######## design 1 ########
Design 1, sequential cells grouped by signal name:
Scale: 4 px per µm.
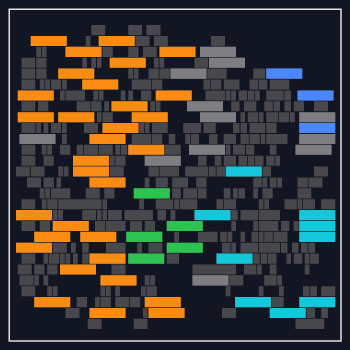

File: config.mk
export PLATFORM = sky130hd
export DESIGN_NAME = config_chain_loader
export DESIGN_NICKNAME = d
export VERILOG_FILES = /design/src/rtl/conf_loader_pkg.sv /design/src/rtl/conf_phase_gen.sv /design/src/rtl/config_chain_loader.sv
export SDC_FILE = /design/constraint.sdc
export NUM_CORES = 1
export LEC_CHECK = 0
export ABC_CLOCK_PERIOD_IN_PS = 2600
export CAP_MARGIN = 20
export CORE_UTILIZATION = 45
export DETAILED_ROUTE_END_ITERATION = 6
export GPL_ROUTABILITY_DRIVEN = 1
export PLACE_DENSITY = 0.69
export SLEW_MARGIN = 10
export SYNTH_ARGS = -nofsm -noshare
export SYNTH_HDL_FRONTEND = slang
export SYNTH_SLANG_ARGS = --single-unit
File: constraint.sdc
create_clock -name CLK -period 2.6 [get_ports CLK]
set_clock_uncertainty 0.2 [all_clocks]
set_input_delay 0.52 -clock CLK [delete_from_list [all_inputs] [get_ports CLK]]
set_output_delay 0.52 -clock CLK [all_outputs]
set_load 0.05 [all_outputs]
File: src/rtl/conf_loader_pkg.sv
// Shared types and constants for the configuration chain loader.
package conf_loader_pkg;

  typedef enum logic [2:0] {
    IDLE,
    SETUP,
    PH1,
    GAP1,
    PH2,
    GAP2,
    WAIT,
    DONE
  } state_t;

  localparam logic [15:0] CRC_POLY = 16'h1021;
  localparam logic [15:0] CRC_INIT = 16'h0000;

  // One MSB-first CRC-16 step for a single serial bit.
  function automatic logic [15:0] crc16_step(input logic [15:0] crc, input logic din);
    logic fb;
    fb = crc[15] ^ din;
    return {crc[14:0], 1'b0} ^ (fb ? CRC_POLY : 16'h0000);
  endfunction

endpackage

File: src/rtl/conf_phase_gen.sv
// Two-phase strobe timer: after a start pulse it walks PH1/GAP1/PH2/GAP2 using
// one down-counter and flags the last GAP2 cycle with bit_done.
module conf_phase_gen
  import conf_loader_pkg::*;
#(
  parameter int PULSE_W = 2,
  parameter int GAP_W   = 1
) (
  input  logic   clk,
  input  logic   rst_n,
  input  logic   start,
  output state_t phase_next,
  output logic   phi1,
  output logic   phi2,
  output logic   bit_done,
  output logic   last_gap_next
);

  localparam int MAX_W = (PULSE_W > GAP_W) ? PULSE_W : GAP_W;
  localparam int CNT_W = (MAX_W > 1) ? $clog2(MAX_W) : 1;
  localparam logic [CNT_W-1:0] PULSE_LD = CNT_W'(PULSE_W - 1);
  localparam logic [CNT_W-1:0] GAP_LD   = CNT_W'(GAP_W - 1);

  state_t           ph_q, ph_d;
  logic [CNT_W-1:0] cnt_q, cnt_d;
  logic             phi1_q, phi2_q;

  always_comb begin
    ph_d  = ph_q;
    cnt_d = cnt_q;
    case (ph_q)
      PH1: begin
        if (cnt_q == '0) begin
          ph_d  = GAP1;
          cnt_d = GAP_LD;
        end else begin
          cnt_d = cnt_q - CNT_W'(1);
        end
      end
      GAP1: begin
        if (cnt_q == '0) begin
          ph_d  = PH2;
          cnt_d = PULSE_LD;
        end else begin
          cnt_d = cnt_q - CNT_W'(1);
        end
      end
      PH2: begin
        if (cnt_q == '0) begin
          ph_d  = GAP2;
          cnt_d = GAP_LD;
        end else begin
          cnt_d = cnt_q - CNT_W'(1);
        end
      end
      GAP2: begin
        if (cnt_q == '0) begin
          ph_d  = IDLE;
          cnt_d = '0;
        end else begin
          cnt_d = cnt_q - CNT_W'(1);
        end
      end
      default: begin
        if (start) begin
          ph_d  = PH1;
          cnt_d = PULSE_LD;
        end
      end
    endcase
    phase_next    = ph_d;
    bit_done      = (ph_q == GAP2) && (cnt_q == '0);
    last_gap_next = (ph_d == GAP2) && (cnt_d == '0);
  end

  // Strobes are registered from the next phase so they rise and fall on clean edges.
  always_ff @(posedge clk or negedge rst_n) begin
    if (!rst_n) begin
      ph_q   <= IDLE;
      cnt_q  <= '0;
      phi1_q <= 1'b0;
      phi2_q <= 1'b0;
    end else begin
      ph_q   <= ph_d;
      cnt_q  <= cnt_d;
      phi1_q <= (ph_d == PH1);
      phi2_q <= (ph_d == PH2);
    end
  end

  assign phi1 = phi1_q;
  assign phi2 = phi2_q;

endmodule

File: src/rtl/config_chain_loader.sv
// Word-to-bit-serial loader for a two-phase tile configuration latch chain.
// Optional CRC-16 of the shifted bits is enabled with CONF_LOADER_CRC_EN.
module config_chain_loader
  import conf_loader_pkg::*;
#(
  parameter int WORD_W     = 32,
  parameter int CHAIN_BITS = 256,
  parameter int PULSE_W    = 2,
  parameter int GAP_W      = 1
) (
  input  logic              CLK,
  input  logic              resetn,
  input  logic [WORD_W-1:0] s_data,
  input  logic              s_valid,
  output logic              s_ready,
  input  logic              s_last,
  output logic              CONF_DATA,
  output logic              CONF_PHI1,
  output logic              CONF_PHI2,
  output logic              busy,
  output logic              done,
  output logic              err_len
`ifdef CONF_LOADER_CRC_EN
  ,
  output logic [15:0]       crc_out
`endif
);

  localparam int BIDX_W = (WORD_W > 1) ? $clog2(WORD_W) : 1;
  localparam int BC_W   = $clog2(CHAIN_BITS + WORD_W + 1);
  localparam logic [BIDX_W-1:0] BIDX_LAST = BIDX_W'(WORD_W - 1);
  localparam logic [BC_W-1:0]   BC_MAX    = BC_W'(CHAIN_BITS + WORD_W);
  localparam logic [BC_W-1:0]   BC_TARGET = BC_W'(CHAIN_BITS);

  state_t              state_q, state_d;
  logic [WORD_W-1:0]   shreg_q, shreg_d;
  logic [BIDX_W-1:0]   bidx_q, bidx_d;
  logic [BC_W-1:0]     bitcnt_q, bitcnt_d;
  logic                last_q, last_d;
  logic                conf_data_q, conf_data_d;
  logic                s_ready_q, s_ready_d;
  logic                busy_q, busy_d;
  logic                done_q, done_d;
  logic                err_len_q, err_len_d;
`ifdef CONF_LOADER_CRC_EN
  logic [15:0]         crc_q, crc_d;
`endif

  logic                accept, load_word, word_end;
  logic [WORD_W-1:0]   sh_next;
  state_t              phase_next;
  logic                bit_done, last_gap_next;

  conf_phase_gen #(
    .PULSE_W (PULSE_W),
    .GAP_W   (GAP_W)
  ) u_phase (
    .clk           (CLK),
    .rst_n         (resetn),
    .start         (state_q == SETUP),
    .phase_next    (phase_next),
    .phi1          (CONF_PHI1),
    .phi2          (CONF_PHI2),
    .bit_done      (bit_done),
    .last_gap_next (last_gap_next)
  );

  // Handshake: a word transfers on a rising edge where s_valid and s_ready are
  // both high; s_ready is registered and s_valid without s_ready does nothing.
  always_comb begin
    state_d     = state_q;
    shreg_d     = shreg_q;
    bidx_d      = bidx_q;
    bitcnt_d    = bitcnt_q;
    last_d      = last_q;
    conf_data_d = conf_data_q;
    busy_d      = busy_q;
    err_len_d   = err_len_q;
`ifdef CONF_LOADER_CRC_EN
    crc_d       = crc_q;
`endif
    accept      = s_valid && s_ready_q;
    load_word   = 1'b0;
    word_end    = (bidx_q == BIDX_LAST);
    sh_next     = shreg_q << 1;

    case (state_q)
      IDLE: begin
        if (accept) begin
          load_word = 1'b1;
          bitcnt_d  = '0;
          err_len_d = 1'b0;
          busy_d    = 1'b1;
`ifdef CONF_LOADER_CRC_EN
          crc_d     = CRC_INIT;
`endif
        end
      end
      SETUP: begin
        state_d = phase_next;
        if (bitcnt_q != BC_MAX) bitcnt_d = bitcnt_q + BC_W'(1);
`ifdef CONF_LOADER_CRC_EN
        crc_d = crc16_step(crc_q, conf_data_q);
`endif
      end
      PH1, GAP1, PH2, GAP2: begin
        if (bit_done) begin
          if (!word_end) begin
            state_d     = SETUP;
            shreg_d     = sh_next;
            bidx_d      = bidx_q + BIDX_W'(1);
            conf_data_d = sh_next[WORD_W-1];
          end else if (last_q) begin
            state_d   = DONE;
            busy_d    = 1'b0;
            err_len_d = (bitcnt_q != BC_TARGET);
          end else if (accept) begin
            load_word = 1'b1;
          end else begin
            state_d = WAIT;
          end
        end else begin
          state_d = phase_next;
        end
      end
      WAIT: begin
        if (accept) load_word = 1'b1;
      end
      DONE: begin
        state_d = IDLE;
      end
      default: begin
        state_d = IDLE;
      end
    endcase

    if (load_word) begin
      state_d     = SETUP;
      shreg_d     = s_data;
      bidx_d      = '0;
      last_d      = s_last;
      conf_data_d = s_data[WORD_W-1];
    end

    done_d    = (state_d == DONE);
    // Ready in the final GAP2 cycle of a non-last word keeps a streaming load bubble-free.
    s_ready_d = (state_d == IDLE) || (state_d == WAIT) ||
                (last_gap_next && word_end && !last_q);
  end

  always_ff @(posedge CLK or negedge resetn) begin
    if (!resetn) begin
      state_q     <= IDLE;
      shreg_q     <= '0;
      bidx_q      <= '0;
      bitcnt_q    <= '0;
      last_q      <= 1'b0;
      conf_data_q <= 1'b0;
      s_ready_q   <= 1'b0;
      busy_q      <= 1'b0;
      done_q      <= 1'b0;
      err_len_q   <= 1'b0;
`ifdef CONF_LOADER_CRC_EN
      crc_q       <= CRC_INIT;
`endif
    end else begin
      state_q     <= state_d;
      shreg_q     <= shreg_d;
      bidx_q      <= bidx_d;
      bitcnt_q    <= bitcnt_d;
      last_q      <= last_d;
      conf_data_q <= conf_data_d;
      s_ready_q   <= s_ready_d;
      busy_q      <= busy_d;
      done_q      <= done_d;
      err_len_q   <= err_len_d;
`ifdef CONF_LOADER_CRC_EN
      crc_q       <= crc_d;
`endif
    end
  end

  assign s_ready   = s_ready_q;
  assign CONF_DATA = conf_data_q;
  assign busy      = busy_q;
  assign done      = done_q;
  assign err_len   = err_len_q;
`ifdef CONF_LOADER_CRC_EN
  assign crc_out   = crc_q;
`endif

endmodule
######## design 2 ########
File: src/rtl/sl28_pkg.sv
// sl28_pkg: shared constants for the reset sequencer.
//   - FSM state encodings (IDLE, WAIT, DONE)
//   - CSR register offsets relative to the block base address
package sl28_pkg;

    localparam logic [1:0] ST_IDLE = 2'd0;
    localparam logic [1:0] ST_WAIT = 2'd1;
    localparam logic [1:0] ST_DONE = 2'd2;

    localparam logic [4:0] OFF_DELAY = 5'd0;
    localparam logic [4:0] OFF_CTRL  = 5'd1;

endpackage

File: src/rtl/reset_sequencer_tick_counter.sv
// tick_counter: 8-bit down-counter paced by a clock-enable tick.
// Ports:
//   clk     system clock
//   rst_n   asynchronous active-low reset (count clears to 0)
//   load_i  load val_i into the count; wins over ce_i
//   val_i   reload value
//   ce_i    decrement request; ignored once the count reaches 0
//   zero_o  high while the count is 0
module tick_counter (
    input  logic       clk,
    input  logic       rst_n,
    input  logic       load_i,
    input  logic [7:0] val_i,
    input  logic       ce_i,
    output logic       zero_o
);

    logic [7:0] cnt_q, cnt_d;

    always_comb begin
        cnt_d = cnt_q;
        if (load_i) begin
            cnt_d = val_i;
        end else if (ce_i && (cnt_q != 8'd0)) begin
            cnt_d = cnt_q - 8'd1;
        end
    end

    always_ff @(posedge clk or negedge rst_n) begin
        if (!rst_n) begin
            cnt_q <= 8'd0;
        end else begin
            cnt_q <= cnt_d;
        end
    end

    assign zero_o = (cnt_q == 8'd0);

endmodule

File: src/rtl/reset_sequencer.sv
// reset_sequencer: releases NUM_STAGES reset outputs one after another,
// each stage waiting DELAY+1 ce ticks, with CSR control.
// Ports:
//   clk, rst_n        clock, asynchronous active-low reset
//   ce                pacing tick for the stage delay
//   start             begin / restart the sequence
//   abort             re-assert all resets and return to IDLE
//   hold              per-stage level mask keeping a stage in reset
//   csr_a/di/we       CSR address, write data, write strobe
//   csr_do            CSR read data (8'h00 when not addressed)
//   rst_out           registered active-high reset per stage
//   done              registered, high while the sequence is complete
module reset_sequencer
    import sl28_pkg::*;
#(
    parameter logic [4:0] BASE_ADDR  = 5'h0,
    parameter int         NUM_STAGES = 4,
    parameter logic [7:0] DFL_DELAY  = 8'd4
) (
    input  logic                  clk,
    input  logic                  rst_n,
    input  logic                  ce,
    input  logic                  start,
    input  logic                  abort,
    input  logic [NUM_STAGES-1:0] hold,
    input  logic [4:0]            csr_a,
    input  logic [7:0]            csr_di,
    input  logic                  csr_we,
    output logic [7:0]            csr_do,
    output logic [NUM_STAGES-1:0] rst_out,
    output logic                  done
);

    localparam logic [4:0] A_DELAY  = BASE_ADDR + OFF_DELAY;
    localparam logic [4:0] A_CTRL   = BASE_ADDR + OFF_CTRL;
    localparam logic [1:0] LAST_IDX = 2'(NUM_STAGES - 1);

    logic [1:0]            state_q, state_d;
    logic [1:0]            idx_q, idx_d;
    logic [NUM_STAGES-1:0] rel_q, rel_d;
    logic [NUM_STAGES-1:0] sw_force_q;
    logic [NUM_STAGES-1:0] rst_out_q;
    logic [7:0]            delay_q;
    logic                  done_q;
    logic                  cnt_load;
    logic                  cnt_dec;
    logic                  cnt_zero;
    logic                  busy;
    logic [3:0]            force4;

    assign busy = (state_q == ST_WAIT);

    // Counting only happens in WAIT; start/abort take precedence so a
    // coincident ce never counts toward the new stage.
    assign cnt_dec = ce & busy & ~start & ~abort;

    tick_counter u_tick (
        .clk    (clk),
        .rst_n  (rst_n),
        .load_i (cnt_load),
        .val_i  (delay_q),
        .ce_i   (cnt_dec),
        .zero_o (cnt_zero)
    );

    always_comb begin
        state_d  = state_q;
        idx_d    = idx_q;
        rel_d    = rel_q;
        cnt_load = 1'b0;
        if (abort) begin
            state_d = ST_IDLE;
            idx_d   = 2'd0;
            rel_d   = '0;
        end else if (start) begin
            state_d  = ST_WAIT;
            idx_d    = 2'd0;
            rel_d    = '0;
            cnt_load = 1'b1;
        end else if (busy && ce && cnt_zero) begin
            for (int k = 0; k < NUM_STAGES; k++) begin
                if (idx_q == 2'(k)) rel_d[k] = 1'b1;
            end
            if (idx_q == LAST_IDX) begin
                // idx returns to 0 so CTRL reads a clean 8'h80 in DONE
                state_d = ST_DONE;
                idx_d   = 2'd0;
            end else begin
                idx_d    = idx_q + 2'd1;
                cnt_load = 1'b1;
            end
        end
    end

    always_ff @(posedge clk or negedge rst_n) begin
        if (!rst_n) begin
            state_q    <= ST_IDLE;
            idx_q      <= 2'd0;
            rel_q      <= '0;
            done_q     <= 1'b0;
            rst_out_q  <= '1;
            delay_q    <= DFL_DELAY;
            sw_force_q <= '0;
        end else begin
            state_q   <= state_d;
            idx_q     <= idx_d;
            rel_q     <= rel_d;
            done_q    <= (state_d == ST_DONE);
            // Output follows the released flags one clk later; hold and
            // sw_force only mask the output, never the sequence.
            rst_out_q <= ~rel_q | hold | sw_force_q;
            // A new DELAY only matters at the next counter reload.
            if (csr_we && (csr_a == A_DELAY)) delay_q <= csr_di;
            if (csr_we && (csr_a == A_CTRL))  sw_force_q <= csr_di[NUM_STAGES-1:0];
        end
    end

    always_comb begin
        force4                   = 4'd0;
        force4[NUM_STAGES-1:0]   = sw_force_q;
        csr_do                   = 8'h00;
        if (csr_a == A_DELAY) begin
            csr_do = delay_q;
        end else if (csr_a == A_CTRL) begin
            csr_do = {done_q, busy, idx_q, force4};
        end
    end

    assign rst_out = rst_out_q;
    assign done    = done_q;

endmodule
File: config.mk
export PLATFORM = sky130hd
export DESIGN_NAME = reset_sequencer
export DESIGN_NICKNAME = d
export VERILOG_FILES = /design/src/rtl/sl28_pkg.sv /design/src/rtl/reset_sequencer_tick_counter.sv /design/src/rtl/reset_sequencer.sv
export SDC_FILE = /design/constraint.sdc
export NUM_CORES = 1
export LEC_CHECK = 0
export CORE_MARGIN = 10
export CORE_UTILIZATION = 50
export DETAILED_ROUTE_END_ITERATION = 7
export GPL_TIMING_DRIVEN = 0
export PLACE_DENSITY = 0.78
export SLEW_MARGIN = 20
export SYNTH_ARGS = -nofsm -noshare
export SYNTH_HDL_FRONTEND = slang
export SYNTH_HIERARCHICAL = 1
export SYNTH_SLANG_ARGS = --single-unit
File: constraint.sdc
create_clock -name clk -period 3.3 [get_ports clk]
set_input_delay 0.495 -clock clk [delete_from_list [all_inputs] [get_ports clk]]
set_output_delay 0.495 -clock clk [all_outputs]
set_load 0.02 [all_outputs]
######## design 3 ########
File: src/rtl/serial_link_credit_return.sv
// serial_link_credit_return
//
// Receiver-side end of the link's credit-based flow control. It sits between
// the receive FIFO and the link TX arbiter. It tracks how many receive-buffer
// slots are occupied and how many credits are owed back to the peer sender.
// Owed credits ride on outgoing data packets. A credit-only packet is requested
// in two cases: outgoing traffic has been absent for too long, or too many
// credits have piled up.
//
// Ports:
//   clk_i                clock
//   rst_i                asynchronous reset, active-high
//   rx_push_i            peer packet written into the receive buffer
//   consume_i            receive-buffer slot freed; one credit now owed
//   tx_valid_i           local data packet offered to link TX
//   tx_ready_i           link TX accepts the data packet
//   credits_o            credits carried by a data or credit-only packet at handshake
//   credit_only_valid_o  request to send a credit-only packet
//   credit_only_ready_i  TX accepts the credit-only packet
//   occupancy_o          occupied receive-buffer slots
//   err_overflow_o       sticky: push while full, or owed credits exceeded NumCredits
//   err_underflow_o      sticky: consume while empty

module serial_link_credit_return #(
    parameter int NumCredits    = 10,
    parameter int ForceThresh   = NumCredits - 2,
    parameter int CreditTimeout = 16,
    localparam int CreditW      = $clog2(NumCredits + 1)
) (
    input  logic               clk_i,
    input  logic               rst_i,
    input  logic               rx_push_i,
    input  logic               consume_i,
    input  logic               tx_valid_i,
    input  logic               tx_ready_i,
    output logic [CreditW-1:0] credits_o,
    output logic               credit_only_valid_o,
    input  logic               credit_only_ready_i,
    output logic [CreditW-1:0] occupancy_o,
    output logic               err_overflow_o,
    output logic               err_underflow_o
);

    localparam int TimerW = (CreditTimeout > 1) ? $clog2(CreditTimeout) : 1;

    localparam logic [CreditW-1:0] MaxCount    = CreditW'(NumCredits);
    localparam logic [CreditW-1:0] ThreshVal   = CreditW'(ForceThresh);
    localparam logic [TimerW-1:0]  TimeoutLast = TimerW'(CreditTimeout - 1);

    typedef enum logic [1:0] {
        ST_IDLE,
        ST_WAIT,
        ST_REQ
    } state_t;

    state_t              state_q, state_d;
    logic [CreditW-1:0]  pending_q, pending_d;
    logic [CreditW-1:0]  occupancy_q, occupancy_d;
    logic [TimerW-1:0]   timer_q, timer_d;
    logic                err_ovf_q, err_unf_q;

    logic                data_hs;
    logic                co_hs;
    logic                send;
    logic                push_ok;
    logic                consume_ok;
    logic                push_at_full;
    logic                consume_at_empty;
    logic                pending_ovf;
    logic [CreditW:0]    pending_sum;

    // Handshake decode plus the pending/occupancy next-state arithmetic.
    // The credit request is a Moore output of the state register, so neither
    // ready input can reach credit_only_valid_o combinationally.
    // A consume that lands on a send cycle starts the next packet's count
    // rather than being lost. Illegal pushes and consumes are dropped here so
    // the counters never wrap.
    always_comb begin
        data_hs          = tx_valid_i & tx_ready_i;
        co_hs            = (state_q == ST_REQ) & credit_only_ready_i;
        send             = data_hs | co_hs;
        push_at_full     = rx_push_i & (occupancy_q == MaxCount);
        consume_at_empty = consume_i & (occupancy_q == '0);
        push_ok          = rx_push_i & ~push_at_full;
        consume_ok       = consume_i & ~consume_at_empty;

        pending_sum = {1'b0, (send ? '0 : pending_q)} + (CreditW + 1)'(consume_ok);
        pending_ovf = 1'b0;
        pending_d   = pending_sum[CreditW-1:0];
        if (pending_sum > {1'b0, MaxCount}) begin
            pending_d   = MaxCount;
            pending_ovf = 1'b1;
        end

        occupancy_d = occupancy_q + CreditW'(push_ok) - CreditW'(consume_ok);
    end

    // Credit-only request FSM. Wait counts idle cycles while credits are owed.
    // A data handshake restarts the count because it already carried the
    // credits. Req holds the request until it is accepted. A data handshake
    // in Req also retires the request, since the credits went with the data.
    always_comb begin
        state_d = state_q;
        timer_d = timer_q;
        unique case (state_q)
            ST_IDLE: begin
                timer_d = '0;
                if (pending_d != '0) begin
                    state_d = ST_WAIT;
                end
            end
            ST_WAIT: begin
                if (data_hs) begin
                    timer_d = '0;
                    if (!consume_ok) begin
                        state_d = ST_IDLE;
                    end
                end else if ((timer_q == TimeoutLast) || (pending_q >= ThreshVal)) begin
                    state_d = ST_REQ;
                    timer_d = '0;
                end else begin
                    timer_d = timer_q + TimerW'(1);
                end
            end
            ST_REQ: begin
                timer_d = '0;
                if (send) begin
                    state_d = consume_ok ? ST_WAIT : ST_IDLE;
                end
            end
            default: begin
                state_d = ST_IDLE;
                timer_d = '0;
            end
        endcase
    end

    // State and counter registers. Reset drops any outstanding request. The
    // peer re-trains the link and restores its own credit count afterwards.
    always_ff @(posedge clk_i or posedge rst_i) begin
        if (rst_i) begin
            state_q     <= ST_IDLE;
            pending_q   <= '0;
            occupancy_q <= '0;
            timer_q     <= '0;
        end else begin
            state_q     <= state_d;
            pending_q   <= pending_d;
            occupancy_q <= occupancy_d;
            timer_q     <= timer_d;
        end
    end

    // Sticky error flags. Only reset clears them.
    always_ff @(posedge clk_i or posedge rst_i) begin
        if (rst_i) begin
            err_ovf_q <= 1'b0;
            err_unf_q <= 1'b0;
        end else begin
            if (push_at_full || pending_ovf) begin
                err_ovf_q <= 1'b1;
            end
            if (consume_at_empty) begin
                err_unf_q <= 1'b1;
            end
        end
    end

    assign credits_o           = pending_q;
    assign credit_only_valid_o = (state_q == ST_REQ);
    assign occupancy_o         = occupancy_q;
    assign err_overflow_o      = err_ovf_q;
    assign err_underflow_o     = err_unf_q;

endmodule
File: config.mk
export PLATFORM = sky130hd
export DESIGN_NAME = serial_link_credit_return
export DESIGN_NICKNAME = d
export VERILOG_FILES = /design/src/rtl/serial_link_credit_return.sv
export SDC_FILE = /design/constraint.sdc
export NUM_CORES = 1
export LEC_CHECK = 0
export ABC_AREA = 1
export CAP_MARGIN = 25
export CORE_MARGIN = 1.5
export CORE_UTILIZATION = 25
export DETAILED_ROUTE_END_ITERATION = 16
export GPL_TIMING_DRIVEN = 1
export PLACE_DENSITY = 0.42
export SYNTH_ARGS = -nofsm -noshare
export SYNTH_HDL_FRONTEND = slang
export SYNTH_SLANG_ARGS = --single-unit
File: constraint.sdc
create_clock -name clk_i -period 4.6 [get_ports clk_i]
set_input_delay 0.69 -clock clk_i [delete_from_list [all_inputs] [get_ports clk_i]]
set_output_delay 0.69 -clock clk_i [all_outputs]
set_load 0.03 [all_outputs]
######## design 4 ########
$ cat src/rtl/bit_serializer_pkg.sv
// bit_serializer_pkg
//   Shared types and constants for the bit_serializer block.
//   - state_t      : serializer FSM states (PARITY is only reachable when the
//                    SER_PARITY_EN macro is defined)
//   - DATA_W_DEF   : default parallel word width
package bit_serializer_pkg;

  localparam int DATA_W_DEF = 8;

  typedef enum logic [1:0] {
    IDLE   = 2'd0,
    SHIFT  = 2'd1,
    PARITY = 2'd2
  } state_t;

endpackage

$ cat src/rtl/bit_serializer_shift_reg.sv
// ser_shift_reg
//   Loadable MSB-first shift register. A load overrides a shift on the same
//   edge; shifting moves the word toward the MSB and fills with zeros.
// Ports:
//   clk     : rising-edge clock
//   rst     : synchronous active-low reset (clears the register)
//   load_i  : load d_i into the register
//   shift_i : shift left by one bit
//   d_i     : parallel load word
//   msb_o   : current MSB (the bit being presented on the serial line)
module ser_shift_reg
  import bit_serializer_pkg::*;
#(
  parameter int W = DATA_W_DEF
) (
  input  logic         clk,
  input  logic         rst,
  input  logic         load_i,
  input  logic         shift_i,
  input  logic [W-1:0] d_i,
  output logic         msb_o
);

  logic [W-1:0] sr_q;

  always_ff @(posedge clk) begin
    if (!rst) begin
      sr_q <= '0;
    end else if (load_i) begin
      sr_q <= d_i;
    end else if (shift_i) begin
      sr_q <= {sr_q[W-2:0], 1'b0};
    end
  end

  assign msb_o = sr_q[W-1];

endmodule

$ cat src/rtl/bit_serializer.sv
// bit_serializer
//   Double-buffered parallel-to-serial converter, MSB first. One shift
//   register carries the frame on the line; one hold register buffers the
//   next word so back-to-back words stream without gaps.
//   Optional macro SER_PARITY_EN appends an even-parity bit to each frame.
// Handshake: a word transfers on a rising edge where in_valid and in_ready
//   are both 1; in_ready is registered and is low while the hold register
//   is full (and during reset).
// Ports:
//   clk         : rising-edge clock
//   rst         : synchronous active-low reset
//   in_data     : parallel word to serialize
//   in_valid    : in_data valid this cycle
//   in_ready    : block can accept a word this cycle
//   ser_out     : serial bit (0 whenever ser_valid is 0)
//   ser_valid   : ser_out carries a frame bit this cycle
//   busy        : shifter or hold register occupied
//   dbg_state_o : current FSM state (state_t encoding)
module bit_serializer
  import bit_serializer_pkg::*;
#(
  parameter int DATA_W = DATA_W_DEF
) (
  input  logic              clk,
  input  logic              rst,
  input  logic [DATA_W-1:0] in_data,
  input  logic              in_valid,
  output logic              in_ready,
  output logic              ser_out,
  output logic              ser_valid,
  output logic              busy,
  output logic [1:0]        dbg_state_o
);

  localparam int CNT_W = $clog2(DATA_W);
  localparam logic [CNT_W-1:0] CNT_TOP = CNT_W'(DATA_W - 1);

  state_t            state_q;
  logic [CNT_W-1:0]  cnt_q;
  logic [DATA_W-1:0] hold_q;
  logic              hold_full_q;
  logic              in_ready_q;
  logic              ser_valid_q;
`ifdef SER_PARITY_EN
  logic              parity_q;
`endif

  logic              xfer;
  logic              frame_last;
  logic              load_en;
  logic [DATA_W-1:0] load_data;
  logic              shift_en;
  logic              hold_wr;
  logic              hold_full_d;
  logic              sr_msb;

  assign xfer = in_valid & in_ready_q;

  // The bit on the line this cycle is the last one of its frame.
`ifdef SER_PARITY_EN
  assign frame_last = (state_q == PARITY);
`else
  assign frame_last = (state_q == SHIFT) && (cnt_q == '0);
`endif

  // Shifter load source: a new word from IDLE, or at frame end the held
  // word (preferred) or a word arriving on the final bit.
  always_comb begin
    load_en   = 1'b0;
    load_data = '0;
    if (state_q == IDLE) begin
      load_en   = xfer;
      load_data = in_data;
    end else if (frame_last) begin
      if (hold_full_q) begin
        load_en   = 1'b1;
        load_data = hold_q;
      end else if (xfer) begin
        load_en   = 1'b1;
        load_data = in_data;
      end
    end
  end

  assign shift_en = (state_q == SHIFT) && !load_en;

  // Words arriving mid-frame park in the hold register.
  assign hold_wr = (state_q != IDLE) && !frame_last && xfer;

  always_comb begin
    hold_full_d = hold_full_q;
    if (frame_last && hold_full_q) begin
      hold_full_d = 1'b0;
    end else if (hold_wr) begin
      hold_full_d = 1'b1;
    end
  end

  always_ff @(posedge clk) begin
    if (!rst) begin
      state_q     <= IDLE;
      cnt_q       <= '0;
      hold_q      <= '0;
      hold_full_q <= 1'b0;
      in_ready_q  <= 1'b0;
      ser_valid_q <= 1'b0;
`ifdef SER_PARITY_EN
      parity_q    <= 1'b0;
`endif
    end else begin
      hold_full_q <= hold_full_d;
      in_ready_q  <= ~hold_full_d;
      if (hold_wr) begin
        hold_q <= in_data;
      end
      if (frame_last) begin
        if (load_en) begin
          state_q <= SHIFT;
          cnt_q   <= CNT_TOP;
`ifdef SER_PARITY_EN
          parity_q <= ^load_data;
`endif
        end else begin
          state_q     <= IDLE;
          ser_valid_q <= 1'b0;
        end
      end else begin
        case (state_q)
          IDLE: begin
            if (xfer) begin
              state_q     <= SHIFT;
              cnt_q       <= CNT_TOP;
              ser_valid_q <= 1'b1;
`ifdef SER_PARITY_EN
              parity_q    <= ^in_data;
`endif
            end
          end
          SHIFT: begin
            // Counter stops at zero; reaching zero is handled as frame end
            // (or entry to PARITY) rather than wrapping.
            if (cnt_q != '0) begin
              cnt_q <= cnt_q - 1'b1;
            end
`ifdef SER_PARITY_EN
            else begin
              state_q <= PARITY;
            end
`endif
          end
          default: begin
            state_q <= IDLE;
          end
        endcase
      end
    end
  end

  ser_shift_reg #(
    .W(DATA_W)
  ) u_shift (
    .clk     (clk),
    .rst     (rst),
    .load_i  (load_en),
    .shift_i (shift_en),
    .d_i     (load_data),
    .msb_o   (sr_msb)
  );

`ifdef SER_PARITY_EN
  assign ser_out = ser_valid_q & ((state_q == PARITY) ? parity_q : sr_msb);
`else
  assign ser_out = ser_valid_q & sr_msb;
`endif

  assign in_ready    = in_ready_q;
  assign ser_valid   = ser_valid_q;
  assign busy        = ser_valid_q | hold_full_q;
  assign dbg_state_o = state_q;

endmodule

$ cat config.mk
export PLATFORM = sky130hd
export DESIGN_NAME = bit_serializer
export DESIGN_NICKNAME = d
export VERILOG_FILES = /design/src/rtl/bit_serializer_pkg.sv /design/src/rtl/bit_serializer_shift_reg.sv /design/src/rtl/bit_serializer.sv
export SDC_FILE = /design/constraint.sdc
export NUM_CORES = 1
export LEC_CHECK = 0
export ABC_AREA = 1
export CAP_MARGIN = 20
export CORE_AREA = 2 2 51 53
export CTS_BUF_LIST = sky130_fd_sc_hd__clkbuf_4
export DETAILED_ROUTE_END_ITERATION = 10
export DIE_AREA = 0 0 53 55
export GPL_TIMING_DRIVEN = 0
export PLACE_DENSITY = 0.75
export SLEW_MARGIN = 20
export SYNTH_ARGS = -nofsm -noshare
export SYNTH_HDL_FRONTEND = slang
export SYNTH_SLANG_ARGS = --single-unit
$ cat constraint.sdc
create_clock -name clk -period 3.6 [get_ports clk]
set_input_delay 0.36 -clock clk [delete_from_list [all_inputs] [get_ports clk]]
set_output_delay 0.36 -clock clk [all_outputs]
set_load 0.005 [all_outputs]

==> gallery <==
Sequential cells grouped by signal name.
shot_01.png
Scale: 6 px per µm.
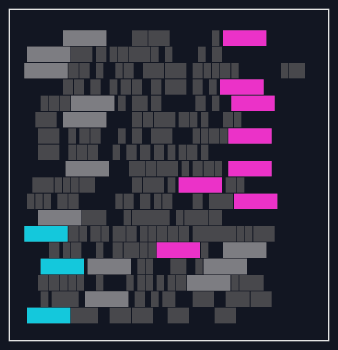
shot_02.png
Scale: 6 px per µm.
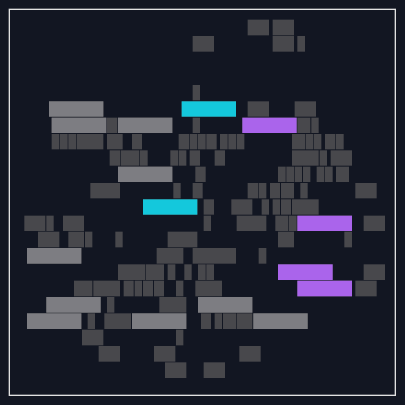
shot_03.png
Scale: 4 px per µm.
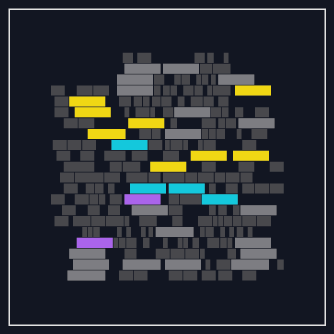
shot_02.png -> design 3
shot_03.png -> design 2
shot_01.png -> design 4

Key to shot_01.png:
- cnt_q: cyan (placed flops 3)
- u_shift.sr_q: magenta (placed flops 8)
- not coloured: 12

Design 1, M3 wires:
Scale: 6 px per µm.
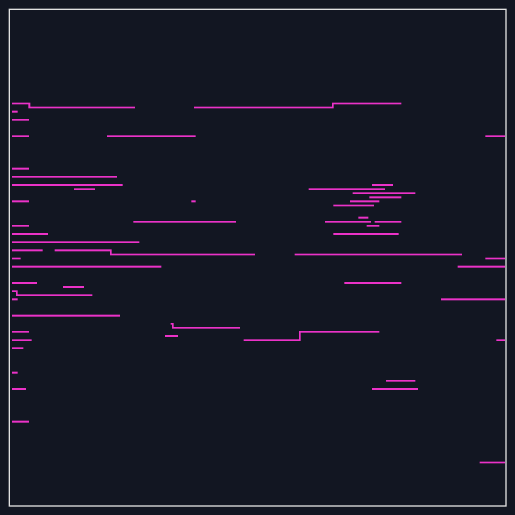
- wire length on this layer: 465 µm
- main direction: horizontal
- nets with wire on the layer: 46
routed via count: 2345
total wire length after detailed routing: 6.088 mm
met3 track utilization from global routing: 9.451%

Notes on 'sequential cells grouped by signal name' of design 1 above:
- u_phase.ph_q: blue (placed flops 3)
- bitcnt_q: cyan (placed flops 9)
- bidx_q: green (placed flops 5)
- shreg_q: orange (placed flops 31)
- not coloured: 12

==> impl_metrics.toml, design 1 <==
# generated from flow reports
[status]
status = "complete, no violations"

[layout]
largest_reg_flops = 31
num_antenna_cells = 0
design_area_um2 = 3680

[synth]
postSynth.topFlopCell = "dfrtp_1"
netlist.top_cell.by_instances = "nand2_1"
ys_sh_xor_pct = 3.299
mux_share_pct = 2.442
netlist_instances = 300

[critical_path]
worstPathCellList = "ha_1 > and3_1 > ha_1 > nor2b_1 > nand3_1 > a21oi_4 > nor2_4 > nand2_1 > nand2_1"
slowest_delay_ns = 0.51
worst_setup_path_startpoint = "bidx_q[0]"

[detailed_routing]
drtIter0Drc = 96
highest_layer = "met4"

[hold_path]
worst_hold_path_cell_count = 2

[clock_tree]
clock_tree.root_cell = "clkbuf_8"
clk_pin_slew_ns = 0.07

[final_timing]
timing_worst_slew_pin_value_ns = 0.6187
unrepaired_setup_endpoints_after_global_routing = "no"
post_layout_worst_setup_margin_ns = 0.2072
min_period_ns = 2.393

[floorplan]
initial_utilization_pct = 47.91
num_rows = 28

[placed_design]
gp_congestion = 0.8598
place_worst_setup_slack_ns = 0.1814

[power]
total_leakage_power_nw = 1.651
p_total_mw = 4.165
p_seq_share_pct = 39.3

[grt]
grtUsageMet2_pct = 31.82
globalRouteOverflowTotal = 0
design 1: placed cells by master, fill, tap and decap left out, types with 2 or more instances in the layout:
| cell type | count |
|---|---|
| mux2i_1 | 6 |
| bufinv_16 | 2 |
| nand2_1 | 73 |
| clkdlybuf4s50_1 | 41 |
| and3_1 | 2 |
| or3_1 | 3 |
| clkinv_2 | 2 |
| clkbuf_8 | 12 |
| a21oi_1 | 6 |
| inv_1 | 5 |
| nand3_1 | 8 |
| dfrtp_1 | 60 |
| nor2_1 | 19 |
| nor3_1 | 2 |
| o22ai_1 | 3 |
| nand2b_1 | 4 |
| buf_4 | 5 |
| nor2_4 | 2 |
| o21ai_0 | 14 |
| a22oi_1 | 29 |
| nand4_1 | 3 |
| ha_1 | 4 |
| buf_12 | 2 |
| xor2_1 | 6 |
| nor2b_1 | 6 |
| a31oi_1 | 4 |
| xnor2_1 | 5 |
design 1: power by group through the flow:
stage / combinational [mW] / sequential [mW] / clock [mW]
after floorplan: 1.09 / 1.67 / 0
after global placement: 1.52 / 1.64 / 0
after detailed placement: 1.55 / 1.64 / 0
after CTS: 1.56 / 1.64 / 1.00
after global routing: 1.74 / 1.69 / 1.04
final: 1.55 / 1.64 / 0.980
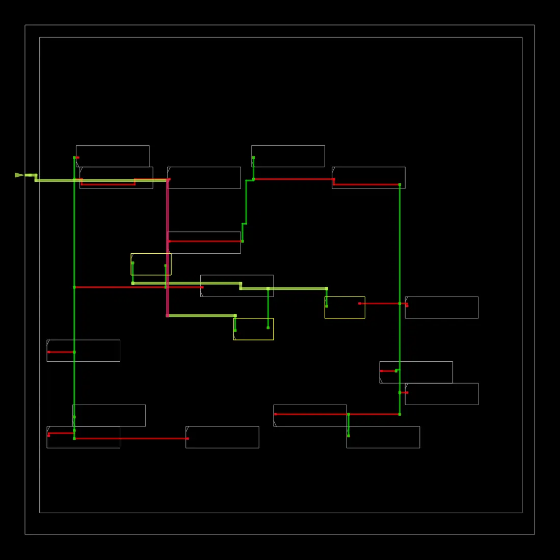
Design 3: clock routing
final-layout clock buffer total: 3
total clock buffers created by CTS: 3
count of flip-flops and latches: 16
Clock Sinks: 16
Final Skew: 0.002636 ns

==> impl_metrics.toml, design 3 <==
# generated from flow reports
[floorplan]
taps = 48
die_wd_um = 64.11
design.core.area_um2 = 3633

[clock_tree]
clk_pin_slew_ns = 0.06
cts_repair_resize_count = 0

[power]
power.ir.vdd_worst_v = 0.0002462
power_switching_share_pct = 44.46

[critical_path]
worst_ep_required_time_ns = 4.74
timing.critical_path.from_type = "input pin"
slowest_delay_ns = 0.48
crit_type = "input pin to flip-flop"
rr_endpoint = "occupancy_o[2]"

[synth]
topCellsByArea = "dfrtp_1 43%, ha_1 12%, inv_1 8.4%, nand3_1 6.4%, nand2_1 6.0%"
mappedNetlistNets = 125
ys_sh_adder_pct = 14.21
synth.cells.most_frequent = "21 x inv_1, 16 x dfrtp_1, 15 x nand2_1"
ys_sh_xor_pct = 2.815

[layout]
finish.cell_count_without_fillers = 176
share_of_layout_cells_above_drive_strength_1_pct = 9.375
layout.cells.most_common = "inv_1"
layout.area.top_class = "combinational gates"
areaGrowthSynthToFinish_pct = 29.09

[placed_design]
place_worst_setup_slack_ns = 1.978

[detailed_routing]
vias = 728

[grt]
antenna_found_initial = 0

[status]
status = "complete, no violations"
design 3: per-stage QoR:
stage / power, mW / cell area [µm²]
floorplan: 0.5600 / 933.4
global placement: 0.7076 / 1164
detailed placement: 0.7113 / 1164
CTS: 0.8233 / 1205
global route: 0.8872 / 1205
finish: 0.8094 / 1205
design 3: how the worst max path moves through the flow:
stage,end,startpoint,slack (ns)
floorplan,occupancy_o[2],occupancy_o[2],2.48
global placement,state_q[1],tx_valid_i,2.00
detailed placement,state_q[1],tx_valid_i,1.98
CTS,state_q[1],tx_valid_i,2.25
global route,state_q[0],tx_ready_i,2.10
finish,state_q[1],credit_only_ready_i,2.26
design 3: per-layer routing:
| metal | global-route usage [%] | routed length (µm) | vias up | part of all wire [%] |
|---|---|---|---|---|
| li1 | - | - | 385 | - |
| met1 | 14.27 | 879 | 328 | 49 |
| met2 | 15.76 | 786 | 13 | 44 |
| met3 | 3.873 | 97 | 2 | 5.4 |
| met4 | 3.191 | 17 | 0 | 0.96 |
| met5 | 0 | 0 | - | 0 |
design 3: sequential cells by signal (all words and copies together), names as in the netlist:
signal / cells
credits_o: 4
err_overflow_o: 1
err_underflow_o: 1
occupancy_o: 4
state_q: 2
timer_q: 4
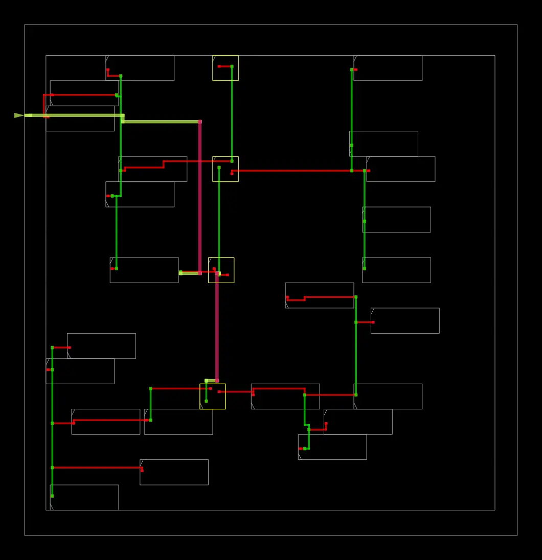
Design 4: clock routing
count of flip-flops and latches: 23
clock network power consumption: 0.124 mW

==> impl_metrics.toml, design 4 <==
# generated from flow reports
[status]
status = "complete, no violations"

[power]
power.ir.vdd_worst_v = 0.0002387

[floorplan]
floorplan.io_pins = 17
die_y_um = 55

[final_timing]
final.setup_skew_ns = 0.001976
report.final.hold_viol_count = 0
min_period_ns = 2.011
final_max_slew_viol_count = 0
fmax_ghz = 0.4973

[detailed_routing]
vias = 1077

[critical_path]
slowest_delay_ns = 0.44
worstSetupEndpointType = "output pin"
worst_setup_path_startpoint = "hold_full_q"
critical_path.reg2reg.startpoint = "cnt_q[0]"
crit_cells = 4
worstPathCellList = "buf_6 > buf_2 > or2_2 > clkdlybuf4s50_1"
crit_family = "buffers and inverters"

[layout]
num_antenna_cells = 0
seq-cell-share_pct = 31.92

[grt]
grt_util_met3_pct = 2.419
global_route.usage.met1_pct = 25.17
antenna_found_initial = 0
grt_first_pass_wirelength_mm = 4.002
top_usage_layer = "met2"

[synth]
synthDominantAreaCellType = "dfxtp_1"

[placed_design]
gp_congestion = 0.8255

[clock_tree]
insertion_delay_ns = 0.30
-- design 4: cell families (layout without fill, tap and decap cells) --
group | count (synthesis) | in the layout | synth area share (%)
DFF | 23 | 23 | 37.28
buffers and inverters | 31 | 49 | 11.75
adders and majority gates | 2 | 2 | 2.026
other | 1 | 1 | 0.3037
AOI/OAI and AO/OA | 37 | 37 | 15.20
and+or+nand+nor | 77 | 77 | 33.43
-- design 4: report_power, final --
part	total [mW]	leakage, nW	switching (mW)	internal, mW
Clock	0.124	0.0184	0.0737	0.0507
Sequential	0.271	0.188	0.00619	0.265
Combinational	0.0771	0.423	0.0421	0.0350
-- design 4: state kept, by name, summed over array words and instances, names as in the netlist --
register and count:
u_shift.sr_q 8, in_ready 1, dbg_state_o 1, ser_valid 1
hold_full_q 1, hold_q 8, cnt_q 3
-- design 4: synth_stat cells, drive strengths merged --
cell and count:
o21ai 25, conb 1, o211ai 1, a21oi 11, inv 22, clkbuf 1, nand3 18, or2 1
dfxtp 23, buf 8, ha 2, nor3 8, nor2 21, nand2 29
Design 2, wiring heat map:
Scale: 4 px per µm. The die is cut into 16 by 16 equal tiles; black is low, pale yellow is high, scaled to the fullest tile. Values are wire area over tile area, all layers added.
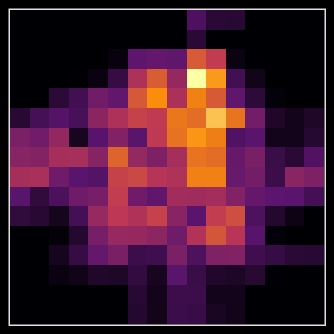
- emptiest ninth of the die: upper left
- nearly empty tiles: 32%
- tiles over half the peak: 12%
per-cell routed wire length: 16.74 µm
All-Layer GR Usage: 14.08%
routed via count: 1358
total wire length after detailed routing: 4.067 mm

==> impl_metrics.toml, design 2 <==
# generated from flow reports
[layout]
post_layout_nets = 225
n_all_buffers = 42
postLayoutCoreUtil_pct = 65.13
areaGrowthSynthToFinish_pct = 26.51

[detailed_routing]
firstDrtPassIters = 4
routed-wl-met3_um = 311

[hold_path]
timing.hold.worst.class = "input pin to asynchronous set/reset pin"

[synth]
mappedNetlistNets = 183
share_of_the_synthesized_area_in_the_top_cell_type_pct = 40.79
compound_area_share_pct = 14.49

[grt]
antenna_found_initial = 0
largest_net_degree_at_the_start_of_global_routing = 34

[clock_tree]
clock_tree.root_cell = "clkbuf_4"
clock_sinks = 33

[final_timing]
final.setup_skew_ns = 0.003358
totalNegativeSetupSlack_ns = 0
unrepaired_setup_endpoints_after_global_routing = "no"
min_period_ns = 3.045

[power]
p_total_mw = 0.9300
p_int_mw = 0.6473
pg_seq_mw = 0.511

[floorplan]
floorplan.io_pins = 36

[critical_path]
worst_setup_path_startpoint = "u_tick/cnt_q[0]"
rr_endpoint = "u_tick/cnt_q[7]"

[status]
status = "complete, no violations"

[placed_design]
place_worst_setup_slack_ns = 0.06660
-- design 2: critical path: cells and delay by family, from the launching register on --
family | cells | cell delay (ns)
simple gates | 4 | 1.27
compound gates | 3 | 0.54
buf+inv | 3 | 0.50
flops | 1 | 0.41
fa+ha+maj | 1 | 0.21
-- design 2: kinds of logic after synthesis --
family	count (synthesis)
AND-OR/OR-AND	34
adder cells (fa/ha/maj)	6
multiplexers	14
buffers and inverters	14
AND/OR/NAND/NOR	53
flip-flops	33
-- design 2: cell usage in the layout, fill, tap and decap left out, types with 2 or more instances in the layout --
master           count
dfrtp_1             28
mux2_4               4
o21ai_0              2
ha_1                 6
mux2i_1              2
a221o_1              2
clkbuf_4             5
or4_1                3
buf_2                5
nand4_1              2
and3_1               2
nor2b_1              3
clkdlybuf4s50_1     34
nor3_1               3
a22o_1               8
or3b_2               3
mux2_2               8
clkinv_2             2
dfstp_2              5
clkbuf_1             2
inv_1                6
a21oi_1             10
a31oi_1              3
nor3b_1              4
nand3_1              2
nand2_1              5
nor2_1              16
-- design 2: sequential cells by signal, summed over array words and instances, names as in the netlist --
name / count
delay_q: 8
u_tick/cnt_q: 8
force4: 4
rel_q: 4
rst_out: 4
idx_q: 2
state_q: 2
done: 1

######## design 5 ########
Design 5, cells by drive strength:
Scale: 4 px per µm.
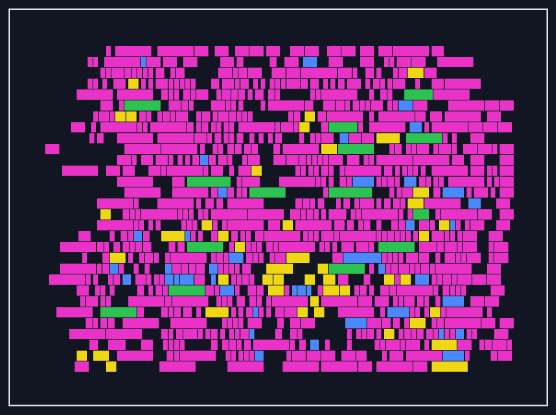

`config.mk`:
```
export PLATFORM = sky130hd
export DESIGN_NAME = rtc_core_flat
export DESIGN_NICKNAME = d
export VERILOG_FILES = /design/src/rtl/rtc_core_if.sv /design/src/rtl/rtc_core.sv /design/src/flat_wrapper.sv
export SDC_FILE = /design/constraint.sdc
export NUM_CORES = 1
export LEC_CHECK = 0
export ABC_AREA = 1
export ABC_CLOCK_PERIOD_IN_PS = 2080
export CORE_ASPECT_RATIO = 0.7
export CORE_MARGIN = 8
export CORE_UTILIZATION = 54
export DETAILED_ROUTE_END_ITERATION = 10
export PLACE_DENSITY = 0.83
export SYNTH_ARGS = -nofsm -noshare
export SYNTH_HDL_FRONTEND = slang
export SYNTH_SLANG_ARGS = --single-unit
```
`constraint.sdc`:
```
create_clock -name clk -period 2.08 [get_ports clk]
set_input_delay 0.208 -clock clk [delete_from_list [all_inputs] [get_ports clk]]
set_output_delay 0.208 -clock clk [all_outputs]
set_load 0.05 [all_outputs]
```
`src/rtl/rtc_core_if.sv`:
```
// rtc_core_if: control, load, alarm and time signals of the real-time clock core.
`timescale 1ns/1ps
interface rtc_core_if #(parameter int TS_WIDTH = 32);
   logic                run;
   logic                set_valid;
   logic [4:0]          set_hour;
   logic [5:0]          set_min;
   logic [5:0]          set_sec;
   logic                alarm_en;
   logic [4:0]          alarm_hour;
   logic [5:0]          alarm_min;
   logic [5:0]          alarm_sec;
   logic [4:0]          hour;
   logic [5:0]          min;
   logic [5:0]          sec;
   logic [TS_WIDTH-1:0] timestamp;
   logic                tick;
   logic                day_wrap;
   logic                alarm;
   logic                set_err;
   modport master(output run, set_valid, set_hour, set_min, set_sec, alarm_en, alarm_hour, alarm_min, alarm_sec,
                  input hour, min, sec, timestamp, tick, day_wrap, alarm, set_err);
   modport slave(input run, set_valid, set_hour, set_min, set_sec, alarm_en, alarm_hour, alarm_min, alarm_sec,
                 output hour, min, sec, timestamp, tick, day_wrap, alarm, set_err);
endinterface

```
`src/rtl/rtc_core.sv`:
```
// rtc_core: prescaled 1 Hz real-time clock with load, pause, uptime timestamp and one-shot alarm.
`timescale 1ns/1ps
module rtc_core #(
   parameter int CLK_HZ   = 125_000_000,
   parameter int TS_WIDTH = 32
) (
   input logic       clk,
   input logic       rst_n,
   rtc_core_if.slave b
);
   localparam int PW = $clog2(CLK_HZ);
   logic [PW-1:0] pre;
   logic          ok, ld, tc, adv, wrap_m, dw;
   logic [5:0]    ns, nm;
   logic [4:0]    nh;
   always_comb begin
      ok     = b.set_hour <= 5'd23 && b.set_min <= 6'd59 && b.set_sec <= 6'd59;
      ld     = b.set_valid && ok;
      tc     = b.run && pre == PW'(CLK_HZ - 1);
      adv    = tc && !ld;
      wrap_m = b.sec == 6'd59 && b.min == 6'd59;
      dw     = wrap_m && b.hour == 5'd23;
      ns     = b.sec == 6'd59 ? 6'd0 : b.sec + 6'd1;
      nm     = b.sec != 6'd59 ? b.min : b.min == 6'd59 ? 6'd0 : b.min + 6'd1;
      nh     = !wrap_m ? b.hour : dw ? 5'd0 : b.hour + 5'd1;
   end
   always_ff @(posedge clk or negedge rst_n) begin
      if (!rst_n) begin
         pre         <= '0;
         b.hour      <= '0;
         b.min       <= '0;
         b.sec       <= '0;
         b.timestamp <= '0;
         b.tick      <= 1'b0;
         b.day_wrap  <= 1'b0;
         b.alarm     <= 1'b0;
         b.set_err   <= 1'b0;
      end else begin
         b.tick     <= adv;
         b.day_wrap <= adv && dw;
         b.alarm    <= adv && b.alarm_en && nh == b.alarm_hour && nm == b.alarm_min && ns == b.alarm_sec;
         b.set_err  <= b.set_valid && !ok;
         // a valid load restarts the second so the next tick is a full period away
         if (ld) begin
            pre    <= '0;
            b.hour <= b.set_hour;
            b.min  <= b.set_min;
            b.sec  <= b.set_sec;
         end else if (b.run) begin
            pre <= tc ? '0 : pre + PW'(1);
            if (tc) begin
               b.hour      <= nh;
               b.min       <= nm;
               b.sec       <= ns;
               b.timestamp <= b.timestamp + TS_WIDTH'(1);
            end
         end
      end
   end
endmodule

```
`src/flat_wrapper.sv`:
```
// flat-port wrapper written by rule: the top's interface ports become plain ports
module rtc_core_flat 
#(
   parameter int CLK_HZ   = 125_000_000,
   parameter int TS_WIDTH = 32
)
  (clk, rst_n, b_run, b_set_valid, b_set_hour, b_set_min, b_set_sec, b_alarm_en, b_alarm_hour, b_alarm_min, b_alarm_sec, b_hour, b_min, b_sec, b_timestamp, b_tick, b_day_wrap, b_alarm, b_set_err);
  rtc_core_if #(.TS_WIDTH(TS_WIDTH)) b_i ();
  input logic clk;
  input logic rst_n;
  input wire logic [$bits(b_i.run)-1:0] b_run;
  input wire logic [$bits(b_i.set_valid)-1:0] b_set_valid;
  input wire logic [$bits(b_i.set_hour)-1:0] b_set_hour;
  input wire logic [$bits(b_i.set_min)-1:0] b_set_min;
  input wire logic [$bits(b_i.set_sec)-1:0] b_set_sec;
  input wire logic [$bits(b_i.alarm_en)-1:0] b_alarm_en;
  input wire logic [$bits(b_i.alarm_hour)-1:0] b_alarm_hour;
  input wire logic [$bits(b_i.alarm_min)-1:0] b_alarm_min;
  input wire logic [$bits(b_i.alarm_sec)-1:0] b_alarm_sec;
  output wire logic [$bits(b_i.hour)-1:0] b_hour;
  output wire logic [$bits(b_i.min)-1:0] b_min;
  output wire logic [$bits(b_i.sec)-1:0] b_sec;
  output wire logic [$bits(b_i.timestamp)-1:0] b_timestamp;
  output wire logic [$bits(b_i.tick)-1:0] b_tick;
  output wire logic [$bits(b_i.day_wrap)-1:0] b_day_wrap;
  output wire logic [$bits(b_i.alarm)-1:0] b_alarm;
  output wire logic [$bits(b_i.set_err)-1:0] b_set_err;
  assign b_i.run = b_run;
  assign b_i.set_valid = b_set_valid;
  assign b_i.set_hour = b_set_hour;
  assign b_i.set_min = b_set_min;
  assign b_i.set_sec = b_set_sec;
  assign b_i.alarm_en = b_alarm_en;
  assign b_i.alarm_hour = b_alarm_hour;
  assign b_i.alarm_min = b_alarm_min;
  assign b_i.alarm_sec = b_alarm_sec;
  assign b_hour = b_i.hour;
  assign b_min = b_i.min;
  assign b_sec = b_i.sec;
  assign b_timestamp = b_i.timestamp;
  assign b_tick = b_i.tick;
  assign b_day_wrap = b_i.day_wrap;
  assign b_alarm = b_i.alarm;
  assign b_set_err = b_i.set_err;
  rtc_core #(.CLK_HZ(CLK_HZ), .TS_WIDTH(TS_WIDTH)) u_core (.clk(clk), .rst_n(rst_n), .b(b_i));
endmodule
```
######## design 6 ########
--- config.mk ---
export PLATFORM = sky130hd
export DESIGN_NAME = arb_requester
export DESIGN_NICKNAME = d
export VERILOG_FILES = /design/src/rtl/arb_pkg.sv /design/src/rtl/arb_req_chan.sv /design/src/rtl/arb_requester.sv
export SDC_FILE = /design/constraint.sdc
export NUM_CORES = 1
export LEC_CHECK = 0
export CAP_MARGIN = 20
export CORE_MARGIN = 2
export CORE_UTILIZATION = 30
export CTS_BUF_LIST = sky130_fd_sc_hd__clkbuf_2
export DETAILED_ROUTE_END_ITERATION = 16
export PLACE_DENSITY = 0.54
export SYNTH_ARGS = -nofsm -noshare
export SYNTH_HDL_FRONTEND = slang
export SYNTH_SLANG_ARGS = --single-unit
export TNS_END_PERCENT = 100
--- constraint.sdc ---
create_clock -name clk -period 1.8 [get_ports clk]
set_input_delay 0.54 -clock clk [delete_from_list [all_inputs] [get_ports clk]]
set_output_delay 0.54 -clock clk [all_outputs]
set_load 0.005 [all_outputs]
--- src/rtl/arb_pkg.sv ---
// Shared types and constants for the round-robin requester front end.
package arb_pkg;
    localparam int NCH          = 4;
    localparam int CH_W         = 2;
    localparam int LEN_W_DEF    = 4;
    localparam int WAIT_W_DEF   = 6;
    localparam int MAX_WAIT_DEF = 40;

    typedef enum logic [1:0] {
        IDLE = 2'd0,
        REQ  = 2'd1,
        XFER = 2'd2,
        GAP  = 2'd3
    } chan_state_t;
endpackage

--- src/rtl/arb_req_chan.sv ---
// One requester channel: job FSM, beat counter, wait/starve tracking and
// registered req/done/aborted, plus a combinational beat strobe for the top.
module arb_req_chan
    import arb_pkg::*;
#(
    parameter int LEN_W    = LEN_W_DEF,
    parameter int WAIT_W   = WAIT_W_DEF,
    parameter int MAX_WAIT = MAX_WAIT_DEF
) (
    input  logic             clk,
    input  logic             rst,
    input  logic             start,
    input  logic [LEN_W-1:0] len,
    input  logic             abort,
    input  logic             gnt,
    output logic             req,
    output logic             busy,
    output logic             done,
    output logic             aborted,
    output logic             starve,
    output logic             beat,
    output logic             beat_last
);

    chan_state_t       state_q, state_d;
    logic [LEN_W-1:0]  cnt_q, cnt_d;
    logic [WAIT_W-1:0] wait_cnt_q, wait_cnt_d;
    logic              starve_q, starve_d;
    logic              req_q, req_d;
    logic              done_q, done_d;
    logic              aborted_q, aborted_d;

    always_comb begin
        state_d    = state_q;
        cnt_d      = cnt_q;
        wait_cnt_d = wait_cnt_q;
        starve_d   = starve_q;
        aborted_d  = 1'b0;
        beat       = 1'b0;
        beat_last  = 1'b0;
        unique case (state_q)
            IDLE: begin
                if (start) begin
                    cnt_d      = len;
                    wait_cnt_d = '0;
                    starve_d   = 1'b0;
                    state_d    = REQ;
                end
            end
            REQ, XFER: begin
                // Abort wins over a coincident grant: that beat is dropped.
                if (abort) begin
                    aborted_d = 1'b1;
                    state_d   = GAP;
                end else if (gnt) begin
                    beat = 1'b1;
                    if (cnt_q == '0) begin
                        beat_last = 1'b1;
                        state_d   = GAP;
                    end else begin
                        cnt_d   = cnt_q - 1'b1;
                        state_d = XFER;
                    end
                end else if (state_q == REQ) begin
                    if (wait_cnt_q != '1) begin
                        wait_cnt_d = wait_cnt_q + 1'b1;
                    end
                    if (wait_cnt_d == WAIT_W'(MAX_WAIT)) begin
                        starve_d = 1'b1;
                    end
                end
            end
            GAP: begin
                state_d = IDLE;
            end
            default: begin
                state_d = IDLE;
            end
        endcase
        req_d  = (state_d == REQ) || (state_d == XFER);
        done_d = (state_d == GAP);
    end

    always_ff @(posedge clk or negedge rst) begin
        if (!rst) begin
            state_q    <= IDLE;
            cnt_q      <= '0;
            wait_cnt_q <= '0;
            starve_q   <= 1'b0;
            req_q      <= 1'b0;
            done_q     <= 1'b0;
            aborted_q  <= 1'b0;
        end else begin
            state_q    <= state_d;
            cnt_q      <= cnt_d;
            wait_cnt_q <= wait_cnt_d;
            starve_q   <= starve_d;
            req_q      <= req_d;
            done_q     <= done_d;
            aborted_q  <= aborted_d;
        end
    end

    assign req     = req_q;
    assign busy    = (state_q != IDLE);
    assign done    = done_q;
    assign aborted = aborted_q;
    assign starve  = starve_q;

endmodule

--- src/rtl/arb_requester.sv ---
// Requester front end: NCH channels, a registered serialized beat stream and
// sticky protocol checks on the arbiter's grant vector.
module arb_requester
    import arb_pkg::*;
#(
    parameter int LEN_W    = LEN_W_DEF,
    parameter int WAIT_W   = WAIT_W_DEF,
    parameter int MAX_WAIT = MAX_WAIT_DEF
) (
    input  logic                 clk,
    input  logic                 rst,
    input  logic [NCH-1:0]       start,
    input  logic [NCH*LEN_W-1:0] len,
    input  logic [NCH-1:0]       abort,
    input  logic [NCH-1:0]       gnt,
    output logic [NCH-1:0]       req,
    output logic [NCH-1:0]       busy,
    output logic [NCH-1:0]       done,
    output logic [NCH-1:0]       aborted,
    output logic                 beat_valid,
    output logic [CH_W-1:0]      beat_ch,
    output logic                 beat_last,
    output logic [NCH-1:0]       starve,
    output logic                 err_spurious,
    output logic                 err_multi
);

    logic [NCH-1:0]  beat_v;
    logic [NCH-1:0]  last_v;
    logic            beat_valid_q, beat_valid_d;
    logic [CH_W-1:0] beat_ch_q, beat_ch_d;
    logic            beat_last_q, beat_last_d;
    logic            err_spurious_q, err_spurious_d;
    logic            err_multi_q, err_multi_d;

    for (genvar i = 0; i < NCH; i++) begin : g_chan
        arb_req_chan #(
            .LEN_W    (LEN_W),
            .WAIT_W   (WAIT_W),
            .MAX_WAIT (MAX_WAIT)
        ) u_chan (
            .clk       (clk),
            .rst       (rst),
            .start     (start[i]),
            .len       (len[i*LEN_W +: LEN_W]),
            .abort     (abort[i]),
            .gnt       (gnt[i]),
            .req       (req[i]),
            .busy      (busy[i]),
            .done      (done[i]),
            .aborted   (aborted[i]),
            .starve    (starve[i]),
            .beat      (beat_v[i]),
            .beat_last (last_v[i])
        );
    end

    // Scanning downward lets the lowest beating channel own beat_ch.
    always_comb begin
        beat_ch_d   = '0;
        beat_last_d = 1'b0;
        for (int i = NCH - 1; i >= 0; i--) begin
            if (beat_v[i]) begin
                beat_ch_d   = CH_W'(i);
                beat_last_d = last_v[i];
            end
        end
        beat_valid_d   = |beat_v;
        err_spurious_d = err_spurious_q | (|(gnt & ~busy));
        err_multi_d    = err_multi_q | ($countones(gnt) > 1);
    end

    always_ff @(posedge clk or negedge rst) begin
        if (!rst) begin
            beat_valid_q   <= 1'b0;
            beat_ch_q      <= '0;
            beat_last_q    <= 1'b0;
            err_spurious_q <= 1'b0;
            err_multi_q    <= 1'b0;
        end else begin
            beat_valid_q   <= beat_valid_d;
            beat_ch_q      <= beat_ch_d;
            beat_last_q    <= beat_last_d;
            err_spurious_q <= err_spurious_d;
            err_multi_q    <= err_multi_d;
        end
    end

    assign beat_valid   = beat_valid_q;
    assign beat_ch      = beat_ch_q;
    assign beat_last    = beat_last_q;
    assign err_spurious = err_spurious_q;
    assign err_multi    = err_multi_q;

endmodule
######## design 7 ########
[src/rtl/conv_pkg.sv]
// Shared state encoding and sizing/saturation helpers for the conv2 MAC streaming engine.
package conv_pkg;

  typedef enum logic [2:0] {IDLE, LOAD, MAC, WRITE, DONE} state_t;

  // Saturation works on a sign-extended copy, so any ACC_W up to SAT_W is covered.
  localparam int SAT_W = 64;

  function automatic int conv_out_size(input int size, input int ksize, input int stride);
    return (size - ksize) / stride + 1;
  endfunction

  function automatic logic signed [SAT_W-1:0] sat_to_width(input logic signed [SAT_W-1:0] acc,
                                                          input int w);
    logic signed [SAT_W-1:0] hi;
    logic signed [SAT_W-1:0] lo;
    hi = (64'sd1 <<< (w - 1)) - 64'sd1;
    lo = -(64'sd1 <<< (w - 1));
    if (acc > hi)      return hi;
    else if (acc < lo) return lo;
    else               return acc;
  endfunction

endpackage

[src/rtl/conv_mac_sat.sv]
// Single signed MAC with full-precision product, clear/enable control and saturated readout.
module conv_mac_sat
  import conv_pkg::*;
#(
  parameter int WIDTH_BIT = 16,
  parameter int ACC_W     = 36
)(
  input  logic                        clock,
  input  logic                        nreset,
  input  logic                        i_clr,
  input  logic                        i_en,
  input  logic signed [WIDTH_BIT-1:0] i_a,
  input  logic signed [WIDTH_BIT-1:0] i_b,
  output logic signed [WIDTH_BIT-1:0] o_sat
);

  logic signed [2*WIDTH_BIT-1:0] w_prod;
  logic signed [ACC_W-1:0]       r_acc;

  assign w_prod = (2*WIDTH_BIT)'(i_a) * (2*WIDTH_BIT)'(i_b);

  // Clear wins over enable so a handshake never leaks a stale term into the next window.
  always_ff @(posedge clock) begin
    if (!nreset)    r_acc <= '0;
    else if (i_clr) r_acc <= '0;
    else if (i_en)  r_acc <= r_acc + ACC_W'(w_prod);
  end

  assign o_sat = WIDTH_BIT'(sat_to_width(SAT_W'(r_acc), WIDTH_BIT));

endmodule

[src/rtl/conv2_mac_stream.sv]
// Multi-channel strided valid 2-D convolution on one time-multiplexed MAC,
// streaming saturated results over valid/ready and mirroring them into a result plane.
module conv2_mac_stream
  import conv_pkg::*;
#(
  parameter int SIZE      = 8,
  parameter int SIZEKer   = 3,
  parameter int WIDTH_BIT = 16,
  parameter int CHANNELS  = 1,
  parameter int STRIDE    = 1,
  parameter int ACC_W     = 2*WIDTH_BIT + $clog2(CHANNELS*SIZEKer*SIZEKer+1),
  localparam int OUT      = conv_out_size(SIZE, SIZEKer, STRIDE),
  localparam int OW       = $clog2(OUT+1)
)(
  input  logic                                                      clock,
  input  logic                                                      nreset,
  input  logic                                                      start,
  input  logic [CHANNELS-1:0][SIZE-1:0][SIZE-1:0][WIDTH_BIT-1:0]       inpMatrixI,
  input  logic [CHANNELS-1:0][SIZEKer-1:0][SIZEKer-1:0][WIDTH_BIT-1:0] inpKernel,
  output logic                                                      busy,
  output logic                                                      out_valid,
  input  logic                                                      out_ready,
  output logic signed [WIDTH_BIT-1:0]                               out_data,
  output logic [OW-1:0]                                             out_row,
  output logic [OW-1:0]                                             out_col,
  output logic                                                      done,
  output logic [OUT-1:0][OUT-1:0][WIDTH_BIT-1:0]                    convIxKernelOut
);

  localparam int RW  = (SIZE > 1)     ? $clog2(SIZE)     : 1;
  localparam int KW  = (SIZEKer > 1)  ? $clog2(SIZEKer)  : 1;
  localparam int CW  = (CHANNELS > 1) ? $clog2(CHANNELS) : 1;
  localparam int OIW = (OUT > 1)      ? $clog2(OUT)      : 1;

  state_t r_state, w_next;

  logic [CHANNELS-1:0][SIZE-1:0][SIZE-1:0][WIDTH_BIT-1:0]       r_img;
  logic [CHANNELS-1:0][SIZEKer-1:0][SIZEKer-1:0][WIDTH_BIT-1:0] r_ker;
  logic [OUT-1:0][OUT-1:0][WIDTH_BIT-1:0]                       r_conv;

  logic [OW-1:0] r_orow, r_ocol;
  logic [CW-1:0] r_ch;
  logic [KW-1:0] r_kr, r_kc;

  logic [RW-1:0]                w_row, w_col;
  logic signed [WIDTH_BIT-1:0]  w_pix, w_coef, w_sat;
  logic                         w_last_term, w_last_pix, w_hs, w_clr, w_en;

  // Window addressing into the snapshots; only the snapshots feed the MAC.
  assign w_row  = RW'(r_orow) * RW'(STRIDE) + RW'(r_kr);
  assign w_col  = RW'(r_ocol) * RW'(STRIDE) + RW'(r_kc);
  assign w_pix  = r_img[r_ch][w_row][w_col];
  assign w_coef = r_ker[r_ch][r_kr][r_kc];

  assign w_last_term = (r_ch == CW'(CHANNELS-1)) && (r_kr == KW'(SIZEKer-1)) &&
                       (r_kc == KW'(SIZEKer-1));
  assign w_last_pix  = (r_orow == OW'(OUT-1)) && (r_ocol == OW'(OUT-1));
  assign w_hs        = (r_state == WRITE) && out_ready;
  assign w_clr       = (r_state == LOAD) || w_hs;
  assign w_en        = (r_state == MAC);

  conv_mac_sat #(
    .WIDTH_BIT (WIDTH_BIT),
    .ACC_W     (ACC_W)
  ) u_mac (
    .clock  (clock),
    .nreset (nreset),
    .i_clr  (w_clr),
    .i_en   (w_en),
    .i_a    (w_pix),
    .i_b    (w_coef),
    .o_sat  (w_sat)
  );

  always_ff @(posedge clock) begin
    if (!nreset) r_state <= IDLE;
    else         r_state <= w_next;
  end

  always_comb begin
    w_next    = r_state;
    busy      = 1'b1;
    out_valid = 1'b0;
    done      = 1'b0;
    case (r_state)
      IDLE: begin
        busy = 1'b0;
        if (start) w_next = LOAD;
      end
      LOAD:  w_next = MAC;
      MAC:   if (w_last_term) w_next = WRITE;
      WRITE: begin
        out_valid = 1'b1;
        if (out_ready) w_next = w_last_pix ? DONE : MAC;
      end
      DONE: begin
        done   = 1'b1;
        w_next = IDLE;
      end
      default: w_next = IDLE;
    endcase
  end

  always_ff @(posedge clock) begin
    if (!nreset) begin
      r_img  <= '0;
      r_ker  <= '0;
      r_conv <= '0;
      r_orow <= '0;
      r_ocol <= '0;
      r_ch   <= '0;
      r_kr   <= '0;
      r_kc   <= '0;
    end else begin
      case (r_state)
        IDLE: if (start) begin
          r_img <= inpMatrixI;
          r_ker <= inpKernel;
        end
        LOAD: begin
          r_conv <= '0;
          r_orow <= '0;
          r_ocol <= '0;
          r_ch   <= '0;
          r_kr   <= '0;
          r_kc   <= '0;
        end
        MAC: begin
          // kc fastest, then kr, then ch; all wrap to 0 after the last term.
          if (r_kc == KW'(SIZEKer-1)) begin
            r_kc <= '0;
            if (r_kr == KW'(SIZEKer-1)) begin
              r_kr <= '0;
              r_ch <= (r_ch == CW'(CHANNELS-1)) ? '0 : r_ch + 1'b1;
            end else begin
              r_kr <= r_kr + 1'b1;
            end
          end else begin
            r_kc <= r_kc + 1'b1;
          end
        end
        WRITE: if (out_ready) begin
          r_conv[OIW'(r_orow)][OIW'(r_ocol)] <= w_sat;
          if (r_ocol == OW'(OUT-1)) begin
            r_ocol <= '0;
            r_orow <= r_orow + 1'b1;
          end else begin
            r_ocol <= r_ocol + 1'b1;
          end
        end
        default: ;
      endcase
    end
  end

  assign out_data        = w_sat;
  assign out_row         = r_orow;
  assign out_col         = r_ocol;
  assign convIxKernelOut = r_conv;

endmodule

[config.mk]
export PLATFORM = sky130hd
export DESIGN_NAME = conv2_mac_stream
export DESIGN_NICKNAME = d
export VERILOG_FILES = /design/src/rtl/conv_pkg.sv /design/src/rtl/conv_mac_sat.sv /design/src/rtl/conv2_mac_stream.sv
export SDC_FILE = /design/constraint.sdc
export NUM_CORES = 2
export LEC_CHECK = 0
export CAP_MARGIN = 20
export CORE_AREA = 10 10 691 693
export CTS_CLUSTER_DIAMETER = 120
export DETAILED_ROUTE_END_ITERATION = 7
export DIE_AREA = 0 0 701 703
export GPL_TIMING_DRIVEN = 0
export PLACE_DENSITY = 0.35
export SYNTH_ARGS = -nofsm -noshare
export SYNTH_HDL_FRONTEND = slang
export SYNTH_HIERARCHICAL = 1
export SYNTH_SLANG_ARGS = --single-unit
[constraint.sdc]
create_clock -name clock -period 11 [get_ports clock]
set_input_delay 1.65 -clock clock [delete_from_list [all_inputs] [get_ports clock]]
set_output_delay 1.65 -clock clock [all_outputs]
set_load 0.05 [all_outputs]
######## design 8 ########
===== src/rtl/des_block_loader.sv =====
`default_nettype none
// ============================================================================
// Module      : des_block_loader
// Description : Packs a plaintext byte stream into 64-bit DES blocks, holds
//               the round key, launches the core and watches for a hang.
// Revision    : 1.0 - initial release
// ============================================================================
module des_block_loader #(
    parameter logic [7:0]  PAD_BYTE = 8'h00,
    parameter int unsigned TIMEOUT  = 64
) (
    input  logic        clk,
    input  logic        rst_n,
    input  logic [7:0]  s_data,
    input  logic        s_valid,
    input  logic        s_last,
    output logic        s_ready,
    input  logic [63:0] key_in,
    input  logic        key_load,
    output logic [63:0] plain_text,
    output logic [63:0] key_out,
    output logic        start,
    input  logic        core_valid,
    output logic        busy,
    output logic [15:0] blk_count,
    output logic        timeout_err
);

    localparam int unsigned           C_WD_W    = $clog2(TIMEOUT);
    localparam logic [C_WD_W-1:0]     C_WD_LAST = C_WD_W'(TIMEOUT - 1);

    typedef enum logic [1:0] {
        S_FILL   = 2'd0,
        S_LAUNCH = 2'd1,
        S_WAIT   = 2'd2
    } state_t;

    state_t              state_q, state_d;
    logic [2:0]          byte_cnt_q, byte_cnt_d;
    logic [63:0]         plain_q, plain_d;
    logic [63:0]         key_q, key_d;
    logic [63:0]         key_pend_q, key_pend_d;
    logic                key_pending_q, key_pending_d;
    logic                start_q, start_d;
    logic [15:0]         blk_q, blk_d;
    logic                terr_q, terr_d;
    logic [C_WD_W-1:0]   wd_q, wd_d;
    logic                w_accept;

    assign s_ready     = (state_q == S_FILL);
    assign busy        = (state_q == S_LAUNCH) || (state_q == S_WAIT);
    assign w_accept    = s_valid && s_ready;
    assign plain_text  = plain_q;
    assign key_out     = key_q;
    assign start       = start_q;
    assign blk_count   = blk_q;
    assign timeout_err = terr_q;

    always_comb begin
        state_d       = state_q;
        byte_cnt_d    = byte_cnt_q;
        plain_d       = plain_q;
        key_d         = key_q;
        key_pend_d    = key_pend_q;
        key_pending_d = key_pending_q;
        start_d       = 1'b0;
        blk_d         = blk_q;
        terr_d        = terr_q;
        wd_d          = wd_q;

        case (state_q)
            S_FILL: begin
                if (key_load) begin
                    key_d         = key_in;
                    key_pending_d = 1'b0;
                end
                if (w_accept) begin
                    // First byte of a block pre-fills the rest with padding.
                    if (byte_cnt_q == 3'd0) begin
                        plain_d = {8{PAD_BYTE}};
                    end
                    for (int i = 0; i < 8; i++) begin
                        if (byte_cnt_q == 3'(i)) begin
                            plain_d[63-8*i -: 8] = s_data;
                        end
                    end
                    if (s_last || (byte_cnt_q == 3'd7)) begin
                        byte_cnt_d = 3'd0;
                        state_d    = S_LAUNCH;
                        start_d    = 1'b1;
                        blk_d      = blk_q + 16'd1;
                    end else begin
                        byte_cnt_d = byte_cnt_q + 3'd1;
                    end
                end
            end

            S_LAUNCH: begin
                if (key_load) begin
                    key_pend_d    = key_in;
                    key_pending_d = 1'b1;
                end
                wd_d    = '0;
                state_d = S_WAIT;
            end

            S_WAIT: begin
                if (key_load) begin
                    key_pend_d    = key_in;
                    key_pending_d = 1'b1;
                end
                if (core_valid || (wd_q == C_WD_LAST)) begin
                    state_d = S_FILL;
                    if (!core_valid) begin
                        terr_d = 1'b1;
                    end
                    // A key strobed on the exit cycle is the newest one, so it wins.
                    if (key_load) begin
                        key_d = key_in;
                    end else if (key_pending_q) begin
                        key_d = key_pend_q;
                    end
                    key_pending_d = 1'b0;
                end else begin
                    wd_d = wd_q + C_WD_W'(1);
                end
            end

            default: begin
                state_d = S_FILL;
            end
        endcase
    end

    always_ff @(posedge clk or negedge rst_n) begin
        if (!rst_n) begin
            state_q       <= S_FILL;
            byte_cnt_q    <= 3'd0;
            plain_q       <= 64'd0;
            key_q         <= 64'd0;
            key_pend_q    <= 64'd0;
            key_pending_q <= 1'b0;
            start_q       <= 1'b0;
            blk_q         <= 16'd0;
            terr_q        <= 1'b0;
            wd_q          <= '0;
        end else begin
            state_q       <= state_d;
            byte_cnt_q    <= byte_cnt_d;
            plain_q       <= plain_d;
            key_q         <= key_d;
            key_pend_q    <= key_pend_d;
            key_pending_q <= key_pending_d;
            start_q       <= start_d;
            blk_q         <= blk_d;
            terr_q        <= terr_d;
            wd_q          <= wd_d;
        end
    end

endmodule
`default_nettype wire


===== config.mk =====
export PLATFORM = sky130hd
export DESIGN_NAME = des_block_loader
export DESIGN_NICKNAME = d
export VERILOG_FILES = /design/src/rtl/des_block_loader.sv
export SDC_FILE = /design/constraint.sdc
export NUM_CORES = 1
export LEC_CHECK = 0
export ABC_AREA = 1
export ABC_CLOCK_PERIOD_IN_PS = 3400
export CORE_ASPECT_RATIO = 1.2
export CORE_UTILIZATION = 30
export DETAILED_ROUTE_END_ITERATION = 10
export PLACE_DENSITY = 0.51
export SLEW_MARGIN = 20
export SYNTH_ARGS = -nofsm -noshare
export SYNTH_HDL_FRONTEND = slang
export SYNTH_SLANG_ARGS = --single-unit

===== constraint.sdc =====
create_clock -name clk -period 3.4 [get_ports clk]
set_clock_uncertainty 0.15 [all_clocks]
set_input_delay 0.51 -clock clk [delete_from_list [all_inputs] [get_ports clk]]
set_output_delay 0.51 -clock clk [all_outputs]
set_load 0.02 [all_outputs]


==> layout pictures side by side <==
Wiring heat map.
panel A
Scale: 0.5 px per µm. The die is cut into 35 by 35 equal tiles; black is low, pale yellow is high, scaled to the fullest tile. Values are wire area over tile area, all layers added.
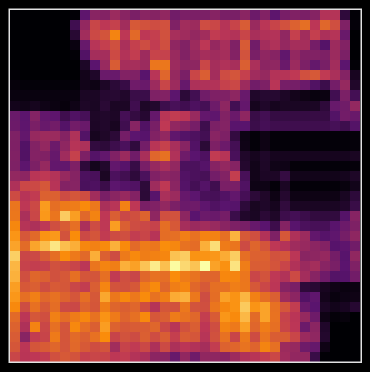
panel B
Scale: 2 px per µm. The die is cut into 33 by 40 equal tiles; black is low, pale yellow is high, scaled to the fullest tile. Values are wire area over tile area, all layers added.
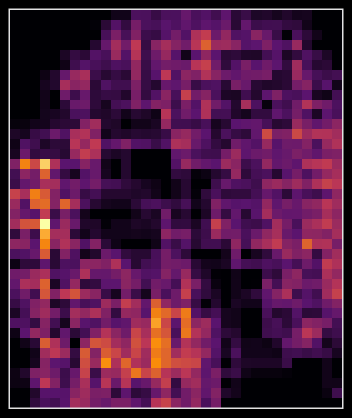
panel C
Scale: 3 px per µm. The die is cut into 27 by 20 equal tiles; black is low, pale yellow is high, scaled to the fullest tile. Values are wire area over tile area, all layers added.
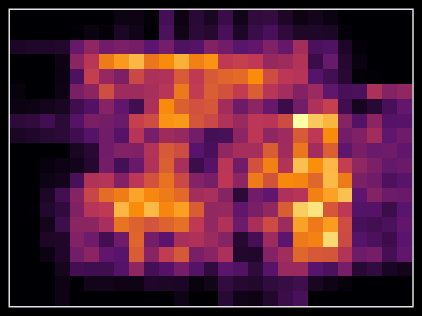
panel D
Scale: 3 px per µm. The die is cut into 25 by 25 equal tiles; black is low, pale yellow is high, scaled to the fullest tile. Values are wire area over tile area, all layers added.
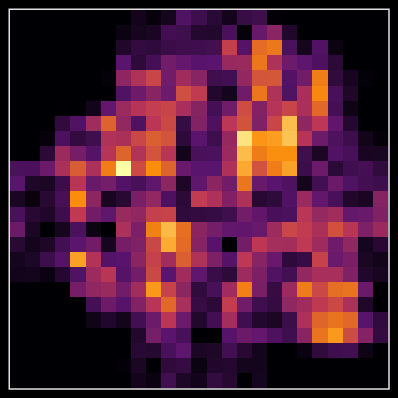
| picture | from |
|---|---|
| panel A | design 7 |
| panel C | design 5 |
| panel B | design 8 |
| panel D | design 6 |
Of these, smallest die: panel C
Of these, largest die: panel A

Key to panel B:
- tiles over half the peak: 6.1%
- fullest tile: 0.56
- emptiest ninth of the die: upper left

Design 5, sequential cells grouped by signal name:
Scale: 3 px per µm.
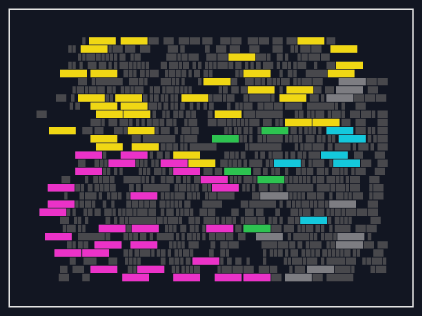
- u_core.pre: magenta (placed flops 27)
- u_core.b.timestamp: yellow (placed flops 32)
- u_core.b.min: cyan (placed flops 6; where middle right)
- u_core.b.hour: green (placed flops 5; where centre)
Core Util, Final: 71.34%
power of the sequential group: 1.71 mW
register share of the cell area: 29.22%
footprint of the flip-flops and latches: 2003 µm²

Design 5, clock routing:
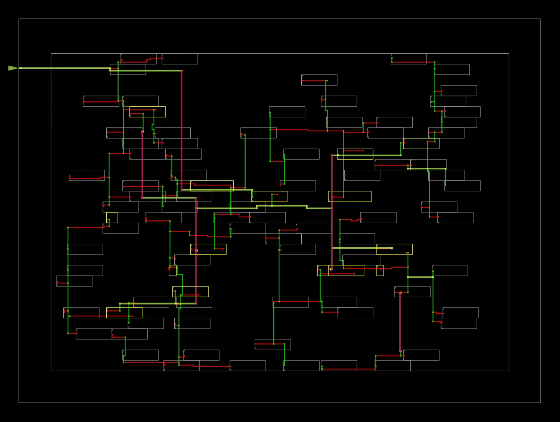
clock latency reported for the late side of the worst-skew pair: 0.34 ns
Final Skew: 0.009875 ns
total clock buffers created by CTS: 9

## Picture notes: 'cells by drive strength' of design 5
- _0 and _1 cells: magenta (cells 737; most used nand2_1)
- _2 cells: blue (cells 41; most used inv_2)
- _3 and _4 cells: yellow (cells 45; most used buf_4)
- _6 and larger: green (cells 14; most used clkbuf_16)

==> impl_metrics.toml, design 5 <==
# generated from flow reports
[status]
status = "complete, no violations"

[clock_tree]
clockBufferDepth = 2
clock_sinks = 80
hold_buffer_count_at_cts = 1

[critical_path]
worstPathCellList = "ha_4 > inv_1 > nor2_1 > nand3_4 > nand2_2 > nor2_1 > nor2_1 > nand2_1 > nor2_1 > nand2_1 > nor2_1 > nand2_1 > nor2_1"
worst_setup_path_startpoint = "u_core.b.sec[0]"
worstSetupEndpointType = "flip-flop"
critical_path.reg2reg.startpoint = "u_core.b.sec[0]"
crit_family = "simple AND/OR/NAND/NOR gates"
critical_path.n_buffers_inverters = 1
top_fanout_value_on_the_critical_path = 12
crit_type = "flip-flop to flip-flop"

[power]
power.ir.vdd_worst_v = 0.0004416
pwr_density_cell_nw_per_um2 = 627.7

[synth]
postSynth.asyncResetShare_pct = 100.0
ys_sh_adder_pct = 1.186
synthDominantAreaCellType = "dfrtp_1"
ys_area_um2 = 5274
edf_count = 0
netlist.top_cell.by_instances = "nand2_1"
mappedNetlistNets = 760

[layout]
filler_cell_count = 733

[final_timing]
final-setup-viol-count = 0
min_period_ns = 1.987
totalNegativeSetupSlack_ns = 0

[floorplan]
die_y_um = 98.69
floorplan.io_pins = 92
==> design 5: layout by cell type (no fill, tap or decap), types with 15 or more instances in the layout <==
master,n
nand2_1,203
xor2_1,27
nor2_1,72
buf_4,25
dfrtp_1,79
nand3_1,47
o21ai_0,15
clkdlybuf4s50_1,90
inv_1,76
nor3_1,33
nand4_1,25
==> design 5: where the power goes <==
part           total [mW]  leakage, nW  switching (mW)  internal, mW
Clock                1.69        0.147           0.652          1.04
Sequential           1.71         1.04          0.0891          1.62
Combinational       0.903         1.90           0.570         0.333
==> design 5: registers in the layout, indices dropped and copies added, names as in the netlist <==
signal / cells
u_core.b.sec: 6
u_core.b.alarm: 1
u_core.pre: 27
u_core.b.min: 6
u_core.b.set_err: 1
u_core.b.tick: 1
u_core.b.day_wrap: 1
u_core.b.hour: 5
u_core.b.timestamp: 32
==> design 5: layout make-up <==
| class | count | area share [%] |
|---|---|---|
| Multi-Input combinational cell | 537 | 42.80 |
| Sequential cell | 80 | 29.22 |
| Timing Repair Buffer | 117 | 16.19 |
| Inverter | 88 | 4.928 |
| Clock buffer | 9 | 3.285 |
| Tap cell | 128 | 2.336 |
| Clock inverter | 6 | 1.241 |
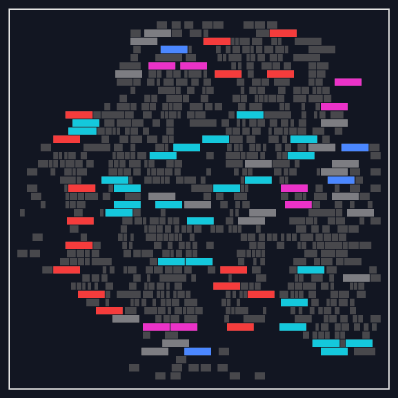
Design 6: sequential cells grouped by signal name
Scale: 3 px per µm.
- g_chan.u_chan.state_q: magenta (placed flops 8)
- g_chan.u_chan.cnt_q: red (placed flops 16)
- g_chan.u_chan.done: blue (placed flops 4)
- g_chan.u_chan.wait_cnt_q: cyan (placed flops 24)

==> impl_metrics.toml, design 6 <==
# generated from flow reports
[layout]
area_share_nonclk_buffers_pct = 23.82
combGateArea_um2 = 2663
nFlopsAndLatches = 70

[critical_path]
setup.worst_path.end = "g_chan[2].u_chan.starve"
timing.reg2reg.worst_path_depth = 7
rr_endpoint = "g_chan[2].u_chan.starve"
timing.critical_path.from_type = "flip-flop"
worstSetupEndpointType = "flip-flop"

[grt]
grtUsageMet2_pct = 25.08

[clock_tree]
cts_repair_resize_count = 82
hold_buffer_count_at_cts = 1

[status]
violations = "setup timing"
status = "finished, violations left"

[synth]
mappedNetlistArea_um2 = 4469
mappedNetlistNets = 556

[detailed_routing]
routed-wl-met3_um = 377

[final_timing]
min_period_ns = 1.962
max-slew-margin-rel_pct = 68.61
final-setup-viol-count = 9
fin_hold_ws_ns = 0.3982
post_layout_worst_setup_margin_ns = -0.1622

[power]
p_int_mw = 6.935
p_total_mw = 11.98

[job]
warnings = 42
==> design 6: power by group through the flow <==
stage / Combinational (mW) / Clock, mW / Sequential [mW]
floorplan: 4.46 / 0 / 2.60
global placement: 7.46 / 0 / 2.59
detailed placement: 7.62 / 0 / 2.61
CTS: 7.94 / 0.807 / 2.59
global route: 9.50 / 0.872 / 2.69
finish: 8.61 / 0.764 / 2.61
==> design 6: critical path, cell delays in order, from the launching register on <==
cell     delay (ns)
dfrtp_1        0.41
inv_2          0.06
ha_4           0.16
nor2b_2        0.17
a21oi_4        0.14
or4b_4         0.48
o41ai_2        0.06
mux2_2         0.37
==> design 6: sequential cells by signal (all words and copies together), names as in the netlist, 2 cells and up <==
signal and flops:
beat_ch 2, g_chan.u_chan.state_q 8, g_chan.u_chan.done 4, g_chan.u_chan.starve 4, g_chan.u_chan.cnt_q 16, g_chan.u_chan.req 4, g_chan.u_chan.wait_cnt_q 24, g_chan.u_chan.aborted 4
==> design 6: kinds of logic after synthesis <==
| family | share of synthesized area (%) |
|---|---|
| compound gates | 22.34 |
| simple gates | 18.06 |
| buf+inv | 8.342 |
| flops | 39.19 |
| fa+ha+maj | 8.567 |
| mux | 2.911 |
| xor+xnor | 0.5880 |
Design 8, cells by drive strength:
Scale: 2 px per µm.
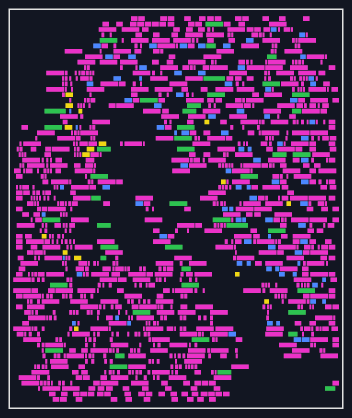
- _0 and _1 cells: magenta (cells 1057; most used clkdlybuf4s50_1)
- _6 and larger: green (cells 45; most used clkbuf_16)
- _2 cells: blue (cells 87; most used mux2_2)
- _3 and _4 cells: yellow (cells 16; most used buf_4)

Design 8, sequential cells grouped by signal name:
Scale: 2 px per µm.
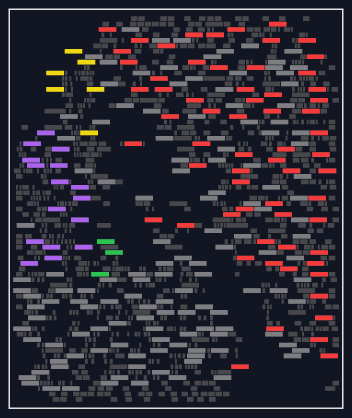
- key_out: red (placed flops 64)
- byte_cnt_q: green (placed flops 3)
- blk_count: purple (placed flops 16; where middle left)
- wd_q: yellow (placed flops 6; where upper left)
- not coloured: 133

==> impl_metrics.toml, design 8 <==
# generated from flow reports
[status]
status = "finished, violations left"
violations = "DRC"

[detailed_routing]
vias = 7380
drc = 17

[hold_path]
worst_hold_path_cell_count = 2
whs_endpoint = "key_pend_q[5]"

[critical_path]
timing.critical_path.from_type = "flip-flop"
timing.reg2reg.worst_path_depth = 10
crit_family = "buffers and inverters"
worstSetupEndpointType = "output pin"
setup.worst_path.end = "busy"
crit_type = "flip-flop to output pin"

[final_timing]
post_layout_worst_setup_margin_ns = 0.6580

[grt]
globalRouteOverflowTotal = 0
top_usage_layer = "met2"

[layout]
post_layout_nets = 1277
finish.cell_count_without_fillers = 1606

[power]
p_total_mw = 12.01

[synth]
netlist_instances = 964
yosys.area_share.simple_pct = 15.33
share_of_the_synthesized_area_in_the_top_cell_type_pct = 57.38
yosys_warnings = 0
top_logic_kind = "simple AND/OR/NAND/NOR gates"
avgSynthCellArea_um2 = 10.04

[job]
warnings = 36
## design 8: power by group
group	switching (mW)	total, mW	internal, mW	leakage (nW)
Clock	1.11	2.94	1.83	0.450
Combinational	2.65	4.79	2.14	3.03
Sequential	0.601	4.29	3.69	2.82
## design 8: synthesized netlist by cell type (5+ instances only)
cell	count
nor2_1	25
clkbuf_1	18
o21ai_2	20
dfrtp_1	222
mux2_2	43
inv_1	76
nand3_1	89
buf_2	17
nand2_1	199
xor2_1	5
nand2_2	13
xnor2_1	6
o21ai_0	138
mux2i_1	43
ha_1	13
## design 8: worst reg2reg max path, cell delays in order (launching register included)
cell     delay (ns)
dfrtp_1        0.41
inv_1          0.11
ha_1           0.33
inv_2          0.08
nor2_4         0.09
inv_2          0.05
nor2_4         0.20
inv_4          0.08
nand2_4        0.07
buf_12         0.43
o21ai_0        0.27
## design 8: layout make-up
type | instances | area, µm² | area share [%]
flip-flops and latches | 222 | 5555 | 41.75
multi-input cells | 617 | 3593 | 27.01
repair buffers | 239 | 2440 | 18.34
clock buffers | 38 | 787.0 | 5.914
well taps | 401 | 501.7 | 3.771
inverters | 80 | 302.8 | 2.276
clock inverters | 9 | 126.4 | 0.9497
Design 7, sequential cells grouped by signal name:
Scale: 1 px per µm.
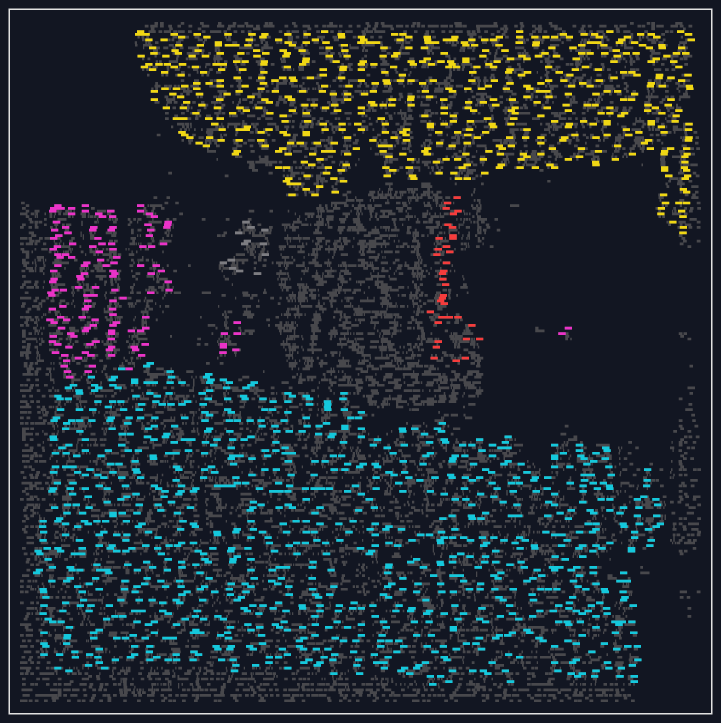
- r_img: cyan (placed flops 1024)
- r_ker: magenta (placed flops 144; where middle left)
- convIxKernelOut: yellow (placed flops 576; where a band across the top)
- u_mac/r_acc: red (placed flops 36)
- not coloured: 13
register share of the cell area: 29.39%
footprint of the flip-flops and latches: 35890 µm²
power of the sequential group: 7.63 mW
Core Util, Final: 26.39%

Design 7, M3 wires:
Scale: 1 px per µm.
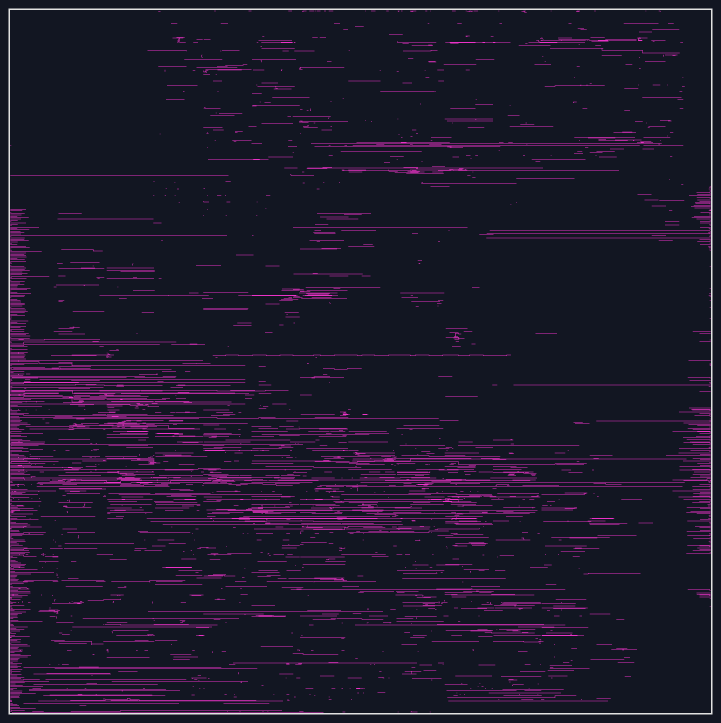
- wire length on this layer: 49.1 mm
- main direction: horizontal
- share of all routed wire: 7.5%
- nets with wire on the layer: 1686
- longest straight run: 351 µm

==> impl_metrics.toml, design 7 <==
# generated from flow reports
[status]
status = "complete, no violations"

[power]
switchingPower_mw = 12.06
p_total_mw = 27.98
maxPowerGroup = "combinational cells"
combinationalPower_mw = 12.4
clock_network_power_consumption_mw = 7.95

[critical_path]
slowest_delay_ns = 0.64
timing.critical_path.from_type = "flip-flop"
worst_setup_path_startpoint = "r_kr[1]"
cp_slowest_cell = "fa_1"

[floorplan]
initial_utilization_pct = 18.98
die_wd_um = 701
floorplan.io_pins = 1773
chip_area_um2 = 492800

[synth]
mappedNetlistNets = 11250
netlist-cell-type-count = 80

[detailed_routing]
vias = 84060
drc = 0
viasPerCell = 4.636

[clock_tree]
clk_pin_slew_ns = 0.06
cts_tree = "built"

[final_timing]
final-setup-viol-count = 0
final_max_slew_viol_count = 0
fin_hold_ws_ns = 0.4594

[grt]
globalRouteOverflowTotal = 0
top_usage_layer = "met2"
antenna_found_initial = 260

[placed_design]
placedCellCount = 17630
hpwlAfterDp_mm = 551.9
placement.cell_area_um2 = 113900
## design 7: how the worst min path moves through the flow
stage / to / cells past startpoint / slack, ns
6_report: r_ker[89] / 2 / 0.46
5_1_grt: r_img[388] / 2 / 0.48
4_1_cts: r_img[694] / 2 / 0.46
3_5_place_dp: r_img[640] / 2 / 0.46
3_3_place_gp: r_img[1019] / 2 / 0.45
2_1_floorplan: r_img[0] / 2 / 0.44
## design 7: layout make-up
cell class | count | area (µm²) | share of cell area [%]
multi-input cells | 6688 | 47200 | 38.64
flip-flops and latches | 1793 | 35890 | 29.39
repair buffers | 1806 | 18260 | 14.95
well taps | 6174 | 7725 | 6.324
clock buffers | 324 | 6659 | 5.451
plain buffers | 790 | 3691 | 3.022
inverters | 371 | 1396 | 1.143
clock inverters | 88 | 1085 | 0.8881
diodes | 96 | 240.2 | 0.1967
## design 7: tightest hold or removal path: cells and delay by family (launching register included)
kind | cells | cell delay (ns)
AOI/OAI and AO/OA | 1 | 0.06
DFF | 1 | 0.30
and+or+nand+nor | 1 | 0.04
## design 7: registers in the layout, summed over array words and instances (netlist names)
register and flops:
r_img 1024, r_kc 2, r_kr 2, out_row 3, u_mac/r_acc 36, r_state 3, out_col 3, convIxKernelOut 576
r_ker 144

######## design 9 ########
Design 9, sequential cells grouped by signal name:
Scale: 4 px per µm.
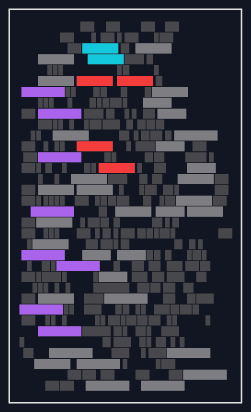

## config.mk

```make
export PLATFORM = sky130hd
export DESIGN_NAME = seq_divider
export DESIGN_NICKNAME = d
export VERILOG_FILES = /design/src/rtl/seq_divider.sv
export SDC_FILE = /design/constraint.sdc
export NUM_CORES = 1
export LEC_CHECK = 0
export CAP_MARGIN = 20
export CORE_ASPECT_RATIO = 1.75
export CORE_MARGIN = 2
export CORE_UTILIZATION = 45
export DETAILED_ROUTE_END_ITERATION = 10
export GPL_TIMING_DRIVEN = 0
export HOLD_SLACK_MARGIN = 0.15
export PLACE_DENSITY = 0.7
export SYNTH_ARGS = -nofsm -noshare
export SYNTH_HDL_FRONTEND = slang
export SYNTH_SLANG_ARGS = --single-unit
```

## constraint.sdc

```tcl
create_clock -name clk -period 2.5 [get_ports clk]
set_clock_uncertainty 0.2 [all_clocks]
set_input_delay 0.375 -clock clk [delete_from_list [all_inputs] [get_ports clk]]
set_output_delay 0.375 -clock clk [all_outputs]
set_load 0.01 [all_outputs]
```

## src/rtl/seq_divider.sv

```systemverilog
// Multi-cycle unsigned restoring divider: one compare-and-subtract step per clock.
// Optional DIV_ZERO_DETECT_EN: B==0 short-circuits to Q=all ones, R=A, err=1.
module seq_divider #(
  parameter int W = 8
) (
  input  logic         clk,
  input  logic         rst,
  input  logic         start,
  input  logic [W-1:0] A,
  input  logic [W-1:0] B,
  output logic [W-1:0] Q,
  output logic [W-1:0] R,
  output logic         busy,
  output logic         done,
  output logic         err
);

  localparam int CNT_W = $clog2(W + 1);

  typedef enum logic [1:0] {IDLE, RUN, DONE} state_t;

  state_t           state, state_nxt;
  logic [W-1:0]     qs, d, pr;
  logic [W-1:0]     qs_nxt, pr_nxt;
  logic [CNT_W-1:0] cnt;
  logic             accept;
  logic             last;
`ifdef DIV_ZERO_DETECT_EN
  logic             zero_div;
`endif

  // One restoring step: shift the next dividend bit into the partial remainder,
  // subtract the divisor when it fits, and shift the quotient bit into qs.
  function automatic logic [2*W-1:0] div_step(input logic [W-1:0] p,
                                               input logic [W-1:0] q,
                                               input logic [W-1:0] dv);
    logic [W:0]   t;
    logic [W:0]   diff;
    logic         ge;
    logic [W-1:0] p_new;
    t     = {p, q[W-1]};
    diff  = t - {1'b0, dv};
    ge    = (t >= {1'b0, dv});
    p_new = ge ? diff[W-1:0] : t[W-1:0];
    return {p_new, q[W-2:0], ge};
  endfunction

  assign {pr_nxt, qs_nxt} = div_step(pr, qs, d);

  always_comb begin
    state_nxt = state;
    accept    = 1'b0;
    last      = 1'b0;
`ifdef DIV_ZERO_DETECT_EN
    zero_div  = 1'b0;
`endif
    case (state)
      IDLE: begin
        if (start) begin
          accept    = 1'b1;
`ifdef DIV_ZERO_DETECT_EN
          zero_div  = (B == '0);
          state_nxt = zero_div ? DONE : RUN;
`else
          state_nxt = RUN;
`endif
        end
      end
      RUN: begin
        if (cnt == CNT_W'(W - 1)) begin
          last      = 1'b1;
          state_nxt = DONE;
        end
      end
      DONE:    state_nxt = IDLE;
      default: state_nxt = IDLE;
    endcase
  end

  assign busy = (state == RUN);
  assign done = (state == DONE);

  // Working registers need no reset: they are always reloaded on accept.
  always_ff @(posedge clk) begin
    if (accept) begin
      qs <= A;
      d  <= B;
      pr <= '0;
    end else if (state == RUN) begin
      qs <= qs_nxt;
      pr <= pr_nxt;
    end
  end

  always_ff @(posedge clk or posedge rst) begin
    if (rst) begin
      state <= IDLE;
      cnt   <= '0;
      Q     <= '0;
      R     <= '0;
    end else begin
      state <= state_nxt;
      if (accept)
        cnt <= '0;
      else if (state == RUN)
        cnt <= cnt + CNT_W'(1);
      if (last) begin
        Q <= qs_nxt;
        R <= pr_nxt;
      end
`ifdef DIV_ZERO_DETECT_EN
      else if (zero_div) begin
        Q <= '1;
        R <= A;
      end
`endif
    end
  end

`ifdef DIV_ZERO_DETECT_EN
  always_ff @(posedge clk or posedge rst) begin
    if (rst)
      err <= 1'b0;
    else if (accept)
      err <= zero_div;
  end
`else
  assign err = 1'b0;
`endif

endmodule
```

######## design 10 ########
$ cat src/rtl/cfg_sender.sv
// rtl/cfg_sender.sv - table-driven configuration word sender
//
// Holds a DEPTH x DWIDTH table of configuration words. It can be written at any
// time. A start request streams the first `len` entries, in order, to a
// downstream receiver over a valid/busy handshake.
//
// Ports
//   clk        in   single clock, rising edge
//   rst_n      in   synchronous active-low reset
//   tbl_addr   in   table write address
//   tbl_wreq   in   table write strobe
//   tbl_din    in   table write data
//   start      in   begin a send sequence (honoured only when idle)
//   start_len  in   number of words to send, clipped to DEPTH
//   abort      in   cancel the running sequence without a done pulse
//   busy       out  sequence in progress
//   done       out  one-cycle pulse after the last word is accepted
//   cfg_valid  out  cfg_data is offered to the receiver
//   cfg_busy   in   receiver cannot accept this cycle
//   cfg_data   out  offered configuration word

module cfg_sender #(
  parameter int DWIDTH = 16,
  parameter int AWIDTH = 4
) (
  input  logic              clk,
  input  logic              rst_n,
  input  logic [AWIDTH-1:0] tbl_addr,
  input  logic              tbl_wreq,
  input  logic [DWIDTH-1:0] tbl_din,
  input  logic              start,
  input  logic [AWIDTH:0]   start_len,
  input  logic              abort,
  output logic              busy,
  output logic              done,
  output logic              cfg_valid,
  input  logic              cfg_busy,
  output logic [DWIDTH-1:0] cfg_data
);

  localparam int DEPTH = 1 << AWIDTH;
  localparam logic [AWIDTH:0]   DEPTH_W = {1'b1, {AWIDTH{1'b0}}};
  localparam logic [AWIDTH:0]   LEN_ONE = {{AWIDTH{1'b0}}, 1'b1};
  localparam logic [AWIDTH-1:0] IDX_ONE = {{(AWIDTH-1){1'b0}}, 1'b1};

  typedef enum logic [1:0] {
    S_IDLE  = 2'd0,
    S_FETCH = 2'd1,
    S_SEND  = 2'd2,
    S_DONE  = 2'd3
  } state_t;

  state_t            state_q, state_d;
  logic [AWIDTH-1:0] idx_q, idx_d;
  logic [AWIDTH:0]   len_q, len_d;
  logic [DWIDTH-1:0] data_q, data_d;

  // Configuration table. It is deliberately not reset, so the contents
  // survive a reset of the sequencer.
  logic [DWIDTH-1:0] tbl_q [DEPTH];

  logic [AWIDTH:0] len_clip;
  logic            last_word;
  logic            xfer;

  assign len_clip  = (start_len > DEPTH_W) ? DEPTH_W : start_len;
  // idx is widened by one bit so that idx+1 == len also works when len == DEPTH.
  assign last_word = (({1'b0, idx_q} + LEN_ONE) == len_q);
  assign xfer      = (state_q == S_SEND) && !cfg_busy;

  // A non-blocking table write makes a read of the same entry in the same
  // FETCH cycle return the old contents. Reset blocks the write.
  always_ff @(posedge clk) begin
    if (rst_n && tbl_wreq) begin
      tbl_q[tbl_addr] <= tbl_din;
    end
  end

  always_ff @(posedge clk) begin
    if (!rst_n) begin
      state_q <= S_IDLE;
      idx_q   <= '0;
      len_q   <= '0;
      data_q  <= '0;
    end else begin
      state_q <= state_d;
      idx_q   <= idx_d;
      len_q   <= len_d;
      data_q  <= data_d;
    end
  end

  always_comb begin
    state_d = state_q;
    idx_d   = idx_q;
    len_d   = len_q;
    data_d  = data_q;

    unique case (state_q)
      S_IDLE: begin
        // abort is ignored here, so start always wins.
        if (start) begin
          len_d   = len_clip;
          idx_d   = '0;
          state_d = (len_clip == '0) ? S_DONE : S_FETCH;
        end
      end

      S_FETCH: begin
        if (abort) begin
          state_d = S_IDLE;
        end else begin
          data_d  = tbl_q[idx_q];
          state_d = S_SEND;
        end
      end

      S_SEND: begin
        // abort takes priority over a transfer in the same cycle. The
        // receiver still takes that word, but no done pulse follows.
        if (abort) begin
          state_d = S_IDLE;
        end else if (xfer) begin
          if (last_word) begin
            state_d = S_DONE;
          end else begin
            idx_d   = idx_q + IDX_ONE;
            state_d = S_FETCH;
          end
        end
      end

      S_DONE: begin
        state_d = S_IDLE;
      end

      default: begin
        state_d = S_IDLE;
      end
    endcase
  end

  assign busy      = (state_q != S_IDLE);
  assign done      = (state_q == S_DONE);
  assign cfg_valid = (state_q == S_SEND);
  assign cfg_data  = data_q;

endmodule

$ cat config.mk
export PLATFORM = sky130hd
export DESIGN_NAME = cfg_sender
export DESIGN_NICKNAME = d
export VERILOG_FILES = /design/src/rtl/cfg_sender.sv
export SDC_FILE = /design/constraint.sdc
export NUM_CORES = 1
export LEC_CHECK = 0
export CAP_MARGIN = 20
export CORE_MARGIN = 2
export CORE_UTILIZATION = 60
export DETAILED_ROUTE_END_ITERATION = 6
export GPL_ROUTABILITY_DRIVEN = 0
export PLACE_DENSITY = 0.79
export SLEW_MARGIN = 20
export SYNTH_ARGS = -nofsm -noshare
export SYNTH_HDL_FRONTEND = slang
export SYNTH_SLANG_ARGS = --single-unit
$ cat constraint.sdc
create_clock -name clk -period 4.4 [get_ports clk]
set_input_delay 0.88 -clock clk [delete_from_list [all_inputs] [get_ports clk]]
set_output_delay 0.88 -clock clk [all_outputs]
set_load 0.01 [all_outputs]
######## design 11 ########
<file path="src/rtl/alu_sched_pkg.sv">
`default_nettype none
// ============================================================================
// Module   : alu_sched_pkg
// Purpose  : Shared constants and types for the ALU scheduler slice.
//            FLAG_W       - width of the ALU flag vector
//            FLAG_*       - bit positions inside {t,gt,ge,eq,le,lt,ne,zero}
//            ID_REQ0/1    - requester tags carried with each operation
//            x_ctl_t      - non-operand fields held in the issue stage
// Revision : 1.0 - initial release
// ============================================================================
package alu_sched_pkg;

  localparam int FLAG_W = 8;

  localparam int FLAG_ZERO = 0;
  localparam int FLAG_NE   = 1;
  localparam int FLAG_LT   = 2;
  localparam int FLAG_LE   = 3;
  localparam int FLAG_EQ   = 4;
  localparam int FLAG_GE   = 5;
  localparam int FLAG_GT   = 6;
  localparam int FLAG_T    = 7;

  localparam logic ID_REQ0 = 1'b0;
  localparam logic ID_REQ1 = 1'b1;

  // Issue-stage control fields (operands are kept separately because their
  // width is a module parameter).
  typedef struct packed {
    logic       id;
    logic [1:0] ctrl;
    logic       sgn;
  } x_ctl_t;

endpackage : alu_sched_pkg
`default_nettype wire

</file>
<file path="src/rtl/alu_sched_rr_arbiter2.sv">
`default_nettype none
// ============================================================================
// Module   : rr_arbiter2
// Purpose  : Two-way arbiter for the ALU scheduler.
//            Default build: round-robin, the requester that did not win the
//            last grant wins the next contention.
//            With ALU_SCHED_FIXED_PRIO_EN defined: req[0] always wins and no
//            history state exists.
// Ports    : clk      in  clock, rising edge
//            reset_n  in  synchronous active-low reset
//            en       in  arbitration allowed this cycle (issue slot free)
//            req[1:0] in  request valids
//            ready[1:0] out per-port ready; never depends on the same port's
//                       valid, only on the other port's valid and history
//            grant[1:0] out one-hot accepted request (req & ready)
// Config   : ALU_SCHED_FIXED_PRIO_EN
// Revision : 1.0 - initial release
// ============================================================================
module rr_arbiter2 (
  input  logic       clk,
  input  logic       reset_n,
  input  logic       en,
  input  logic [1:0] req,
  output logic [1:0] ready,
  output logic [1:0] grant
);

`ifdef ALU_SCHED_FIXED_PRIO_EN

  // req0 is always ready when a slot is free; req1 only when req0 is idle.
  always_comb begin
    ready    = 2'b00;
    ready[0] = en;
    ready[1] = en && !req[0];
    grant    = req & ready;
  end

`else

  logic last_grant_q;
  logic last_grant_d;

  // Winner of a contention is the port that did not win last time. Each
  // port's ready looks only at the other port's valid, so there is no
  // valid->ready loop on the same port.
  always_comb begin
    ready    = 2'b00;
    ready[0] = en && (!req[1] || last_grant_q);
    ready[1] = en && (!req[0] || !last_grant_q);
    grant    = req & ready;
  end

  always_comb begin
    last_grant_d = last_grant_q;
    if (|grant) begin
      last_grant_d = grant[1];
    end
  end

  // Reset to 1 so req0 wins the first contention after reset.
  always_ff @(posedge clk) begin
    if (!reset_n) begin
      last_grant_q <= 1'b1;
    end else begin
      last_grant_q <= last_grant_d;
    end
  end

`endif

endmodule : rr_arbiter2
`default_nettype wire

</file>
<file path="src/rtl/alu_scheduler.sv">
`default_nettype none
// ============================================================================
// Module   : alu_scheduler
// Purpose  : Shares one external combinational ALU between two requesters.
//            Granted operands are registered into an issue stage (X) that
//            drives the ALU; the ALU outputs are captured into a response
//            stage (R) tagged with the issuing requester's ID.
// Ports    : clk, reset_n              clock / sync active-low reset
//            reqN_valid/ready          request handshake, N = 0,1
//            reqN_a, reqN_b            operands (WIDTH)
//            reqN_ctrl, reqN_signed    ALU op select / signed compare
//            alu_a, alu_b, alu_ctrl,   to ALU, driven only from X registers
//            alu_signed_comp
//            alu_s, alu_overflow,      from ALU
//            alu_flags
//            rsp_valid/ready           response handshake
//            rsp_id, rsp_s,            registered response
//            rsp_overflow, rsp_flags
// Config   : ALU_SCHED_FIXED_PRIO_EN (fixed priority to req0; see
//            rr_arbiter2)
// Revision : 1.0 - initial release
// ============================================================================
module alu_scheduler
  import alu_sched_pkg::*;
#(
  parameter int WIDTH = 32
) (
  input  logic              clk,
  input  logic              reset_n,

  input  logic              req0_valid,
  output logic              req0_ready,
  input  logic [WIDTH-1:0]  req0_a,
  input  logic [WIDTH-1:0]  req0_b,
  input  logic [1:0]        req0_ctrl,
  input  logic              req0_signed,

  input  logic              req1_valid,
  output logic              req1_ready,
  input  logic [WIDTH-1:0]  req1_a,
  input  logic [WIDTH-1:0]  req1_b,
  input  logic [1:0]        req1_ctrl,
  input  logic              req1_signed,

  output logic [WIDTH-1:0]  alu_a,
  output logic [WIDTH-1:0]  alu_b,
  output logic [1:0]        alu_ctrl,
  output logic              alu_signed_comp,
  input  logic [WIDTH-1:0]  alu_s,
  input  logic              alu_overflow,
  input  logic [FLAG_W-1:0] alu_flags,

  output logic              rsp_valid,
  input  logic              rsp_ready,
  output logic              rsp_id,
  output logic [WIDTH-1:0]  rsp_s,
  output logic              rsp_overflow,
  output logic [FLAG_W-1:0] rsp_flags
);

  // --------------------------------------------------------------------------
  // Stage registers
  // --------------------------------------------------------------------------
  logic              x_valid_q,   x_valid_d;
  logic [WIDTH-1:0]  x_a_q,       x_a_d;
  logic [WIDTH-1:0]  x_b_q,       x_b_d;
  x_ctl_t            x_ctl_q,     x_ctl_d;

  logic              rsp_valid_q, rsp_valid_d;
  logic              rsp_id_q,    rsp_id_d;
  logic [WIDTH-1:0]  rsp_s_q,     rsp_s_d;
  logic              rsp_ovf_q,   rsp_ovf_d;
  logic [FLAG_W-1:0] rsp_flags_q, rsp_flags_d;

  // --------------------------------------------------------------------------
  // Pipeline advance
  // --------------------------------------------------------------------------
  logic       r_free;
  logic       x_adv;
  logic       x_free;
  logic       arb_en;
  logic [1:0] arb_ready;
  logic [1:0] arb_grant;

  always_comb begin
    r_free = !rsp_valid_q || rsp_ready;
    x_adv  = x_valid_q && r_free;
    x_free = !x_valid_q || x_adv;
    // Gating with reset_n keeps both readies low during the reset cycle so
    // nothing is considered accepted while state is being cleared.
    arb_en = x_free && reset_n;
  end

  rr_arbiter2 u_arb (
    .clk     (clk),
    .reset_n (reset_n),
    .en      (arb_en),
    .req     ({req1_valid, req0_valid}),
    .ready   (arb_ready),
    .grant   (arb_grant)
  );

  assign req0_ready = arb_ready[0];
  assign req1_ready = arb_ready[1];

  // --------------------------------------------------------------------------
  // Issue stage (X): load on grant, otherwise hold so the ALU keeps seeing
  // the last operands even after the stage empties.
  // --------------------------------------------------------------------------
  always_comb begin
    x_a_d   = x_a_q;
    x_b_d   = x_b_q;
    x_ctl_d = x_ctl_q;
    if (arb_grant[0]) begin
      x_a_d        = req0_a;
      x_b_d        = req0_b;
      x_ctl_d.id   = ID_REQ0;
      x_ctl_d.ctrl = req0_ctrl;
      x_ctl_d.sgn  = req0_signed;
    end else if (arb_grant[1]) begin
      x_a_d        = req1_a;
      x_b_d        = req1_b;
      x_ctl_d.id   = ID_REQ1;
      x_ctl_d.ctrl = req1_ctrl;
      x_ctl_d.sgn  = req1_signed;
    end
    x_valid_d = (|arb_grant) || (x_valid_q && !x_adv);
  end

  // --------------------------------------------------------------------------
  // Response stage (R): capture ALU outputs when X advances. A drain and a
  // new capture in the same cycle simply overwrite, keeping rsp_valid high.
  // --------------------------------------------------------------------------
  always_comb begin
    rsp_id_d    = rsp_id_q;
    rsp_s_d     = rsp_s_q;
    rsp_ovf_d   = rsp_ovf_q;
    rsp_flags_d = rsp_flags_q;
    if (x_adv) begin
      rsp_id_d    = x_ctl_q.id;
      rsp_s_d     = alu_s;
      rsp_ovf_d   = alu_overflow;
      rsp_flags_d = alu_flags;
    end
    rsp_valid_d = x_adv || (rsp_valid_q && !rsp_ready);
  end

  // --------------------------------------------------------------------------
  // State registers
  // --------------------------------------------------------------------------
  always_ff @(posedge clk) begin
    if (!reset_n) begin
      x_valid_q   <= 1'b0;
      x_a_q       <= '0;
      x_b_q       <= '0;
      x_ctl_q     <= '0;
      rsp_valid_q <= 1'b0;
      rsp_id_q    <= 1'b0;
      rsp_s_q     <= '0;
      rsp_ovf_q   <= 1'b0;
      rsp_flags_q <= '0;
    end else begin
      x_valid_q   <= x_valid_d;
      x_a_q       <= x_a_d;
      x_b_q       <= x_b_d;
      x_ctl_q     <= x_ctl_d;
      rsp_valid_q <= rsp_valid_d;
      rsp_id_q    <= rsp_id_d;
      rsp_s_q     <= rsp_s_d;
      rsp_ovf_q   <= rsp_ovf_d;
      rsp_flags_q <= rsp_flags_d;
    end
  end

  // --------------------------------------------------------------------------
  // Outputs
  // --------------------------------------------------------------------------
  assign alu_a           = x_a_q;
  assign alu_b           = x_b_q;
  assign alu_ctrl        = x_ctl_q.ctrl;
  assign alu_signed_comp = x_ctl_q.sgn;

  assign rsp_valid    = rsp_valid_q;
  assign rsp_id       = rsp_id_q;
  assign rsp_s        = rsp_s_q;
  assign rsp_overflow = rsp_ovf_q;
  assign rsp_flags    = rsp_flags_q;

endmodule : alu_scheduler
`default_nettype wire

</file>
<file path="config.mk">
export PLATFORM = sky130hd
export DESIGN_NAME = alu_scheduler
export DESIGN_NICKNAME = d
export VERILOG_FILES = /design/src/rtl/alu_sched_pkg.sv /design/src/rtl/alu_sched_rr_arbiter2.sv /design/src/rtl/alu_scheduler.sv
export SDC_FILE = /design/constraint.sdc
export NUM_CORES = 1
export LEC_CHECK = 0
export ABC_AREA = 1
export CORE_ASPECT_RATIO = 2
export CORE_MARGIN = 2
export CORE_UTILIZATION = 30
export CTS_CLUSTER_DIAMETER = 100
export DETAILED_ROUTE_END_ITERATION = 8
export DONT_BUFFER_PORTS = 1
export PLACE_DENSITY_LB_ADDON = 0.3
export SYNTH_ARGS = -nofsm -noshare
export SYNTH_HDL_FRONTEND = slang
export SYNTH_SLANG_ARGS = --single-unit
</file>
<file path="constraint.sdc">
create_clock -name clk -period 1.7 [get_ports clk]
set_input_delay 0.17 -clock clk [delete_from_list [all_inputs] [get_ports clk]]
set_output_delay 0.17 -clock clk [all_outputs]
set_load 0.01 [all_outputs]
</file>
######## design 12 ########
## src/rtl/mips32_trace_buffer.sv

```systemverilog
// Pipeline trace-capture buffer for the MIPS32 debug probes: records stamped
// per-cycle snapshots while capturing, then drains them oldest-first over valid/ready.
module mips32_trace_buffer #(
    parameter int DEPTH        = 16,
    parameter int SAMPLE_LIMIT = 16,
    parameter bit RING_MODE    = 1'b0,
    parameter int STAMP_W      = 16
) (
    input  logic                     clk,
    input  logic                     rst,
    input  logic                     arm,
    input  logic                     stop,
    input  logic                     probe_en,
    input  logic [11:0]              ctrl_code,
    input  logic [13:0]              mem_addr,
    input  logic [31:0]              mem_data,
    input  logic [4:0]               wb_addr,
    input  logic [31:0]              wb_data,
    input  logic [31:0]              next_pc,
    input  logic [31:0]              instr_if,
    input  logic [31:0]              instr_id,
    output logic                     rd_valid,
    input  logic                     rd_ready,
    output logic [190:0]             rd_entry,
    output logic [STAMP_W-1:0]       rd_stamp,
    output logic [$clog2(DEPTH):0]   count,
    output logic [1:0]               state,
    output logic                     overflow
);

    localparam int PW      = $clog2(DEPTH);
    localparam int CW      = PW + 1;
    localparam int ENTRY_W = 191;
    localparam int SLOT_W  = ENTRY_W + STAMP_W;
    localparam int SCNT_W  = 16;

    typedef enum logic [1:0] {
        ST_IDLE    = 2'd0,
        ST_CAPTURE = 2'd1,
        ST_DONE    = 2'd2
    } state_t;

    state_t              state_q, state_d;
    logic [PW-1:0]       wr_ptr_q, wr_ptr_d;
    logic [PW-1:0]       rd_ptr_q, rd_ptr_d;
    logic [CW-1:0]       count_q, count_d;
    logic                overflow_q, overflow_d;
    logic [STAMP_W-1:0]  stamp_q, stamp_d;
    logic [SCNT_W-1:0]   sample_q, sample_d;

    logic                mem_we;
    logic [PW-1:0]       mem_waddr;
    logic [SLOT_W-1:0]   mem_wdata;
    logic [SLOT_W-1:0]   mem [DEPTH];
    logic [SLOT_W-1:0]   rd_slot;

    logic                full;
    logic                pop;
    logic [ENTRY_W-1:0]  probe_word;

    assign probe_word = {instr_id, instr_if, next_pc, wb_data, wb_addr,
                         mem_data, mem_addr, ctrl_code};
    assign full       = (count_q == CW'(DEPTH));
    assign rd_valid   = (state_q == ST_DONE) && (count_q != '0);
    assign pop        = rd_valid && rd_ready;

    always_comb begin
        state_d    = state_q;
        wr_ptr_d   = wr_ptr_q;
        rd_ptr_d   = rd_ptr_q;
        count_d    = count_q;
        overflow_d = overflow_q;
        stamp_d    = stamp_q;
        sample_d   = sample_q;
        mem_we     = 1'b0;
        mem_waddr  = wr_ptr_q;
        mem_wdata  = {probe_word, stamp_q};

        if (arm) begin
            // arm restarts from any state and takes priority over stop
            state_d    = ST_CAPTURE;
            wr_ptr_d   = '0;
            rd_ptr_d   = '0;
            count_d    = '0;
            overflow_d = 1'b0;
            stamp_d    = '0;
            sample_d   = '0;
        end else begin
            case (state_q)
                ST_CAPTURE: begin
                    stamp_d = stamp_q + STAMP_W'(1);
                    if (probe_en) begin
                        if (RING_MODE) begin
                            mem_we   = 1'b1;
                            wr_ptr_d = wr_ptr_q + PW'(1);
                            if (full) begin
                                // overwrite the oldest slot and slide the window
                                rd_ptr_d   = rd_ptr_q + PW'(1);
                                overflow_d = 1'b1;
                            end else begin
                                count_d = count_q + CW'(1);
                            end
                        end else begin
                            sample_d = sample_q + SCNT_W'(1);
                            if (full) begin
                                overflow_d = 1'b1;
                            end else begin
                                mem_we   = 1'b1;
                                wr_ptr_d = wr_ptr_q + PW'(1);
                                count_d  = count_q + CW'(1);
                            end
                            if (sample_d == SCNT_W'(SAMPLE_LIMIT)) begin
                                state_d = ST_DONE;
                            end
                        end
                    end
                    if (stop) begin
                        state_d = ST_DONE;
                    end
                end
                ST_DONE: begin
                    if (pop) begin
                        rd_ptr_d = rd_ptr_q + PW'(1);
                        count_d  = count_q - CW'(1);
                    end
                end
                default: begin
                    state_d = ST_IDLE;
                end
            endcase
        end
    end

    always_ff @(posedge clk or negedge rst) begin
        if (!rst) begin
            state_q    <= ST_IDLE;
            wr_ptr_q   <= '0;
            rd_ptr_q   <= '0;
            count_q    <= '0;
            overflow_q <= 1'b0;
            stamp_q    <= '0;
            sample_q   <= '0;
        end else begin
            state_q    <= state_d;
            wr_ptr_q   <= wr_ptr_d;
            rd_ptr_q   <= rd_ptr_d;
            count_q    <= count_d;
            overflow_q <= overflow_d;
            stamp_q    <= stamp_d;
            sample_q   <= sample_d;
        end
    end

    // Storage has no reset; count_q alone decides which slots are live.
    always_ff @(posedge clk) begin
        if (mem_we) begin
            mem[mem_waddr] <= mem_wdata;
        end
    end

    assign rd_slot  = mem[rd_ptr_q];
    assign rd_entry = rd_valid ? rd_slot[SLOT_W-1:STAMP_W] : '0;
    assign rd_stamp = rd_valid ? rd_slot[STAMP_W-1:0] : '0;
    assign count    = count_q;
    assign state    = state_q;
    assign overflow = overflow_q;

endmodule
```

## config.mk

```make
export PLATFORM = sky130hd
export DESIGN_NAME = mips32_trace_buffer
export DESIGN_NICKNAME = d
export VERILOG_FILES = /design/src/rtl/mips32_trace_buffer.sv
export SDC_FILE = /design/constraint.sdc
export NUM_CORES = 2
export LEC_CHECK = 0
export ABC_AREA = 0
export CORE_UTILIZATION = 45
export CTS_BUF_LIST = sky130_fd_sc_hd__clkbuf_2 sky130_fd_sc_hd__clkbuf_4 sky130_fd_sc_hd__clkbuf_8
export DETAILED_ROUTE_END_ITERATION = 10
export PLACE_DENSITY_LB_ADDON = 0.12
export SYNTH_ARGS = -nofsm -noshare
export SYNTH_HDL_FRONTEND = slang
export SYNTH_SLANG_ARGS = --single-unit
```

## constraint.sdc

```tcl
create_clock -name clk -period 20.1 [get_ports clk]
set_input_delay 4.02 -clock clk [delete_from_list [all_inputs] [get_ports clk]]
set_output_delay 4.02 -clock clk [all_outputs]
set_load 0.01 [all_outputs]
```

Design 11, cells by drive strength:
Scale: 3 px per µm.
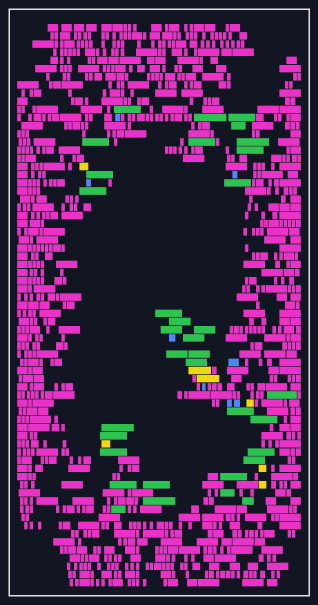
- _3 and _4 cells: yellow (cells 7; most used buf_4)
- _0 and _1 cells: magenta (cells 931; most used nor2_1)
- _2 cells: blue (cells 8; most used clkinv_2)
- _6 and larger: green (cells 34; most used clkbuf_16)
total non-filler cell area in the finished layout: 7686 µm²
count of plain and timing-repair buffers in the layout: 150
Synth-to-Final Area Change: 40.51%

Design 11, wiring heat map:
Scale: 2 px per µm. The die is cut into 20 by 39 equal tiles; black is low, pale yellow is high, scaled to the fullest tile. Values are wire area over tile area, all layers added.
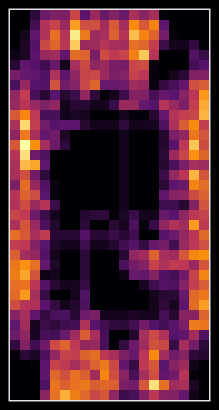
- tiles over half the peak: 22%
- fullest tile: 0.50
- emptiest ninth of the die: centre
- nearly empty tiles: 22%
total wire length after detailed routing: 16.79 mm
routed via count: 5562
All-Layer GR Usage: 17.02%

==> impl_metrics.toml, design 11 <==
# generated from flow reports
[hold_path]
worst_hold_path_cell_count = 4

[power]
switchingPower_mw = 2.113

[detailed_routing]
drtIter0Drc = 159
firstDrtPassIters = 4

[grt]
grt_first_pass_wirelength_mm = 26.49
vias_in_the_first_global_route = 5495

[layout]
seq-cell-share_pct = 29.43
inv_count = 74
num_antenna_cells = 0
clockBufferCount = 21

[synth]
ys_seq_elements = 113
avgSynthCellArea_um2 = 6.376
netlist-cell-type-count = 19
mappedNetlistArea_um2 = 5470

[floorplan]
design.core.area_um2 = 17780
initial_utilization_pct = 30.76

[clock_tree]
clockBufferDepth = 2
hold_buffer_count_at_cts = 138

[placed_design]
hpwlAfterDp_mm = 10.66

[final_timing]
final_min_period_over_clock_period_pct = 92.06
fin_hold_ws_ns = 0.009635

[critical_path]
top_fanout_value_on_the_critical_path = 27
cp_slowest_cell = "dlygate4sd3_1"

[status]
status = "complete, no violations"
## design 11: cell usage after synthesis
library cell / count / area [µm²]
dfxtp_1: 113 / 2262
a21boi_0: 1 / 7.510
nor2_1: 283 / 1062
inv_2: 1 / 3.750
nand2_1: 210 / 788.3
inv_1: 72 / 270.3
clkbuf_1: 25 / 93.84
a21oi_1: 3 / 15.01
buf_2: 21 / 105.1
nand4_4: 1 / 21.27
nand3_2: 1 / 10.01
buf_6: 3 / 33.78
buf_1: 6 / 22.52
o21ai_0: 42 / 210.2
buf_4: 4 / 30.03
nand3b_1: 67 / 503.0
clkinv_1: 1 / 3.750
nand4_2: 1 / 12.51
nand3_1: 3 / 15.01
## design 11: state kept, by name, summed over array words and instances, names as in the netlist
signal and cells:
rsp_id 1, rsp_valid 1, rsp_s 32, alu_signed_comp 1, alu_a 32, rsp_overflow 1, alu_b 32, x_valid_q 1
u_arb.last_grant_q 1, rsp_flags 8, alu_ctrl 2, x_ctl_q 1
## design 11: metal layers
layer  global-route usage (%)  vias to the layer above  wire [µm]
met5                        0                        -          0
met4                    9.285                        0        562
met3                    4.675                       34       1156
met2                    31.68                      221       9012
met1                    16.46                     2500       6059
li1                         -                     2807          -
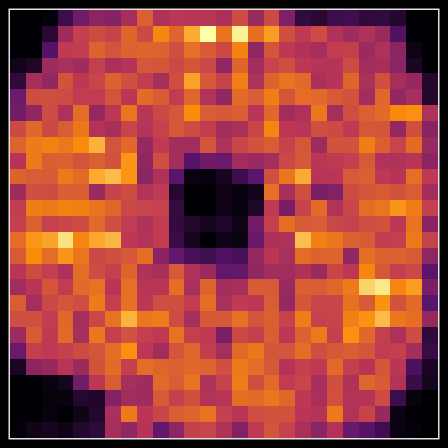
Design 12: wiring heat map
The die is cut into 27 by 27 equal tiles; black is low, pale yellow is high, scaled to the fullest tile. Values are wire area over tile area, all layers added.
- nearly empty tiles: 4.4%
- emptiest ninth of the die: centre
- fullest tile: 0.35

==> impl_metrics.toml, design 12 <==
# generated from flow reports
[power]
total_leakage_power_nw = 44.63
power.share.combinational_pct = 2.1
share_clk_of_total_power_pct = 41.9

[placed_design]
placement.cell_area_um2 = 136700

[clock_tree]
clk_pin_slew_ns = 0.05
clock_tree.root_cell = "clkbuf_8"

[layout]
n_all_buffers = 532
postLayoutCoreUtil_pct = 52.14
combGateArea_um2 = 26150

[detailed_routing]
drc = 0

[hold_path]
worst_hold_path_cell_count = 2

[job]
max_cap_violations = 0
warnings = 50

[status]
status = "complete, no violations"

[synth]
netlist_instances = 5107
==> design 12: synth_stat cells <==
| cell | n |
|---|---|
| buf_4 | 29 |
| or3b_2 | 1 |
| buf_1 | 36 |
| nand3_1 | 14 |
| buf_6 | 50 |
| ha_1 | 11 |
| nor2_1 | 56 |
| nand2_1 | 21 |
| nor4_1 | 5 |
| xnor2_1 | 17 |
| mux2i_1 | 4 |
| a21o_1 | 4 |
| and3_1 | 7 |
| nand4_1 | 10 |
| inv_1 | 6 |
| xor2_1 | 22 |
| mux4_2 | 1035 |
| and4_1 | 4 |
| nor2b_1 | 3 |
| and2_1 | 213 |
| nand3b_1 | 1 |
| dfrtp_1 | 48 |
| nand2b_1 | 3 |
| buf_2 | 18 |
| a211oi_1 | 2 |
| edfxtp_1 | 3312 |
| nor3_1 | 11 |
| a21boi_1 | 1 |
| or3_1 | 5 |
| fa_1 | 1 |
| o21a_1 | 1 |
| a21oi_1 | 13 |
| o21ai_0 | 5 |
| a2111oi_0 | 1 |
| clkbuf_1 | 134 |
| a31oi_1 | 3 |
==> design 12: state kept, by name, indices dropped and copies added (netlist names) <==
name,cells
mem,3312
rd_ptr_q,4
count,5
mem_waddr,4
sample_q,16
stamp_q,16
state,2
overflow,1
Design 10, clock routing:
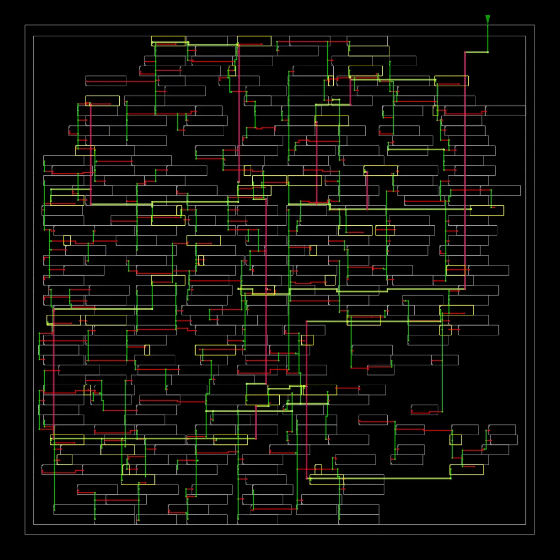
Clock Sinks: 283
total clock buffers created by CTS: 28
final-layout clock buffer total: 34

==> impl_metrics.toml, design 10 <==
# generated from flow reports
[status]
status = "complete, no violations"

[power]
total_leakage_power_nw = 3.927

[critical_path]
critical_path.n_buffers_inverters = 1
worstPathCellList = "clkdlybuf4s50_1 > nand2_1 > or3_1 > nor2_2"
worst_ep_required_time_ns = 4.55
cp_slowest_cell = "clkdlybuf4s50_1"

[clock_tree]
cts_tree = "built"
clk_pin_slew_ns = 0.06
cts_post_setup_buffers_inserted = 0
clockBufferDepth = 3

[grt]
grt_first_pass_wirelength_mm = 35.39
largest_net_degree_at_the_start_of_global_routing = 40

[floorplan]
floorplan.io_pins = 50
die_wd_um = 139.0

[job]
warnings = 26

[synth]
ys_sh_xor_pct = 0.4004
top_logic_kind = "multiplexers"
ys_sh_adder_pct = 0.1144

[detailed_routing]
firstDrtPassIters = 4
postRouteWirelength_mm = 23.35

[layout]
layout.cells.most_common = "edfxtp_1"
seq-cell-share_pct = 64.64
comb_share_pct = 20.52
mostFrequentLayoutCells = "256 x edfxtp_1, 64 x mux4_2, 49 x clkdlybuf4s50_1"
layout.area.top_class = "flip-flops and latches"

[final_timing]
totalNegativeSetupSlack_ns = 0
final.setup_skew_ns = 0.009532
## design 10: layer usage
metal	wire (µm)	vias to the layer above	share of wire (%)	track usage, %
li1	-	2374	-	-
met1	8881	2930	38	32.54
met2	12140	276	52	42.34
met3	1575	51	6.7	3.419
met4	749	0	3.2	9.357
met5	0	-	0	0
## design 10: flip-flops by register name, summed over array words and instances, names as in the netlist
name and cells:
tbl_q 256, cfg_data 16, len_q 5, idx_q 4, state_q 2
## design 10: path summary, 6_finish.rpt
kind / startpoint / end / slack (ns) / depth (start not counted)
min reg2reg: cfg_data[11] / cfg_data[11] / 0.49 / 2
min: cfg_data[11] / cfg_data[11] / 0.49 / 2
max: rst_n / tbl_q[2][14] / 1.41 / 4
max reg2reg: idx_q[1] / state_q[1] / 1.73 / 6
## design 10: power breakdown
part | switching [mW] | internal [mW] | total (mW) | leakage, nW
logic | 0.108 | 0.0813 | 0.189 | 0.926
registers | 0.0214 | 2.97 | 2.99 | 2.53
clock network | 0.996 | 1.43 | 2.43 | 0.474
Design 9, M3 wires:
Scale: 6 px per µm.
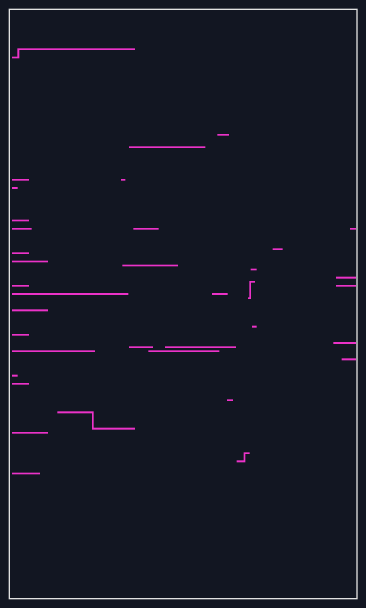
- nets with wire on the layer: 32
- wire length on this layer: 189 µm
- share of all routed wire: 3.7%
- main direction: horizontal
- longest straight run: 19.3 µm

Notes on 'sequential cells grouped by signal name' of design 9 above:
- cnt: red (placed flops 4; where top centre)
- state: cyan (placed flops 2)
- qs: purple (placed flops 8)

==> impl_metrics.toml, design 9 <==
# generated from flow reports
[clock_tree]
numCtsBuffers = 5

[final_timing]
unrepaired_setup_endpoints_after_global_routing = "no"
report.final.hold_viol_count = 0

[floorplan]
design.core.area_um2 = 4935

[status]
status = "complete, no violations"

[synth]
yosys_warnings = 0
mux_share_pct = 0.4405
yosys.area_share.simple_pct = 20.21

[detailed_routing]
detail_route.wl_per_cell_um = 15.16

[critical_path]
worstSetupEndpointType = "flip-flop"
top_fanout_value_on_the_critical_path = 8

[grt]
grt_first_pass_wirelength_mm = 8.652

[layout]
seq-cell-share_pct = 42.18
num_antenna_cells = 0

[hold_path]
timing.hold.worst.class = "flip-flop to flip-flop"
design 9: sequential cells by signal, indices dropped and copies added, names as in the netlist:
register,count
d,8
state,2
pr,8
qs,8
cnt,4
Q,8
R,8
design 9: final timing paths:
kind / startpoint / endpoint / slack, ns / cells after the start
setup / recovery: d[6] / pr[2] / 0.13 / 7
hold / removal: qs[3] / Q[4] / 0.27 / 2
setup reg to reg: d[6] / pr[2] / 0.13 / 7
hold reg to reg: qs[3] / Q[4] / 0.27 / 2
max in group asynchronous: rst / Q[5] / 1.22 / 2
min in group asynchronous: rst / R[7] / 0.34 / 2
design 9: layer usage:
metal,part of all wire [%],up-vias
met5,0,-
met4,2.5,0
met3,3.7,10
met2,55,45
met1,39,883
li1,-,920
design 9: tightest hold or removal path, cell delays in order (launching register included):
cell and delay (ns):
edfxtp_1 0.35, nand2_1 0.05, nand2_1 0.05
design 9: where the power goes:
group	internal [mW]	total [mW]	switching, mW
logic	0.888	1.95	1.06
clock network	0.259	0.514	0.255
registers	1.17	1.41	0.236
total	2.32	3.87	1.55

######## design 13 ########
**src/rtl/controle_rega_pkg.sv**
```systemverilog
// rtl/controle_rega_pkg.sv - state and request codes shared by the irrigation control path
package controle_rega_pkg;

  typedef enum logic [2:0] {
    S_IDLE        = 3'b000,
    S_CONFIRMA    = 3'b001,
    S_ASPERSAO    = 3'b010,
    S_GOTEJAMENTO = 3'b011,
    S_PAUSA       = 3'b100,
    S_ERRO        = 3'b101
  } estado_t;

  localparam logic [1:0] REQ_NONE   = 2'b00;
  localparam logic [1:0] REQ_ASP    = 2'b10;
  localparam logic [1:0] REQ_GOT    = 2'b01;
  localparam logic [1:0] REQ_ILEGAL = 2'b11;

  function automatic logic req_valida(input logic [1:0] req);
    return (req == REQ_ASP) || (req == REQ_GOT);
  endfunction

endpackage

```
**src/rtl/controle_rega_if.sv**
```systemverilog
// rtl/controle_rega_if.sv - request/fault inputs and valve/status outputs of the irrigation controller
interface controle_rega_if #(
  parameter int CW = 8
);
  logic [1:0]    rega;
  logic          erro;
  logic          reconhece;
  logic          valvula_asp;
  logic          valvula_got;
  logic          ativo;
  logic          erro_trav;
  logic [2:0]    estado;
  logic [CW-1:0] restante;

  modport master (
    output rega, erro, reconhece,
    input  valvula_asp, valvula_got, ativo, erro_trav, estado, restante
  );

  modport slave (
    input  rega, erro, reconhece,
    output valvula_asp, valvula_got, ativo, erro_trav, estado, restante
  );
endinterface

```
**src/rtl/controle_rega_temporizador.sv**
```systemverilog
// rtl/controle_rega_temporizador.sv - loadable down-counter timing the confirm, irrigate and pause phases
module temporizador_rega #(
  parameter int CW = 8
) (
  input  logic          clk,
  input  logic          reset,
  input  logic          i_load,
  input  logic [CW-1:0] i_valor,
  input  logic          i_dec,
  output logic          o_zero,
  output logic [CW-1:0] o_valor
);

  logic [CW-1:0] r_cont;

  // Decrement saturates at zero so a stray enable can never wrap the counter.
  always_ff @(posedge clk or posedge reset) begin
    if (reset) begin
      r_cont <= '0;
    end else if (i_load) begin
      r_cont <= i_valor;
    end else if (i_dec && (r_cont != '0)) begin
      r_cont <= r_cont - 1'b1;
    end
  end

  assign o_zero  = (r_cont == '0);
  assign o_valor = r_cont;

endmodule

```
**src/rtl/controle_rega.sv**
```systemverilog
// rtl/controle_rega.sv - turns a validated irrigation request into a timed valve cycle with latched faults
module controle_rega
  import controle_rega_pkg::*;
#(
  parameter int N_CONF  = 4,
  parameter int T_ASP   = 20,
  parameter int T_GOT   = 40,
  parameter int T_PAUSA = 10,
  parameter int CW      = 8
) (
  input  logic           clk,
  input  logic           reset,
  controle_rega_if.slave bus
);

  localparam logic [CW-1:0] L_CONF  = CW'(N_CONF - 1);
  localparam logic [CW-1:0] L_ASP   = CW'(T_ASP - 1);
  localparam logic [CW-1:0] L_GOT   = CW'(T_GOT - 1);
  localparam logic [CW-1:0] L_PAUSA = CW'(T_PAUSA - 1);

  estado_t       r_estado;
  estado_t       w_prox;
  logic [1:0]    r_tipo;
  logic [1:0]    w_tipo;
  logic          w_load;
  logic          w_dec;
  logic          w_zero;
  logic [CW-1:0] w_valor;
  logic [CW-1:0] w_restante;

  temporizador_rega #(.CW(CW)) u_temporizador (
    .clk     (clk),
    .reset   (reset),
    .i_load  (w_load),
    .i_valor (w_valor),
    .i_dec   (w_dec),
    .o_zero  (w_zero),
    .o_valor (w_restante)
  );

  always_ff @(posedge clk or posedge reset) begin
    if (reset) begin
      r_estado <= S_IDLE;
      r_tipo   <= REQ_NONE;
    end else begin
      r_estado <= w_prox;
      r_tipo   <= w_tipo;
    end
  end

  always_comb begin
    w_prox  = r_estado;
    w_tipo  = r_tipo;
    w_load  = 1'b0;
    w_valor = '0;
    w_dec   = 1'b0;

    // A fault outranks every other transition, including counter expiry.
    if ((r_estado != S_ERRO) && (bus.erro || (bus.rega == REQ_ILEGAL))) begin
      w_prox = S_ERRO;
      w_tipo = REQ_NONE;
      w_load = 1'b1;
    end else begin
      case (r_estado)
        S_IDLE: begin
          if (req_valida(bus.rega)) begin
            w_prox  = S_CONFIRMA;
            w_tipo  = bus.rega;
            w_load  = 1'b1;
            w_valor = L_CONF;
          end
        end
        S_CONFIRMA: begin
          if (bus.rega != r_tipo) begin
            w_prox = S_IDLE;
          end else if (w_zero) begin
            w_load = 1'b1;
            if (r_tipo == REQ_ASP) begin
              w_prox  = S_ASPERSAO;
              w_valor = L_ASP;
            end else begin
              w_prox  = S_GOTEJAMENTO;
              w_valor = L_GOT;
            end
          end else begin
            w_dec = 1'b1;
          end
        end
        S_ASPERSAO, S_GOTEJAMENTO: begin
          // Any change of request, including a switch to the other valve, is a withdrawal.
          if (w_zero || (bus.rega != r_tipo)) begin
            w_prox  = S_PAUSA;
            w_load  = 1'b1;
            w_valor = L_PAUSA;
          end else begin
            w_dec = 1'b1;
          end
        end
        S_PAUSA: begin
          if (w_zero) begin
            w_prox = S_IDLE;
          end else begin
            w_dec = 1'b1;
          end
        end
        S_ERRO: begin
          w_tipo = REQ_NONE;
          w_load = 1'b1;
          if (bus.reconhece && !bus.erro && (bus.rega != REQ_ILEGAL)) begin
            w_prox = S_IDLE;
          end
        end
        default: begin
          w_prox = S_IDLE;
          w_tipo = REQ_NONE;
          w_load = 1'b1;
        end
      endcase
    end
  end

  assign bus.valvula_asp = (r_estado == S_ASPERSAO);
  assign bus.valvula_got = (r_estado == S_GOTEJAMENTO);
  assign bus.ativo       = (r_estado == S_CONFIRMA) || (r_estado == S_ASPERSAO) ||
                           (r_estado == S_GOTEJAMENTO) || (r_estado == S_PAUSA);
  assign bus.erro_trav   = (r_estado == S_ERRO);
  assign bus.estado      = r_estado;
  assign bus.restante    = w_restante;

endmodule

```
**src/flat_wrapper.sv**
```systemverilog
// flat-port wrapper written by rule: the top's interface ports become plain ports
module controle_rega_flat import controle_rega_pkg::*;
#(
  parameter int N_CONF  = 4,
  parameter int T_ASP   = 20,
  parameter int T_GOT   = 40,
  parameter int T_PAUSA = 10,
  parameter int CW      = 8
)
  (clk, reset, bus_rega, bus_erro, bus_reconhece, bus_valvula_asp, bus_valvula_got, bus_ativo, bus_erro_trav, bus_estado, bus_restante);
  controle_rega_if #(.CW(CW)) bus_i ();
  input  logic clk;
  input  logic reset;
  input wire logic [$bits(bus_i.rega)-1:0] bus_rega;
  input wire logic [$bits(bus_i.erro)-1:0] bus_erro;
  input wire logic [$bits(bus_i.reconhece)-1:0] bus_reconhece;
  output wire logic [$bits(bus_i.valvula_asp)-1:0] bus_valvula_asp;
  output wire logic [$bits(bus_i.valvula_got)-1:0] bus_valvula_got;
  output wire logic [$bits(bus_i.ativo)-1:0] bus_ativo;
  output wire logic [$bits(bus_i.erro_trav)-1:0] bus_erro_trav;
  output wire logic [$bits(bus_i.estado)-1:0] bus_estado;
  output wire logic [$bits(bus_i.restante)-1:0] bus_restante;
  assign bus_i.rega = bus_rega;
  assign bus_i.erro = bus_erro;
  assign bus_i.reconhece = bus_reconhece;
  assign bus_valvula_asp = bus_i.valvula_asp;
  assign bus_valvula_got = bus_i.valvula_got;
  assign bus_ativo = bus_i.ativo;
  assign bus_erro_trav = bus_i.erro_trav;
  assign bus_estado = bus_i.estado;
  assign bus_restante = bus_i.restante;
  controle_rega #(.N_CONF(N_CONF), .T_ASP(T_ASP), .T_GOT(T_GOT), .T_PAUSA(T_PAUSA), .CW(CW)) u_core (.clk(clk), .reset(reset), .bus(bus_i));
endmodule
```
**config.mk**
```make
export PLATFORM = sky130hd
export DESIGN_NAME = controle_rega_flat
export DESIGN_NICKNAME = d
export VERILOG_FILES = /design/src/rtl/controle_rega_pkg.sv /design/src/rtl/controle_rega_if.sv /design/src/rtl/controle_rega_temporizador.sv /design/src/rtl/controle_rega.sv /design/src/flat_wrapper.sv
export SDC_FILE = /design/constraint.sdc
export NUM_CORES = 1
export LEC_CHECK = 0
export ABC_AREA = 1
export ABC_CLOCK_PERIOD_IN_PS = 2810
export CORE_MARGIN = 4
export CORE_UTILIZATION = 35
export CTS_BUF_LIST = sky130_fd_sc_hd__clkbuf_8 sky130_fd_sc_hd__clkbuf_16
export CTS_CLUSTER_DIAMETER = 120
export DETAILED_ROUTE_END_ITERATION = 10
export PLACE_DENSITY_LB_ADDON = 0.08
export SYNTH_ARGS = -nofsm -noshare
export SYNTH_HDL_FRONTEND = slang
export SYNTH_SLANG_ARGS = --single-unit
```
**constraint.sdc**
```tcl
create_clock -name clk -period 2.81 [get_ports clk]
set_input_delay 0.562 -clock clk [delete_from_list [all_inputs] [get_ports clk]]
set_output_delay 0.562 -clock clk [all_outputs]
set_load 0.01 [all_outputs]
```
######## design 14 ########
==> src/rtl/fifo_pkg.sv <==
// Shared defaults and helpers for the synchronous FIFO family.
package fifo_pkg;

  localparam int unsigned DEF_WIDTH = 8;
  localparam int unsigned DEF_DEPTH = 16;

  // Ceiling log2 for tools without $clog2; returns 0 for values <= 1.
  function automatic int unsigned clog2(input int unsigned value);
    int unsigned result;
    result = 0;
    for (int unsigned i = 0; i < 32; i++) begin
      if ((64'd1 << i) < 64'(value)) result = i + 1;
    end
    return result;
  endfunction

  // Occupancy counters need one extra bit to represent a completely full FIFO.
  function automatic int unsigned count_width(input int unsigned depth);
    return clog2(depth) + 1;
  endfunction

  localparam int unsigned DEF_CNT_WIDTH = count_width(DEF_DEPTH);

endpackage

==> src/rtl/fifo_mem.sv <==
// 1W1R register array: synchronous write, asynchronous read.
module fifo_mem
  import fifo_pkg::*;
#(
  parameter int unsigned WIDTH      = DEF_WIDTH,
  parameter int unsigned DEPTH      = DEF_DEPTH,
  parameter int unsigned ADDR_WIDTH = clog2(DEPTH)
) (
  input  logic                  clk,
  input  logic                  we,
  input  logic [ADDR_WIDTH-1:0] waddr,
  input  logic [WIDTH-1:0]      wdata,
  input  logic [ADDR_WIDTH-1:0] raddr,
  output logic [WIDTH-1:0]      rdata
);

  logic [WIDTH-1:0] mem [DEPTH];

  always_ff @(posedge clk) begin
    if (we) mem[waddr] <= wdata;
  end

  assign rdata = mem[raddr];

endmodule

==> src/rtl/sync_fifo_flex.sv <==
// Single-clock FIFO with occupancy count, programmable almost flags and error pulses.
// Define SYNC_FIFO_FWFT_EN for first-word-fall-through reads; default is a registered read.
module sync_fifo_flex
  import fifo_pkg::*;
#(
  parameter int unsigned WIDTH     = DEF_WIDTH,
  parameter int unsigned DEPTH     = DEF_DEPTH,
  parameter int unsigned PTR_WIDTH = clog2(DEPTH),
  parameter int unsigned AF_THRESH = DEPTH - 2,
  parameter int unsigned AE_THRESH = 2
) (
  input  logic                 clk_i,
  input  logic                 rst_i,
  input  logic                 wr_en_i,
  input  logic [WIDTH-1:0]     wdata_i,
  input  logic                 rd_en_i,
  output logic [WIDTH-1:0]     rdata_o,
  output logic                 full_o,
  output logic                 empty_o,
  output logic                 almost_full_o,
  output logic                 almost_empty_o,
  output logic [PTR_WIDTH:0]   count_o,
  output logic                 wr_error_o,
  output logic                 rd_error_o
);

  localparam int unsigned CNT_W = PTR_WIDTH + 1;

  logic [CNT_W-1:0] wr_ptr;
  logic [CNT_W-1:0] rd_ptr;
  logic [CNT_W-1:0] count;
  logic [CNT_W-1:0] count_next;
  logic             wr_acc;
  logic             rd_acc;
  logic [WIDTH-1:0] mem_rdata;

  // A write into a full FIFO is allowed when a read frees a slot on the same edge.
  assign wr_acc = wr_en_i & (~full_o | rd_en_i);
  assign rd_acc = rd_en_i & ~empty_o;

  always_comb begin
    count_next = count;
    if (wr_acc && !rd_acc)      count_next = count + CNT_W'(1);
    else if (!wr_acc && rd_acc) count_next = count - CNT_W'(1);
  end

  fifo_mem #(
    .WIDTH      (WIDTH),
    .DEPTH      (DEPTH),
    .ADDR_WIDTH (PTR_WIDTH)
  ) u_mem (
    .clk   (clk_i),
    .we    (wr_acc & ~rst_i),
    .waddr (wr_ptr[PTR_WIDTH-1:0]),
    .wdata (wdata_i),
    .raddr (rd_ptr[PTR_WIDTH-1:0]),
    .rdata (mem_rdata)
  );

  // Flags derive from count_next so they always agree with count_o in the same cycle.
  always_ff @(posedge clk_i) begin
    if (rst_i) begin
      wr_ptr         <= '0;
      rd_ptr         <= '0;
      count          <= '0;
      empty_o        <= 1'b1;
      almost_empty_o <= 1'b1;
      full_o         <= 1'b0;
      almost_full_o  <= (AF_THRESH == 0);
      wr_error_o     <= 1'b0;
      rd_error_o     <= 1'b0;
    end else begin
      if (wr_acc) wr_ptr <= wr_ptr + CNT_W'(1);
      if (rd_acc) rd_ptr <= rd_ptr + CNT_W'(1);
      count          <= count_next;
      empty_o        <= (count_next == '0);
      full_o         <= (32'(count_next) == DEPTH);
      almost_full_o  <= (32'(count_next) >= AF_THRESH);
      almost_empty_o <= (32'(count_next) <= AE_THRESH);
      wr_error_o     <= wr_en_i & ~wr_acc;
      rd_error_o     <= rd_en_i & ~rd_acc;
    end
  end

  assign count_o = count;

`ifdef SYNC_FIFO_FWFT_EN
  assign rdata_o = mem_rdata;
`else
  always_ff @(posedge clk_i) begin
    if (rst_i)       rdata_o <= '0;
    else if (rd_acc) rdata_o <= mem_rdata;
  end
`endif

  af_thresh_legal: assert property (@(posedge clk_i) disable iff (rst_i)
    (AF_THRESH >= 1 && AF_THRESH <= DEPTH));
  ae_thresh_legal: assert property (@(posedge clk_i) disable iff (rst_i)
    (AE_THRESH < DEPTH));

endmodule

==> config.mk <==
export PLATFORM = sky130hd
export DESIGN_NAME = sync_fifo_flex
export DESIGN_NICKNAME = d
export VERILOG_FILES = /design/src/rtl/fifo_pkg.sv /design/src/rtl/fifo_mem.sv /design/src/rtl/sync_fifo_flex.sv
export SDC_FILE = /design/constraint.sdc
export NUM_CORES = 1
export LEC_CHECK = 0
export CELL_PAD_IN_SITES_DETAIL_PLACEMENT = 1
export CELL_PAD_IN_SITES_GLOBAL_PLACEMENT = 2
export CORE_MARGIN = 2
export CORE_UTILIZATION = 25
export DETAILED_ROUTE_END_ITERATION = 8
export PLACE_DENSITY = 0.52
export SYNTH_ARGS = -nofsm -noshare
export SYNTH_HDL_FRONTEND = slang
export SYNTH_SLANG_ARGS = --single-unit
==> constraint.sdc <==
create_clock -name clk_i -period 2.66 [get_ports clk_i]
set_input_delay 0.532 -clock clk_i [delete_from_list [all_inputs] [get_ports clk_i]]
set_output_delay 0.532 -clock clk_i [all_outputs]
set_load 0.01 [all_outputs]
######## design 15 ########
`config.mk`:
```
export PLATFORM = sky130hd
export DESIGN_NAME = seq_pattern_tx
export DESIGN_NICKNAME = d
export VERILOG_FILES = /design/src/rtl/seq_pkg.sv /design/src/rtl/seq_pattern_tx.sv
export SDC_FILE = /design/constraint.sdc
export NUM_CORES = 1
export LEC_CHECK = 0
export CAP_MARGIN = 5
export CORE_MARGIN = 5
export CORE_UTILIZATION = 48
export DETAILED_ROUTE_END_ITERATION = 16
export PLACE_DENSITY_LB_ADDON = 0.05
export SYNTH_ARGS = -nofsm -noshare
export SYNTH_HDL_FRONTEND = slang
export SYNTH_SLANG_ARGS = --single-unit
```
`constraint.sdc`:
```
create_clock -name clk -period 1.4 [get_ports clk]
set_clock_uncertainty 0.05 [all_clocks]
set_input_delay 0.28 -clock clk [delete_from_list [all_inputs] [get_ports clk]]
set_output_delay 0.28 -clock clk [all_outputs]
set_load 0.01 [all_outputs]
```
`src/rtl/seq_pkg.sv`:
```
// rtl/seq_pkg.sv - shared types, constants and length clamp for seq_pattern_tx
package seq_pkg;

  // Frame sequencer states; PAR is only reachable when parity is built in.
  typedef enum logic [1:0] {
    IDLE  = 2'd0,
    SHIFT = 2'd1,
    PAR   = 2'd2,
    DONE  = 2'd3
  } seq_state_t;

  // Default pattern word width, also the longest frame in bits.
  localparam int SEQ_DATA_W = 8;

  // Effective frame length: 0 selects the full word, oversize requests saturate.
  function automatic int seq_clamp_len(input logic [3:0] len, input int data_w);
    int l;
    l = int'({28'd0, len});
    if (l == 0 || l > data_w) begin
      return data_w;
    end
    return l;
  endfunction

endpackage

```
`src/rtl/seq_pattern_tx.sv`:
```
// rtl/seq_pattern_tx.sv - MSB-first serial pattern transmitter, optional parity via SEQ_PATTERN_TX_PARITY_EN
module seq_pattern_tx
  import seq_pkg::*;
#(
  parameter int DATA_W = SEQ_DATA_W
) (
  input  logic              clk,
  input  logic              rst,
  input  logic              start,
  input  logic [DATA_W-1:0] data,
  input  logic [3:0]        len,
  output logic              tx_bit,
  output logic              tx_valid,
  output logic              busy,
  output logic              done
);

  // Counter holds the full effective length (up to DATA_W) without wrapping.
  localparam int CW = $clog2(DATA_W) + 1;

  seq_state_t        state, state_n;
  logic [DATA_W-1:0] shreg, shreg_n;
  logic [CW-1:0]     cnt, cnt_n;
  logic              tx_bit_n;
  logic              tx_valid_n;
  logic              busy_n;
  logic              done_n;
`ifdef SEQ_PATTERN_TX_PARITY_EN
  logic              par, par_n;
`endif

  // Next-state, datapath and registered-output values; outputs lag the state by one edge.
  always_comb begin
    state_n    = state;
    shreg_n    = shreg;
    cnt_n      = cnt;
    tx_bit_n   = 1'b0;
    tx_valid_n = 1'b0;
    done_n     = 1'b0;
`ifdef SEQ_PATTERN_TX_PARITY_EN
    par_n      = par;
`endif
    case (state)
      IDLE: begin
        if (start) begin
          state_n = SHIFT;
          shreg_n = data;
          cnt_n   = CW'(seq_clamp_len(len, DATA_W));
`ifdef SEQ_PATTERN_TX_PARITY_EN
          par_n   = 1'b0;
`endif
        end
      end
      SHIFT: begin
        tx_bit_n   = shreg[DATA_W-1];
        tx_valid_n = 1'b1;
        shreg_n    = shreg << 1;
        cnt_n      = cnt - CW'(1);
`ifdef SEQ_PATTERN_TX_PARITY_EN
        par_n      = par ^ shreg[DATA_W-1];
        if (cnt == CW'(1)) begin
          state_n = PAR;
        end
`else
        if (cnt == CW'(1)) begin
          state_n = DONE;
        end
`endif
      end
`ifdef SEQ_PATTERN_TX_PARITY_EN
      PAR: begin
        // par already folds in every data bit, so it is the even-parity bit itself.
        tx_bit_n   = par;
        tx_valid_n = 1'b1;
        state_n    = DONE;
      end
`endif
      DONE: begin
        done_n  = 1'b1;
        state_n = IDLE;
      end
      default: begin
        state_n = IDLE;
      end
    endcase
    busy_n = (state_n == SHIFT) || (state_n == PAR);
  end

  // State and output registers; synchronous reset aborts any frame in flight.
  always_ff @(posedge clk) begin
    if (rst) begin
      state    <= IDLE;
      shreg    <= '0;
      cnt      <= '0;
      tx_bit   <= 1'b0;
      tx_valid <= 1'b0;
      busy     <= 1'b0;
      done     <= 1'b0;
`ifdef SEQ_PATTERN_TX_PARITY_EN
      par      <= 1'b0;
`endif
    end else begin
      state    <= state_n;
      shreg    <= shreg_n;
      cnt      <= cnt_n;
      tx_bit   <= tx_bit_n;
      tx_valid <= tx_valid_n;
      busy     <= busy_n;
      done     <= done_n;
`ifdef SEQ_PATTERN_TX_PARITY_EN
      par      <= par_n;
`endif
    end
  end

endmodule
```
######## design 16 ########
===== config.mk =====
export PLATFORM = sky130hd
export DESIGN_NAME = reg_bank_writer
export DESIGN_NICKNAME = d
export VERILOG_FILES = /design/src/rtl/reg_bank_pkg.sv /design/src/rtl/wr_fifo.sv /design/src/rtl/reg_bank_writer.sv
export SDC_FILE = /design/constraint.sdc
export NUM_CORES = 1
export LEC_CHECK = 0
export ABC_AREA = 0
export CORE_AREA = 2 2 133 135
export DETAILED_ROUTE_END_ITERATION = 16
export DIE_AREA = 0 0 135 137
export PLACE_DENSITY = 0.78
export SYNTH_ARGS = -nofsm -noshare
export SYNTH_HDL_FRONTEND = slang
export SYNTH_SLANG_ARGS = --single-unit

===== constraint.sdc =====
create_clock -name clk -period 3.19 [get_ports clk]
set_input_delay 0.638 -clock clk [delete_from_list [all_inputs] [get_ports clk]]
set_output_delay 0.638 -clock clk [all_outputs]
set_load 0.05 [all_outputs]

===== src/rtl/reg_bank_pkg.sv =====
`default_nettype none
// +----------------------------------------------------------------------+
// | reg_bank_pkg                                                         |
// | Constants and request type shared by the register bank and its mux. |
// | Revision: 1.0                                                        |
// +----------------------------------------------------------------------+
package reg_bank_pkg;

  localparam int DEF_WIDTH  = 32;
  localparam int NREG       = 4;
  localparam int REG_ADDR_W = 2;

  typedef struct packed {
    logic [REG_ADDR_W-1:0] regNo;
    logic [DEF_WIDTH-1:0]  data;
  } wr_req_t;

  function automatic logic [NREG-1:0] reg_onehot(input logic [REG_ADDR_W-1:0] regNo);
    reg_onehot = NREG'(1) << regNo;
  endfunction

endpackage
`default_nettype wire


===== src/rtl/wr_fifo.sv =====
`default_nettype none
// +----------------------------------------------------------------------+
// | wr_fifo                                                              |
// | Synchronous FIFO exposing its storage and per-slot valid flags.      |
// | Revision: 1.0                                                        |
// +----------------------------------------------------------------------+
module wr_fifo #(
  parameter int DEPTH   = 2,
  parameter int ENTRY_W = 34
) (
  input  logic                              clk,
  input  logic                              rst_n,
  input  logic                              clr_i,
  input  logic                              push_i,
  input  logic                              pop_i,
  input  logic [ENTRY_W-1:0]                din_i,
  output logic [ENTRY_W-1:0]                head_o,
  output logic [$clog2(DEPTH):0]            count_o,
  output logic [DEPTH-1:0][ENTRY_W-1:0]     entries_o,
  output logic [DEPTH-1:0]                  valid_o
);

  localparam int AW = $clog2(DEPTH);
  localparam int CW = AW + 1;

  logic [ENTRY_W-1:0] mem_q [DEPTH];
  logic [AW-1:0]      wr_ptr_q, wr_ptr_d;
  logic [AW-1:0]      rd_ptr_q, rd_ptr_d;
  logic [CW-1:0]      count_q, count_d;

  always_comb begin
    wr_ptr_d = wr_ptr_q;
    rd_ptr_d = rd_ptr_q;
    count_d  = count_q;
    if (clr_i) begin
      wr_ptr_d = '0;
      rd_ptr_d = '0;
      count_d  = '0;
    end else begin
      wr_ptr_d = wr_ptr_q + AW'(push_i);
      rd_ptr_d = rd_ptr_q + AW'(pop_i);
      count_d  = count_q + CW'(push_i) - CW'(pop_i);
    end
  end

  always_ff @(posedge clk or negedge rst_n) begin
    if (!rst_n) begin
      wr_ptr_q <= '0;
      rd_ptr_q <= '0;
      count_q  <= '0;
    end else begin
      wr_ptr_q <= wr_ptr_d;
      rd_ptr_q <= rd_ptr_d;
      count_q  <= count_d;
    end
  end

  // Storage needs no reset: slots are only observed through valid_o or a pop.
  always_ff @(posedge clk) begin
    if (push_i && !clr_i) begin
      mem_q[wr_ptr_q] <= din_i;
    end
  end

  always_comb begin
    logic [AW-1:0] offs;
    offs      = '0;
    valid_o   = '0;
    entries_o = '0;
    for (int k = 0; k < DEPTH; k++) begin
      offs         = AW'(k) - rd_ptr_q;
      valid_o[k]   = ({1'b0, offs} < count_q);
      entries_o[k] = mem_q[k];
    end
  end

  assign head_o  = mem_q[rd_ptr_q];
  assign count_o = count_q;

endmodule
`default_nettype wire


===== src/rtl/reg_bank_writer.sv =====
`default_nettype none
// +----------------------------------------------------------------------+
// | reg_bank_writer                                                      |
// | Queued write port for the 4-entry register bank with pending flags.  |
// | Revision: 1.0                                                        |
// +----------------------------------------------------------------------+
module reg_bank_writer
  import reg_bank_pkg::*;
#(
  parameter int WIDTH = DEF_WIDTH,
  parameter int DEPTH = 2
) (
  input  logic                    clk,
  input  logic                    rst_n,
  input  logic                    wrValid,
  output logic                    wrReady,
  input  logic [REG_ADDR_W-1:0]   wrRegNo,
  input  logic [WIDTH-1:0]        wrData,
  input  logic                    hold,
  input  logic                    clr,
  output logic [WIDTH-1:0]        q0,
  output logic [WIDTH-1:0]        q1,
  output logic [WIDTH-1:0]        q2,
  output logic [WIDTH-1:0]        q3,
  output logic [NREG-1:0]         pending,
  output logic [$clog2(DEPTH):0]  count
);

  localparam int CW      = $clog2(DEPTH) + 1;
  localparam int ENTRY_W = REG_ADDR_W + WIDTH;

  typedef struct packed {
    logic [REG_ADDR_W-1:0] regNo;
    logic [WIDTH-1:0]      data;
  } req_t;

  req_t                          w_push_req;
  req_t                          w_head;
  logic [DEPTH-1:0][ENTRY_W-1:0] w_entries;
  logic [DEPTH-1:0]              w_valid;
  logic                          w_push;
  logic                          w_pop;
  logic [NREG-1:0]               w_we;
  logic [WIDTH-1:0]              bank_q [NREG];
  logic [WIDTH-1:0]              bank_d [NREG];

  assign wrReady    = (count != CW'(DEPTH));
  assign w_push     = wrValid && wrReady && !clr;
  assign w_pop      = (count != '0) && !hold && !clr;
  assign w_push_req = '{regNo: wrRegNo, data: wrData};

  wr_fifo #(
    .DEPTH   (DEPTH),
    .ENTRY_W (ENTRY_W)
  ) u_fifo (
    .clk       (clk),
    .rst_n     (rst_n),
    .clr_i     (clr),
    .push_i    (w_push),
    .pop_i     (w_pop),
    .din_i     (w_push_req),
    .head_o    (w_head),
    .count_o   (count),
    .entries_o (w_entries),
    .valid_o   (w_valid)
  );

  always_comb begin
    w_we = w_pop ? reg_onehot(w_head.regNo) : '0;
    for (int i = 0; i < NREG; i++) begin
      if (clr)         bank_d[i] = '0;
      else if (w_we[i]) bank_d[i] = w_head.data;
      else             bank_d[i] = bank_q[i];
    end
  end

  always_ff @(posedge clk or negedge rst_n) begin
    if (!rst_n) begin
      for (int i = 0; i < NREG; i++) bank_q[i] <= '0;
    end else begin
      for (int i = 0; i < NREG; i++) bank_q[i] <= bank_d[i];
    end
  end

  // Derived from registered FIFO slots only, so no input reaches it combinationally.
  always_comb begin
    pending = '0;
    for (int k = 0; k < DEPTH; k++) begin
      if (w_valid[k]) pending = pending | reg_onehot(w_entries[k][ENTRY_W-1 -: REG_ADDR_W]);
    end
  end

  assign q0 = bank_q[0];
  assign q1 = bank_q[1];
  assign q2 = bank_q[2];
  assign q3 = bank_q[3];

endmodule
`default_nettype wire


Design 14, clock routing:
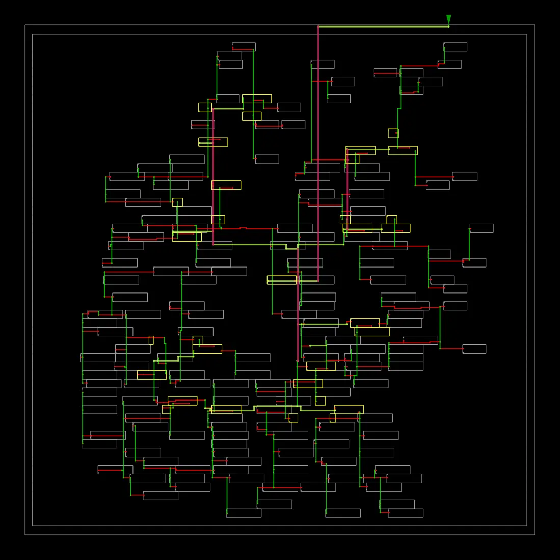
Final Skew: 0.01215 ns
final-layout clock buffer total: 17
Clock Sinks: 155
clock network power consumption: 2.38 mW
count of flip-flops and latches: 155

==> impl_metrics.toml, design 14 <==
# generated from flow reports
[layout]
layout.area.top_class = "flip-flops and latches"
clockNetworkAreaShare_pct = 7.690
share_of_layout_cells_above_drive_strength_1_pct = 22.43
layout.cells.most_common = "edfxtp_1"

[grt]
global_route.usage.met1_pct = 15.82
vias_in_the_first_global_route = 3812
grt_util_met3_pct = 2.712
globalRouteOverflowTotal = 0

[critical_path]
slowest_delay_ns = 0.56
worst_setup_path_startpoint = "rd_en_i"

[final_timing]
totalNegativeSetupSlack_ns = 0
report.final.hold_viol_count = 0
timing_worst_slew_pin_value_ns = 0.6680
unrepaired_setup_endpoints_after_global_routing = "no"
fmax_ghz = 0.4511

[detailed_routing]
viasPerCell = 4.440
antenna_violating_nets_post_route = 0

[hold_path]
timing.hold.worst.class = "flip-flop to flip-flop"

[synth]
topCellsByArea = "edfxtp_1 63%, mux4_2 12%, dfxtp_1 8.8%, nor2_1 2.0%, ha_1 1.4%"
ys_seq_elements = 155
mappedNetlistNets = 385
ys_sh_adder_pct = 1.428

[job]
warnings = 30

[placed_design]
hpwlAfterDp_mm = 10.35

[floorplan]
taps = 324

[status]
status = "complete, no violations"
design 14: path summary, 6_finish.rpt:
| check | end | slack, ns | cells past startpoint |
|---|---|---|---|
| worst min-delay path | rdata_o[3] | 0.49 | 2 |
| worst min register to register | rdata_o[3] | 0.49 | 2 |
| worst max register to register | almost_empty_o | 0.55 | 7 |
| worst max-delay path | almost_full_o | 0.44 | 6 |
design 14: registers in the layout, indices dropped and copies added, names as in the netlist:
name	flops
count_o	5
almost_full_o	1
empty_o	1
u_mem.mem	128
wr_ptr	4
rd_ptr	4
full_o	1
wr_error_o	1
almost_empty_o	1
rdata_o	8
rd_error_o	1
design 14: report_power, final:
part           internal (mW)  switching [mW]
Clock                   1.32            1.05
Combinational          0.453           0.463
Sequential              2.71          0.0840
Total                   4.49            1.60
design 14: through the flow:
step                total power, mW  setup WS [ns]  area (µm²)  cells
global route                  6.358         0.2719        7566    761
global placement              3.782       0.003226        6984    729
detailed placement            3.792        0.01358        6984    729
floorplan                     3.389         0.2313        6135    366
CTS                           6.192         0.4445        7566    761
finish                        6.087         0.4432        7566    761
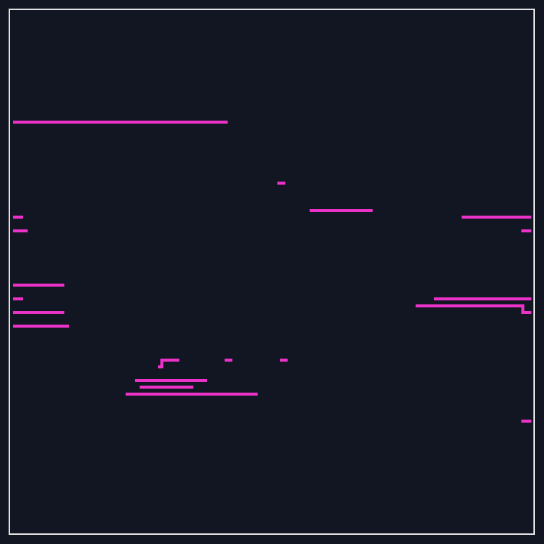
Design 15: M3 wires
Scale: 10 px per µm.
- wire length on this layer: 102 µm
- share of all routed wire: 5.5%
- longest straight run: 21.2 µm

==> impl_metrics.toml, design 15 <==
# generated from flow reports
[status]
status = "complete, no violations"

[critical_path]
worst_ep_required_time_ns = 1.53
critical_path.reg2reg.startpoint = "cnt[0]"

[clock_tree]
hold_buffer_count_at_cts = 0
insertion_delay_ns = 0.29
clock_tree.root_cell = "clkbuf_4"

[synth]
netlist.top_cell.by_instances = "nor2_1"
netlist_instances = 98
avgSynthCellArea_um2 = 8.784
topCellsByArea = "dfxtp_1 42%, nor2_1 8.3%, a211oi_1 7.0%, a22o_1 4.1%, inv_1 3.5%"

[final_timing]
max-slew-margin-rel_pct = 80.94

[detailed_routing]
antenna_violating_nets_post_route = 0
viasPerCell = 5.311

[layout]
post_layout_nets = 145

[power]
combinationalPower_mw = 0.257
## design 15: logic make-up after synthesis
group           Yosys count  synth area share, %
simple gates             36                21.08
fa+ha+maj                 2                2.907
compound gates           27                25.15
buf+inv                  15                9.011
flops                    18                41.86
## design 15: worst max path at each step
stage	depth (start not counted)	to
finish	4	cnt[3]
global route	6	shreg[4]
CTS	5	cnt[1]
detailed placement	4	cnt[3]
global placement	4	cnt[3]
floorplan	5	cnt[1]
## design 15: metrics by stage
step	power (mW)	hold WS (ns)	util (%)	TNS (ns)	instance area, µm²
after floorplan	0.7517	0.3805	-	0	860.8
after global placement	0.8483	0.4001	65.93	-2.102	1126
after detailed placement	0.8572	0.4088	65.93	-2.353	1126
after CTS	1.103	0.4338	66.96	0	1144
after global routing	1.164	0.4373	67.62	0	1155
final	1.096	0.4370	67.62	0	1155
## design 15: per-layer routing
layer	share of wire (%)	track usage, %	wire length, µm
met1	46	19.00	853
met2	47	26.65	867
met3	5.5	2.849	102
met4	2.2	8.936	41
met5	0	0	0
## design 15: sequential cells by signal, summed over array words and instances, names as in the netlist
signal and count:
shreg 8, cnt 4, state 2, busy 1, done 1, tx_bit 1, tx_valid 1
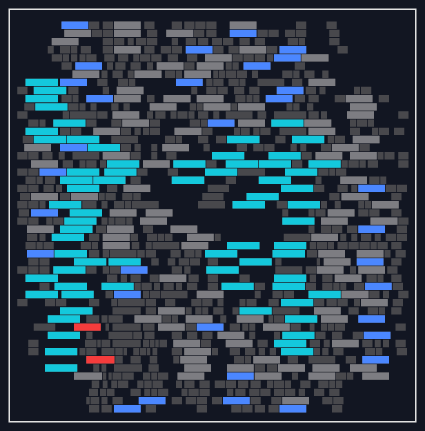
Design 16: sequential cells grouped by signal name
Scale: 3 px per µm.
- u_fifo.count_o: red (placed flops 2)
- q1: blue (placed flops 32; where widely spread)
- u_fifo.mem_q: cyan (placed flops 68)
- not coloured: 98

==> impl_metrics.toml, design 16 <==
# generated from flow reports
[clock_tree]
clock_sinks = 200

[synth]
mappedNetlistNets = 639

[status]
status = "complete, no violations"

[final_timing]
max-slew-margin-rel_pct = 49.88
timing_worst_slew_pin_value_ns = 0.7514
final_min_period_over_clock_period_pct = 95.21

[floorplan]
die_y_um = 137
num_rows = 48

[power]
pwr_density_cell_nw_per_um2 = 513.3
total_leakage_power_nw = 5.119

[layout]
nFlopsAndLatches = 200
share_of_layout_cells_above_drive_strength_1_pct = 11.81
finish.cell_count_without_fillers = 1004

[detailed_routing]
drtIter0Drc = 196

[grt]
antenna_found_initial = 0

[job]
warnings = 26
[design 16: cells in the mapped netlist (all sizes together), types with 2 or more instances]
| cell type | number |
|---|---|
| nor2 | 4 |
| ha | 2 |
| or2 | 32 |
| o22ai | 2 |
| dfrtp | 132 |
| nand2b | 132 |
| a21oi | 2 |
| edfxtp | 68 |
| o2bb2ai | 2 |
| o21ai | 2 |
| o2111ai | 4 |
| mux2i | 163 |
| inv | 6 |
| mux2 | 2 |
| nor2b | 3 |
| buf | 18 |
| clkbuf | 19 |
[design 16: registers in the layout (all words and copies together) (netlist names)]
name,count
u_fifo.count_o,2
u_fifo.rd_ptr_q,1
u_fifo.mem_q,68
u_fifo.wr_ptr_q,1
q0,32
q3,32
q2,32
q1,32
[design 16: cell families after synthesis]
family,Yosys count
flip-flops,200
AND/OR/NAND/NOR,172
multiplexers,165
buffers and inverters,43
AND-OR/OR-AND,14
XOR/XNOR,2
adder cells (fa/ha/maj),2
[design 16: power groups by stage]
stage	sequential [mW]	clock [mW]	combinational, mW
final	2.81	2.06	0.796
after floorplan	2.96	0	0.422
after global placement	2.85	0	0.783
after global routing	2.81	2.21	0.846
after CTS	2.81	2.09	0.805
after detailed placement	2.86	0	0.802
Design 13, wiring heat map:
Scale: 6 px per µm. The die is cut into 13 by 13 equal tiles; black is low, pale yellow is high, scaled to the fullest tile. Values are wire area over tile area, all layers added.
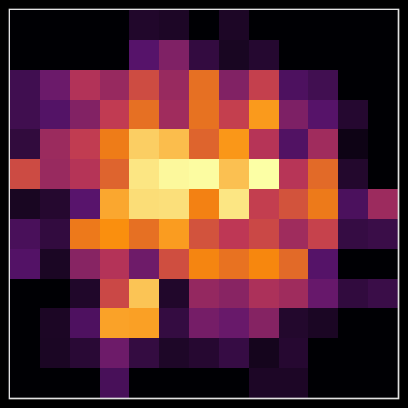
- nearly empty tiles: 26%
- mean over tiles: 0.10
- densest ninth of the die: centre
- emptiest ninth of the die: upper right
total wire length after detailed routing: 2.714 mm
routed via count: 1052
per-cell routed wire length: 12.17 µm
All-Layer GR Usage: 14.19%

==> impl_metrics.toml, design 13 <==
# generated from flow reports
[status]
status = "complete, no violations"

[critical_path]
arrival_ns = 1.78
top_fanout_value_on_the_critical_path = 6
worst_ep_required_time_ns = 2.25

[placed_design]
io_buffer_count = 20

[layout]
share_of_layout_cells_above_drive_strength_1_pct = 21.79
clockNetworkAreaShare_pct = 3.166
areaGrowthSynthToFinish_pct = 26.76
filler_cell_count = 322
finish.cell_count_without_fillers = 223
flop_area_um2 = 325.3

[job]
max_cap_violations = 0

[grt]
vias_in_the_first_global_route = 1068
grtUsageMet2_pct = 24.36
largest_net_degree_at_the_start_of_global_routing = 14

[synth]
synthDominantAreaCellType = "dfrtp_1"
ys_seq_elements = 13
avgSynthCellArea_um2 = 7.241

[clock_tree]
cts_tree = "built"
clock_tree.root_cell = "clkbuf_8"

[final_timing]
totalNegativeSetupSlack_ns = 0
report.final.hold_viol_count = 0

[hold_path]
worst_hold_path_cell_count = 2
min_from = "u_core.u_temporizador.o_valor[0]"

[detailed_routing]
highest_layer = "met4"
drtIter0Drc = 32
antenna_violating_nets_post_route = 0
viasPerCell = 4.717

[floorplan]
design.core.area_um2 = 3053

[power]
total_leakage_power_nw = 0.6893
-- design 13: logic make-up (layout without fill, tap and decap cells) --
logic type | after synthesis | after routing | share of synthesized area, %
and+or+nand+nor | 104 | 104 | 51.95
AOI/OAI and AO/OA | 7 | 7 | 4.348
DFF | 13 | 13 | 28.99
adders and majority gates | 3 | 3 | 3.345
xor gates and xnor gates | 3 | 3 | 2.342
buffers and inverters | 25 | 49 | 9.030
-- design 13: sequential cells by signal, summed over array words and instances (netlist names) --
signal                         count
u_core.bus.estado                  3
u_core.u_temporizador.o_valor      8
u_core.r_tipo                      2
-- design 13: worst max-delay path: cells and delay by family (launching register included) --
| kind | cells | cell delay [ns] |
|---|---|---|
| buffers and inverters | 1 | 0.57 |
| AND/OR/NAND/NOR | 3 | 0.51 |
| flip-flops | 1 | 0.46 |
-- design 13: power by group --
part / leakage (nW) / internal, mW / total, mW / switching [mW]
clock network: 0.0269 / 0.0967 / 0.171 / 0.0738
logic: 0.490 / 0.360 / 0.919 / 0.559
registers: 0.172 / 0.235 / 0.300 / 0.0653

######## design 17 ########
Design 17, M3 wires:
Scale: 4 px per µm.
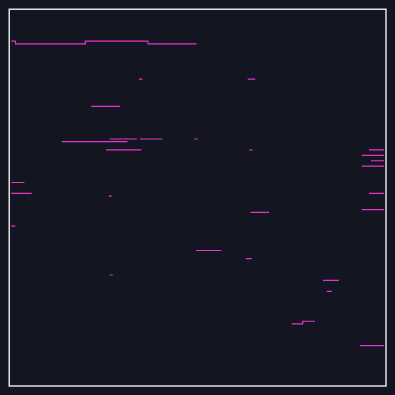

===== src/rtl/debounce_pkg.sv =====
// Shared types and default parameters for the switch debounce block.
// Imported by the channel sub-module and the top.
package debounce_pkg;

    typedef enum logic {
        ST_STABLE,
        ST_PENDING
    } db_state_t;

    localparam int DEFAULT_SYNC_STAGES     = 2;
    localparam int DEFAULT_DEBOUNCE_CYCLES = 1000;

endpackage : debounce_pkg


===== src/rtl/switch_debounce_4_if.sv =====
// Switch-side bus of the debounce block: raw levels in, conditioned levels,
// change strobes and startup-valid flag out.
interface switch_debounce_4_if #(
    parameter int N_IN = 4
);

    logic [N_IN-1:0] sw_raw;
    logic [N_IN-1:0] sw_clean;
    logic [N_IN-1:0] sw_changed;
    logic            any_changed;
    logic            clean_valid;

    modport master (
        output sw_raw,
        input  sw_clean,
        input  sw_changed,
        input  any_changed,
        input  clean_valid
    );

    modport slave (
        input  sw_raw,
        output sw_clean,
        output sw_changed,
        output any_changed,
        output clean_valid
    );

endinterface : switch_debounce_4_if


===== src/rtl/debounce_channel.sv =====
// One input bit: synchroniser chain, then a stable/pending FSM that accepts a
// new level only after DEBOUNCE_CYCLES consecutive mismatching synced samples.
module debounce_channel
    import debounce_pkg::*;
#(
    parameter int SYNC_STAGES     = DEFAULT_SYNC_STAGES,
    parameter int DEBOUNCE_CYCLES = DEFAULT_DEBOUNCE_CYCLES
) (
    input  logic clk,
    input  logic rst_n,
    input  logic raw,
    output logic clean,
    output logic changed
);

    localparam int             CNT_W    = $clog2(DEBOUNCE_CYCLES);
    localparam logic [CNT_W-1:0] CNT_LAST = CNT_W'(DEBOUNCE_CYCLES - 1);

    logic [SYNC_STAGES-1:0] syncReg;
    logic                   synced;

    db_state_t        state, stateNext;
    logic [CNT_W-1:0] cnt, cntNext;
    logic             cleanNext;
    logic             changedNext;

    // Plain flop chain: any logic between these stages would defeat metastability settling.
    // NOTE: every clocked state update uses <= so all flops sample pre-edge values together.
    always_ff @(posedge clk or negedge rst_n) begin
        if (!rst_n) begin
            syncReg <= '0;
        end else begin
            syncReg <= {syncReg[SYNC_STAGES-2:0], raw};
        end
    end

    assign synced = syncReg[SYNC_STAGES-1];

    // NOTE: only the control flops are reset here; there is no memory array to clear.
    always_ff @(posedge clk or negedge rst_n) begin
        if (!rst_n) begin
            state   <= ST_STABLE;
            cnt     <= '0;
            clean   <= 1'b0;
            changed <= 1'b0;
        end else begin
            state   <= stateNext;
            cnt     <= cntNext;
            clean   <= cleanNext;
            changed <= changedNext;
        end
    end

    // NOTE: defaults first, so no path through the case leaves a signal unassigned (no latches).
    always_comb begin
        stateNext   = state;
        cntNext     = cnt;
        cleanNext   = clean;
        changedNext = 1'b0;
        case (state)
            ST_STABLE: begin
                if (synced != clean) begin
                    stateNext = ST_PENDING;
                    cntNext   = CNT_W'(1);
                end else begin
                    cntNext = '0;
                end
            end
            ST_PENDING: begin
                if (synced == clean) begin
                    // Bounce returned to the accepted level before the window closed.
                    stateNext = ST_STABLE;
                    cntNext   = '0;
                end else if (cnt == CNT_LAST) begin
                    stateNext   = ST_STABLE;
                    cntNext     = '0;
                    cleanNext   = synced;
                    changedNext = 1'b1;
                end else begin
                    cntNext = cnt + CNT_W'(1);
                end
            end
            default: begin
                stateNext = ST_STABLE;
                cntNext   = '0;
            end
        endcase
    end

endmodule : debounce_channel


===== src/rtl/switch_debounce_4.sv =====
// Conditions N_IN raw switch inputs into clean levels for the 4-input logic gates
// ([3]=inA .. [0]=inD), with per-bit change strobes and a startup-valid flag.
module switch_debounce_4
    import debounce_pkg::*;
#(
    parameter int N_IN            = 4,
    parameter int SYNC_STAGES     = DEFAULT_SYNC_STAGES,
    parameter int DEBOUNCE_CYCLES = DEFAULT_DEBOUNCE_CYCLES
) (
    input logic                clk,
    input logic                rst_n,
    switch_debounce_4_if.slave bus
);

    localparam int               STARTUP_EDGES = SYNC_STAGES + DEBOUNCE_CYCLES;
    localparam int               START_W       = $clog2(STARTUP_EDGES + 1);
    localparam logic [START_W-1:0] START_LAST  = START_W'(STARTUP_EDGES - 1);

    logic [N_IN-1:0]    swClean;
    logic [N_IN-1:0]    swChanged;
    logic [START_W-1:0] startCnt;
    logic               cleanValid;

    for (genvar i = 0; i < N_IN; i++) begin : g_channel
        debounce_channel #(
            .SYNC_STAGES     (SYNC_STAGES),
            .DEBOUNCE_CYCLES (DEBOUNCE_CYCLES)
        ) u_channel (
            .clk     (clk),
            .rst_n   (rst_n),
            .raw     (bus.sw_raw[i]),
            .clean   (swClean[i]),
            .changed (swChanged[i])
        );
    end

    // The first accepted level can take the full sync+debounce window, so hold off until then.
    always_ff @(posedge clk or negedge rst_n) begin
        if (!rst_n) begin
            startCnt   <= '0;
            cleanValid <= 1'b0;
        end else if (!cleanValid) begin
            startCnt <= startCnt + START_W'(1);
            if (startCnt == START_LAST) begin
                cleanValid <= 1'b1;
            end
        end
    end

    assign bus.sw_clean    = swClean;
    assign bus.sw_changed  = swChanged;
    assign bus.any_changed = |swChanged;
    assign bus.clean_valid = cleanValid;

endmodule : switch_debounce_4


===== src/flat_wrapper.sv =====
// flat-port wrapper written by rule: the top's interface ports become plain ports
module switch_debounce_4_flat import debounce_pkg::*;
#(
    parameter int N_IN            = 4,
    parameter int SYNC_STAGES     = DEFAULT_SYNC_STAGES,
    parameter int DEBOUNCE_CYCLES = DEFAULT_DEBOUNCE_CYCLES
)
  (clk, rst_n, bus_sw_raw, bus_sw_clean, bus_sw_changed, bus_any_changed, bus_clean_valid);
  switch_debounce_4_if #(.N_IN(N_IN)) bus_i ();
  input logic clk;
  input logic rst_n;
  input wire logic [$bits(bus_i.sw_raw)-1:0] bus_sw_raw;
  output wire logic [$bits(bus_i.sw_clean)-1:0] bus_sw_clean;
  output wire logic [$bits(bus_i.sw_changed)-1:0] bus_sw_changed;
  output wire logic [$bits(bus_i.any_changed)-1:0] bus_any_changed;
  output wire logic [$bits(bus_i.clean_valid)-1:0] bus_clean_valid;
  assign bus_i.sw_raw = bus_sw_raw;
  assign bus_sw_clean = bus_i.sw_clean;
  assign bus_sw_changed = bus_i.sw_changed;
  assign bus_any_changed = bus_i.any_changed;
  assign bus_clean_valid = bus_i.clean_valid;
  switch_debounce_4 #(.N_IN(N_IN), .SYNC_STAGES(SYNC_STAGES), .DEBOUNCE_CYCLES(DEBOUNCE_CYCLES)) u_core (.clk(clk), .rst_n(rst_n), .bus(bus_i));
endmodule

===== config.mk =====
export PLATFORM = sky130hd
export DESIGN_NAME = switch_debounce_4_flat
export DESIGN_NICKNAME = d
export VERILOG_FILES = /design/src/rtl/debounce_pkg.sv /design/src/rtl/switch_debounce_4_if.sv /design/src/rtl/debounce_channel.sv /design/src/rtl/switch_debounce_4.sv /design/src/flat_wrapper.sv
export SDC_FILE = /design/constraint.sdc
export NUM_CORES = 1
export LEC_CHECK = 0
export ABC_AREA = 1
export ABC_CLOCK_PERIOD_IN_PS = 3600
export CAP_MARGIN = 0
export CORE_MARGIN = 3
export CORE_UTILIZATION = 45
export DETAILED_ROUTE_END_ITERATION = 6
export SLEW_MARGIN = 10
export SYNTH_ARGS = -nofsm -noshare
export SYNTH_HDL_FRONTEND = slang
export SYNTH_SLANG_ARGS = --single-unit

===== constraint.sdc =====
create_clock -name clk -period 3.6 [get_ports clk]
set_clock_uncertainty 0.15 [all_clocks]
set_input_delay 0.72 -clock clk [delete_from_list [all_inputs] [get_ports clk]]
set_output_delay 0.72 -clock clk [all_outputs]
set_load 0.005 [all_outputs]

######## design 18 ########
**config.mk**
```make
export PLATFORM = sky130hd
export DESIGN_NAME = pe_mem_req_arbiter
export DESIGN_NICKNAME = d
export VERILOG_FILES = /design/src/rtl/pe_mem_req_arbiter.sv
export SDC_FILE = /design/constraint.sdc
export NUM_CORES = 1
export LEC_CHECK = 0
export CAP_MARGIN = 25
export CORE_AREA = 2 2 150 152
export DETAILED_ROUTE_END_ITERATION = 10
export DIE_AREA = 0 0 152 154
export GPL_ROUTABILITY_DRIVEN = 0
export SLEW_MARGIN = 10
export SYNTH_ARGS = -nofsm -noshare
export SYNTH_HDL_FRONTEND = slang
export SYNTH_SLANG_ARGS = --single-unit
export TNS_END_PERCENT = 100
```
**constraint.sdc**
```tcl
create_clock -name clk -period 5.68 [get_ports clk]
set_input_delay 0.568 -clock clk [delete_from_list [all_inputs] [get_ports clk]]
set_output_delay 0.568 -clock clk [all_outputs]
set_load 0.03 [all_outputs]
```
**src/rtl/pe_mem_req_arbiter.sv**
```systemverilog
// Round-robin, burst-locked arbiter for the PE memory request port.
// Optional PE_MEM_ARB_PERF_CNT_EN adds grant and stall counters.
module pe_mem_req_arbiter #(
  parameter int NUM_REQ   = 4,
  parameter int ADDR_W    = 24,
  parameter int DATA_W    = 32,
  parameter int BURST_W   = 4,
  parameter int RSP_DEPTH = 8
) (
  input  logic                       clk,
  input  logic                       reset_poweron,
  input  logic [NUM_REQ-1:0]         req__valid,
  input  logic [NUM_REQ-1:0]         req__write,
  input  logic [NUM_REQ*ADDR_W-1:0]  req__addr,
  input  logic [NUM_REQ*DATA_W-1:0]  req__wdata,
  input  logic [NUM_REQ*BURST_W-1:0] req__burst_len,
  output logic [NUM_REQ-1:0]         req__ready,
  output logic                       mem__valid,
  output logic                       mem__write,
  output logic [ADDR_W-1:0]          mem__addr,
  output logic [DATA_W-1:0]          mem__wdata,
  input  logic                       mem__ready,
  input  logic                       mem__rvalid,
  input  logic [DATA_W-1:0]          mem__rdata,
  output logic [NUM_REQ-1:0]         rsp__valid,
  output logic [DATA_W-1:0]          rsp__data,
`ifdef PE_MEM_ARB_PERF_CNT_EN
  output logic [NUM_REQ*16-1:0]      perf__grant_cnt,
  output logic [15:0]                perf__stall_cnt,
`endif
  output logic                       arb__err
);

  localparam int IDX_W = (NUM_REQ > 1) ? $clog2(NUM_REQ) : 1;
  localparam int PTR_W = (RSP_DEPTH > 1) ? $clog2(RSP_DEPTH) : 1;
  localparam int CNT_W = PTR_W + 1;

  typedef logic [IDX_W-1:0] idx_t;
  typedef enum logic {IDLE, BURST} state_t;

  state_t              state, state_nxt;
  idx_t                owner, owner_nxt;
  idx_t                rr_ptr, rr_nxt;
  logic [BURST_W-1:0]  beat_cnt, cnt_nxt;

  logic [ADDR_W-1:0]   addr_a  [NUM_REQ];
  logic [DATA_W-1:0]   wdata_a [NUM_REQ];
  logic [BURST_W-1:0]  len_a   [NUM_REQ];

  for (genvar g = 0; g < NUM_REQ; g++) begin : g_unpack
    assign addr_a[g]  = req__addr[g*ADDR_W +: ADDR_W];
    assign wdata_a[g] = req__wdata[g*DATA_W +: DATA_W];
    assign len_a[g]   = req__burst_len[g*BURST_W +: BURST_W];
  end

  logic          in_burst;
  logic          own_valid;
  logic          own_write;
  logic          rd_block;
  logic          beat_acc;
  logic          grant;
  logic          pick_vld;
  idx_t          pick;
  idx_t          owner_inc;

  logic          push, pop;
  logic          fifo_full, fifo_empty;
  logic [CNT_W-1:0] fifo_cnt;
  logic [PTR_W-1:0] wr_ptr, rd_ptr;
  idx_t          tag_mem [RSP_DEPTH];
  idx_t          head_tag;

  assign in_burst  = (state == BURST);
  assign own_valid = req__valid[owner];
  assign own_write = req__write[owner];
  assign fifo_full  = (fifo_cnt == CNT_W'(RSP_DEPTH));
  assign fifo_empty = (fifo_cnt == '0);

  // Full is judged on the registered count, so a same-cycle pop
  // never frees room for a read beat.
  assign rd_block = ~own_write & fifo_full;
  assign beat_acc = in_burst & own_valid & ~rd_block & mem__ready;

  assign owner_inc = (owner == idx_t'(NUM_REQ - 1)) ?
                     '0 : owner + 1'b1;

  always_comb begin
    pick_vld = 1'b0;
    pick     = rr_ptr;
    for (int k = NUM_REQ - 1; k >= 0; k--) begin
      int j;
      j = int'(rr_ptr) + k;
      if (j >= NUM_REQ) j = j - NUM_REQ;
      if (req__valid[j]) begin
        pick_vld = 1'b1;
        pick     = idx_t'(j);
      end
    end
  end

  always_ff @(posedge clk) begin
    if (reset_poweron) begin
      state    <= IDLE;
      owner    <= '0;
      rr_ptr   <= '0;
      beat_cnt <= '0;
    end else begin
      state    <= state_nxt;
      owner    <= owner_nxt;
      rr_ptr   <= rr_nxt;
      beat_cnt <= cnt_nxt;
    end
  end

  always_comb begin
    state_nxt  = state;
    owner_nxt  = owner;
    rr_nxt     = rr_ptr;
    cnt_nxt    = beat_cnt;
    grant      = 1'b0;
    req__ready = '0;
    mem__valid = 1'b0;
    mem__write = 1'b0;
    mem__addr  = '0;
    mem__wdata = '0;
    unique case (state)
      IDLE: begin
        if (pick_vld) begin
          grant     = 1'b1;
          owner_nxt = pick;
          cnt_nxt   = len_a[pick];
          state_nxt = BURST;
        end
      end
      BURST: begin
        mem__valid        = own_valid & ~rd_block;
        mem__write        = own_write;
        mem__addr         = addr_a[owner];
        mem__wdata        = wdata_a[owner];
        req__ready[owner] = mem__ready & ~rd_block;
        if (beat_acc) begin
          if (beat_cnt == '0) begin
            state_nxt = IDLE;
            rr_nxt    = owner_inc;
          end else begin
            cnt_nxt = beat_cnt - 1'b1;
          end
        end
      end
      default: state_nxt = IDLE;
    endcase
  end

  assign push     = beat_acc & ~own_write;
  assign pop      = mem__rvalid & ~fifo_empty;
  assign head_tag = tag_mem[rd_ptr];

  always_ff @(posedge clk) begin
    if (reset_poweron) begin
      wr_ptr   <= '0;
      rd_ptr   <= '0;
      fifo_cnt <= '0;
      arb__err <= 1'b0;
    end else begin
      if (push) wr_ptr <= wr_ptr + 1'b1;
      if (pop)  rd_ptr <= rd_ptr + 1'b1;
      unique case ({push, pop})
        2'b10:   fifo_cnt <= fifo_cnt + 1'b1;
        2'b01:   fifo_cnt <= fifo_cnt - 1'b1;
        default: fifo_cnt <= fifo_cnt;
      endcase
      if (mem__rvalid & fifo_empty) arb__err <= 1'b1;
    end
  end

  always_ff @(posedge clk) begin
    if (push) tag_mem[wr_ptr] <= owner;
  end

  always_comb begin
    rsp__valid = '0;
    for (int i = 0; i < NUM_REQ; i++) begin
      rsp__valid[i] = pop & (head_tag == idx_t'(i));
    end
  end

  assign rsp__data = mem__rdata;

`ifdef PE_MEM_ARB_PERF_CNT_EN
  logic [15:0] grant_cnt [NUM_REQ];
  logic        stall_cyc;

  assign stall_cyc = in_burst & own_valid & ~req__ready[owner];

  for (genvar g = 0; g < NUM_REQ; g++) begin : g_perf
    assign perf__grant_cnt[g*16 +: 16] = grant_cnt[g];

    always_ff @(posedge clk) begin
      if (reset_poweron) begin
        grant_cnt[g] <= '0;
      end else if (grant && pick == idx_t'(g) &&
                   grant_cnt[g] != 16'hFFFF) begin
        grant_cnt[g] <= grant_cnt[g] + 16'd1;
      end
    end
  end

  always_ff @(posedge clk) begin
    if (reset_poweron) begin
      perf__stall_cnt <= '0;
    end else if (stall_cyc && perf__stall_cnt != 16'hFFFF) begin
      perf__stall_cnt <= perf__stall_cnt + 16'd1;
    end
  end
`endif

endmodule

```
######## design 19 ########
## config.mk

```make
export PLATFORM = sky130hd
export DESIGN_NAME = baud_generator
export DESIGN_NICKNAME = d
export VERILOG_FILES = /design/src/rtl/baud_generator.sv
export SDC_FILE = /design/constraint.sdc
export NUM_CORES = 1
export LEC_CHECK = 0
export CAP_MARGIN = 20
export CORE_MARGIN = 5
export CORE_UTILIZATION = 35
export CTS_CLUSTER_SIZE = 24
export DETAILED_ROUTE_END_ITERATION = 10
export HOLD_SLACK_MARGIN = 0.06
export PLACE_DENSITY = 0.58
export SLEW_MARGIN = 20
export SYNTH_ARGS = -nofsm -noshare
export SYNTH_HDL_FRONTEND = slang
export SYNTH_SLANG_ARGS = --single-unit
```

## constraint.sdc

```tcl
create_clock -name clk -period 4.7 [get_ports clk]
set_input_delay 0.94 -clock clk [delete_from_list [all_inputs] [get_ports clk]]
set_output_delay 0.94 -clock clk [all_outputs]
set_load 0.02 [all_outputs]
```

## src/rtl/baud_generator.sv

```systemverilog
// Fractional baud-rate generator.
// Divides clk by a programmable {integer, fraction} divisor to produce a
// one-cycle oversample tick, a bit-rate tick and a bit-rate square wave.
// Ports:
//   clk        system clock, rising edge
//   reset_n    asynchronous active-low reset
//   enable     1 = run, 0 = freeze all counters
//   div_int    new integer divisor (0 is treated as 1)
//   div_frac   new fractional divisor, in units of 1/2^FRAC_WIDTH
//   div_load   strobe, captures div_int/div_frac into the pending register
//   phase_clr  strobe, restarts the divider and oversample phase
//   tick_os    one-cycle pulse at the oversample rate
//   tick_bit   one-cycle pulse on every OVERSAMPLE-th tick_os
//   baud_clk   bit-rate square wave (MSB of the oversample counter)
//   busy_load  high while a captured divisor waits for the next reload
module baud_generator #(
    parameter int unsigned INT_WIDTH  = 16,
    parameter int unsigned FRAC_WIDTH = 4,
    parameter int unsigned OVERSAMPLE = 16,
    parameter int unsigned RESET_INT  = 27,
    parameter int unsigned RESET_FRAC = 2
) (
    input  logic                  clk,
    input  logic                  reset_n,
    input  logic                  enable,
    input  logic [INT_WIDTH-1:0]  div_int,
    input  logic [FRAC_WIDTH-1:0] div_frac,
    input  logic                  div_load,
    input  logic                  phase_clr,
    output logic                  tick_os,
    output logic                  tick_bit,
    output logic                  baud_clk,
    output logic                  busy_load
);

    localparam int unsigned OS_W      = $clog2(OVERSAMPLE);
    localparam int unsigned RESET_CNT = (RESET_INT == 0) ? 0 : RESET_INT - 1;

    // I' - 1 where I' = max(I, 1)
    function automatic logic [INT_WIDTH-1:0] period_m1(input logic [INT_WIDTH-1:0] i);
        return (i == '0) ? '0 : i - INT_WIDTH'(1);
    endfunction

    logic [INT_WIDTH-1:0]  act_int,  act_int_n;
    logic [FRAC_WIDTH-1:0] act_frac, act_frac_n;
    logic [INT_WIDTH-1:0]  pend_int, pend_int_n;
    logic [FRAC_WIDTH-1:0] pend_frac, pend_frac_n;
    logic                  busy_n;
    logic [INT_WIDTH-1:0]  cnt, cnt_n;
    logic [FRAC_WIDTH-1:0] frac_acc, frac_acc_n;
    logic [OS_W-1:0]       os_cnt, os_cnt_n;
    logic                  tick_os_n, tick_bit_n;

    // Divisor that the next reload or phase restart will use
    logic [INT_WIDTH-1:0]  sel_int;
    logic [FRAC_WIDTH-1:0] sel_frac;
    logic [FRAC_WIDTH:0]   sum;

    assign sel_int  = busy_load ? pend_int  : act_int;
    assign sel_frac = busy_load ? pend_frac : act_frac;
    assign sum      = {1'b0, frac_acc} + {1'b0, sel_frac};
    assign baud_clk = os_cnt[OS_W-1];

    // Next-state for divider, divisor registers and tick outputs
    always_comb begin
        act_int_n   = act_int;
        act_frac_n  = act_frac;
        pend_int_n  = pend_int;
        pend_frac_n = pend_frac;
        busy_n      = busy_load;
        cnt_n       = cnt;
        frac_acc_n  = frac_acc;
        os_cnt_n    = os_cnt;
        tick_os_n   = 1'b0;
        tick_bit_n  = 1'b0;

        if (phase_clr) begin
            // Restart phase, folding in any pending divisor; a same-cycle load is dropped
            act_int_n  = sel_int;
            act_frac_n = sel_frac;
            busy_n     = 1'b0;
            cnt_n      = period_m1(sel_int);
            frac_acc_n = '0;
            os_cnt_n   = '0;
        end else if (!enable) begin
            // Frozen: a load takes effect immediately with a fresh phase
            if (div_load) begin
                act_int_n   = div_int;
                act_frac_n  = div_frac;
                pend_int_n  = div_int;
                pend_frac_n = div_frac;
                busy_n      = 1'b0;
                cnt_n       = period_m1(div_int);
                frac_acc_n  = '0;
            end
        end else begin
            if (cnt == '0) begin
                // Reload edge: emit tick, apply pending divisor, carry stretches next period
                tick_os_n  = 1'b1;
                tick_bit_n = (os_cnt == OS_W'(OVERSAMPLE - 1));
                os_cnt_n   = os_cnt + OS_W'(1);
                frac_acc_n = sum[FRAC_WIDTH-1:0];
                cnt_n      = period_m1(sel_int) + INT_WIDTH'(sum[FRAC_WIDTH]);
                act_int_n  = sel_int;
                act_frac_n = sel_frac;
                busy_n     = 1'b0;
            end else begin
                cnt_n = cnt - INT_WIDTH'(1);
            end
            // Capture after the reload so a coincident load stays pending
            if (div_load) begin
                pend_int_n  = div_int;
                pend_frac_n = div_frac;
                busy_n      = 1'b1;
            end
        end
    end

    // State and output registers
    always_ff @(posedge clk or negedge reset_n) begin
        if (!reset_n) begin
            act_int   <= INT_WIDTH'(RESET_INT);
            act_frac  <= FRAC_WIDTH'(RESET_FRAC);
            pend_int  <= INT_WIDTH'(RESET_INT);
            pend_frac <= FRAC_WIDTH'(RESET_FRAC);
            busy_load <= 1'b0;
            cnt       <= INT_WIDTH'(RESET_CNT);
            frac_acc  <= '0;
            os_cnt    <= '0;
            tick_os   <= 1'b0;
            tick_bit  <= 1'b0;
        end else begin
            act_int   <= act_int_n;
            act_frac  <= act_frac_n;
            pend_int  <= pend_int_n;
            pend_frac <= pend_frac_n;
            busy_load <= busy_n;
            cnt       <= cnt_n;
            frac_acc  <= frac_acc_n;
            os_cnt    <= os_cnt_n;
            tick_os   <= tick_os_n;
            tick_bit  <= tick_bit_n;
        end
    end

endmodule
```

######## design 20 ########
<file path="config.mk">
export PLATFORM = sky130hd
export DESIGN_NAME = clk_ratio_meter_flat
export DESIGN_NICKNAME = d
export VERILOG_FILES = /design/src/rtl/clk_ratio_meter_if.sv /design/src/rtl/clk_ratio_meter.sv /design/src/flat_wrapper.sv
export SDC_FILE = /design/constraint.sdc
export NUM_CORES = 1
export LEC_CHECK = 0
export ABC_AREA = 1
export CAP_MARGIN = 20
export CORE_AREA = 10 10 123 125
export CTS_CLUSTER_DIAMETER = 40
export DETAILED_ROUTE_END_ITERATION = 12
export DIE_AREA = 0 0 133 135
export PLACE_DENSITY = 0.69
export SYNTH_ARGS = -nofsm -noshare
export SYNTH_HDL_FRONTEND = slang
export SYNTH_SLANG_ARGS = --single-unit
</file>
<file path="constraint.sdc">
create_clock -name clk_fast -period 2.6 [get_ports clk_fast]
set_input_delay 0.39 -clock clk_fast [delete_from_list [all_inputs] [get_ports clk_fast]]
set_output_delay 0.39 -clock clk_fast [all_outputs]
set_load 0.005 [all_outputs]
</file>
<file path="src/rtl/clk_ratio_meter_if.sv">
// Control/result bundle for clk_ratio_meter: start request and target in, status and result out.
interface clk_ratio_meter_if #(
  parameter int CLEN = 24,
  parameter int ELEN = 16
);
  logic            start;
  logic [ELEN-1:0] n_edges;
  logic            busy;
  logic            done;
  logic            ovf;
  logic [CLEN-1:0] cyc_cnt;
  logic            edge_seen;

  modport master (
    output start, n_edges,
    input  busy, done, ovf, cyc_cnt, edge_seen
  );

  modport slave (
    input  start, n_edges,
    output busy, done, ovf, cyc_cnt, edge_seen
  );
endinterface

</file>
<file path="src/rtl/clk_ratio_meter.sv">
// Counts clk_fast cycles spanned by n_edges periods of an asynchronous clk_in.
// Optional macro CLK_RATIO_METER_GLITCH_FILTER_EN requires two low then two high samples per edge.
module clk_ratio_meter #(
  parameter int CLEN = 24,
  parameter int ELEN = 16
) (
  input  logic                clk_fast,
  input  logic                rst_n,
  input  logic                clk_in,
  clk_ratio_meter_if.slave    bus
);

  typedef enum logic [1:0] {IDLE, ARM, MEAS, DONE} state_e;

  localparam logic [CLEN-1:0] KMAX = '1;

  logic s1_q, s1_d;
  logic s2_q, s2_d;
  logic s3_q, s3_d;
`ifdef CLK_RATIO_METER_GLITCH_FILTER_EN
  logic s4_q, s4_d;
`endif
  logic e;

  state_e          state_q, state_d;
  logic [CLEN-1:0] k_q, k_d;
  logic [CLEN-1:0] cyc_q, cyc_d;
  logic [ELEN-1:0] ec_q, ec_d;
  logic [ELEN-1:0] tgt_q, tgt_d;
  logic            busy_q, busy_d;
  logic            done_q, done_d;
  logic            ovf_q, ovf_d;
  logic            es_q, es_d;

  // Synchronizer chain and edge detector
  always_comb begin
    s1_d = clk_in;
    s2_d = s1_q;
    s3_d = s2_q;
`ifdef CLK_RATIO_METER_GLITCH_FILTER_EN
    s4_d = s3_q;
    e    = ~s4_q & ~s3_q & s2_q & s1_q;
`else
    e    = s2_q & ~s3_q;
`endif
    es_d = e;
  end

  always_comb begin
    state_d = state_q;
    k_d     = k_q;
    cyc_d   = cyc_q;
    ec_d    = ec_q;
    tgt_d   = tgt_q;
    ovf_d   = ovf_q;
    case (state_q)
      IDLE: begin
        if (bus.start && (bus.n_edges != '0)) begin
          tgt_d   = bus.n_edges;
          cyc_d   = '0;
          ovf_d   = 1'b0;
          k_d     = '0;
          ec_d    = '0;
          state_d = ARM;
        end
      end
      ARM: begin
        if (e) begin
          k_d     = CLEN'(1);
          ec_d    = '0;
          state_d = MEAS;
        end else if (k_q == KMAX) begin
          ovf_d   = 1'b1;
          cyc_d   = KMAX;
          state_d = DONE;
        end else begin
          k_d = k_q + CLEN'(1);
        end
      end
      MEAS: begin
        // Completion takes priority over saturation on the same cycle
        if (e && ((ec_q + ELEN'(1)) == tgt_q)) begin
          cyc_d   = k_q;
          state_d = DONE;
        end else begin
          if (e) ec_d = ec_q + ELEN'(1);
          if (k_q == KMAX) begin
            ovf_d   = 1'b1;
            cyc_d   = KMAX;
            state_d = DONE;
          end else begin
            k_d = k_q + CLEN'(1);
          end
        end
      end
      DONE: state_d = IDLE;
      default: state_d = IDLE;
    endcase
    busy_d = (state_d != IDLE);
    done_d = (state_d == DONE);
  end

  always_ff @(posedge clk_fast or negedge rst_n) begin
    if (!rst_n) begin
      s1_q    <= 1'b0;
      s2_q    <= 1'b0;
      s3_q    <= 1'b0;
`ifdef CLK_RATIO_METER_GLITCH_FILTER_EN
      s4_q    <= 1'b0;
`endif
      es_q    <= 1'b0;
      state_q <= IDLE;
      k_q     <= '0;
      cyc_q   <= '0;
      ec_q    <= '0;
      tgt_q   <= '0;
      busy_q  <= 1'b0;
      done_q  <= 1'b0;
      ovf_q   <= 1'b0;
    end else begin
      s1_q    <= s1_d;
      s2_q    <= s2_d;
      s3_q    <= s3_d;
`ifdef CLK_RATIO_METER_GLITCH_FILTER_EN
      s4_q    <= s4_d;
`endif
      es_q    <= es_d;
      state_q <= state_d;
      k_q     <= k_d;
      cyc_q   <= cyc_d;
      ec_q    <= ec_d;
      tgt_q   <= tgt_d;
      busy_q  <= busy_d;
      done_q  <= done_d;
      ovf_q   <= ovf_d;
    end
  end

  assign bus.busy      = busy_q;
  assign bus.done      = done_q;
  assign bus.ovf       = ovf_q;
  assign bus.cyc_cnt   = cyc_q;
  assign bus.edge_seen = es_q;

endmodule

</file>
<file path="src/flat_wrapper.sv">
// flat-port wrapper written by rule: the top's interface ports become plain ports
module clk_ratio_meter_flat 
#(
  parameter int CLEN = 24,
  parameter int ELEN = 16
)
  (clk_fast, rst_n, clk_in, bus_start, bus_n_edges, bus_busy, bus_done, bus_ovf, bus_cyc_cnt, bus_edge_seen);
  clk_ratio_meter_if #(.CLEN(CLEN), .ELEN(ELEN)) bus_i ();
  input  logic clk_fast;
  input  logic rst_n;
  input  logic clk_in;
  input wire logic [$bits(bus_i.start)-1:0] bus_start;
  input wire logic [$bits(bus_i.n_edges)-1:0] bus_n_edges;
  output wire logic [$bits(bus_i.busy)-1:0] bus_busy;
  output wire logic [$bits(bus_i.done)-1:0] bus_done;
  output wire logic [$bits(bus_i.ovf)-1:0] bus_ovf;
  output wire logic [$bits(bus_i.cyc_cnt)-1:0] bus_cyc_cnt;
  output wire logic [$bits(bus_i.edge_seen)-1:0] bus_edge_seen;
  assign bus_i.start = bus_start;
  assign bus_i.n_edges = bus_n_edges;
  assign bus_busy = bus_i.busy;
  assign bus_done = bus_i.done;
  assign bus_ovf = bus_i.ovf;
  assign bus_cyc_cnt = bus_i.cyc_cnt;
  assign bus_edge_seen = bus_i.edge_seen;
  clk_ratio_meter #(.CLEN(CLEN), .ELEN(ELEN)) u_core (.clk_fast(clk_fast), .rst_n(rst_n), .clk_in(clk_in), .bus(bus_i));
endmodule
</file>

==> layout pictures side by side <==
Wiring heat map.
(a)
Scale: 2 px per µm. The die is cut into 30 by 31 equal tiles; black is low, pale yellow is high, scaled to the fullest tile. Values are wire area over tile area, all layers added.
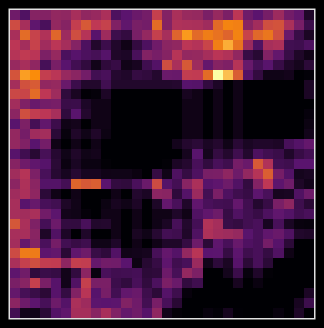
(b)
Scale: 3 px per µm. The die is cut into 26 by 26 equal tiles; black is low, pale yellow is high, scaled to the fullest tile. Values are wire area over tile area, all layers added.
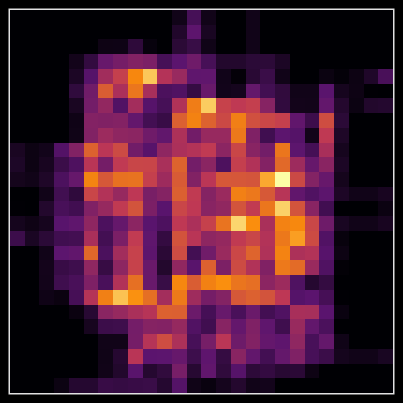
(c)
Scale: 4 px per µm. The die is cut into 19 by 19 equal tiles; black is low, pale yellow is high, scaled to the fullest tile. Values are wire area over tile area, all layers added.
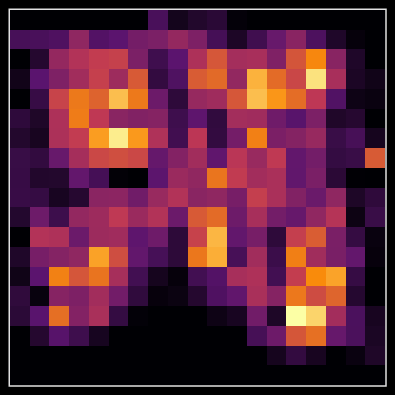
(d)
Scale: 3 px per µm. The die is cut into 27 by 27 equal tiles; black is low, pale yellow is high, scaled to the fullest tile. Values are wire area over tile area, all layers added.
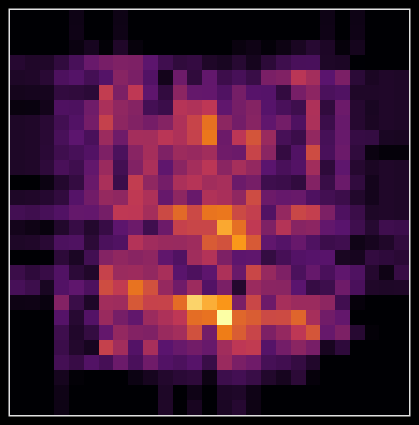
| picture | from |
|---|---|
| (c) | design 17 |
| (d) | design 20 |
| (b) | design 19 |
| (a) | design 18 |

Key to (b):
- densest ninth of the die: centre
- fullest tile: 0.59
- tiles over half the peak: 15%
- mean over tiles: 0.13

Design 18, cells by drive strength:
Scale: 3 px per µm.
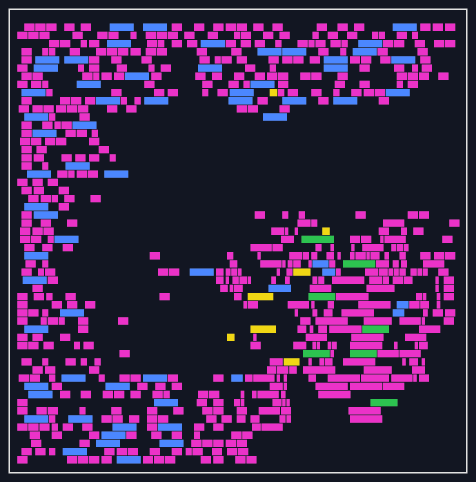
- _0 and _1 cells: magenta (cells 561; most used clkdlybuf4s50_1)
- _3 and _4 cells: yellow (cells 7; most used buf_4)
- _6 and larger: green (cells 7; most used clkbuf_16)
- _2 cells: blue (cells 63; most used mux4_2)
total non-filler cell area in the finished layout: 7515 µm²
post-layout worst setup margin: 2.006 ns
Synth-to-Final Area Change: 82.06%

==> impl_metrics.toml, design 18 <==
# generated from flow reports
[floorplan]
die_y_um = 154
floorplan.io_pins = 383
chip_area_um2 = 23410

[critical_path]
worst_setup_path_startpoint = "owner[0]"
timing.critical_path.from_type = "flip-flop"
cp_slowest_cell = "dfxtp_4"
rr_endpoint = "fifo_cnt[2]"
critical_path.n_buffers_inverters = 2

[final_timing]
final_max_slew_viol_count = 0

[clock_tree]
numCtsBuffers = 5
cts_repair_resize_count = 0
cts_tree = "built"

[power]
power.share.combinational_pct = 48.4
share_clk_of_total_power_pct = 25.3
p_int_mw = 0.9743

[grt]
grtUsageMet2_pct = 25.93

[layout]
layout.cells.most_common = "clkdlybuf4s50_1"

[synth]
mappedNetlistNets = 664

[detailed_routing]
antenna_violating_nets_post_route = 0

[status]
status = "complete, no violations"
==> design 18: layout make-up <==
type / count / area [µm²]
multi-input combinational: 263 / 2789
inverter: 7 / 26.28
tap: 280 / 350.3
clock buffer: 6 / 128.9
sequential: 39 / 949.7
clock inverter: 2 / 60.06
antenna: 2 / 5.005
timing repair buffer: 321 / 3206
fill: 2223 / 14170
==> design 18: cells in the mapped netlist (4+ instances only) <==
library cell / count
a21oi_1: 10
and2_1: 59
buf_1: 4
buf_2: 6
buf_4: 37
clkbuf_1: 13
dfxtp_1: 23
edfxtp_1: 16
ha_1: 11
inv_1: 7
mux2i_1: 17
mux4_1: 4
mux4_2: 57
nand2_1: 12
nand2b_1: 4
nor2_1: 23
nor2b_1: 10
nor3_1: 4
o21ai_0: 4
or3_1: 4
xor2_1: 5
==> design 18: worst register-to-register path: stages (launching register included) <==
cell	delay, ns
dfxtp_4	0.93
mux2i_1	0.36
o22ai_2	0.16
o221ai_2	0.49
ha_1	0.35
xor2_1	0.17
ha_1	0.16
a21oi_1	0.05
xor2_1	0.16
or3_1	0.31
a21oi_1	0.13
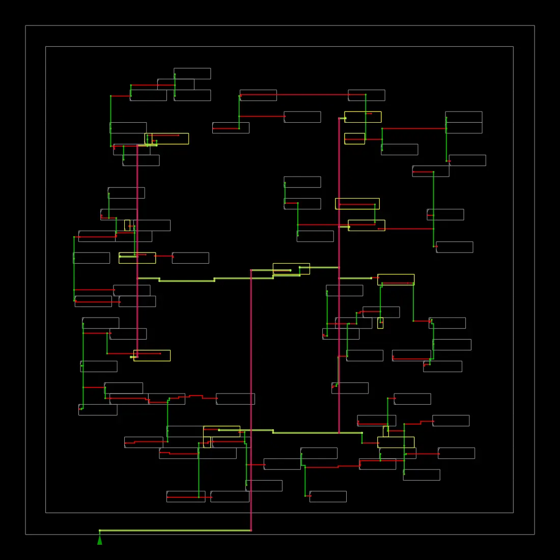
Design 19: clock routing
clock latency reported for the late side of the worst-skew pair: 0.35 ns
final-layout clock buffer total: 13

==> impl_metrics.toml, design 19 <==
# generated from flow reports
[floorplan]
design.core.area_um2 = 13720
floorplan.io_pins = 29

[critical_path]
critical_path.most_common_cell = "a21o_1"
arrival_ns = 4.18

[synth]
ys_seq_elements = 67
mappedNetlistArea_um2 = 4847
postSynth.asyncResetShare_pct = 100.0
top_logic_kind = "simple AND/OR/NAND/NOR gates"
yosys_warnings = 0
yosys.area_share.simple_pct = 22.35

[final_timing]
final_max_slew_viol_count = 0
final_min_period_over_clock_period_pct = 84.32
timing_worst_slew_pin_value_ns = 0.8684

[status]
status = "complete, no violations"

[power]
pg_seq_mw = 0.801
power.ir.vdd_worst_v = 0.0001788
p_int_mw = 1.382
power.share.combinational_pct = 28.7
switchingPower_mw = 0.6859

[layout]
postLayoutCoreUtil_pct = 40.88
area_share_nonclk_buffers_pct = 6.513
inv_count = 10
comb_cells = 440

[clock_tree]
clock_sinks = 67

[job]
warnings = 27

[grt]
vias_in_the_first_global_route = 4236
-- design 19: final timing paths --
kind                                  start     endpoint  depth (start not counted)
worst min-delay path            act_frac[1]  act_frac[1]                          2
worst min register to register  act_frac[1]  act_frac[1]                          2
min in group asynchronous           reset_n  act_frac[3]                          1
worst max register to register    busy_load      cnt[15]                         13
max in group asynchronous           reset_n       cnt[1]                          2
worst max-delay path             div_int[0]      cnt[14]                         11
-- design 19: metal layers --
layer  global-route usage (%)  vias up  wire length (µm)
met2                    27.38      110              6453
met3                    2.958       13               615
met4                    6.117        0               245
met5                        0        -                 0
li1                         -     2068                 -
met1                    24.33     2102              6435
-- design 19: stage by stage --
stage,cells,hold slack [ns],power (mW)
2_1_floorplan,543,0.4460,1.218
3_3_place_gp,737,0.4582,1.377
3_5_place_dp,737,0.4710,1.395
6_report,753,0.4749,2.068
4_1_cts,753,0.4785,2.079
5_1_grt,753,0.4899,2.196
-- design 19: registers in the layout, summed over array words and instances (netlist names), 4 cells and up --
signal     count
act_int       16
cnt           16
pend_int      16
act_frac       4
frac_acc       4
os_cnt         4
pend_frac      4
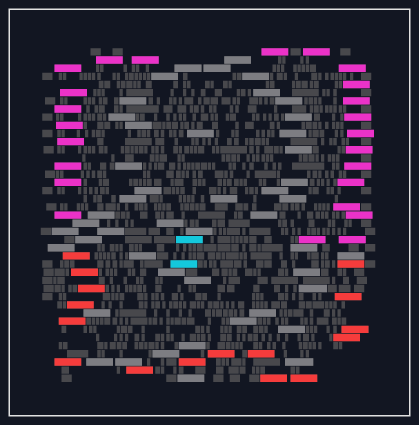
Design 20: sequential cells grouped by signal name
Scale: 3 px per µm.
- u_core.tgt_q: red (placed flops 16)
- u_core.bus.cyc_cnt: magenta (placed flops 24)
- u_core.state_q: cyan (placed flops 2)
Core Util, Final: 59.41%
power of the sequential group: 1.66 mW

==> impl_metrics.toml, design 20 <==
# generated from flow reports
[status]
status = "complete, no violations"

[final_timing]
final_min_period_over_clock_period_pct = 93.50
final-setup-viol-count = 0

[synth]
ys_seq_elements = 89
netlist-cell-type-count = 32
postSynth.topFlopCell = "dfrtp_1"
ys_sh_adder_pct = 1.419
mux_share_pct = 0.1825
edf_count = 0
ys_area_um2 = 6171

[clock_tree]
cts_post_setup_buffers_inserted = 0
hold_buffer_count_at_cts = 1
insertion_delay_ns = 0.35
clockBufferDepth = 2
clock_sinks = 89

[placed_design]
hpwlAfterDp_mm = 11.34

[detailed_routing]
firstDrtPassIters = 5

[power]
power.ir.vdd_worst_v = 0.0005228

[layout]
share_of_layout_cells_above_drive_strength_1_pct = 8.189

[grt]
vias_in_the_first_global_route = 5429

[hold_path]
min_from = "u_core.s1_q"

[floorplan]
floorplan.io_pins = 48

[critical_path]
timing.reg2reg.worst_path_depth = 18
worstPathCellList = "buf_4 > nand2_1 > nor2_4 > nand2_2 > nand2_1 > nand2_1 > nand2_1 > nand3_1 > nor2_2 > nand2_1 > nor2_4 > buf_4 > clkbuf_16 > nand3_1 > nand2_1 > inv_1 > nand2_1 > nand2_1"
worstSetupEndpointType = "flip-flop"
critical_path.n_buffers_inverters = 4
[design 20: metrics by stage]
step | worst slack, ns | hold slack [ns] | utilization, % | total power [mW]
after floorplan | 0.3862 | 0.09441 | - | 3.307
after global placement | -0.1160 | 0.2700 | 55.63 | 4.067
after detailed placement | -0.1301 | 0.2709 | 55.63 | 4.093
after CTS | 0.01951 | 0.3516 | 58.33 | 5.557
after global routing | -0.01473 | 0.3682 | 59.41 | 6.019
final | 0.1689 | 0.3493 | 59.41 | 5.589
[design 20: report_power, final]
group,switching [mW],internal [mW]
Clock,0.571,0.872
Combinational,1.64,0.842
Sequential,0.108,1.56
[design 20: per-layer routing]
layer / GRT usage (%) / routed length, µm
met1: 26.35 / 8064
met2: 25.51 / 6588
met3: 3.783 / 1048
met4: 6.174 / 205
met5: 0 / 0
[design 20: area by class of cell]
| class | instances | share of cell area (%) |
|---|---|---|
| timing repair buffer | 90 | 12.13 |
| inverter | 100 | 5.027 |
| clock inverter | 6 | 1.206 |
| tap | 172 | 2.882 |
| sequential | 89 | 29.86 |
| multi-input combinational | 743 | 45.69 |
| clock buffer | 10 | 3.200 |
Design 17, cells by drive strength:
Scale: 4 px per µm.
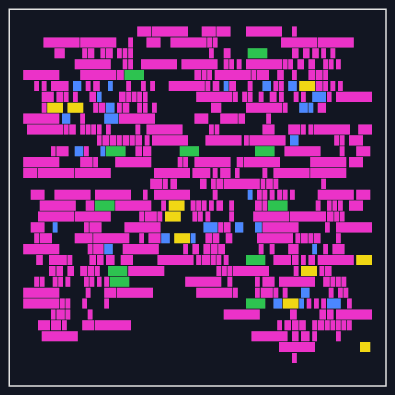
- _0 and _1 cells: magenta (cells 381)
- _2 cells: blue (cells 28; most used inv_2)
- _3 and _4 cells: yellow (cells 10; most used nor2_4)
- _6 and larger: green (cells 11; most used clkbuf_8)
post-layout worst setup margin: 1.407 ns
total non-filler cell area in the finished layout: 3844 µm²
count of plain and timing-repair buffers in the layout: 15
Synth-to-Final Area Change: 10.82%

Design 17, sequential cells grouped by signal name:
Scale: 4 px per µm.
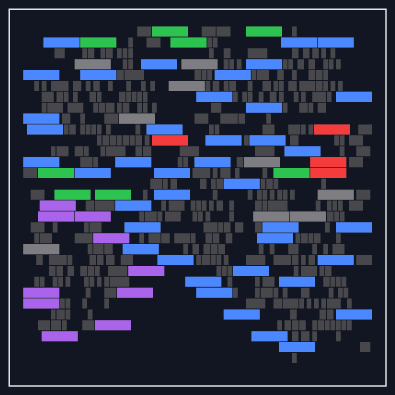
- u_core.g_channel.u_channel.syncReg: green (placed flops 8)
- u_core.g_channel.u_channel.cnt: blue (placed flops 40; where widely spread)
- u_core.g_channel.u_channel.changed: red (placed flops 4)
- u_core.startCnt: purple (placed flops 10)

Notes on 'M3 wires' of design 17 above:
- share of all routed wire: 2.8%
- wire length on this layer: 156 µm
- nets with wire on the layer: 19
- main direction: horizontal
- longest straight run: 17.5 µm
total wire length after detailed routing: 5.678 mm
routed via count: 2484
met3 track utilization from global routing: 2.885%

==> impl_metrics.toml, design 17 <==
# generated from flow reports
[status]
status = "complete, no violations"

[detailed_routing]
viasPerCell = 4.696
firstDrtPassIters = 4

[layout]
layout_top_registers = "u_core.g_channel.u_channel.cnt: 40 flops, u_core.startCnt: 10 flops, u_core.g_channel.u_channel.syncReg: 8 flops"
share_of_layout_cells_above_drive_strength_1_pct = 11.40
largest_reg_flops = 40

[clock_tree]
cts_tree = "built"
clockBufferDepth = 2

[grt]
global_route.usage.met1_pct = 20.01
antenna_found_initial = 0

[critical_path]
worstPathCellList = "nor2_1 > nand2_1 > clkdlybuf4s50_1"
crit_cells = 3
worstSetupEndpointType = "output pin"

[floorplan]
die_wd_um = 93.79
chip_area_um2 = 8797

[synth]
mappedNetlistNets = 421
postSynth.topFlopCell = "dfrtp_1"
postSynth.asyncResetShare_pct = 100.0
compound_area_share_pct = 4.040
synthDominantAreaCellType = "dfrtp_1"
ys_area_um2 = 3468

[placed_design]
gp_congestion = 0.7894

[job]
max_cap_violations = 0

[final_timing]
final-setup-viol-count = 0
timing_worst_slew_pin_value_ns = 0.8892

[power]
power.share.combinational_pct = 5.6
pwr_density_cell_nw_per_um2 = 381.4
power.ir.vdd_worst_v = 0.0002268

[hold_path]
whs_endpoint = "u_core.g_channel[3].u_channel.syncReg[1]"
design 17: power by group through the flow:
stage	Combinational, mW	Sequential (mW)	Clock, mW
6_report	0.0816	0.838	0.547
5_1_grt	0.0979	0.841	0.598
4_1_cts	0.0847	0.838	0.567
3_5_place_dp	0.0841	0.853	0
3_3_place_gp	0.0840	0.852	0
2_1_floorplan	0.0518	0.849	0
design 17: per-stage QoR:
step | power, mW | cells | setup WS, ns | hold WS (ns) | cell area (µm²)
2_1_floorplan | 0.9007 | 409 | 2.219 | 0.1812 | 3468
4_1_cts | 1.490 | 529 | 1.381 | 0.2017 | 3844
3_5_place_dp | 0.9372 | 515 | 1.754 | 0.1863 | 3680
6_report | 1.466 | 529 | 1.407 | 0.2001 | 3844
5_1_grt | 1.537 | 529 | 1.323 | 0.2086 | 3844
3_3_place_gp | 0.9364 | 515 | 1.760 | 0.1855 | 3680
design 17: final cells by class:
class | count | area, µm²
flip-flops and latches | 71 | 1777
inverters | 61 | 229.0
clock buffers | 13 | 158.9
clock inverters | 1 | 5.005
multi-input cells | 269 | 1403
well taps | 99 | 123.9
fillers | 717 | 3526
repair buffers | 15 | 147.6

######## design 21 ########
Design 21, wiring heat map:
Scale: 3 px per µm. The die is cut into 24 by 24 equal tiles; black is low, pale yellow is high, scaled to the fullest tile. Values are wire area over tile area, all layers added.
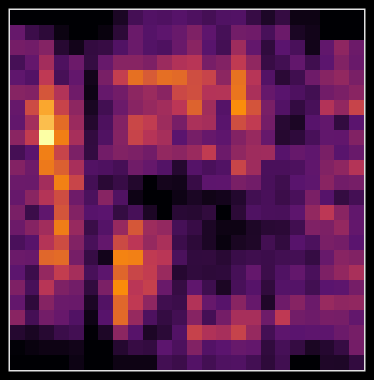

File: config.mk
export PLATFORM = sky130hd
export DESIGN_NAME = mem_stage
export DESIGN_NICKNAME = d
export VERILOG_FILES = /design/src/rtl/mem_stage.sv
export SDC_FILE = /design/constraint.sdc
export NUM_CORES = 1
export LEC_CHECK = 0
export ABC_CLOCK_PERIOD_IN_PS = 4300
export CORE_AREA = 4 4 114 116
export CTS_CLUSTER_DIAMETER = 80
export CTS_CLUSTER_SIZE = 16
export DETAILED_ROUTE_END_ITERATION = 10
export DIE_AREA = 0 0 118 120
export PLACE_DENSITY = 0.82
export SYNTH_ARGS = -nofsm -noshare
export SYNTH_HDL_FRONTEND = slang
export SYNTH_SLANG_ARGS = --single-unit
File: constraint.sdc
create_clock -name clk -period 4.3 [get_ports clk]
set_input_delay 1.075 -clock clk [delete_from_list [all_inputs] [get_ports clk]]
set_output_delay 1.075 -clock clk [all_outputs]
set_load 0.02 [all_outputs]
File: src/rtl/mem_stage.sv
// RV32I MEM stage: data-memory request/ready handshake, byte-lane alignment,
// load sign/zero extension, and the registered MEM/WB boundary signals.
module mem_stage #(
   parameter int unsigned XLEN     = 32,
   parameter int unsigned MAX_WAIT = 255
) (
   input  logic            clk,
   input  logic            rst,
   input  logic            EX_valid,
   input  logic            EX_MemRead,
   input  logic            EX_MemWrite,
   input  logic            EX_MemtoReg,
   input  logic            EX_RegWrite,
   input  logic [2:0]      EX_funct3,
   input  logic [XLEN-1:0] EX_alu_out,
   input  logic [XLEN-1:0] EX_rs2_data,
   input  logic [4:0]      EX_rd_addr,
   output logic            DM_req,
   output logic            DM_we,
   output logic [3:0]      DM_be,
   output logic [XLEN-1:0] DM_addr,
   output logic [XLEN-1:0] DM_wdata,
   input  logic            DM_ready,
   input  logic [XLEN-1:0] DM_rdata,
   output logic            MEM_stall,
   output logic            MEM_fault,
   output logic            MEM_MemtoReg,
   output logic            MEM_RegWrite,
   output logic [XLEN-1:0] MEM_rd_data,
   output logic [XLEN-1:0] MEM_Dout,
   output logic [4:0]      MEM_rd_addr
);

   typedef enum logic {S_IDLE, S_BUSY} state_t;
   localparam logic [7:0] LP_MAX_WAIT = 8'(MAX_WAIT);

   state_t          r_state, w_state_nx;
   logic [7:0]      r_wait, w_wait_nx;
   logic [1:0]      w_off;
   logic            w_mem_op, w_store, w_legal, w_misalign, w_acc_fault, w_issue;
   logic            w_req, w_stall, w_fault, w_complete, w_timeout, w_nonmem;
   logic [3:0]      w_be;
   logic [XLEN-1:0] w_wdata, w_shifted, w_load;

   assign w_off    = EX_alu_out[1:0];
   assign w_mem_op = EX_valid & (EX_MemRead | EX_MemWrite);
   assign w_store  = EX_MemWrite;
   assign w_nonmem = EX_valid & ~(EX_MemRead | EX_MemWrite);

   always_comb begin
      w_legal    = 1'b0;
      w_misalign = 1'b0;
      if (w_store)
         w_legal = ~EX_funct3[2] & (EX_funct3[1:0] != 2'b11);
      else
         w_legal = (EX_funct3[1:0] != 2'b11) & ~(EX_funct3[2] & EX_funct3[1]);
      case (EX_funct3[1:0])
         2'b01:   w_misalign = w_off[0];
         2'b10:   w_misalign = (w_off != 2'b00);
         default: w_misalign = 1'b0;
      endcase
   end

   assign w_acc_fault = w_mem_op & (~w_legal | w_misalign);
   assign w_issue     = w_mem_op & ~w_acc_fault;

   always_comb begin
      w_be    = '0;
      w_wdata = '0;
      case (EX_funct3[1:0])
         2'b00: begin
            w_be    = 4'b0001 << w_off;
            w_wdata = {4{EX_rs2_data[7:0]}};
         end
         2'b01: begin
            w_be    = w_off[1] ? 4'b1100 : 4'b0011;
            w_wdata = {2{EX_rs2_data[15:0]}};
         end
         default: begin
            w_be    = 4'b1111;
            w_wdata = EX_rs2_data;
         end
      endcase
   end

   assign w_shifted = DM_rdata >> {w_off, 3'b000};

   always_comb begin
      case (EX_funct3)
         3'b000:  w_load = {{(XLEN-8){w_shifted[7]}}, w_shifted[7:0]};
         3'b001:  w_load = {{(XLEN-16){w_shifted[15]}}, w_shifted[15:0]};
         3'b100:  w_load = {{(XLEN-8){1'b0}}, w_shifted[7:0]};
         3'b101:  w_load = {{(XLEN-16){1'b0}}, w_shifted[15:0]};
         default: w_load = w_shifted;
      endcase
   end

   // BUSY keeps the request up until ready; timeout drops it and releases the stall
   always_comb begin
      w_state_nx = r_state;
      w_wait_nx  = r_wait;
      w_req      = 1'b0;
      w_stall    = 1'b0;
      w_complete = 1'b0;
      w_timeout  = 1'b0;
      case (r_state)
         S_IDLE: begin
            if (w_issue) begin
               w_req = 1'b1;
               if (DM_ready) begin
                  w_complete = 1'b1;
               end else begin
                  w_stall    = 1'b1;
                  w_state_nx = S_BUSY;
                  w_wait_nx  = '0;
               end
            end
         end
         S_BUSY: begin
            if (DM_ready) begin
               w_req      = 1'b1;
               w_complete = 1'b1;
               w_state_nx = S_IDLE;
            end else if (r_wait == LP_MAX_WAIT) begin
               w_timeout  = 1'b1;
               w_state_nx = S_IDLE;
            end else begin
               w_req     = 1'b1;
               w_stall   = 1'b1;
               w_wait_nx = r_wait + 8'd1;
            end
         end
         default: w_state_nx = S_IDLE;
      endcase
   end

   assign w_fault = ((r_state == S_IDLE) & w_acc_fault) | w_timeout;

   // Combinational outputs are gated by reset so they fall without a clock
   assign DM_req    = rst & w_req;
   assign DM_we     = DM_req & w_store;
   assign DM_be     = (DM_req & w_store) ? w_be : '0;
   assign DM_addr   = DM_req ? {EX_alu_out[XLEN-1:2], 2'b00} : '0;
   assign DM_wdata  = (DM_req & w_store) ? w_wdata : '0;
   assign MEM_stall = rst & w_stall;
   assign MEM_fault = rst & w_fault;

   always_ff @(posedge clk or negedge rst) begin
      if (!rst) begin
         r_state <= S_IDLE;
         r_wait  <= '0;
      end else begin
         r_state <= w_state_nx;
         r_wait  <= w_wait_nx;
      end
   end

   always_ff @(posedge clk or negedge rst) begin
      if (!rst) begin
         MEM_MemtoReg <= 1'b0;
         MEM_RegWrite <= 1'b0;
         MEM_rd_data  <= '0;
         MEM_Dout     <= '0;
         MEM_rd_addr  <= '0;
      end else if (w_complete) begin
         MEM_MemtoReg <= EX_MemtoReg;
         MEM_RegWrite <= EX_RegWrite & ~w_store;
         MEM_rd_data  <= EX_alu_out;
         MEM_Dout     <= w_store ? '0 : w_load;
         MEM_rd_addr  <= EX_rd_addr;
      end else if ((r_state == S_IDLE) && w_nonmem) begin
         MEM_MemtoReg <= EX_MemtoReg;
         MEM_RegWrite <= EX_RegWrite;
         MEM_rd_data  <= EX_alu_out;
         MEM_Dout     <= '0;
         MEM_rd_addr  <= EX_rd_addr;
      end else begin
         MEM_MemtoReg <= 1'b0;
         MEM_RegWrite <= 1'b0;
         MEM_rd_data  <= '0;
         MEM_Dout     <= '0;
         MEM_rd_addr  <= '0;
      end
   end

endmodule
######## design 22 ########
===== config.mk =====
export PLATFORM = sky130hd
export DESIGN_NAME = z80_io_responder_flat
export DESIGN_NICKNAME = d
export VERILOG_FILES = /design/src/rtl/z80_io_responder_if.sv /design/src/rtl/z80_io_responder.sv /design/src/flat_wrapper.sv
export SDC_FILE = /design/constraint.sdc
export NUM_CORES = 1
export LEC_CHECK = 0
export ABC_AREA = 0
export CAP_MARGIN = 20
export CORE_ASPECT_RATIO = 1.4
export CORE_MARGIN = 2
export CORE_UTILIZATION = 62
export CTS_CLUSTER_SIZE = 12
export DETAILED_ROUTE_END_ITERATION = 10
export DONT_BUFFER_PORTS = 1
export GPL_TIMING_DRIVEN = 0
export PLACE_DENSITY = 0.89
export SYNTH_ARGS = -nofsm -noshare
export SYNTH_HDL_FRONTEND = slang
export SYNTH_SLANG_ARGS = --single-unit

===== constraint.sdc =====
create_clock -name clk -period 2.46 [get_ports clk]
set_clock_uncertainty 0.15 [all_clocks]
set_input_delay 0.246 -clock clk [delete_from_list [all_inputs] [get_ports clk]]
set_output_delay 0.246 -clock clk [all_outputs]
set_load 0.01 [all_outputs]

===== src/rtl/z80_io_responder_if.sv =====
// Z80 I/O bus bundle shared by the CPU side (master) and the peripheral (slave).
// Carries the address/data/control strobes in, and the read data/handshake outputs back.
interface z80_io_responder_if;
  logic [15:0] A;
  logic [7:0]  di;
  logic        m1_n;
  logic        mreq_n;
  logic        iorq_n;
  logic        rd_n;
  logic        wr_n;
  logic [7:0]  dout;
  logic        doe;
  logic        wait_n;
  logic        int_n;

  modport master (
    output A, di, m1_n, mreq_n, iorq_n, rd_n, wr_n,
    input  dout, doe, wait_n, int_n
  );

  modport slave (
    input  A, di, m1_n, mreq_n, iorq_n, rd_n, wr_n,
    output dout, doe, wait_n, int_n
  );
endinterface


===== src/rtl/z80_io_responder.sv =====
// Z80 I/O-mapped peripheral: scratch, IM2 vector, ID, CTRL/STATUS interrupt logic.
// Define Z80_IO_RESPONDER_TIMER_EN to build the 16-bit auto-reload down-counter.
module z80_io_responder #(
  parameter logic [7:0]  BASE_PORT   = 8'h40,
  parameter int unsigned WAIT_STATES = 1
) (
  input  logic              clk,
  input  logic              reset_n,
  input  logic              irq_in,
  z80_io_responder_if.slave bus
);
  localparam logic [2:0] LP_WAIT = 3'(WAIT_STATES);
  localparam logic [7:0] LP_ID   = 8'h5A;

  typedef enum logic [1:0] {
    ST_IDLE,
    ST_IO,
    ST_ACK
  } state_t;

  state_t      r_state;
  state_t      w_nextState;

  logic        w_sel;
  logic        w_ackCycle;
  logic        w_ioStart;
  logic        w_ackStart;
  logic        w_doe;
  logic        w_commit;
  logic        w_irqRise;
  logic        w_timerTick;
  logic        w_timerEn;
  logic [15:0] w_reload;
  logic [7:0]  w_rdData;
  logic [1:0]  w_stSet;
  logic [1:0]  w_stClr;
  logic        w_unused;

  logic [2:0]  r_waitCnt;
  logic [2:0]  r_addr;
  logic        r_wrDone;
  logic        r_irqPrev;
  logic        r_irqEn;
  logic        r_intN;
  logic [7:0]  r_scratch0;
  logic [7:0]  r_scratch1;
  logic [7:0]  r_vector;
  logic [7:0]  r_dout;
  logic [1:0]  r_status;

  assign w_unused = ^bus.A[15:8];

  assign w_sel = ~bus.iorq_n & bus.m1_n & bus.mreq_n &
                 (bus.A[7:3] == BASE_PORT[7:3]) & (~bus.rd_n | ~bus.wr_n);
  assign w_ackCycle = ~bus.m1_n & ~bus.iorq_n;

  always_ff @(posedge clk) begin
    if (!reset_n) begin
      r_state <= ST_IDLE;
    end else begin
      r_state <= w_nextState;
    end
  end

  // A transaction stays open until iorq_n rises, so one long strobe is one access.
  always_comb begin
    w_nextState = r_state;
    w_ioStart   = 1'b0;
    w_ackStart  = 1'b0;
    w_doe       = 1'b0;
    case (r_state)
      ST_IDLE: begin
        if (w_sel) begin
          w_nextState = ST_IO;
          w_ioStart   = 1'b1;
        end else if (w_ackCycle) begin
          w_nextState = ST_ACK;
          w_ackStart  = 1'b1;
        end
      end
      ST_IO: begin
        w_doe = ~bus.rd_n & ~bus.iorq_n;
        if (bus.iorq_n) begin
          w_nextState = ST_IDLE;
        end
      end
      ST_ACK: begin
        w_doe = ~bus.iorq_n;
        if (bus.iorq_n) begin
          w_nextState = ST_IDLE;
        end
      end
      default: begin
        w_nextState = ST_IDLE;
      end
    endcase
  end

  assign w_commit = (r_state == ST_IO) & ~bus.iorq_n & ~bus.wr_n &
                    (r_waitCnt == 3'd0) & ~r_wrDone;

  always_ff @(posedge clk) begin
    if (!reset_n) begin
      r_waitCnt <= 3'd0;
      r_addr    <= 3'd0;
      r_wrDone  <= 1'b0;
    end else if (w_ioStart) begin
      r_waitCnt <= LP_WAIT;
      r_addr    <= bus.A[2:0];
      r_wrDone  <= 1'b0;
    end else begin
      if (bus.iorq_n) begin
        r_waitCnt <= 3'd0;
      end else if (r_waitCnt != 3'd0) begin
        r_waitCnt <= r_waitCnt - 3'd1;
      end
      if (w_commit) begin
        r_wrDone <= 1'b1;
      end
    end
  end

  always_comb begin
    w_rdData = 8'h00;
    case (bus.A[2:0])
      3'd0: w_rdData = r_scratch0;
      3'd1: w_rdData = r_scratch1;
      3'd2: w_rdData = w_reload[7:0];
      3'd3: w_rdData = w_reload[15:8];
      3'd4: w_rdData = {6'b000000, r_irqEn, w_timerEn};
      3'd5: w_rdData = {6'b000000, r_status};
      3'd6: w_rdData = r_vector;
      3'd7: w_rdData = LP_ID;
      default: w_rdData = 8'h00;
    endcase
  end

  always_ff @(posedge clk) begin
    if (!reset_n) begin
      r_dout <= 8'h00;
    end else if (w_ioStart && !bus.rd_n) begin
      r_dout <= w_rdData;
    end else if (w_ackStart) begin
      r_dout <= r_vector;
    end
  end

  always_ff @(posedge clk) begin
    if (!reset_n) begin
      r_scratch0 <= 8'h00;
      r_scratch1 <= 8'h00;
      r_vector   <= 8'h00;
      r_irqEn    <= 1'b0;
    end else if (w_commit) begin
      case (r_addr)
        3'd0: r_scratch0 <= bus.di;
        3'd1: r_scratch1 <= bus.di;
        3'd4: r_irqEn    <= bus.di[1];
        3'd6: r_vector   <= bus.di;
        default: ;
      endcase
    end
  end

`ifdef Z80_IO_RESPONDER_TIMER_EN
  logic [15:0] r_reload;
  logic [15:0] r_tcnt;
  logic        r_timerEn;

  // Enabling from off reloads the count; otherwise it free-runs and reloads on zero.
  always_ff @(posedge clk) begin
    if (!reset_n) begin
      r_reload  <= 16'h0000;
      r_tcnt    <= 16'h0000;
      r_timerEn <= 1'b0;
    end else begin
      if (w_commit && r_addr == 3'd2) begin
        r_reload[7:0] <= bus.di;
      end
      if (w_commit && r_addr == 3'd3) begin
        r_reload[15:8] <= bus.di;
      end
      if (w_commit && r_addr == 3'd4) begin
        r_timerEn <= bus.di[0];
      end
      if (w_commit && r_addr == 3'd4 && bus.di[0] && !r_timerEn) begin
        r_tcnt <= r_reload;
      end else if (r_timerEn) begin
        r_tcnt <= (r_tcnt == 16'h0000) ? r_reload : (r_tcnt - 16'd1);
      end
    end
  end

  assign w_reload    = r_reload;
  assign w_timerEn   = r_timerEn;
  assign w_timerTick = r_timerEn & (r_tcnt == 16'h0000);
`else
  assign w_reload    = 16'h0000;
  assign w_timerEn   = 1'b0;
  assign w_timerTick = 1'b0;
`endif

  assign w_irqRise = irq_in & ~r_irqPrev;
  assign w_stSet   = {w_irqRise, w_timerTick};

  // An acknowledge retires only the lowest pending source; new set events always win.
  always_comb begin
    w_stClr = 2'b00;
    if (w_commit && r_addr == 3'd5) begin
      w_stClr = bus.di[1:0];
    end
    if (w_ackStart) begin
      if (r_status[0]) begin
        w_stClr[0] = 1'b1;
      end else if (r_status[1]) begin
        w_stClr[1] = 1'b1;
      end
    end
  end

  always_ff @(posedge clk) begin
    if (!reset_n) begin
      r_status  <= 2'b00;
      r_irqPrev <= 1'b0;
      r_intN    <= 1'b1;
    end else begin
      r_status  <= (r_status & ~w_stClr) | w_stSet;
      r_irqPrev <= irq_in;
      r_intN    <= ~(r_irqEn & (r_status[0] | r_status[1]));
    end
  end

  assign bus.dout   = r_dout;
  assign bus.doe    = w_doe;
  assign bus.wait_n = (r_waitCnt == 3'd0);
  assign bus.int_n  = r_intN;
endmodule


===== src/flat_wrapper.sv =====
// flat-port wrapper written by rule: the top's interface ports become plain ports
module z80_io_responder_flat 
#(
  parameter logic [7:0]  BASE_PORT   = 8'h40,
  parameter int unsigned WAIT_STATES = 1
)
  (clk, reset_n, irq_in, bus_A, bus_di, bus_m1_n, bus_mreq_n, bus_iorq_n, bus_rd_n, bus_wr_n, bus_dout, bus_doe, bus_wait_n, bus_int_n);
  z80_io_responder_if bus_i ();
  input  logic clk;
  input  logic reset_n;
  input  logic irq_in;
  input wire logic [$bits(bus_i.A)-1:0] bus_A;
  input wire logic [$bits(bus_i.di)-1:0] bus_di;
  input wire logic [$bits(bus_i.m1_n)-1:0] bus_m1_n;
  input wire logic [$bits(bus_i.mreq_n)-1:0] bus_mreq_n;
  input wire logic [$bits(bus_i.iorq_n)-1:0] bus_iorq_n;
  input wire logic [$bits(bus_i.rd_n)-1:0] bus_rd_n;
  input wire logic [$bits(bus_i.wr_n)-1:0] bus_wr_n;
  output wire logic [$bits(bus_i.dout)-1:0] bus_dout;
  output wire logic [$bits(bus_i.doe)-1:0] bus_doe;
  output wire logic [$bits(bus_i.wait_n)-1:0] bus_wait_n;
  output wire logic [$bits(bus_i.int_n)-1:0] bus_int_n;
  assign bus_i.A = bus_A;
  assign bus_i.di = bus_di;
  assign bus_i.m1_n = bus_m1_n;
  assign bus_i.mreq_n = bus_mreq_n;
  assign bus_i.iorq_n = bus_iorq_n;
  assign bus_i.rd_n = bus_rd_n;
  assign bus_i.wr_n = bus_wr_n;
  assign bus_dout = bus_i.dout;
  assign bus_doe = bus_i.doe;
  assign bus_wait_n = bus_i.wait_n;
  assign bus_int_n = bus_i.int_n;
  z80_io_responder #(.BASE_PORT(BASE_PORT), .WAIT_STATES(WAIT_STATES)) u_core (.clk(clk), .reset_n(reset_n), .irq_in(irq_in), .bus(bus_i));
endmodule

######## design 23 ########
**config.mk**
```make
export PLATFORM = sky130hd
export DESIGN_NAME = bit_population_generator
export DESIGN_NICKNAME = d
export VERILOG_FILES = /design/src/rtl/bit_population_generator.sv
export SDC_FILE = /design/constraint.sdc
export NUM_CORES = 1
export LEC_CHECK = 0
export CORE_MARGIN = 8
export CORE_UTILIZATION = 40
export CTS_CLUSTER_SIZE = 40
export DETAILED_ROUTE_END_ITERATION = 7
export SYNTH_ARGS = -nofsm -noshare
export SYNTH_HDL_FRONTEND = slang
export SYNTH_SLANG_ARGS = --single-unit
```
**constraint.sdc**
```tcl
create_clock -name clk_i -period 7.3 [get_ports clk_i]
set_clock_uncertainty 0.2 [all_clocks]
set_input_delay 1.46 -clock clk_i [delete_from_list [all_inputs] [get_ports clk_i]]
set_output_delay 1.46 -clock clk_i [all_outputs]
set_load 0.02 [all_outputs]
```
**src/rtl/bit_population_generator.sv**
```systemverilog
// rtl/bit_population_generator.sv - emits a word with a requested number of LFSR-placed set bits
module bit_population_generator #(
  parameter int          DATA_W    = 16,
  parameter logic [15:0] LFSR_SEED = 16'hACE1
) (
  input  logic                      clk_i,
  input  logic                      arstn_i,
  input  logic [$clog2(DATA_W)+1:0] cnt_i,
  input  logic                      cnt_val_i,
  output logic                      cnt_ready_o,
  output logic [DATA_W-1:0]         data_o,
  output logic                      data_val_o,
  input  logic                      data_ready_i
);

  localparam int IDX_W = $clog2(DATA_W);
  localparam int CNT_W = IDX_W + 2;
  localparam logic [CNT_W-1:0] FULL_CNT = CNT_W'(DATA_W);
  localparam logic [IDX_W:0]   FULL_REM = (IDX_W+1)'(DATA_W);
  localparam logic [15:0]      TAPS     = 16'hB400;

  typedef enum logic [1:0] {IDLE, BUILD, OUT} state_t;

  state_t              state, state_nxt;
  logic [DATA_W-1:0]   mask, mask_nxt;
  logic [IDX_W:0]      remaining, remaining_nxt;
  logic [15:0]         lfsr, lfsr_nxt, lfsr_adv;
  logic [IDX_W:0]      sat_cnt;
  logic [IDX_W-1:0]    pos, target, idx;

  // Compare at full request width so oversized counts saturate instead of wrapping.
  assign sat_cnt  = (cnt_i > FULL_CNT) ? FULL_REM : cnt_i[IDX_W:0];
  assign pos      = lfsr[IDX_W-1:0];
  assign lfsr_adv = {1'b0, lfsr[15:1]} ^ (lfsr[0] ? TAPS : 16'h0000);

  // Descending loop so the nearest clear bit above pos (modulo DATA_W) wins.
  always_comb begin
    target = '0;
    idx    = '0;
    for (int i = DATA_W - 1; i >= 0; i--) begin
      idx = pos + IDX_W'(i);
      if (!mask[idx]) target = idx;
    end
  end

  always_comb begin
    state_nxt     = state;
    mask_nxt      = mask;
    remaining_nxt = remaining;
    lfsr_nxt      = lfsr;
    case (state)
      IDLE: begin
        if (cnt_val_i) begin
          mask_nxt      = '0;
          remaining_nxt = sat_cnt;
          state_nxt     = (sat_cnt != '0) ? BUILD : OUT;
        end
      end
      BUILD: begin
        mask_nxt      = mask | (DATA_W'(1) << target);
        remaining_nxt = remaining - 1'b1;
        lfsr_nxt      = lfsr_adv;
        if (remaining == (IDX_W+1)'(1)) state_nxt = OUT;
      end
      OUT: begin
        if (data_ready_i) state_nxt = IDLE;
      end
      default: state_nxt = IDLE;
    endcase
  end

  always_ff @(posedge clk_i or negedge arstn_i) begin
    if (!arstn_i) begin
      state     <= IDLE;
      mask      <= '0;
      remaining <= '0;
      lfsr      <= LFSR_SEED;
    end else begin
      state     <= state_nxt;
      mask      <= mask_nxt;
      remaining <= remaining_nxt;
      lfsr      <= lfsr_nxt;
    end
  end

  assign cnt_ready_o = (state == IDLE);
  assign data_val_o  = (state == OUT);
  assign data_o      = mask;

endmodule

```
######## design 24 ########
File: config.mk
export PLATFORM = sky130hd
export DESIGN_NAME = datapath_ctrl
export DESIGN_NICKNAME = d
export VERILOG_FILES = /design/src/rtl/datapath_ctrl.sv
export SDC_FILE = /design/constraint.sdc
export NUM_CORES = 1
export LEC_CHECK = 0
export CAP_MARGIN = 20
export CELL_PAD_IN_SITES_DETAIL_PLACEMENT = 0
export CELL_PAD_IN_SITES_GLOBAL_PLACEMENT = 1
export CORE_MARGIN = 10
export CORE_UTILIZATION = 23
export CTS_BUF_LIST = sky130_fd_sc_hd__clkbuf_8
export DETAILED_ROUTE_END_ITERATION = 7
export PLACE_DENSITY = 0.75
export SLEW_MARGIN = 10
export SYNTH_ARGS = -nofsm -noshare
export SYNTH_HDL_FRONTEND = slang
export SYNTH_SLANG_ARGS = --single-unit
File: constraint.sdc
create_clock -name Clock -period 1.8 [get_ports Clock]
set_input_delay 0.45 -clock Clock [delete_from_list [all_inputs] [get_ports Clock]]
set_output_delay 0.45 -clock Clock [all_outputs]
set_load 0.02 [all_outputs]
File: src/rtl/datapath_ctrl.sv
// datapath_ctrl: control FSM for the 8-bit general datapath
// (PC, IR, A register, 32x8 RAM, add/sub unit).
// Sequence per instruction: FETCH, DECODE, then one execute state per opcode.
//
// Ports:
//   Clock    in   system clock, rising edge
//   Reset    in   asynchronous active-low reset, forces START
//   IR[2:0]  in   opcode from datapath IR[7:5]
//   Aeq0     in   A == 0 flag
//   Apos     in   A >= 0 flag
//   Enter    in   operator strobe (pre-synchronised, level-sensitive)
//   DpReset  out  synchronous clear to the datapath
//   PCload   out  load PC
//   JMPmux   out  1: PC <= IR[4:0], 0: PC <= PC+1
//   IRload   out  load IR from RAM
//   Meminst  out  1: RAM address from PC, 0: from IR[4:0]
//   MemWr    out  RAM write enable
//   Aload    out  load A
//   Sub      out  1: subtract, 0: add
//   Asel     out  A source: 00 ALU, 01 data_in, 10 RAM
//   Halt     out  processor halted
//   State    out  current state register, for debug
//
// Parameter HALT_LOCK: 1 = HALT left only by Reset; 0 = Enter in HALT
// returns to FETCH without reloading PC.
module datapath_ctrl #(
  parameter bit HALT_LOCK = 1'b1
) (
  input  logic       Clock,
  input  logic       Reset,
  input  logic [2:0] IR,
  input  logic       Aeq0,
  input  logic       Apos,
  input  logic       Enter,
  output logic       DpReset,
  output logic       PCload,
  output logic       JMPmux,
  output logic       IRload,
  output logic       Meminst,
  output logic       MemWr,
  output logic       Aload,
  output logic       Sub,
  output logic [1:0] Asel,
  output logic       Halt,
  output logic [3:0] State
);

  localparam logic [3:0] S_START  = 4'd0;
  localparam logic [3:0] S_FETCH  = 4'd1;
  localparam logic [3:0] S_DECODE = 4'd2;
  localparam logic [3:0] S_INREL  = 4'd3;
  localparam logic [3:0] S_LOAD   = 4'd8;
  localparam logic [3:0] S_STORE  = 4'd9;
  localparam logic [3:0] S_ADD    = 4'd10;
  localparam logic [3:0] S_SUB    = 4'd11;
  localparam logic [3:0] S_INPUT  = 4'd12;
  localparam logic [3:0] S_JZ     = 4'd13;
  localparam logic [3:0] S_JPOS   = 4'd14;
  localparam logic [3:0] S_HALT   = 4'd15;

  logic [3:0] state_q;
  logic [3:0] state_d;

  always_ff @(posedge Clock or negedge Reset) begin
    if (!Reset) begin
      state_q <= S_START;
    end else begin
      state_q <= state_d;
    end
  end

  always_comb begin
    state_d = state_q;
    unique case (state_q)
      S_START:  state_d = S_FETCH;
      S_FETCH:  state_d = S_DECODE;
      // Execute states occupy 8..15, so the opcode maps directly.
      S_DECODE: state_d = {1'b1, IR};
      S_LOAD,
      S_STORE,
      S_ADD,
      S_SUB,
      S_JZ,
      S_JPOS:   state_d = S_FETCH;
      S_INPUT:  state_d = Enter ? S_INREL : S_INPUT;
      // Waiting for Enter release gives exactly one load per press.
      S_INREL:  state_d = Enter ? S_INREL : S_FETCH;
      S_HALT: begin
        if (!HALT_LOCK && Enter) begin
          state_d = S_FETCH;
        end
      end
      default:  state_d = S_START;
    endcase
  end

  // Outputs decode from the state register, so an asynchronous reset
  // drops any write or load strobe immediately.
  always_comb begin
    DpReset = 1'b0;
    PCload  = 1'b0;
    JMPmux  = 1'b0;
    IRload  = 1'b0;
    Meminst = 1'b0;
    MemWr   = 1'b0;
    Aload   = 1'b0;
    Sub     = 1'b0;
    Asel    = 2'b00;
    Halt    = 1'b0;
    unique case (state_q)
      S_START: DpReset = 1'b1;
      S_FETCH: begin
        Meminst = 1'b1;
        IRload  = 1'b1;
        PCload  = 1'b1;
      end
      S_LOAD: begin
        Asel  = 2'b10;
        Aload = 1'b1;
      end
      S_STORE: MemWr = 1'b1;
      S_ADD:   Aload = 1'b1;
      S_SUB: begin
        Sub   = 1'b1;
        Aload = 1'b1;
      end
      S_INPUT: begin
        Asel  = 2'b01;
        Aload = Enter;
      end
      S_JZ: begin
        JMPmux = 1'b1;
        PCload = Aeq0;
      end
      S_JPOS: begin
        JMPmux = 1'b1;
        PCload = Apos;
      end
      S_HALT:  Halt = 1'b1;
      default: ;
    endcase
  end

  assign State = state_q;

endmodule

Design 24, cells by drive strength:
Scale: 8 px per µm.
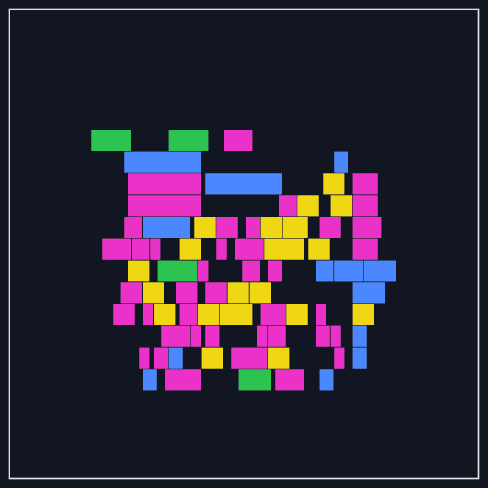
- _6 and larger: green (cells 4; most used clkbuf_8)
- _0 and _1 cells: magenta (cells 41; most used clkdlybuf4s50_1)
- _2 cells: blue (cells 13)
- _3 and _4 cells: yellow (cells 20; most used buf_4)

Design 24, clock distribution:
Scale: 6 px per µm.
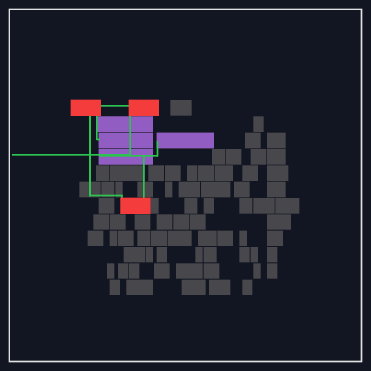
- clock drivers: red (count 3)
- clock wires: green (length 88.1 µm)
- flip-flops: purple (count 4)
- routed clock nets: 4
Final Skew: 0.003555 ns
clock network power consumption: 0.184 mW
clock latency reported for the late side of the worst-skew pair: 0.22 ns

==> impl_metrics.toml, design 24 <==
# generated from flow reports
[status]
status = "complete, no violations"

[placed_design]
place_worst_setup_slack_ns = -0.5603

[synth]
netlist-cell-type-count = 23
postSynth.asyncResetShare_pct = 100.0
mappedNetlistNets = 50
sequential_element_share_of_the_synthesized_area_pct = 29.41
netlist_instances = 42

[power]
switchingPower_mw = 0.04897
total_leakage_power_nw = 0.3356
p_total_mw = 0.2989
pg_seq_mw = 0.0906
p_int_mw = 0.2499
p_seq_share_pct = 30.3

[final_timing]
max-slew-margin-rel_pct = 85.37

[clock_tree]
cts_post_setup_buffers_inserted = 0
cts_repair_resize_count = 42
cts_tree = "built"
clock_sinks = 4

[grt]
antenna_found_initial = 0
grt_first_pass_wirelength_mm = 1.938

[floorplan]
floorplan.io_pins = 23
die_y_um = 58.47
design.core.area_um2 = 1350
chip_area_um2 = 3418

[detailed_routing]
viasPerCell = 4.634

[critical_path]
worstPathCellList = "buf_4 > clkdlybuf4s50_1"
arrival_ns = 1.31

[hold_path]
timing.hold.worst.class = "input pin to asynchronous set/reset pin"

[layout]
largest_reg_flops = 4
## design 24: layout by cell type (no fill, tap or decap), drive strengths merged, types with 3 or more instances in the layout
| master | count |
|---|---|
| nor3 | 3 |
| nand2b | 3 |
| o22ai | 3 |
| clkdlybuf4s50 | 6 |
| clkbuf | 6 |
| dfrtp | 4 |
| nor2 | 5 |
| dlygate4sd2 | 3 |
| buf | 21 |
| inv | 4 |
## design 24: final timing paths
path,end,slack (ns),cells after the start
min reg2reg,State[0],0.56,1
max,State[3],0.04,2
max reg2reg,State[2],0.61,4
max in group asynchronous,State[1],1.19,1
min in group Clock,State[0],0.56,1
min,State[3],0.43,1
## design 24: area by class of cell
class	count	area, µm²
well taps	15	18.77
repair buffers	37	302.8
clock buffers	3	41.29
fillers	135	664.4
multi-input cells	30	205.2
flip-flops and latches	4	102.6
inverters	4	15.01
## design 24: cell families after synthesis
kind of cell    Yosys count  share of synthesized area, %
compound gates           13                         28.31
buf+inv                   8                         14.34
flops                     4                         29.41
simple gates             17                         27.94
## design 24: metal layers
layer,part of all wire [%],track usage [%],wire length [µm],vias up
met5,0,0,0,-
met4,1.1,5.034,14,0
met3,11,4.936,136,2
met2,48,11.84,593,15
met1,39,6.988,482,195
li1,-,-,-,219
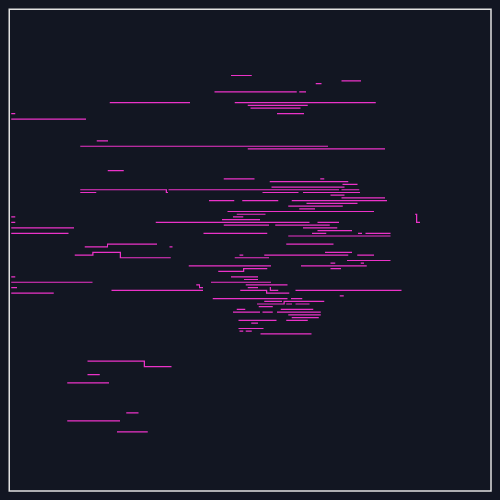
Design 23: M3 wires
Scale: 4 px per µm.
- longest straight run: 61.6 µm
- main direction: horizontal
met3 track utilization from global routing: 3.288%
total wire length after detailed routing: 13.27 mm

Design 23, wiring heat map:
Scale: 3 px per µm. The die is cut into 24 by 24 equal tiles; black is low, pale yellow is high, scaled to the fullest tile. Values are wire area over tile area, all layers added.
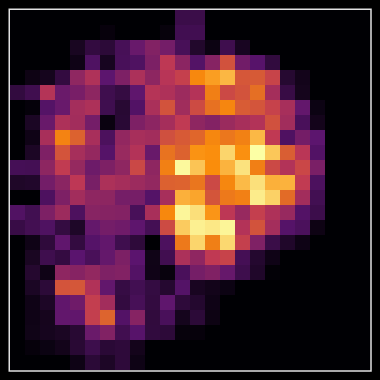
- nearly empty tiles: 37%
- tiles over half the peak: 17%
- mean over tiles: 0.15
- fullest tile: 0.66
All-Layer GR Usage: 18.40%
per-cell routed wire length: 21.44 µm
routed via count: 4017

==> impl_metrics.toml, design 23 <==
# generated from flow reports
[status]
status = "complete, no violations"

[layout]
layout.area.top_class = "combinational gates"
flop_area_um2 = 985.9

[synth]
yosys-stat-cells = 467
postSynth.topFlopCell = "dfrtp_1"
top_logic_kind = "multiplexers"

[grt]
global_route.usage.met1_pct = 25.67
largest_net_degree_at_the_start_of_global_routing = 40
globalRouteOverflowTotal = 0

[placed_design]
gp_congestion = 1.011

[power]
pwr_density_cell_nw_per_um2 = 221.7
power.share.combinational_pct = 56.7
combinationalPower_mw = 0.595

[critical_path]
setup.reg_to_reg.worst_slack_ns = 2.35
arrival_ns = 4.95

[clock_tree]
numCtsBuffers = 5
-- design 23: cell families after synthesis --
family	count (synthesis)
and+or+nand+nor	147
xor gates and xnor gates	15
muxes	83
buffers and inverters	48
adders and majority gates	9
AOI/OAI and AO/OA	126
DFF	39
-- design 23: final timing paths --
kind / endpoint / startpoint / depth (start not counted)
worst max-delay path: data_o[11] / lfsr[1] / 12
worst min-delay path: lfsr[6] / lfsr[7] / 2
worst max register to register: data_o[11] / lfsr[1] / 12
worst min register to register: lfsr[6] / lfsr[7] / 2
max in group asynchronous: data_o[15] / arstn_i / 1
min in group asynchronous: data_o[10] / arstn_i / 1
-- design 23: layout by cell type, fill, tap and decap left out, types with 6 or more instances in the layout --
cell             instances
nand2_1                 67
mux2i_1                 32
nor2_1                  31
dfrtp_1                 31
clkdlybuf4s50_1         26
o21ai_0                 25
mux4_2                  21
mux2_2                  20
a21oi_1                 19
inv_1                   18
xnor2_1                 11
nor3_1                  10
mux4_1                   9
ha_1                     9
a22o_1                   8
dfstp_2                  8
nand3_1                  6
o21ai_1                  6
-- design 23: flip-flops by register name, indices dropped and copies added, names as in the netlist --
register,cells
data_o,16
lfsr,16
remaining,5
state,2
Design 22, sequential cells grouped by signal name:
Scale: 4 px per µm.
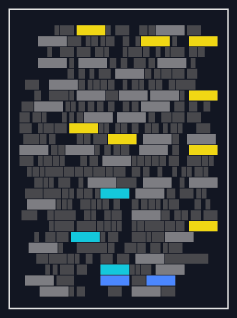
- u_core.bus.dout: yellow (placed flops 8)
- u_core.r_addr: cyan (placed flops 3)
- u_core.r_status: blue (placed flops 2)

==> impl_metrics.toml, design 22 <==
# generated from flow reports
[synth]
sequential_element_share_of_the_synthesized_area_pct = 41.91
edf_count = 0
share_of_the_synthesized_area_in_the_top_cell_type_pct = 41.91
avgSynthCellArea_um2 = 8.260
topCellsByArea = "dfxtp_1 42%, nand3_1 7.5%, o21ai_0 5.5%, nand2_1 4.8%, mux2i_1 4.6%"

[job]
max_cap_violations = 0
warnings = 37

[critical_path]
arrival_ns = 2.27
timing.critical_path.from_type = "flip-flop"

[final_timing]
max-slew-margin-rel_pct = 50.80
min_period_ns = 2.221
report.final.hold_viol_count = 0
final-setup-viol-count = 0

[grt]
top_usage_layer = "met2"
antenna_found_initial = 0
globalRouteOverflowTotal = 0

[floorplan]
num_rows = 25

[clock_tree]
insertion_delay_ns = 0.30
numCtsBuffers = 5

[layout]
share_of_layout_cells_above_drive_strength_1_pct = 6.969
num_antenna_cells = 0

[placed_design]
io_buffer_count = 0

[status]
status = "complete, no violations"
## design 22: critical path, stage by stage, from the launching register on
cell and delay (ns):
dfxtp_1 0.35, inv_1 0.10, ha_1 0.22, nand2b_1 0.14, or4_1 0.41, clkbuf_1 0.20, clkbuf_2 0.26, a32oi_1 0.20
o21ai_1 0.09
## design 22: where the power goes
part	internal (mW)	switching, mW	total [mW]
logic	0.0411	0.0750	0.116
registers	0.749	0.00419	0.754
clock network	0.303	0.262	0.565
## design 22: cell type report
class	count	area share (%)
well taps	40	2.016
clock buffers	6	2.923
inverters	11	1.663
multi-input cells	191	46.98
flip-flops and latches	46	37.10
clock inverters	2	1.512
repair buffers	13	4.738
plain buffers	18	3.075
## design 22: kinds of logic after synthesis
group,Yosys count
simple gates,115
xor+xnor,1
flops,46
mux,10
buf+inv,29
compound gates,60
fa+ha+maj,5
## design 22: repair_timing
item / CTS / global route
endpoints found under the hold margin: 27 / 0
pin swaps: 1 / 2
setup endpoints to repair: 1 / 18
hold buffers: 9 / 0
buffers inserted: 0 / 3
gates resized: 0 / 3
Design 21, sequential cells grouped by signal name:
Scale: 3 px per µm.
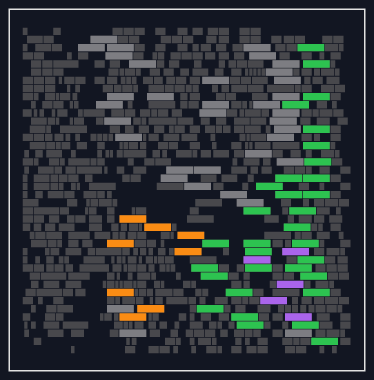
- MEM_rd_data: green (placed flops 32)
- MEM_rd_addr: purple (placed flops 5; where lower right)
- r_wait: orange (placed flops 8)

Design 21, cells by drive strength:
Scale: 4 px per µm.
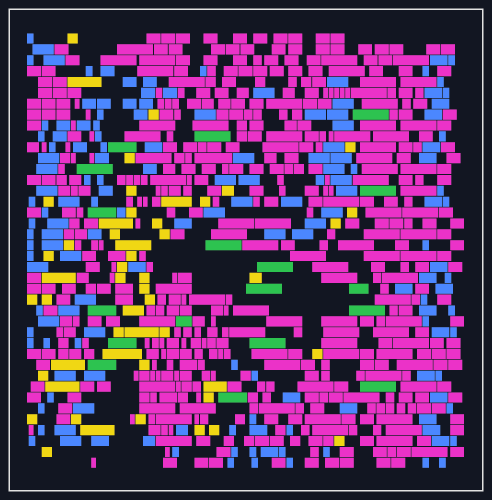
- _6 and larger: green (cells 18; most used clkbuf_16)
- _0 and _1 cells: magenta (cells 506; most used clkdlybuf4s50_1)
- _3 and _4 cells: yellow (cells 50; most used buf_4)
- _2 cells: blue (cells 152; most used buf_2)
post-layout worst setup margin: 0.08933 ns
total non-filler cell area in the finished layout: 8064 µm²
Synth-to-Final Area Change: 53.60%
count of plain and timing-repair buffers in the layout: 285

About 'wiring heat map' of design 21:
- nearly empty tiles: 5.6%
- tiles over half the peak: 11%
- mean over tiles: 0.20
- fullest tile: 0.72

==> impl_metrics.toml, design 21 <==
# generated from flow reports
[synth]
top_logic_kind = "simple AND/OR/NAND/NOR gates"
yosys_warnings = 0
netlist_instances = 480
avgSynthCellArea_um2 = 10.94
share_of_the_synthesized_area_in_the_top_cell_type_pct = 38.13

[hold_path]
worst_hold_path_cell_count = 1
min_from = "r_wait[6]"
whs_endpoint = "r_wait[6]"

[power]
total_leakage_power_nw = 3.361
combinationalPower_mw = 0.705
maxPowerGroup = "sequential cells"
p_int_mw = 1.536

[detailed_routing]
routed-wl-met3_mm = 1.237
highest_layer = "met4"

[clock_tree]
clockBufferDepth = 2
clk_pin_slew_ns = 0.06
cts_repair_resize_count = 228

[critical_path]
cp_slowest_cell = "clkdlybuf4s50_1"
worstPathCellList = "clkdlybuf4s50_1 > buf_4 > ha_1 > o211ai_2 > nand4b_4 > o21a_4 > clkbuf_16 > nor4b_2 > buf_4"

[placed_design]
hpwlAfterDp_mm = 13.34

[floorplan]
design.core.area_um2 = 11910
floorplan.io_pins = 255

[grt]
global_route.usage.total_pct = 23.41
largest_net_degree_at_the_start_of_global_routing = 71

[status]
status = "complete, no violations"

[final_timing]
timing_worst_slew_pin_value_ns = 0.8916
min_period_ns = 4.211
final-setup-viol-count = 0
-- design 21: per-stage QoR --
step                utilization, %  instance area, µm²  setup TNS [ns]
floorplan                        -                5254               0
global placement             67.00                7980          -18.61
detailed placement           67.00                7980          -21.16
CTS                          68.55                8165       -0.008484
global route                 67.70                8064       -0.005114
finish                       67.70                8064               0
-- design 21: area by class of cell --
| type | instances | area, µm² |
|---|---|---|
| Clock inverter | 5 | 32.53 |
| Tap cell | 147 | 183.9 |
| Timing Repair Buffer | 285 | 2550 |
| Clock buffer | 11 | 242.7 |
| Sequential cell | 80 | 2002 |
| Inverter | 6 | 22.52 |
| Fill cell | 915 | 3847 |
| Multi-Input combinational cell | 339 | 3030 |
-- design 21: sequential cells by signal (all words and copies together) (netlist names) --
signal,count
r_state,1
MEM_rd_addr,5
r_wait,8
MEM_Dout,32
MEM_rd_data,32
MEM_RegWrite,1
MEM_MemtoReg,1
-- design 21: worst max-delay path, delay by kind of cell --
| family | cells | cell delay [ns] |
|---|---|---|
| buf+inv | 4 | 0.93 |
| simple gates | 2 | 0.41 |
| compound gates | 2 | 0.50 |
| fa+ha+maj | 1 | 0.21 |


## Gallery

Clock routing.
image #1
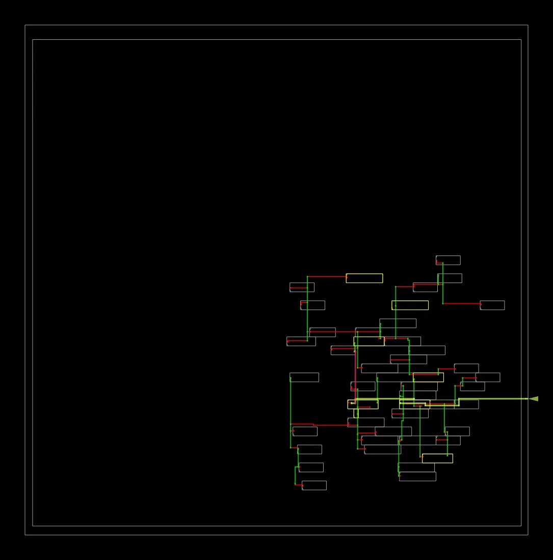
image #2
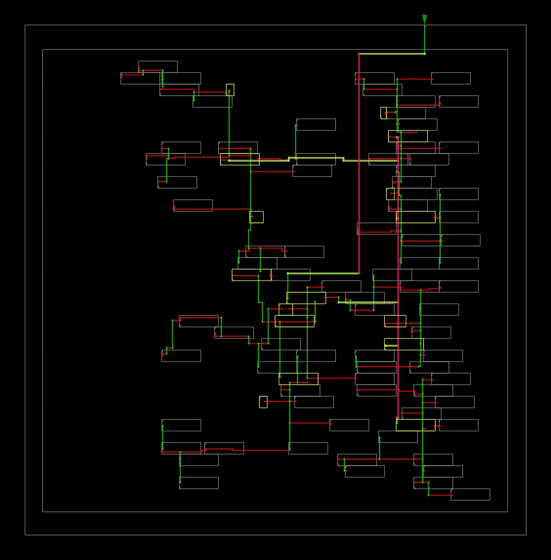
image #3
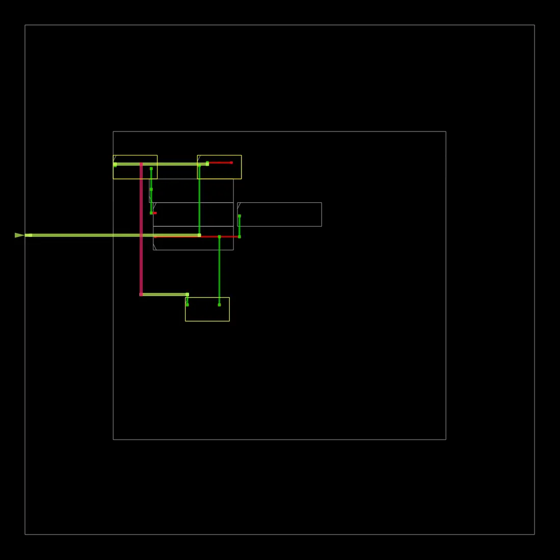
image #4
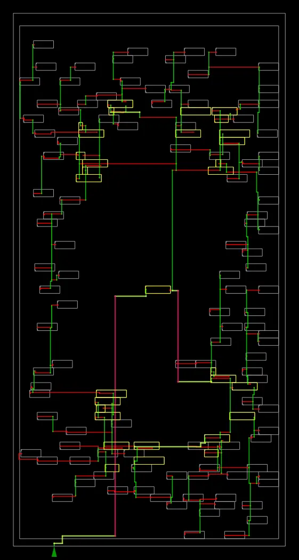
image #5
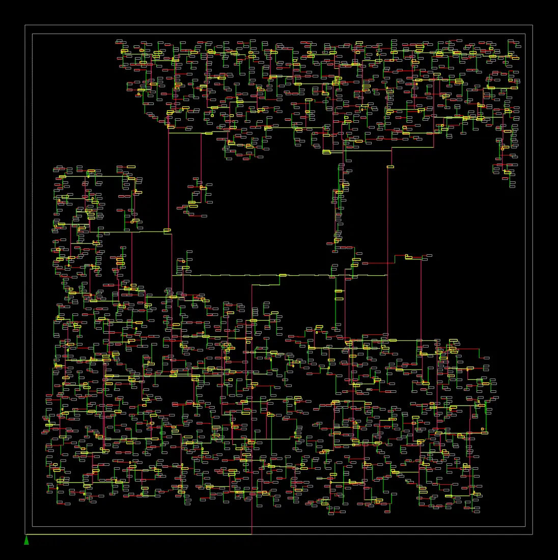
image #6
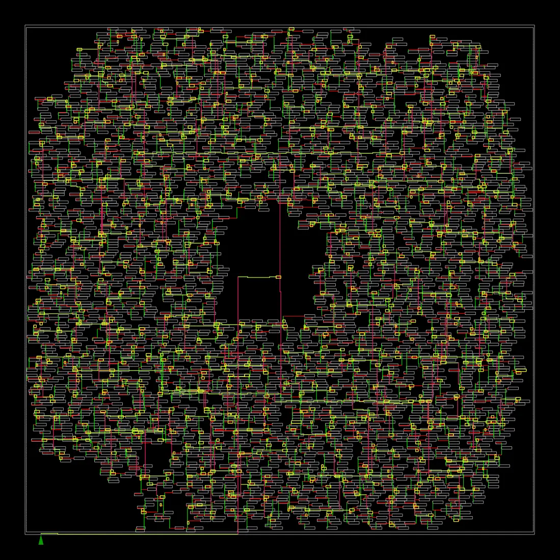
Image #6 is design 12.
Image #3 is design 24.
Image #5 is design 7.
Image #1 is design 18.
Image #2 is design 21.
Image #4 is design 11.
The one with the most clock buffers is image #6.


==> layout pictures side by side <==
M3 wires.
picture 1
Scale: 4 px per µm.
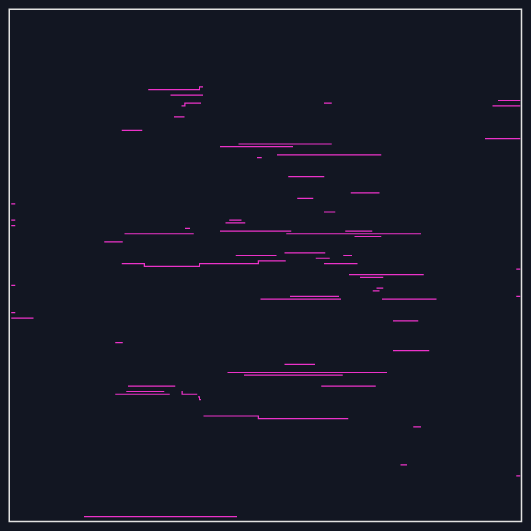
picture 2
Scale: 3 px per µm.
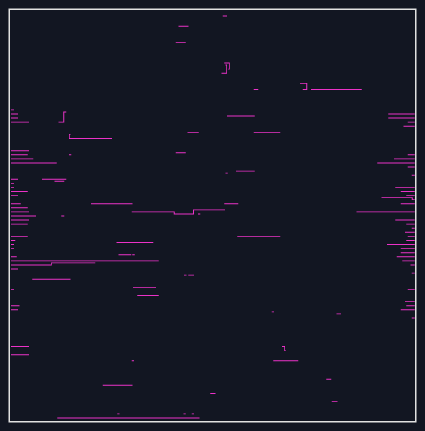
picture 3
Scale: 4 px per µm.
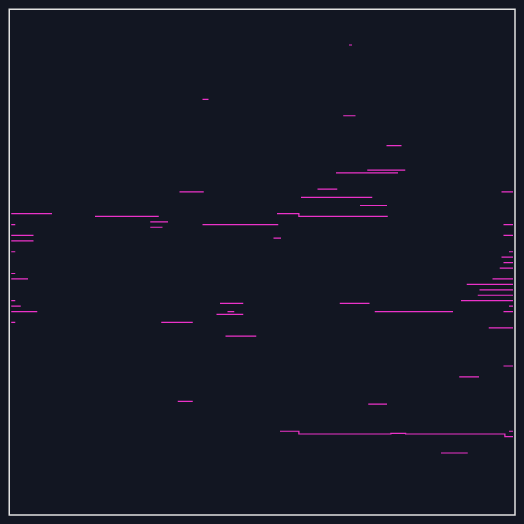
picture 4
Scale: 2 px per µm.
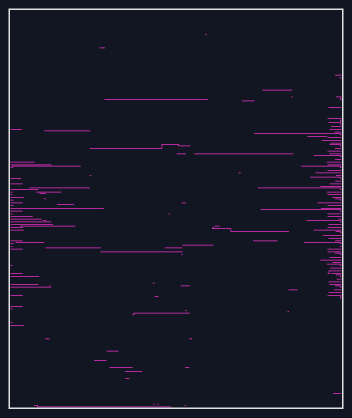
picture 5
Scale: 1 px per µm.
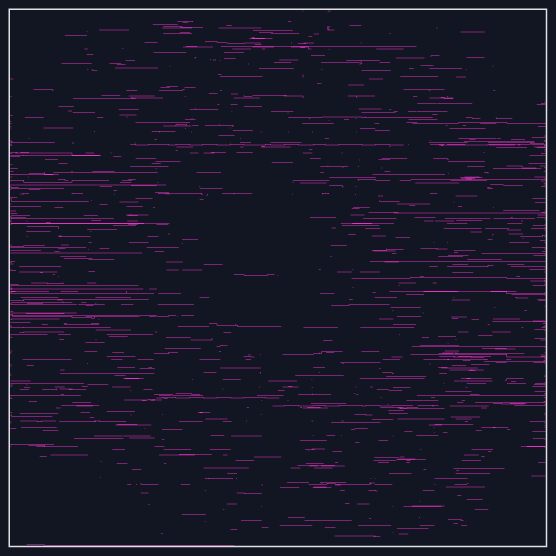
picture 6
Scale: 6 px per µm.
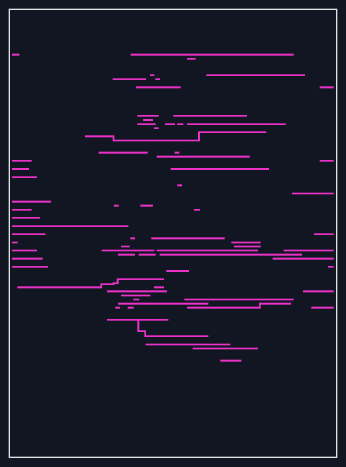
- smallest die: picture 6
picture 5 -> design 12
picture 4 -> design 8
picture 6 -> design 22
picture 1 -> design 19
picture 3 -> design 6
picture 2 -> design 16

Power and IR drop assume default switching activity.
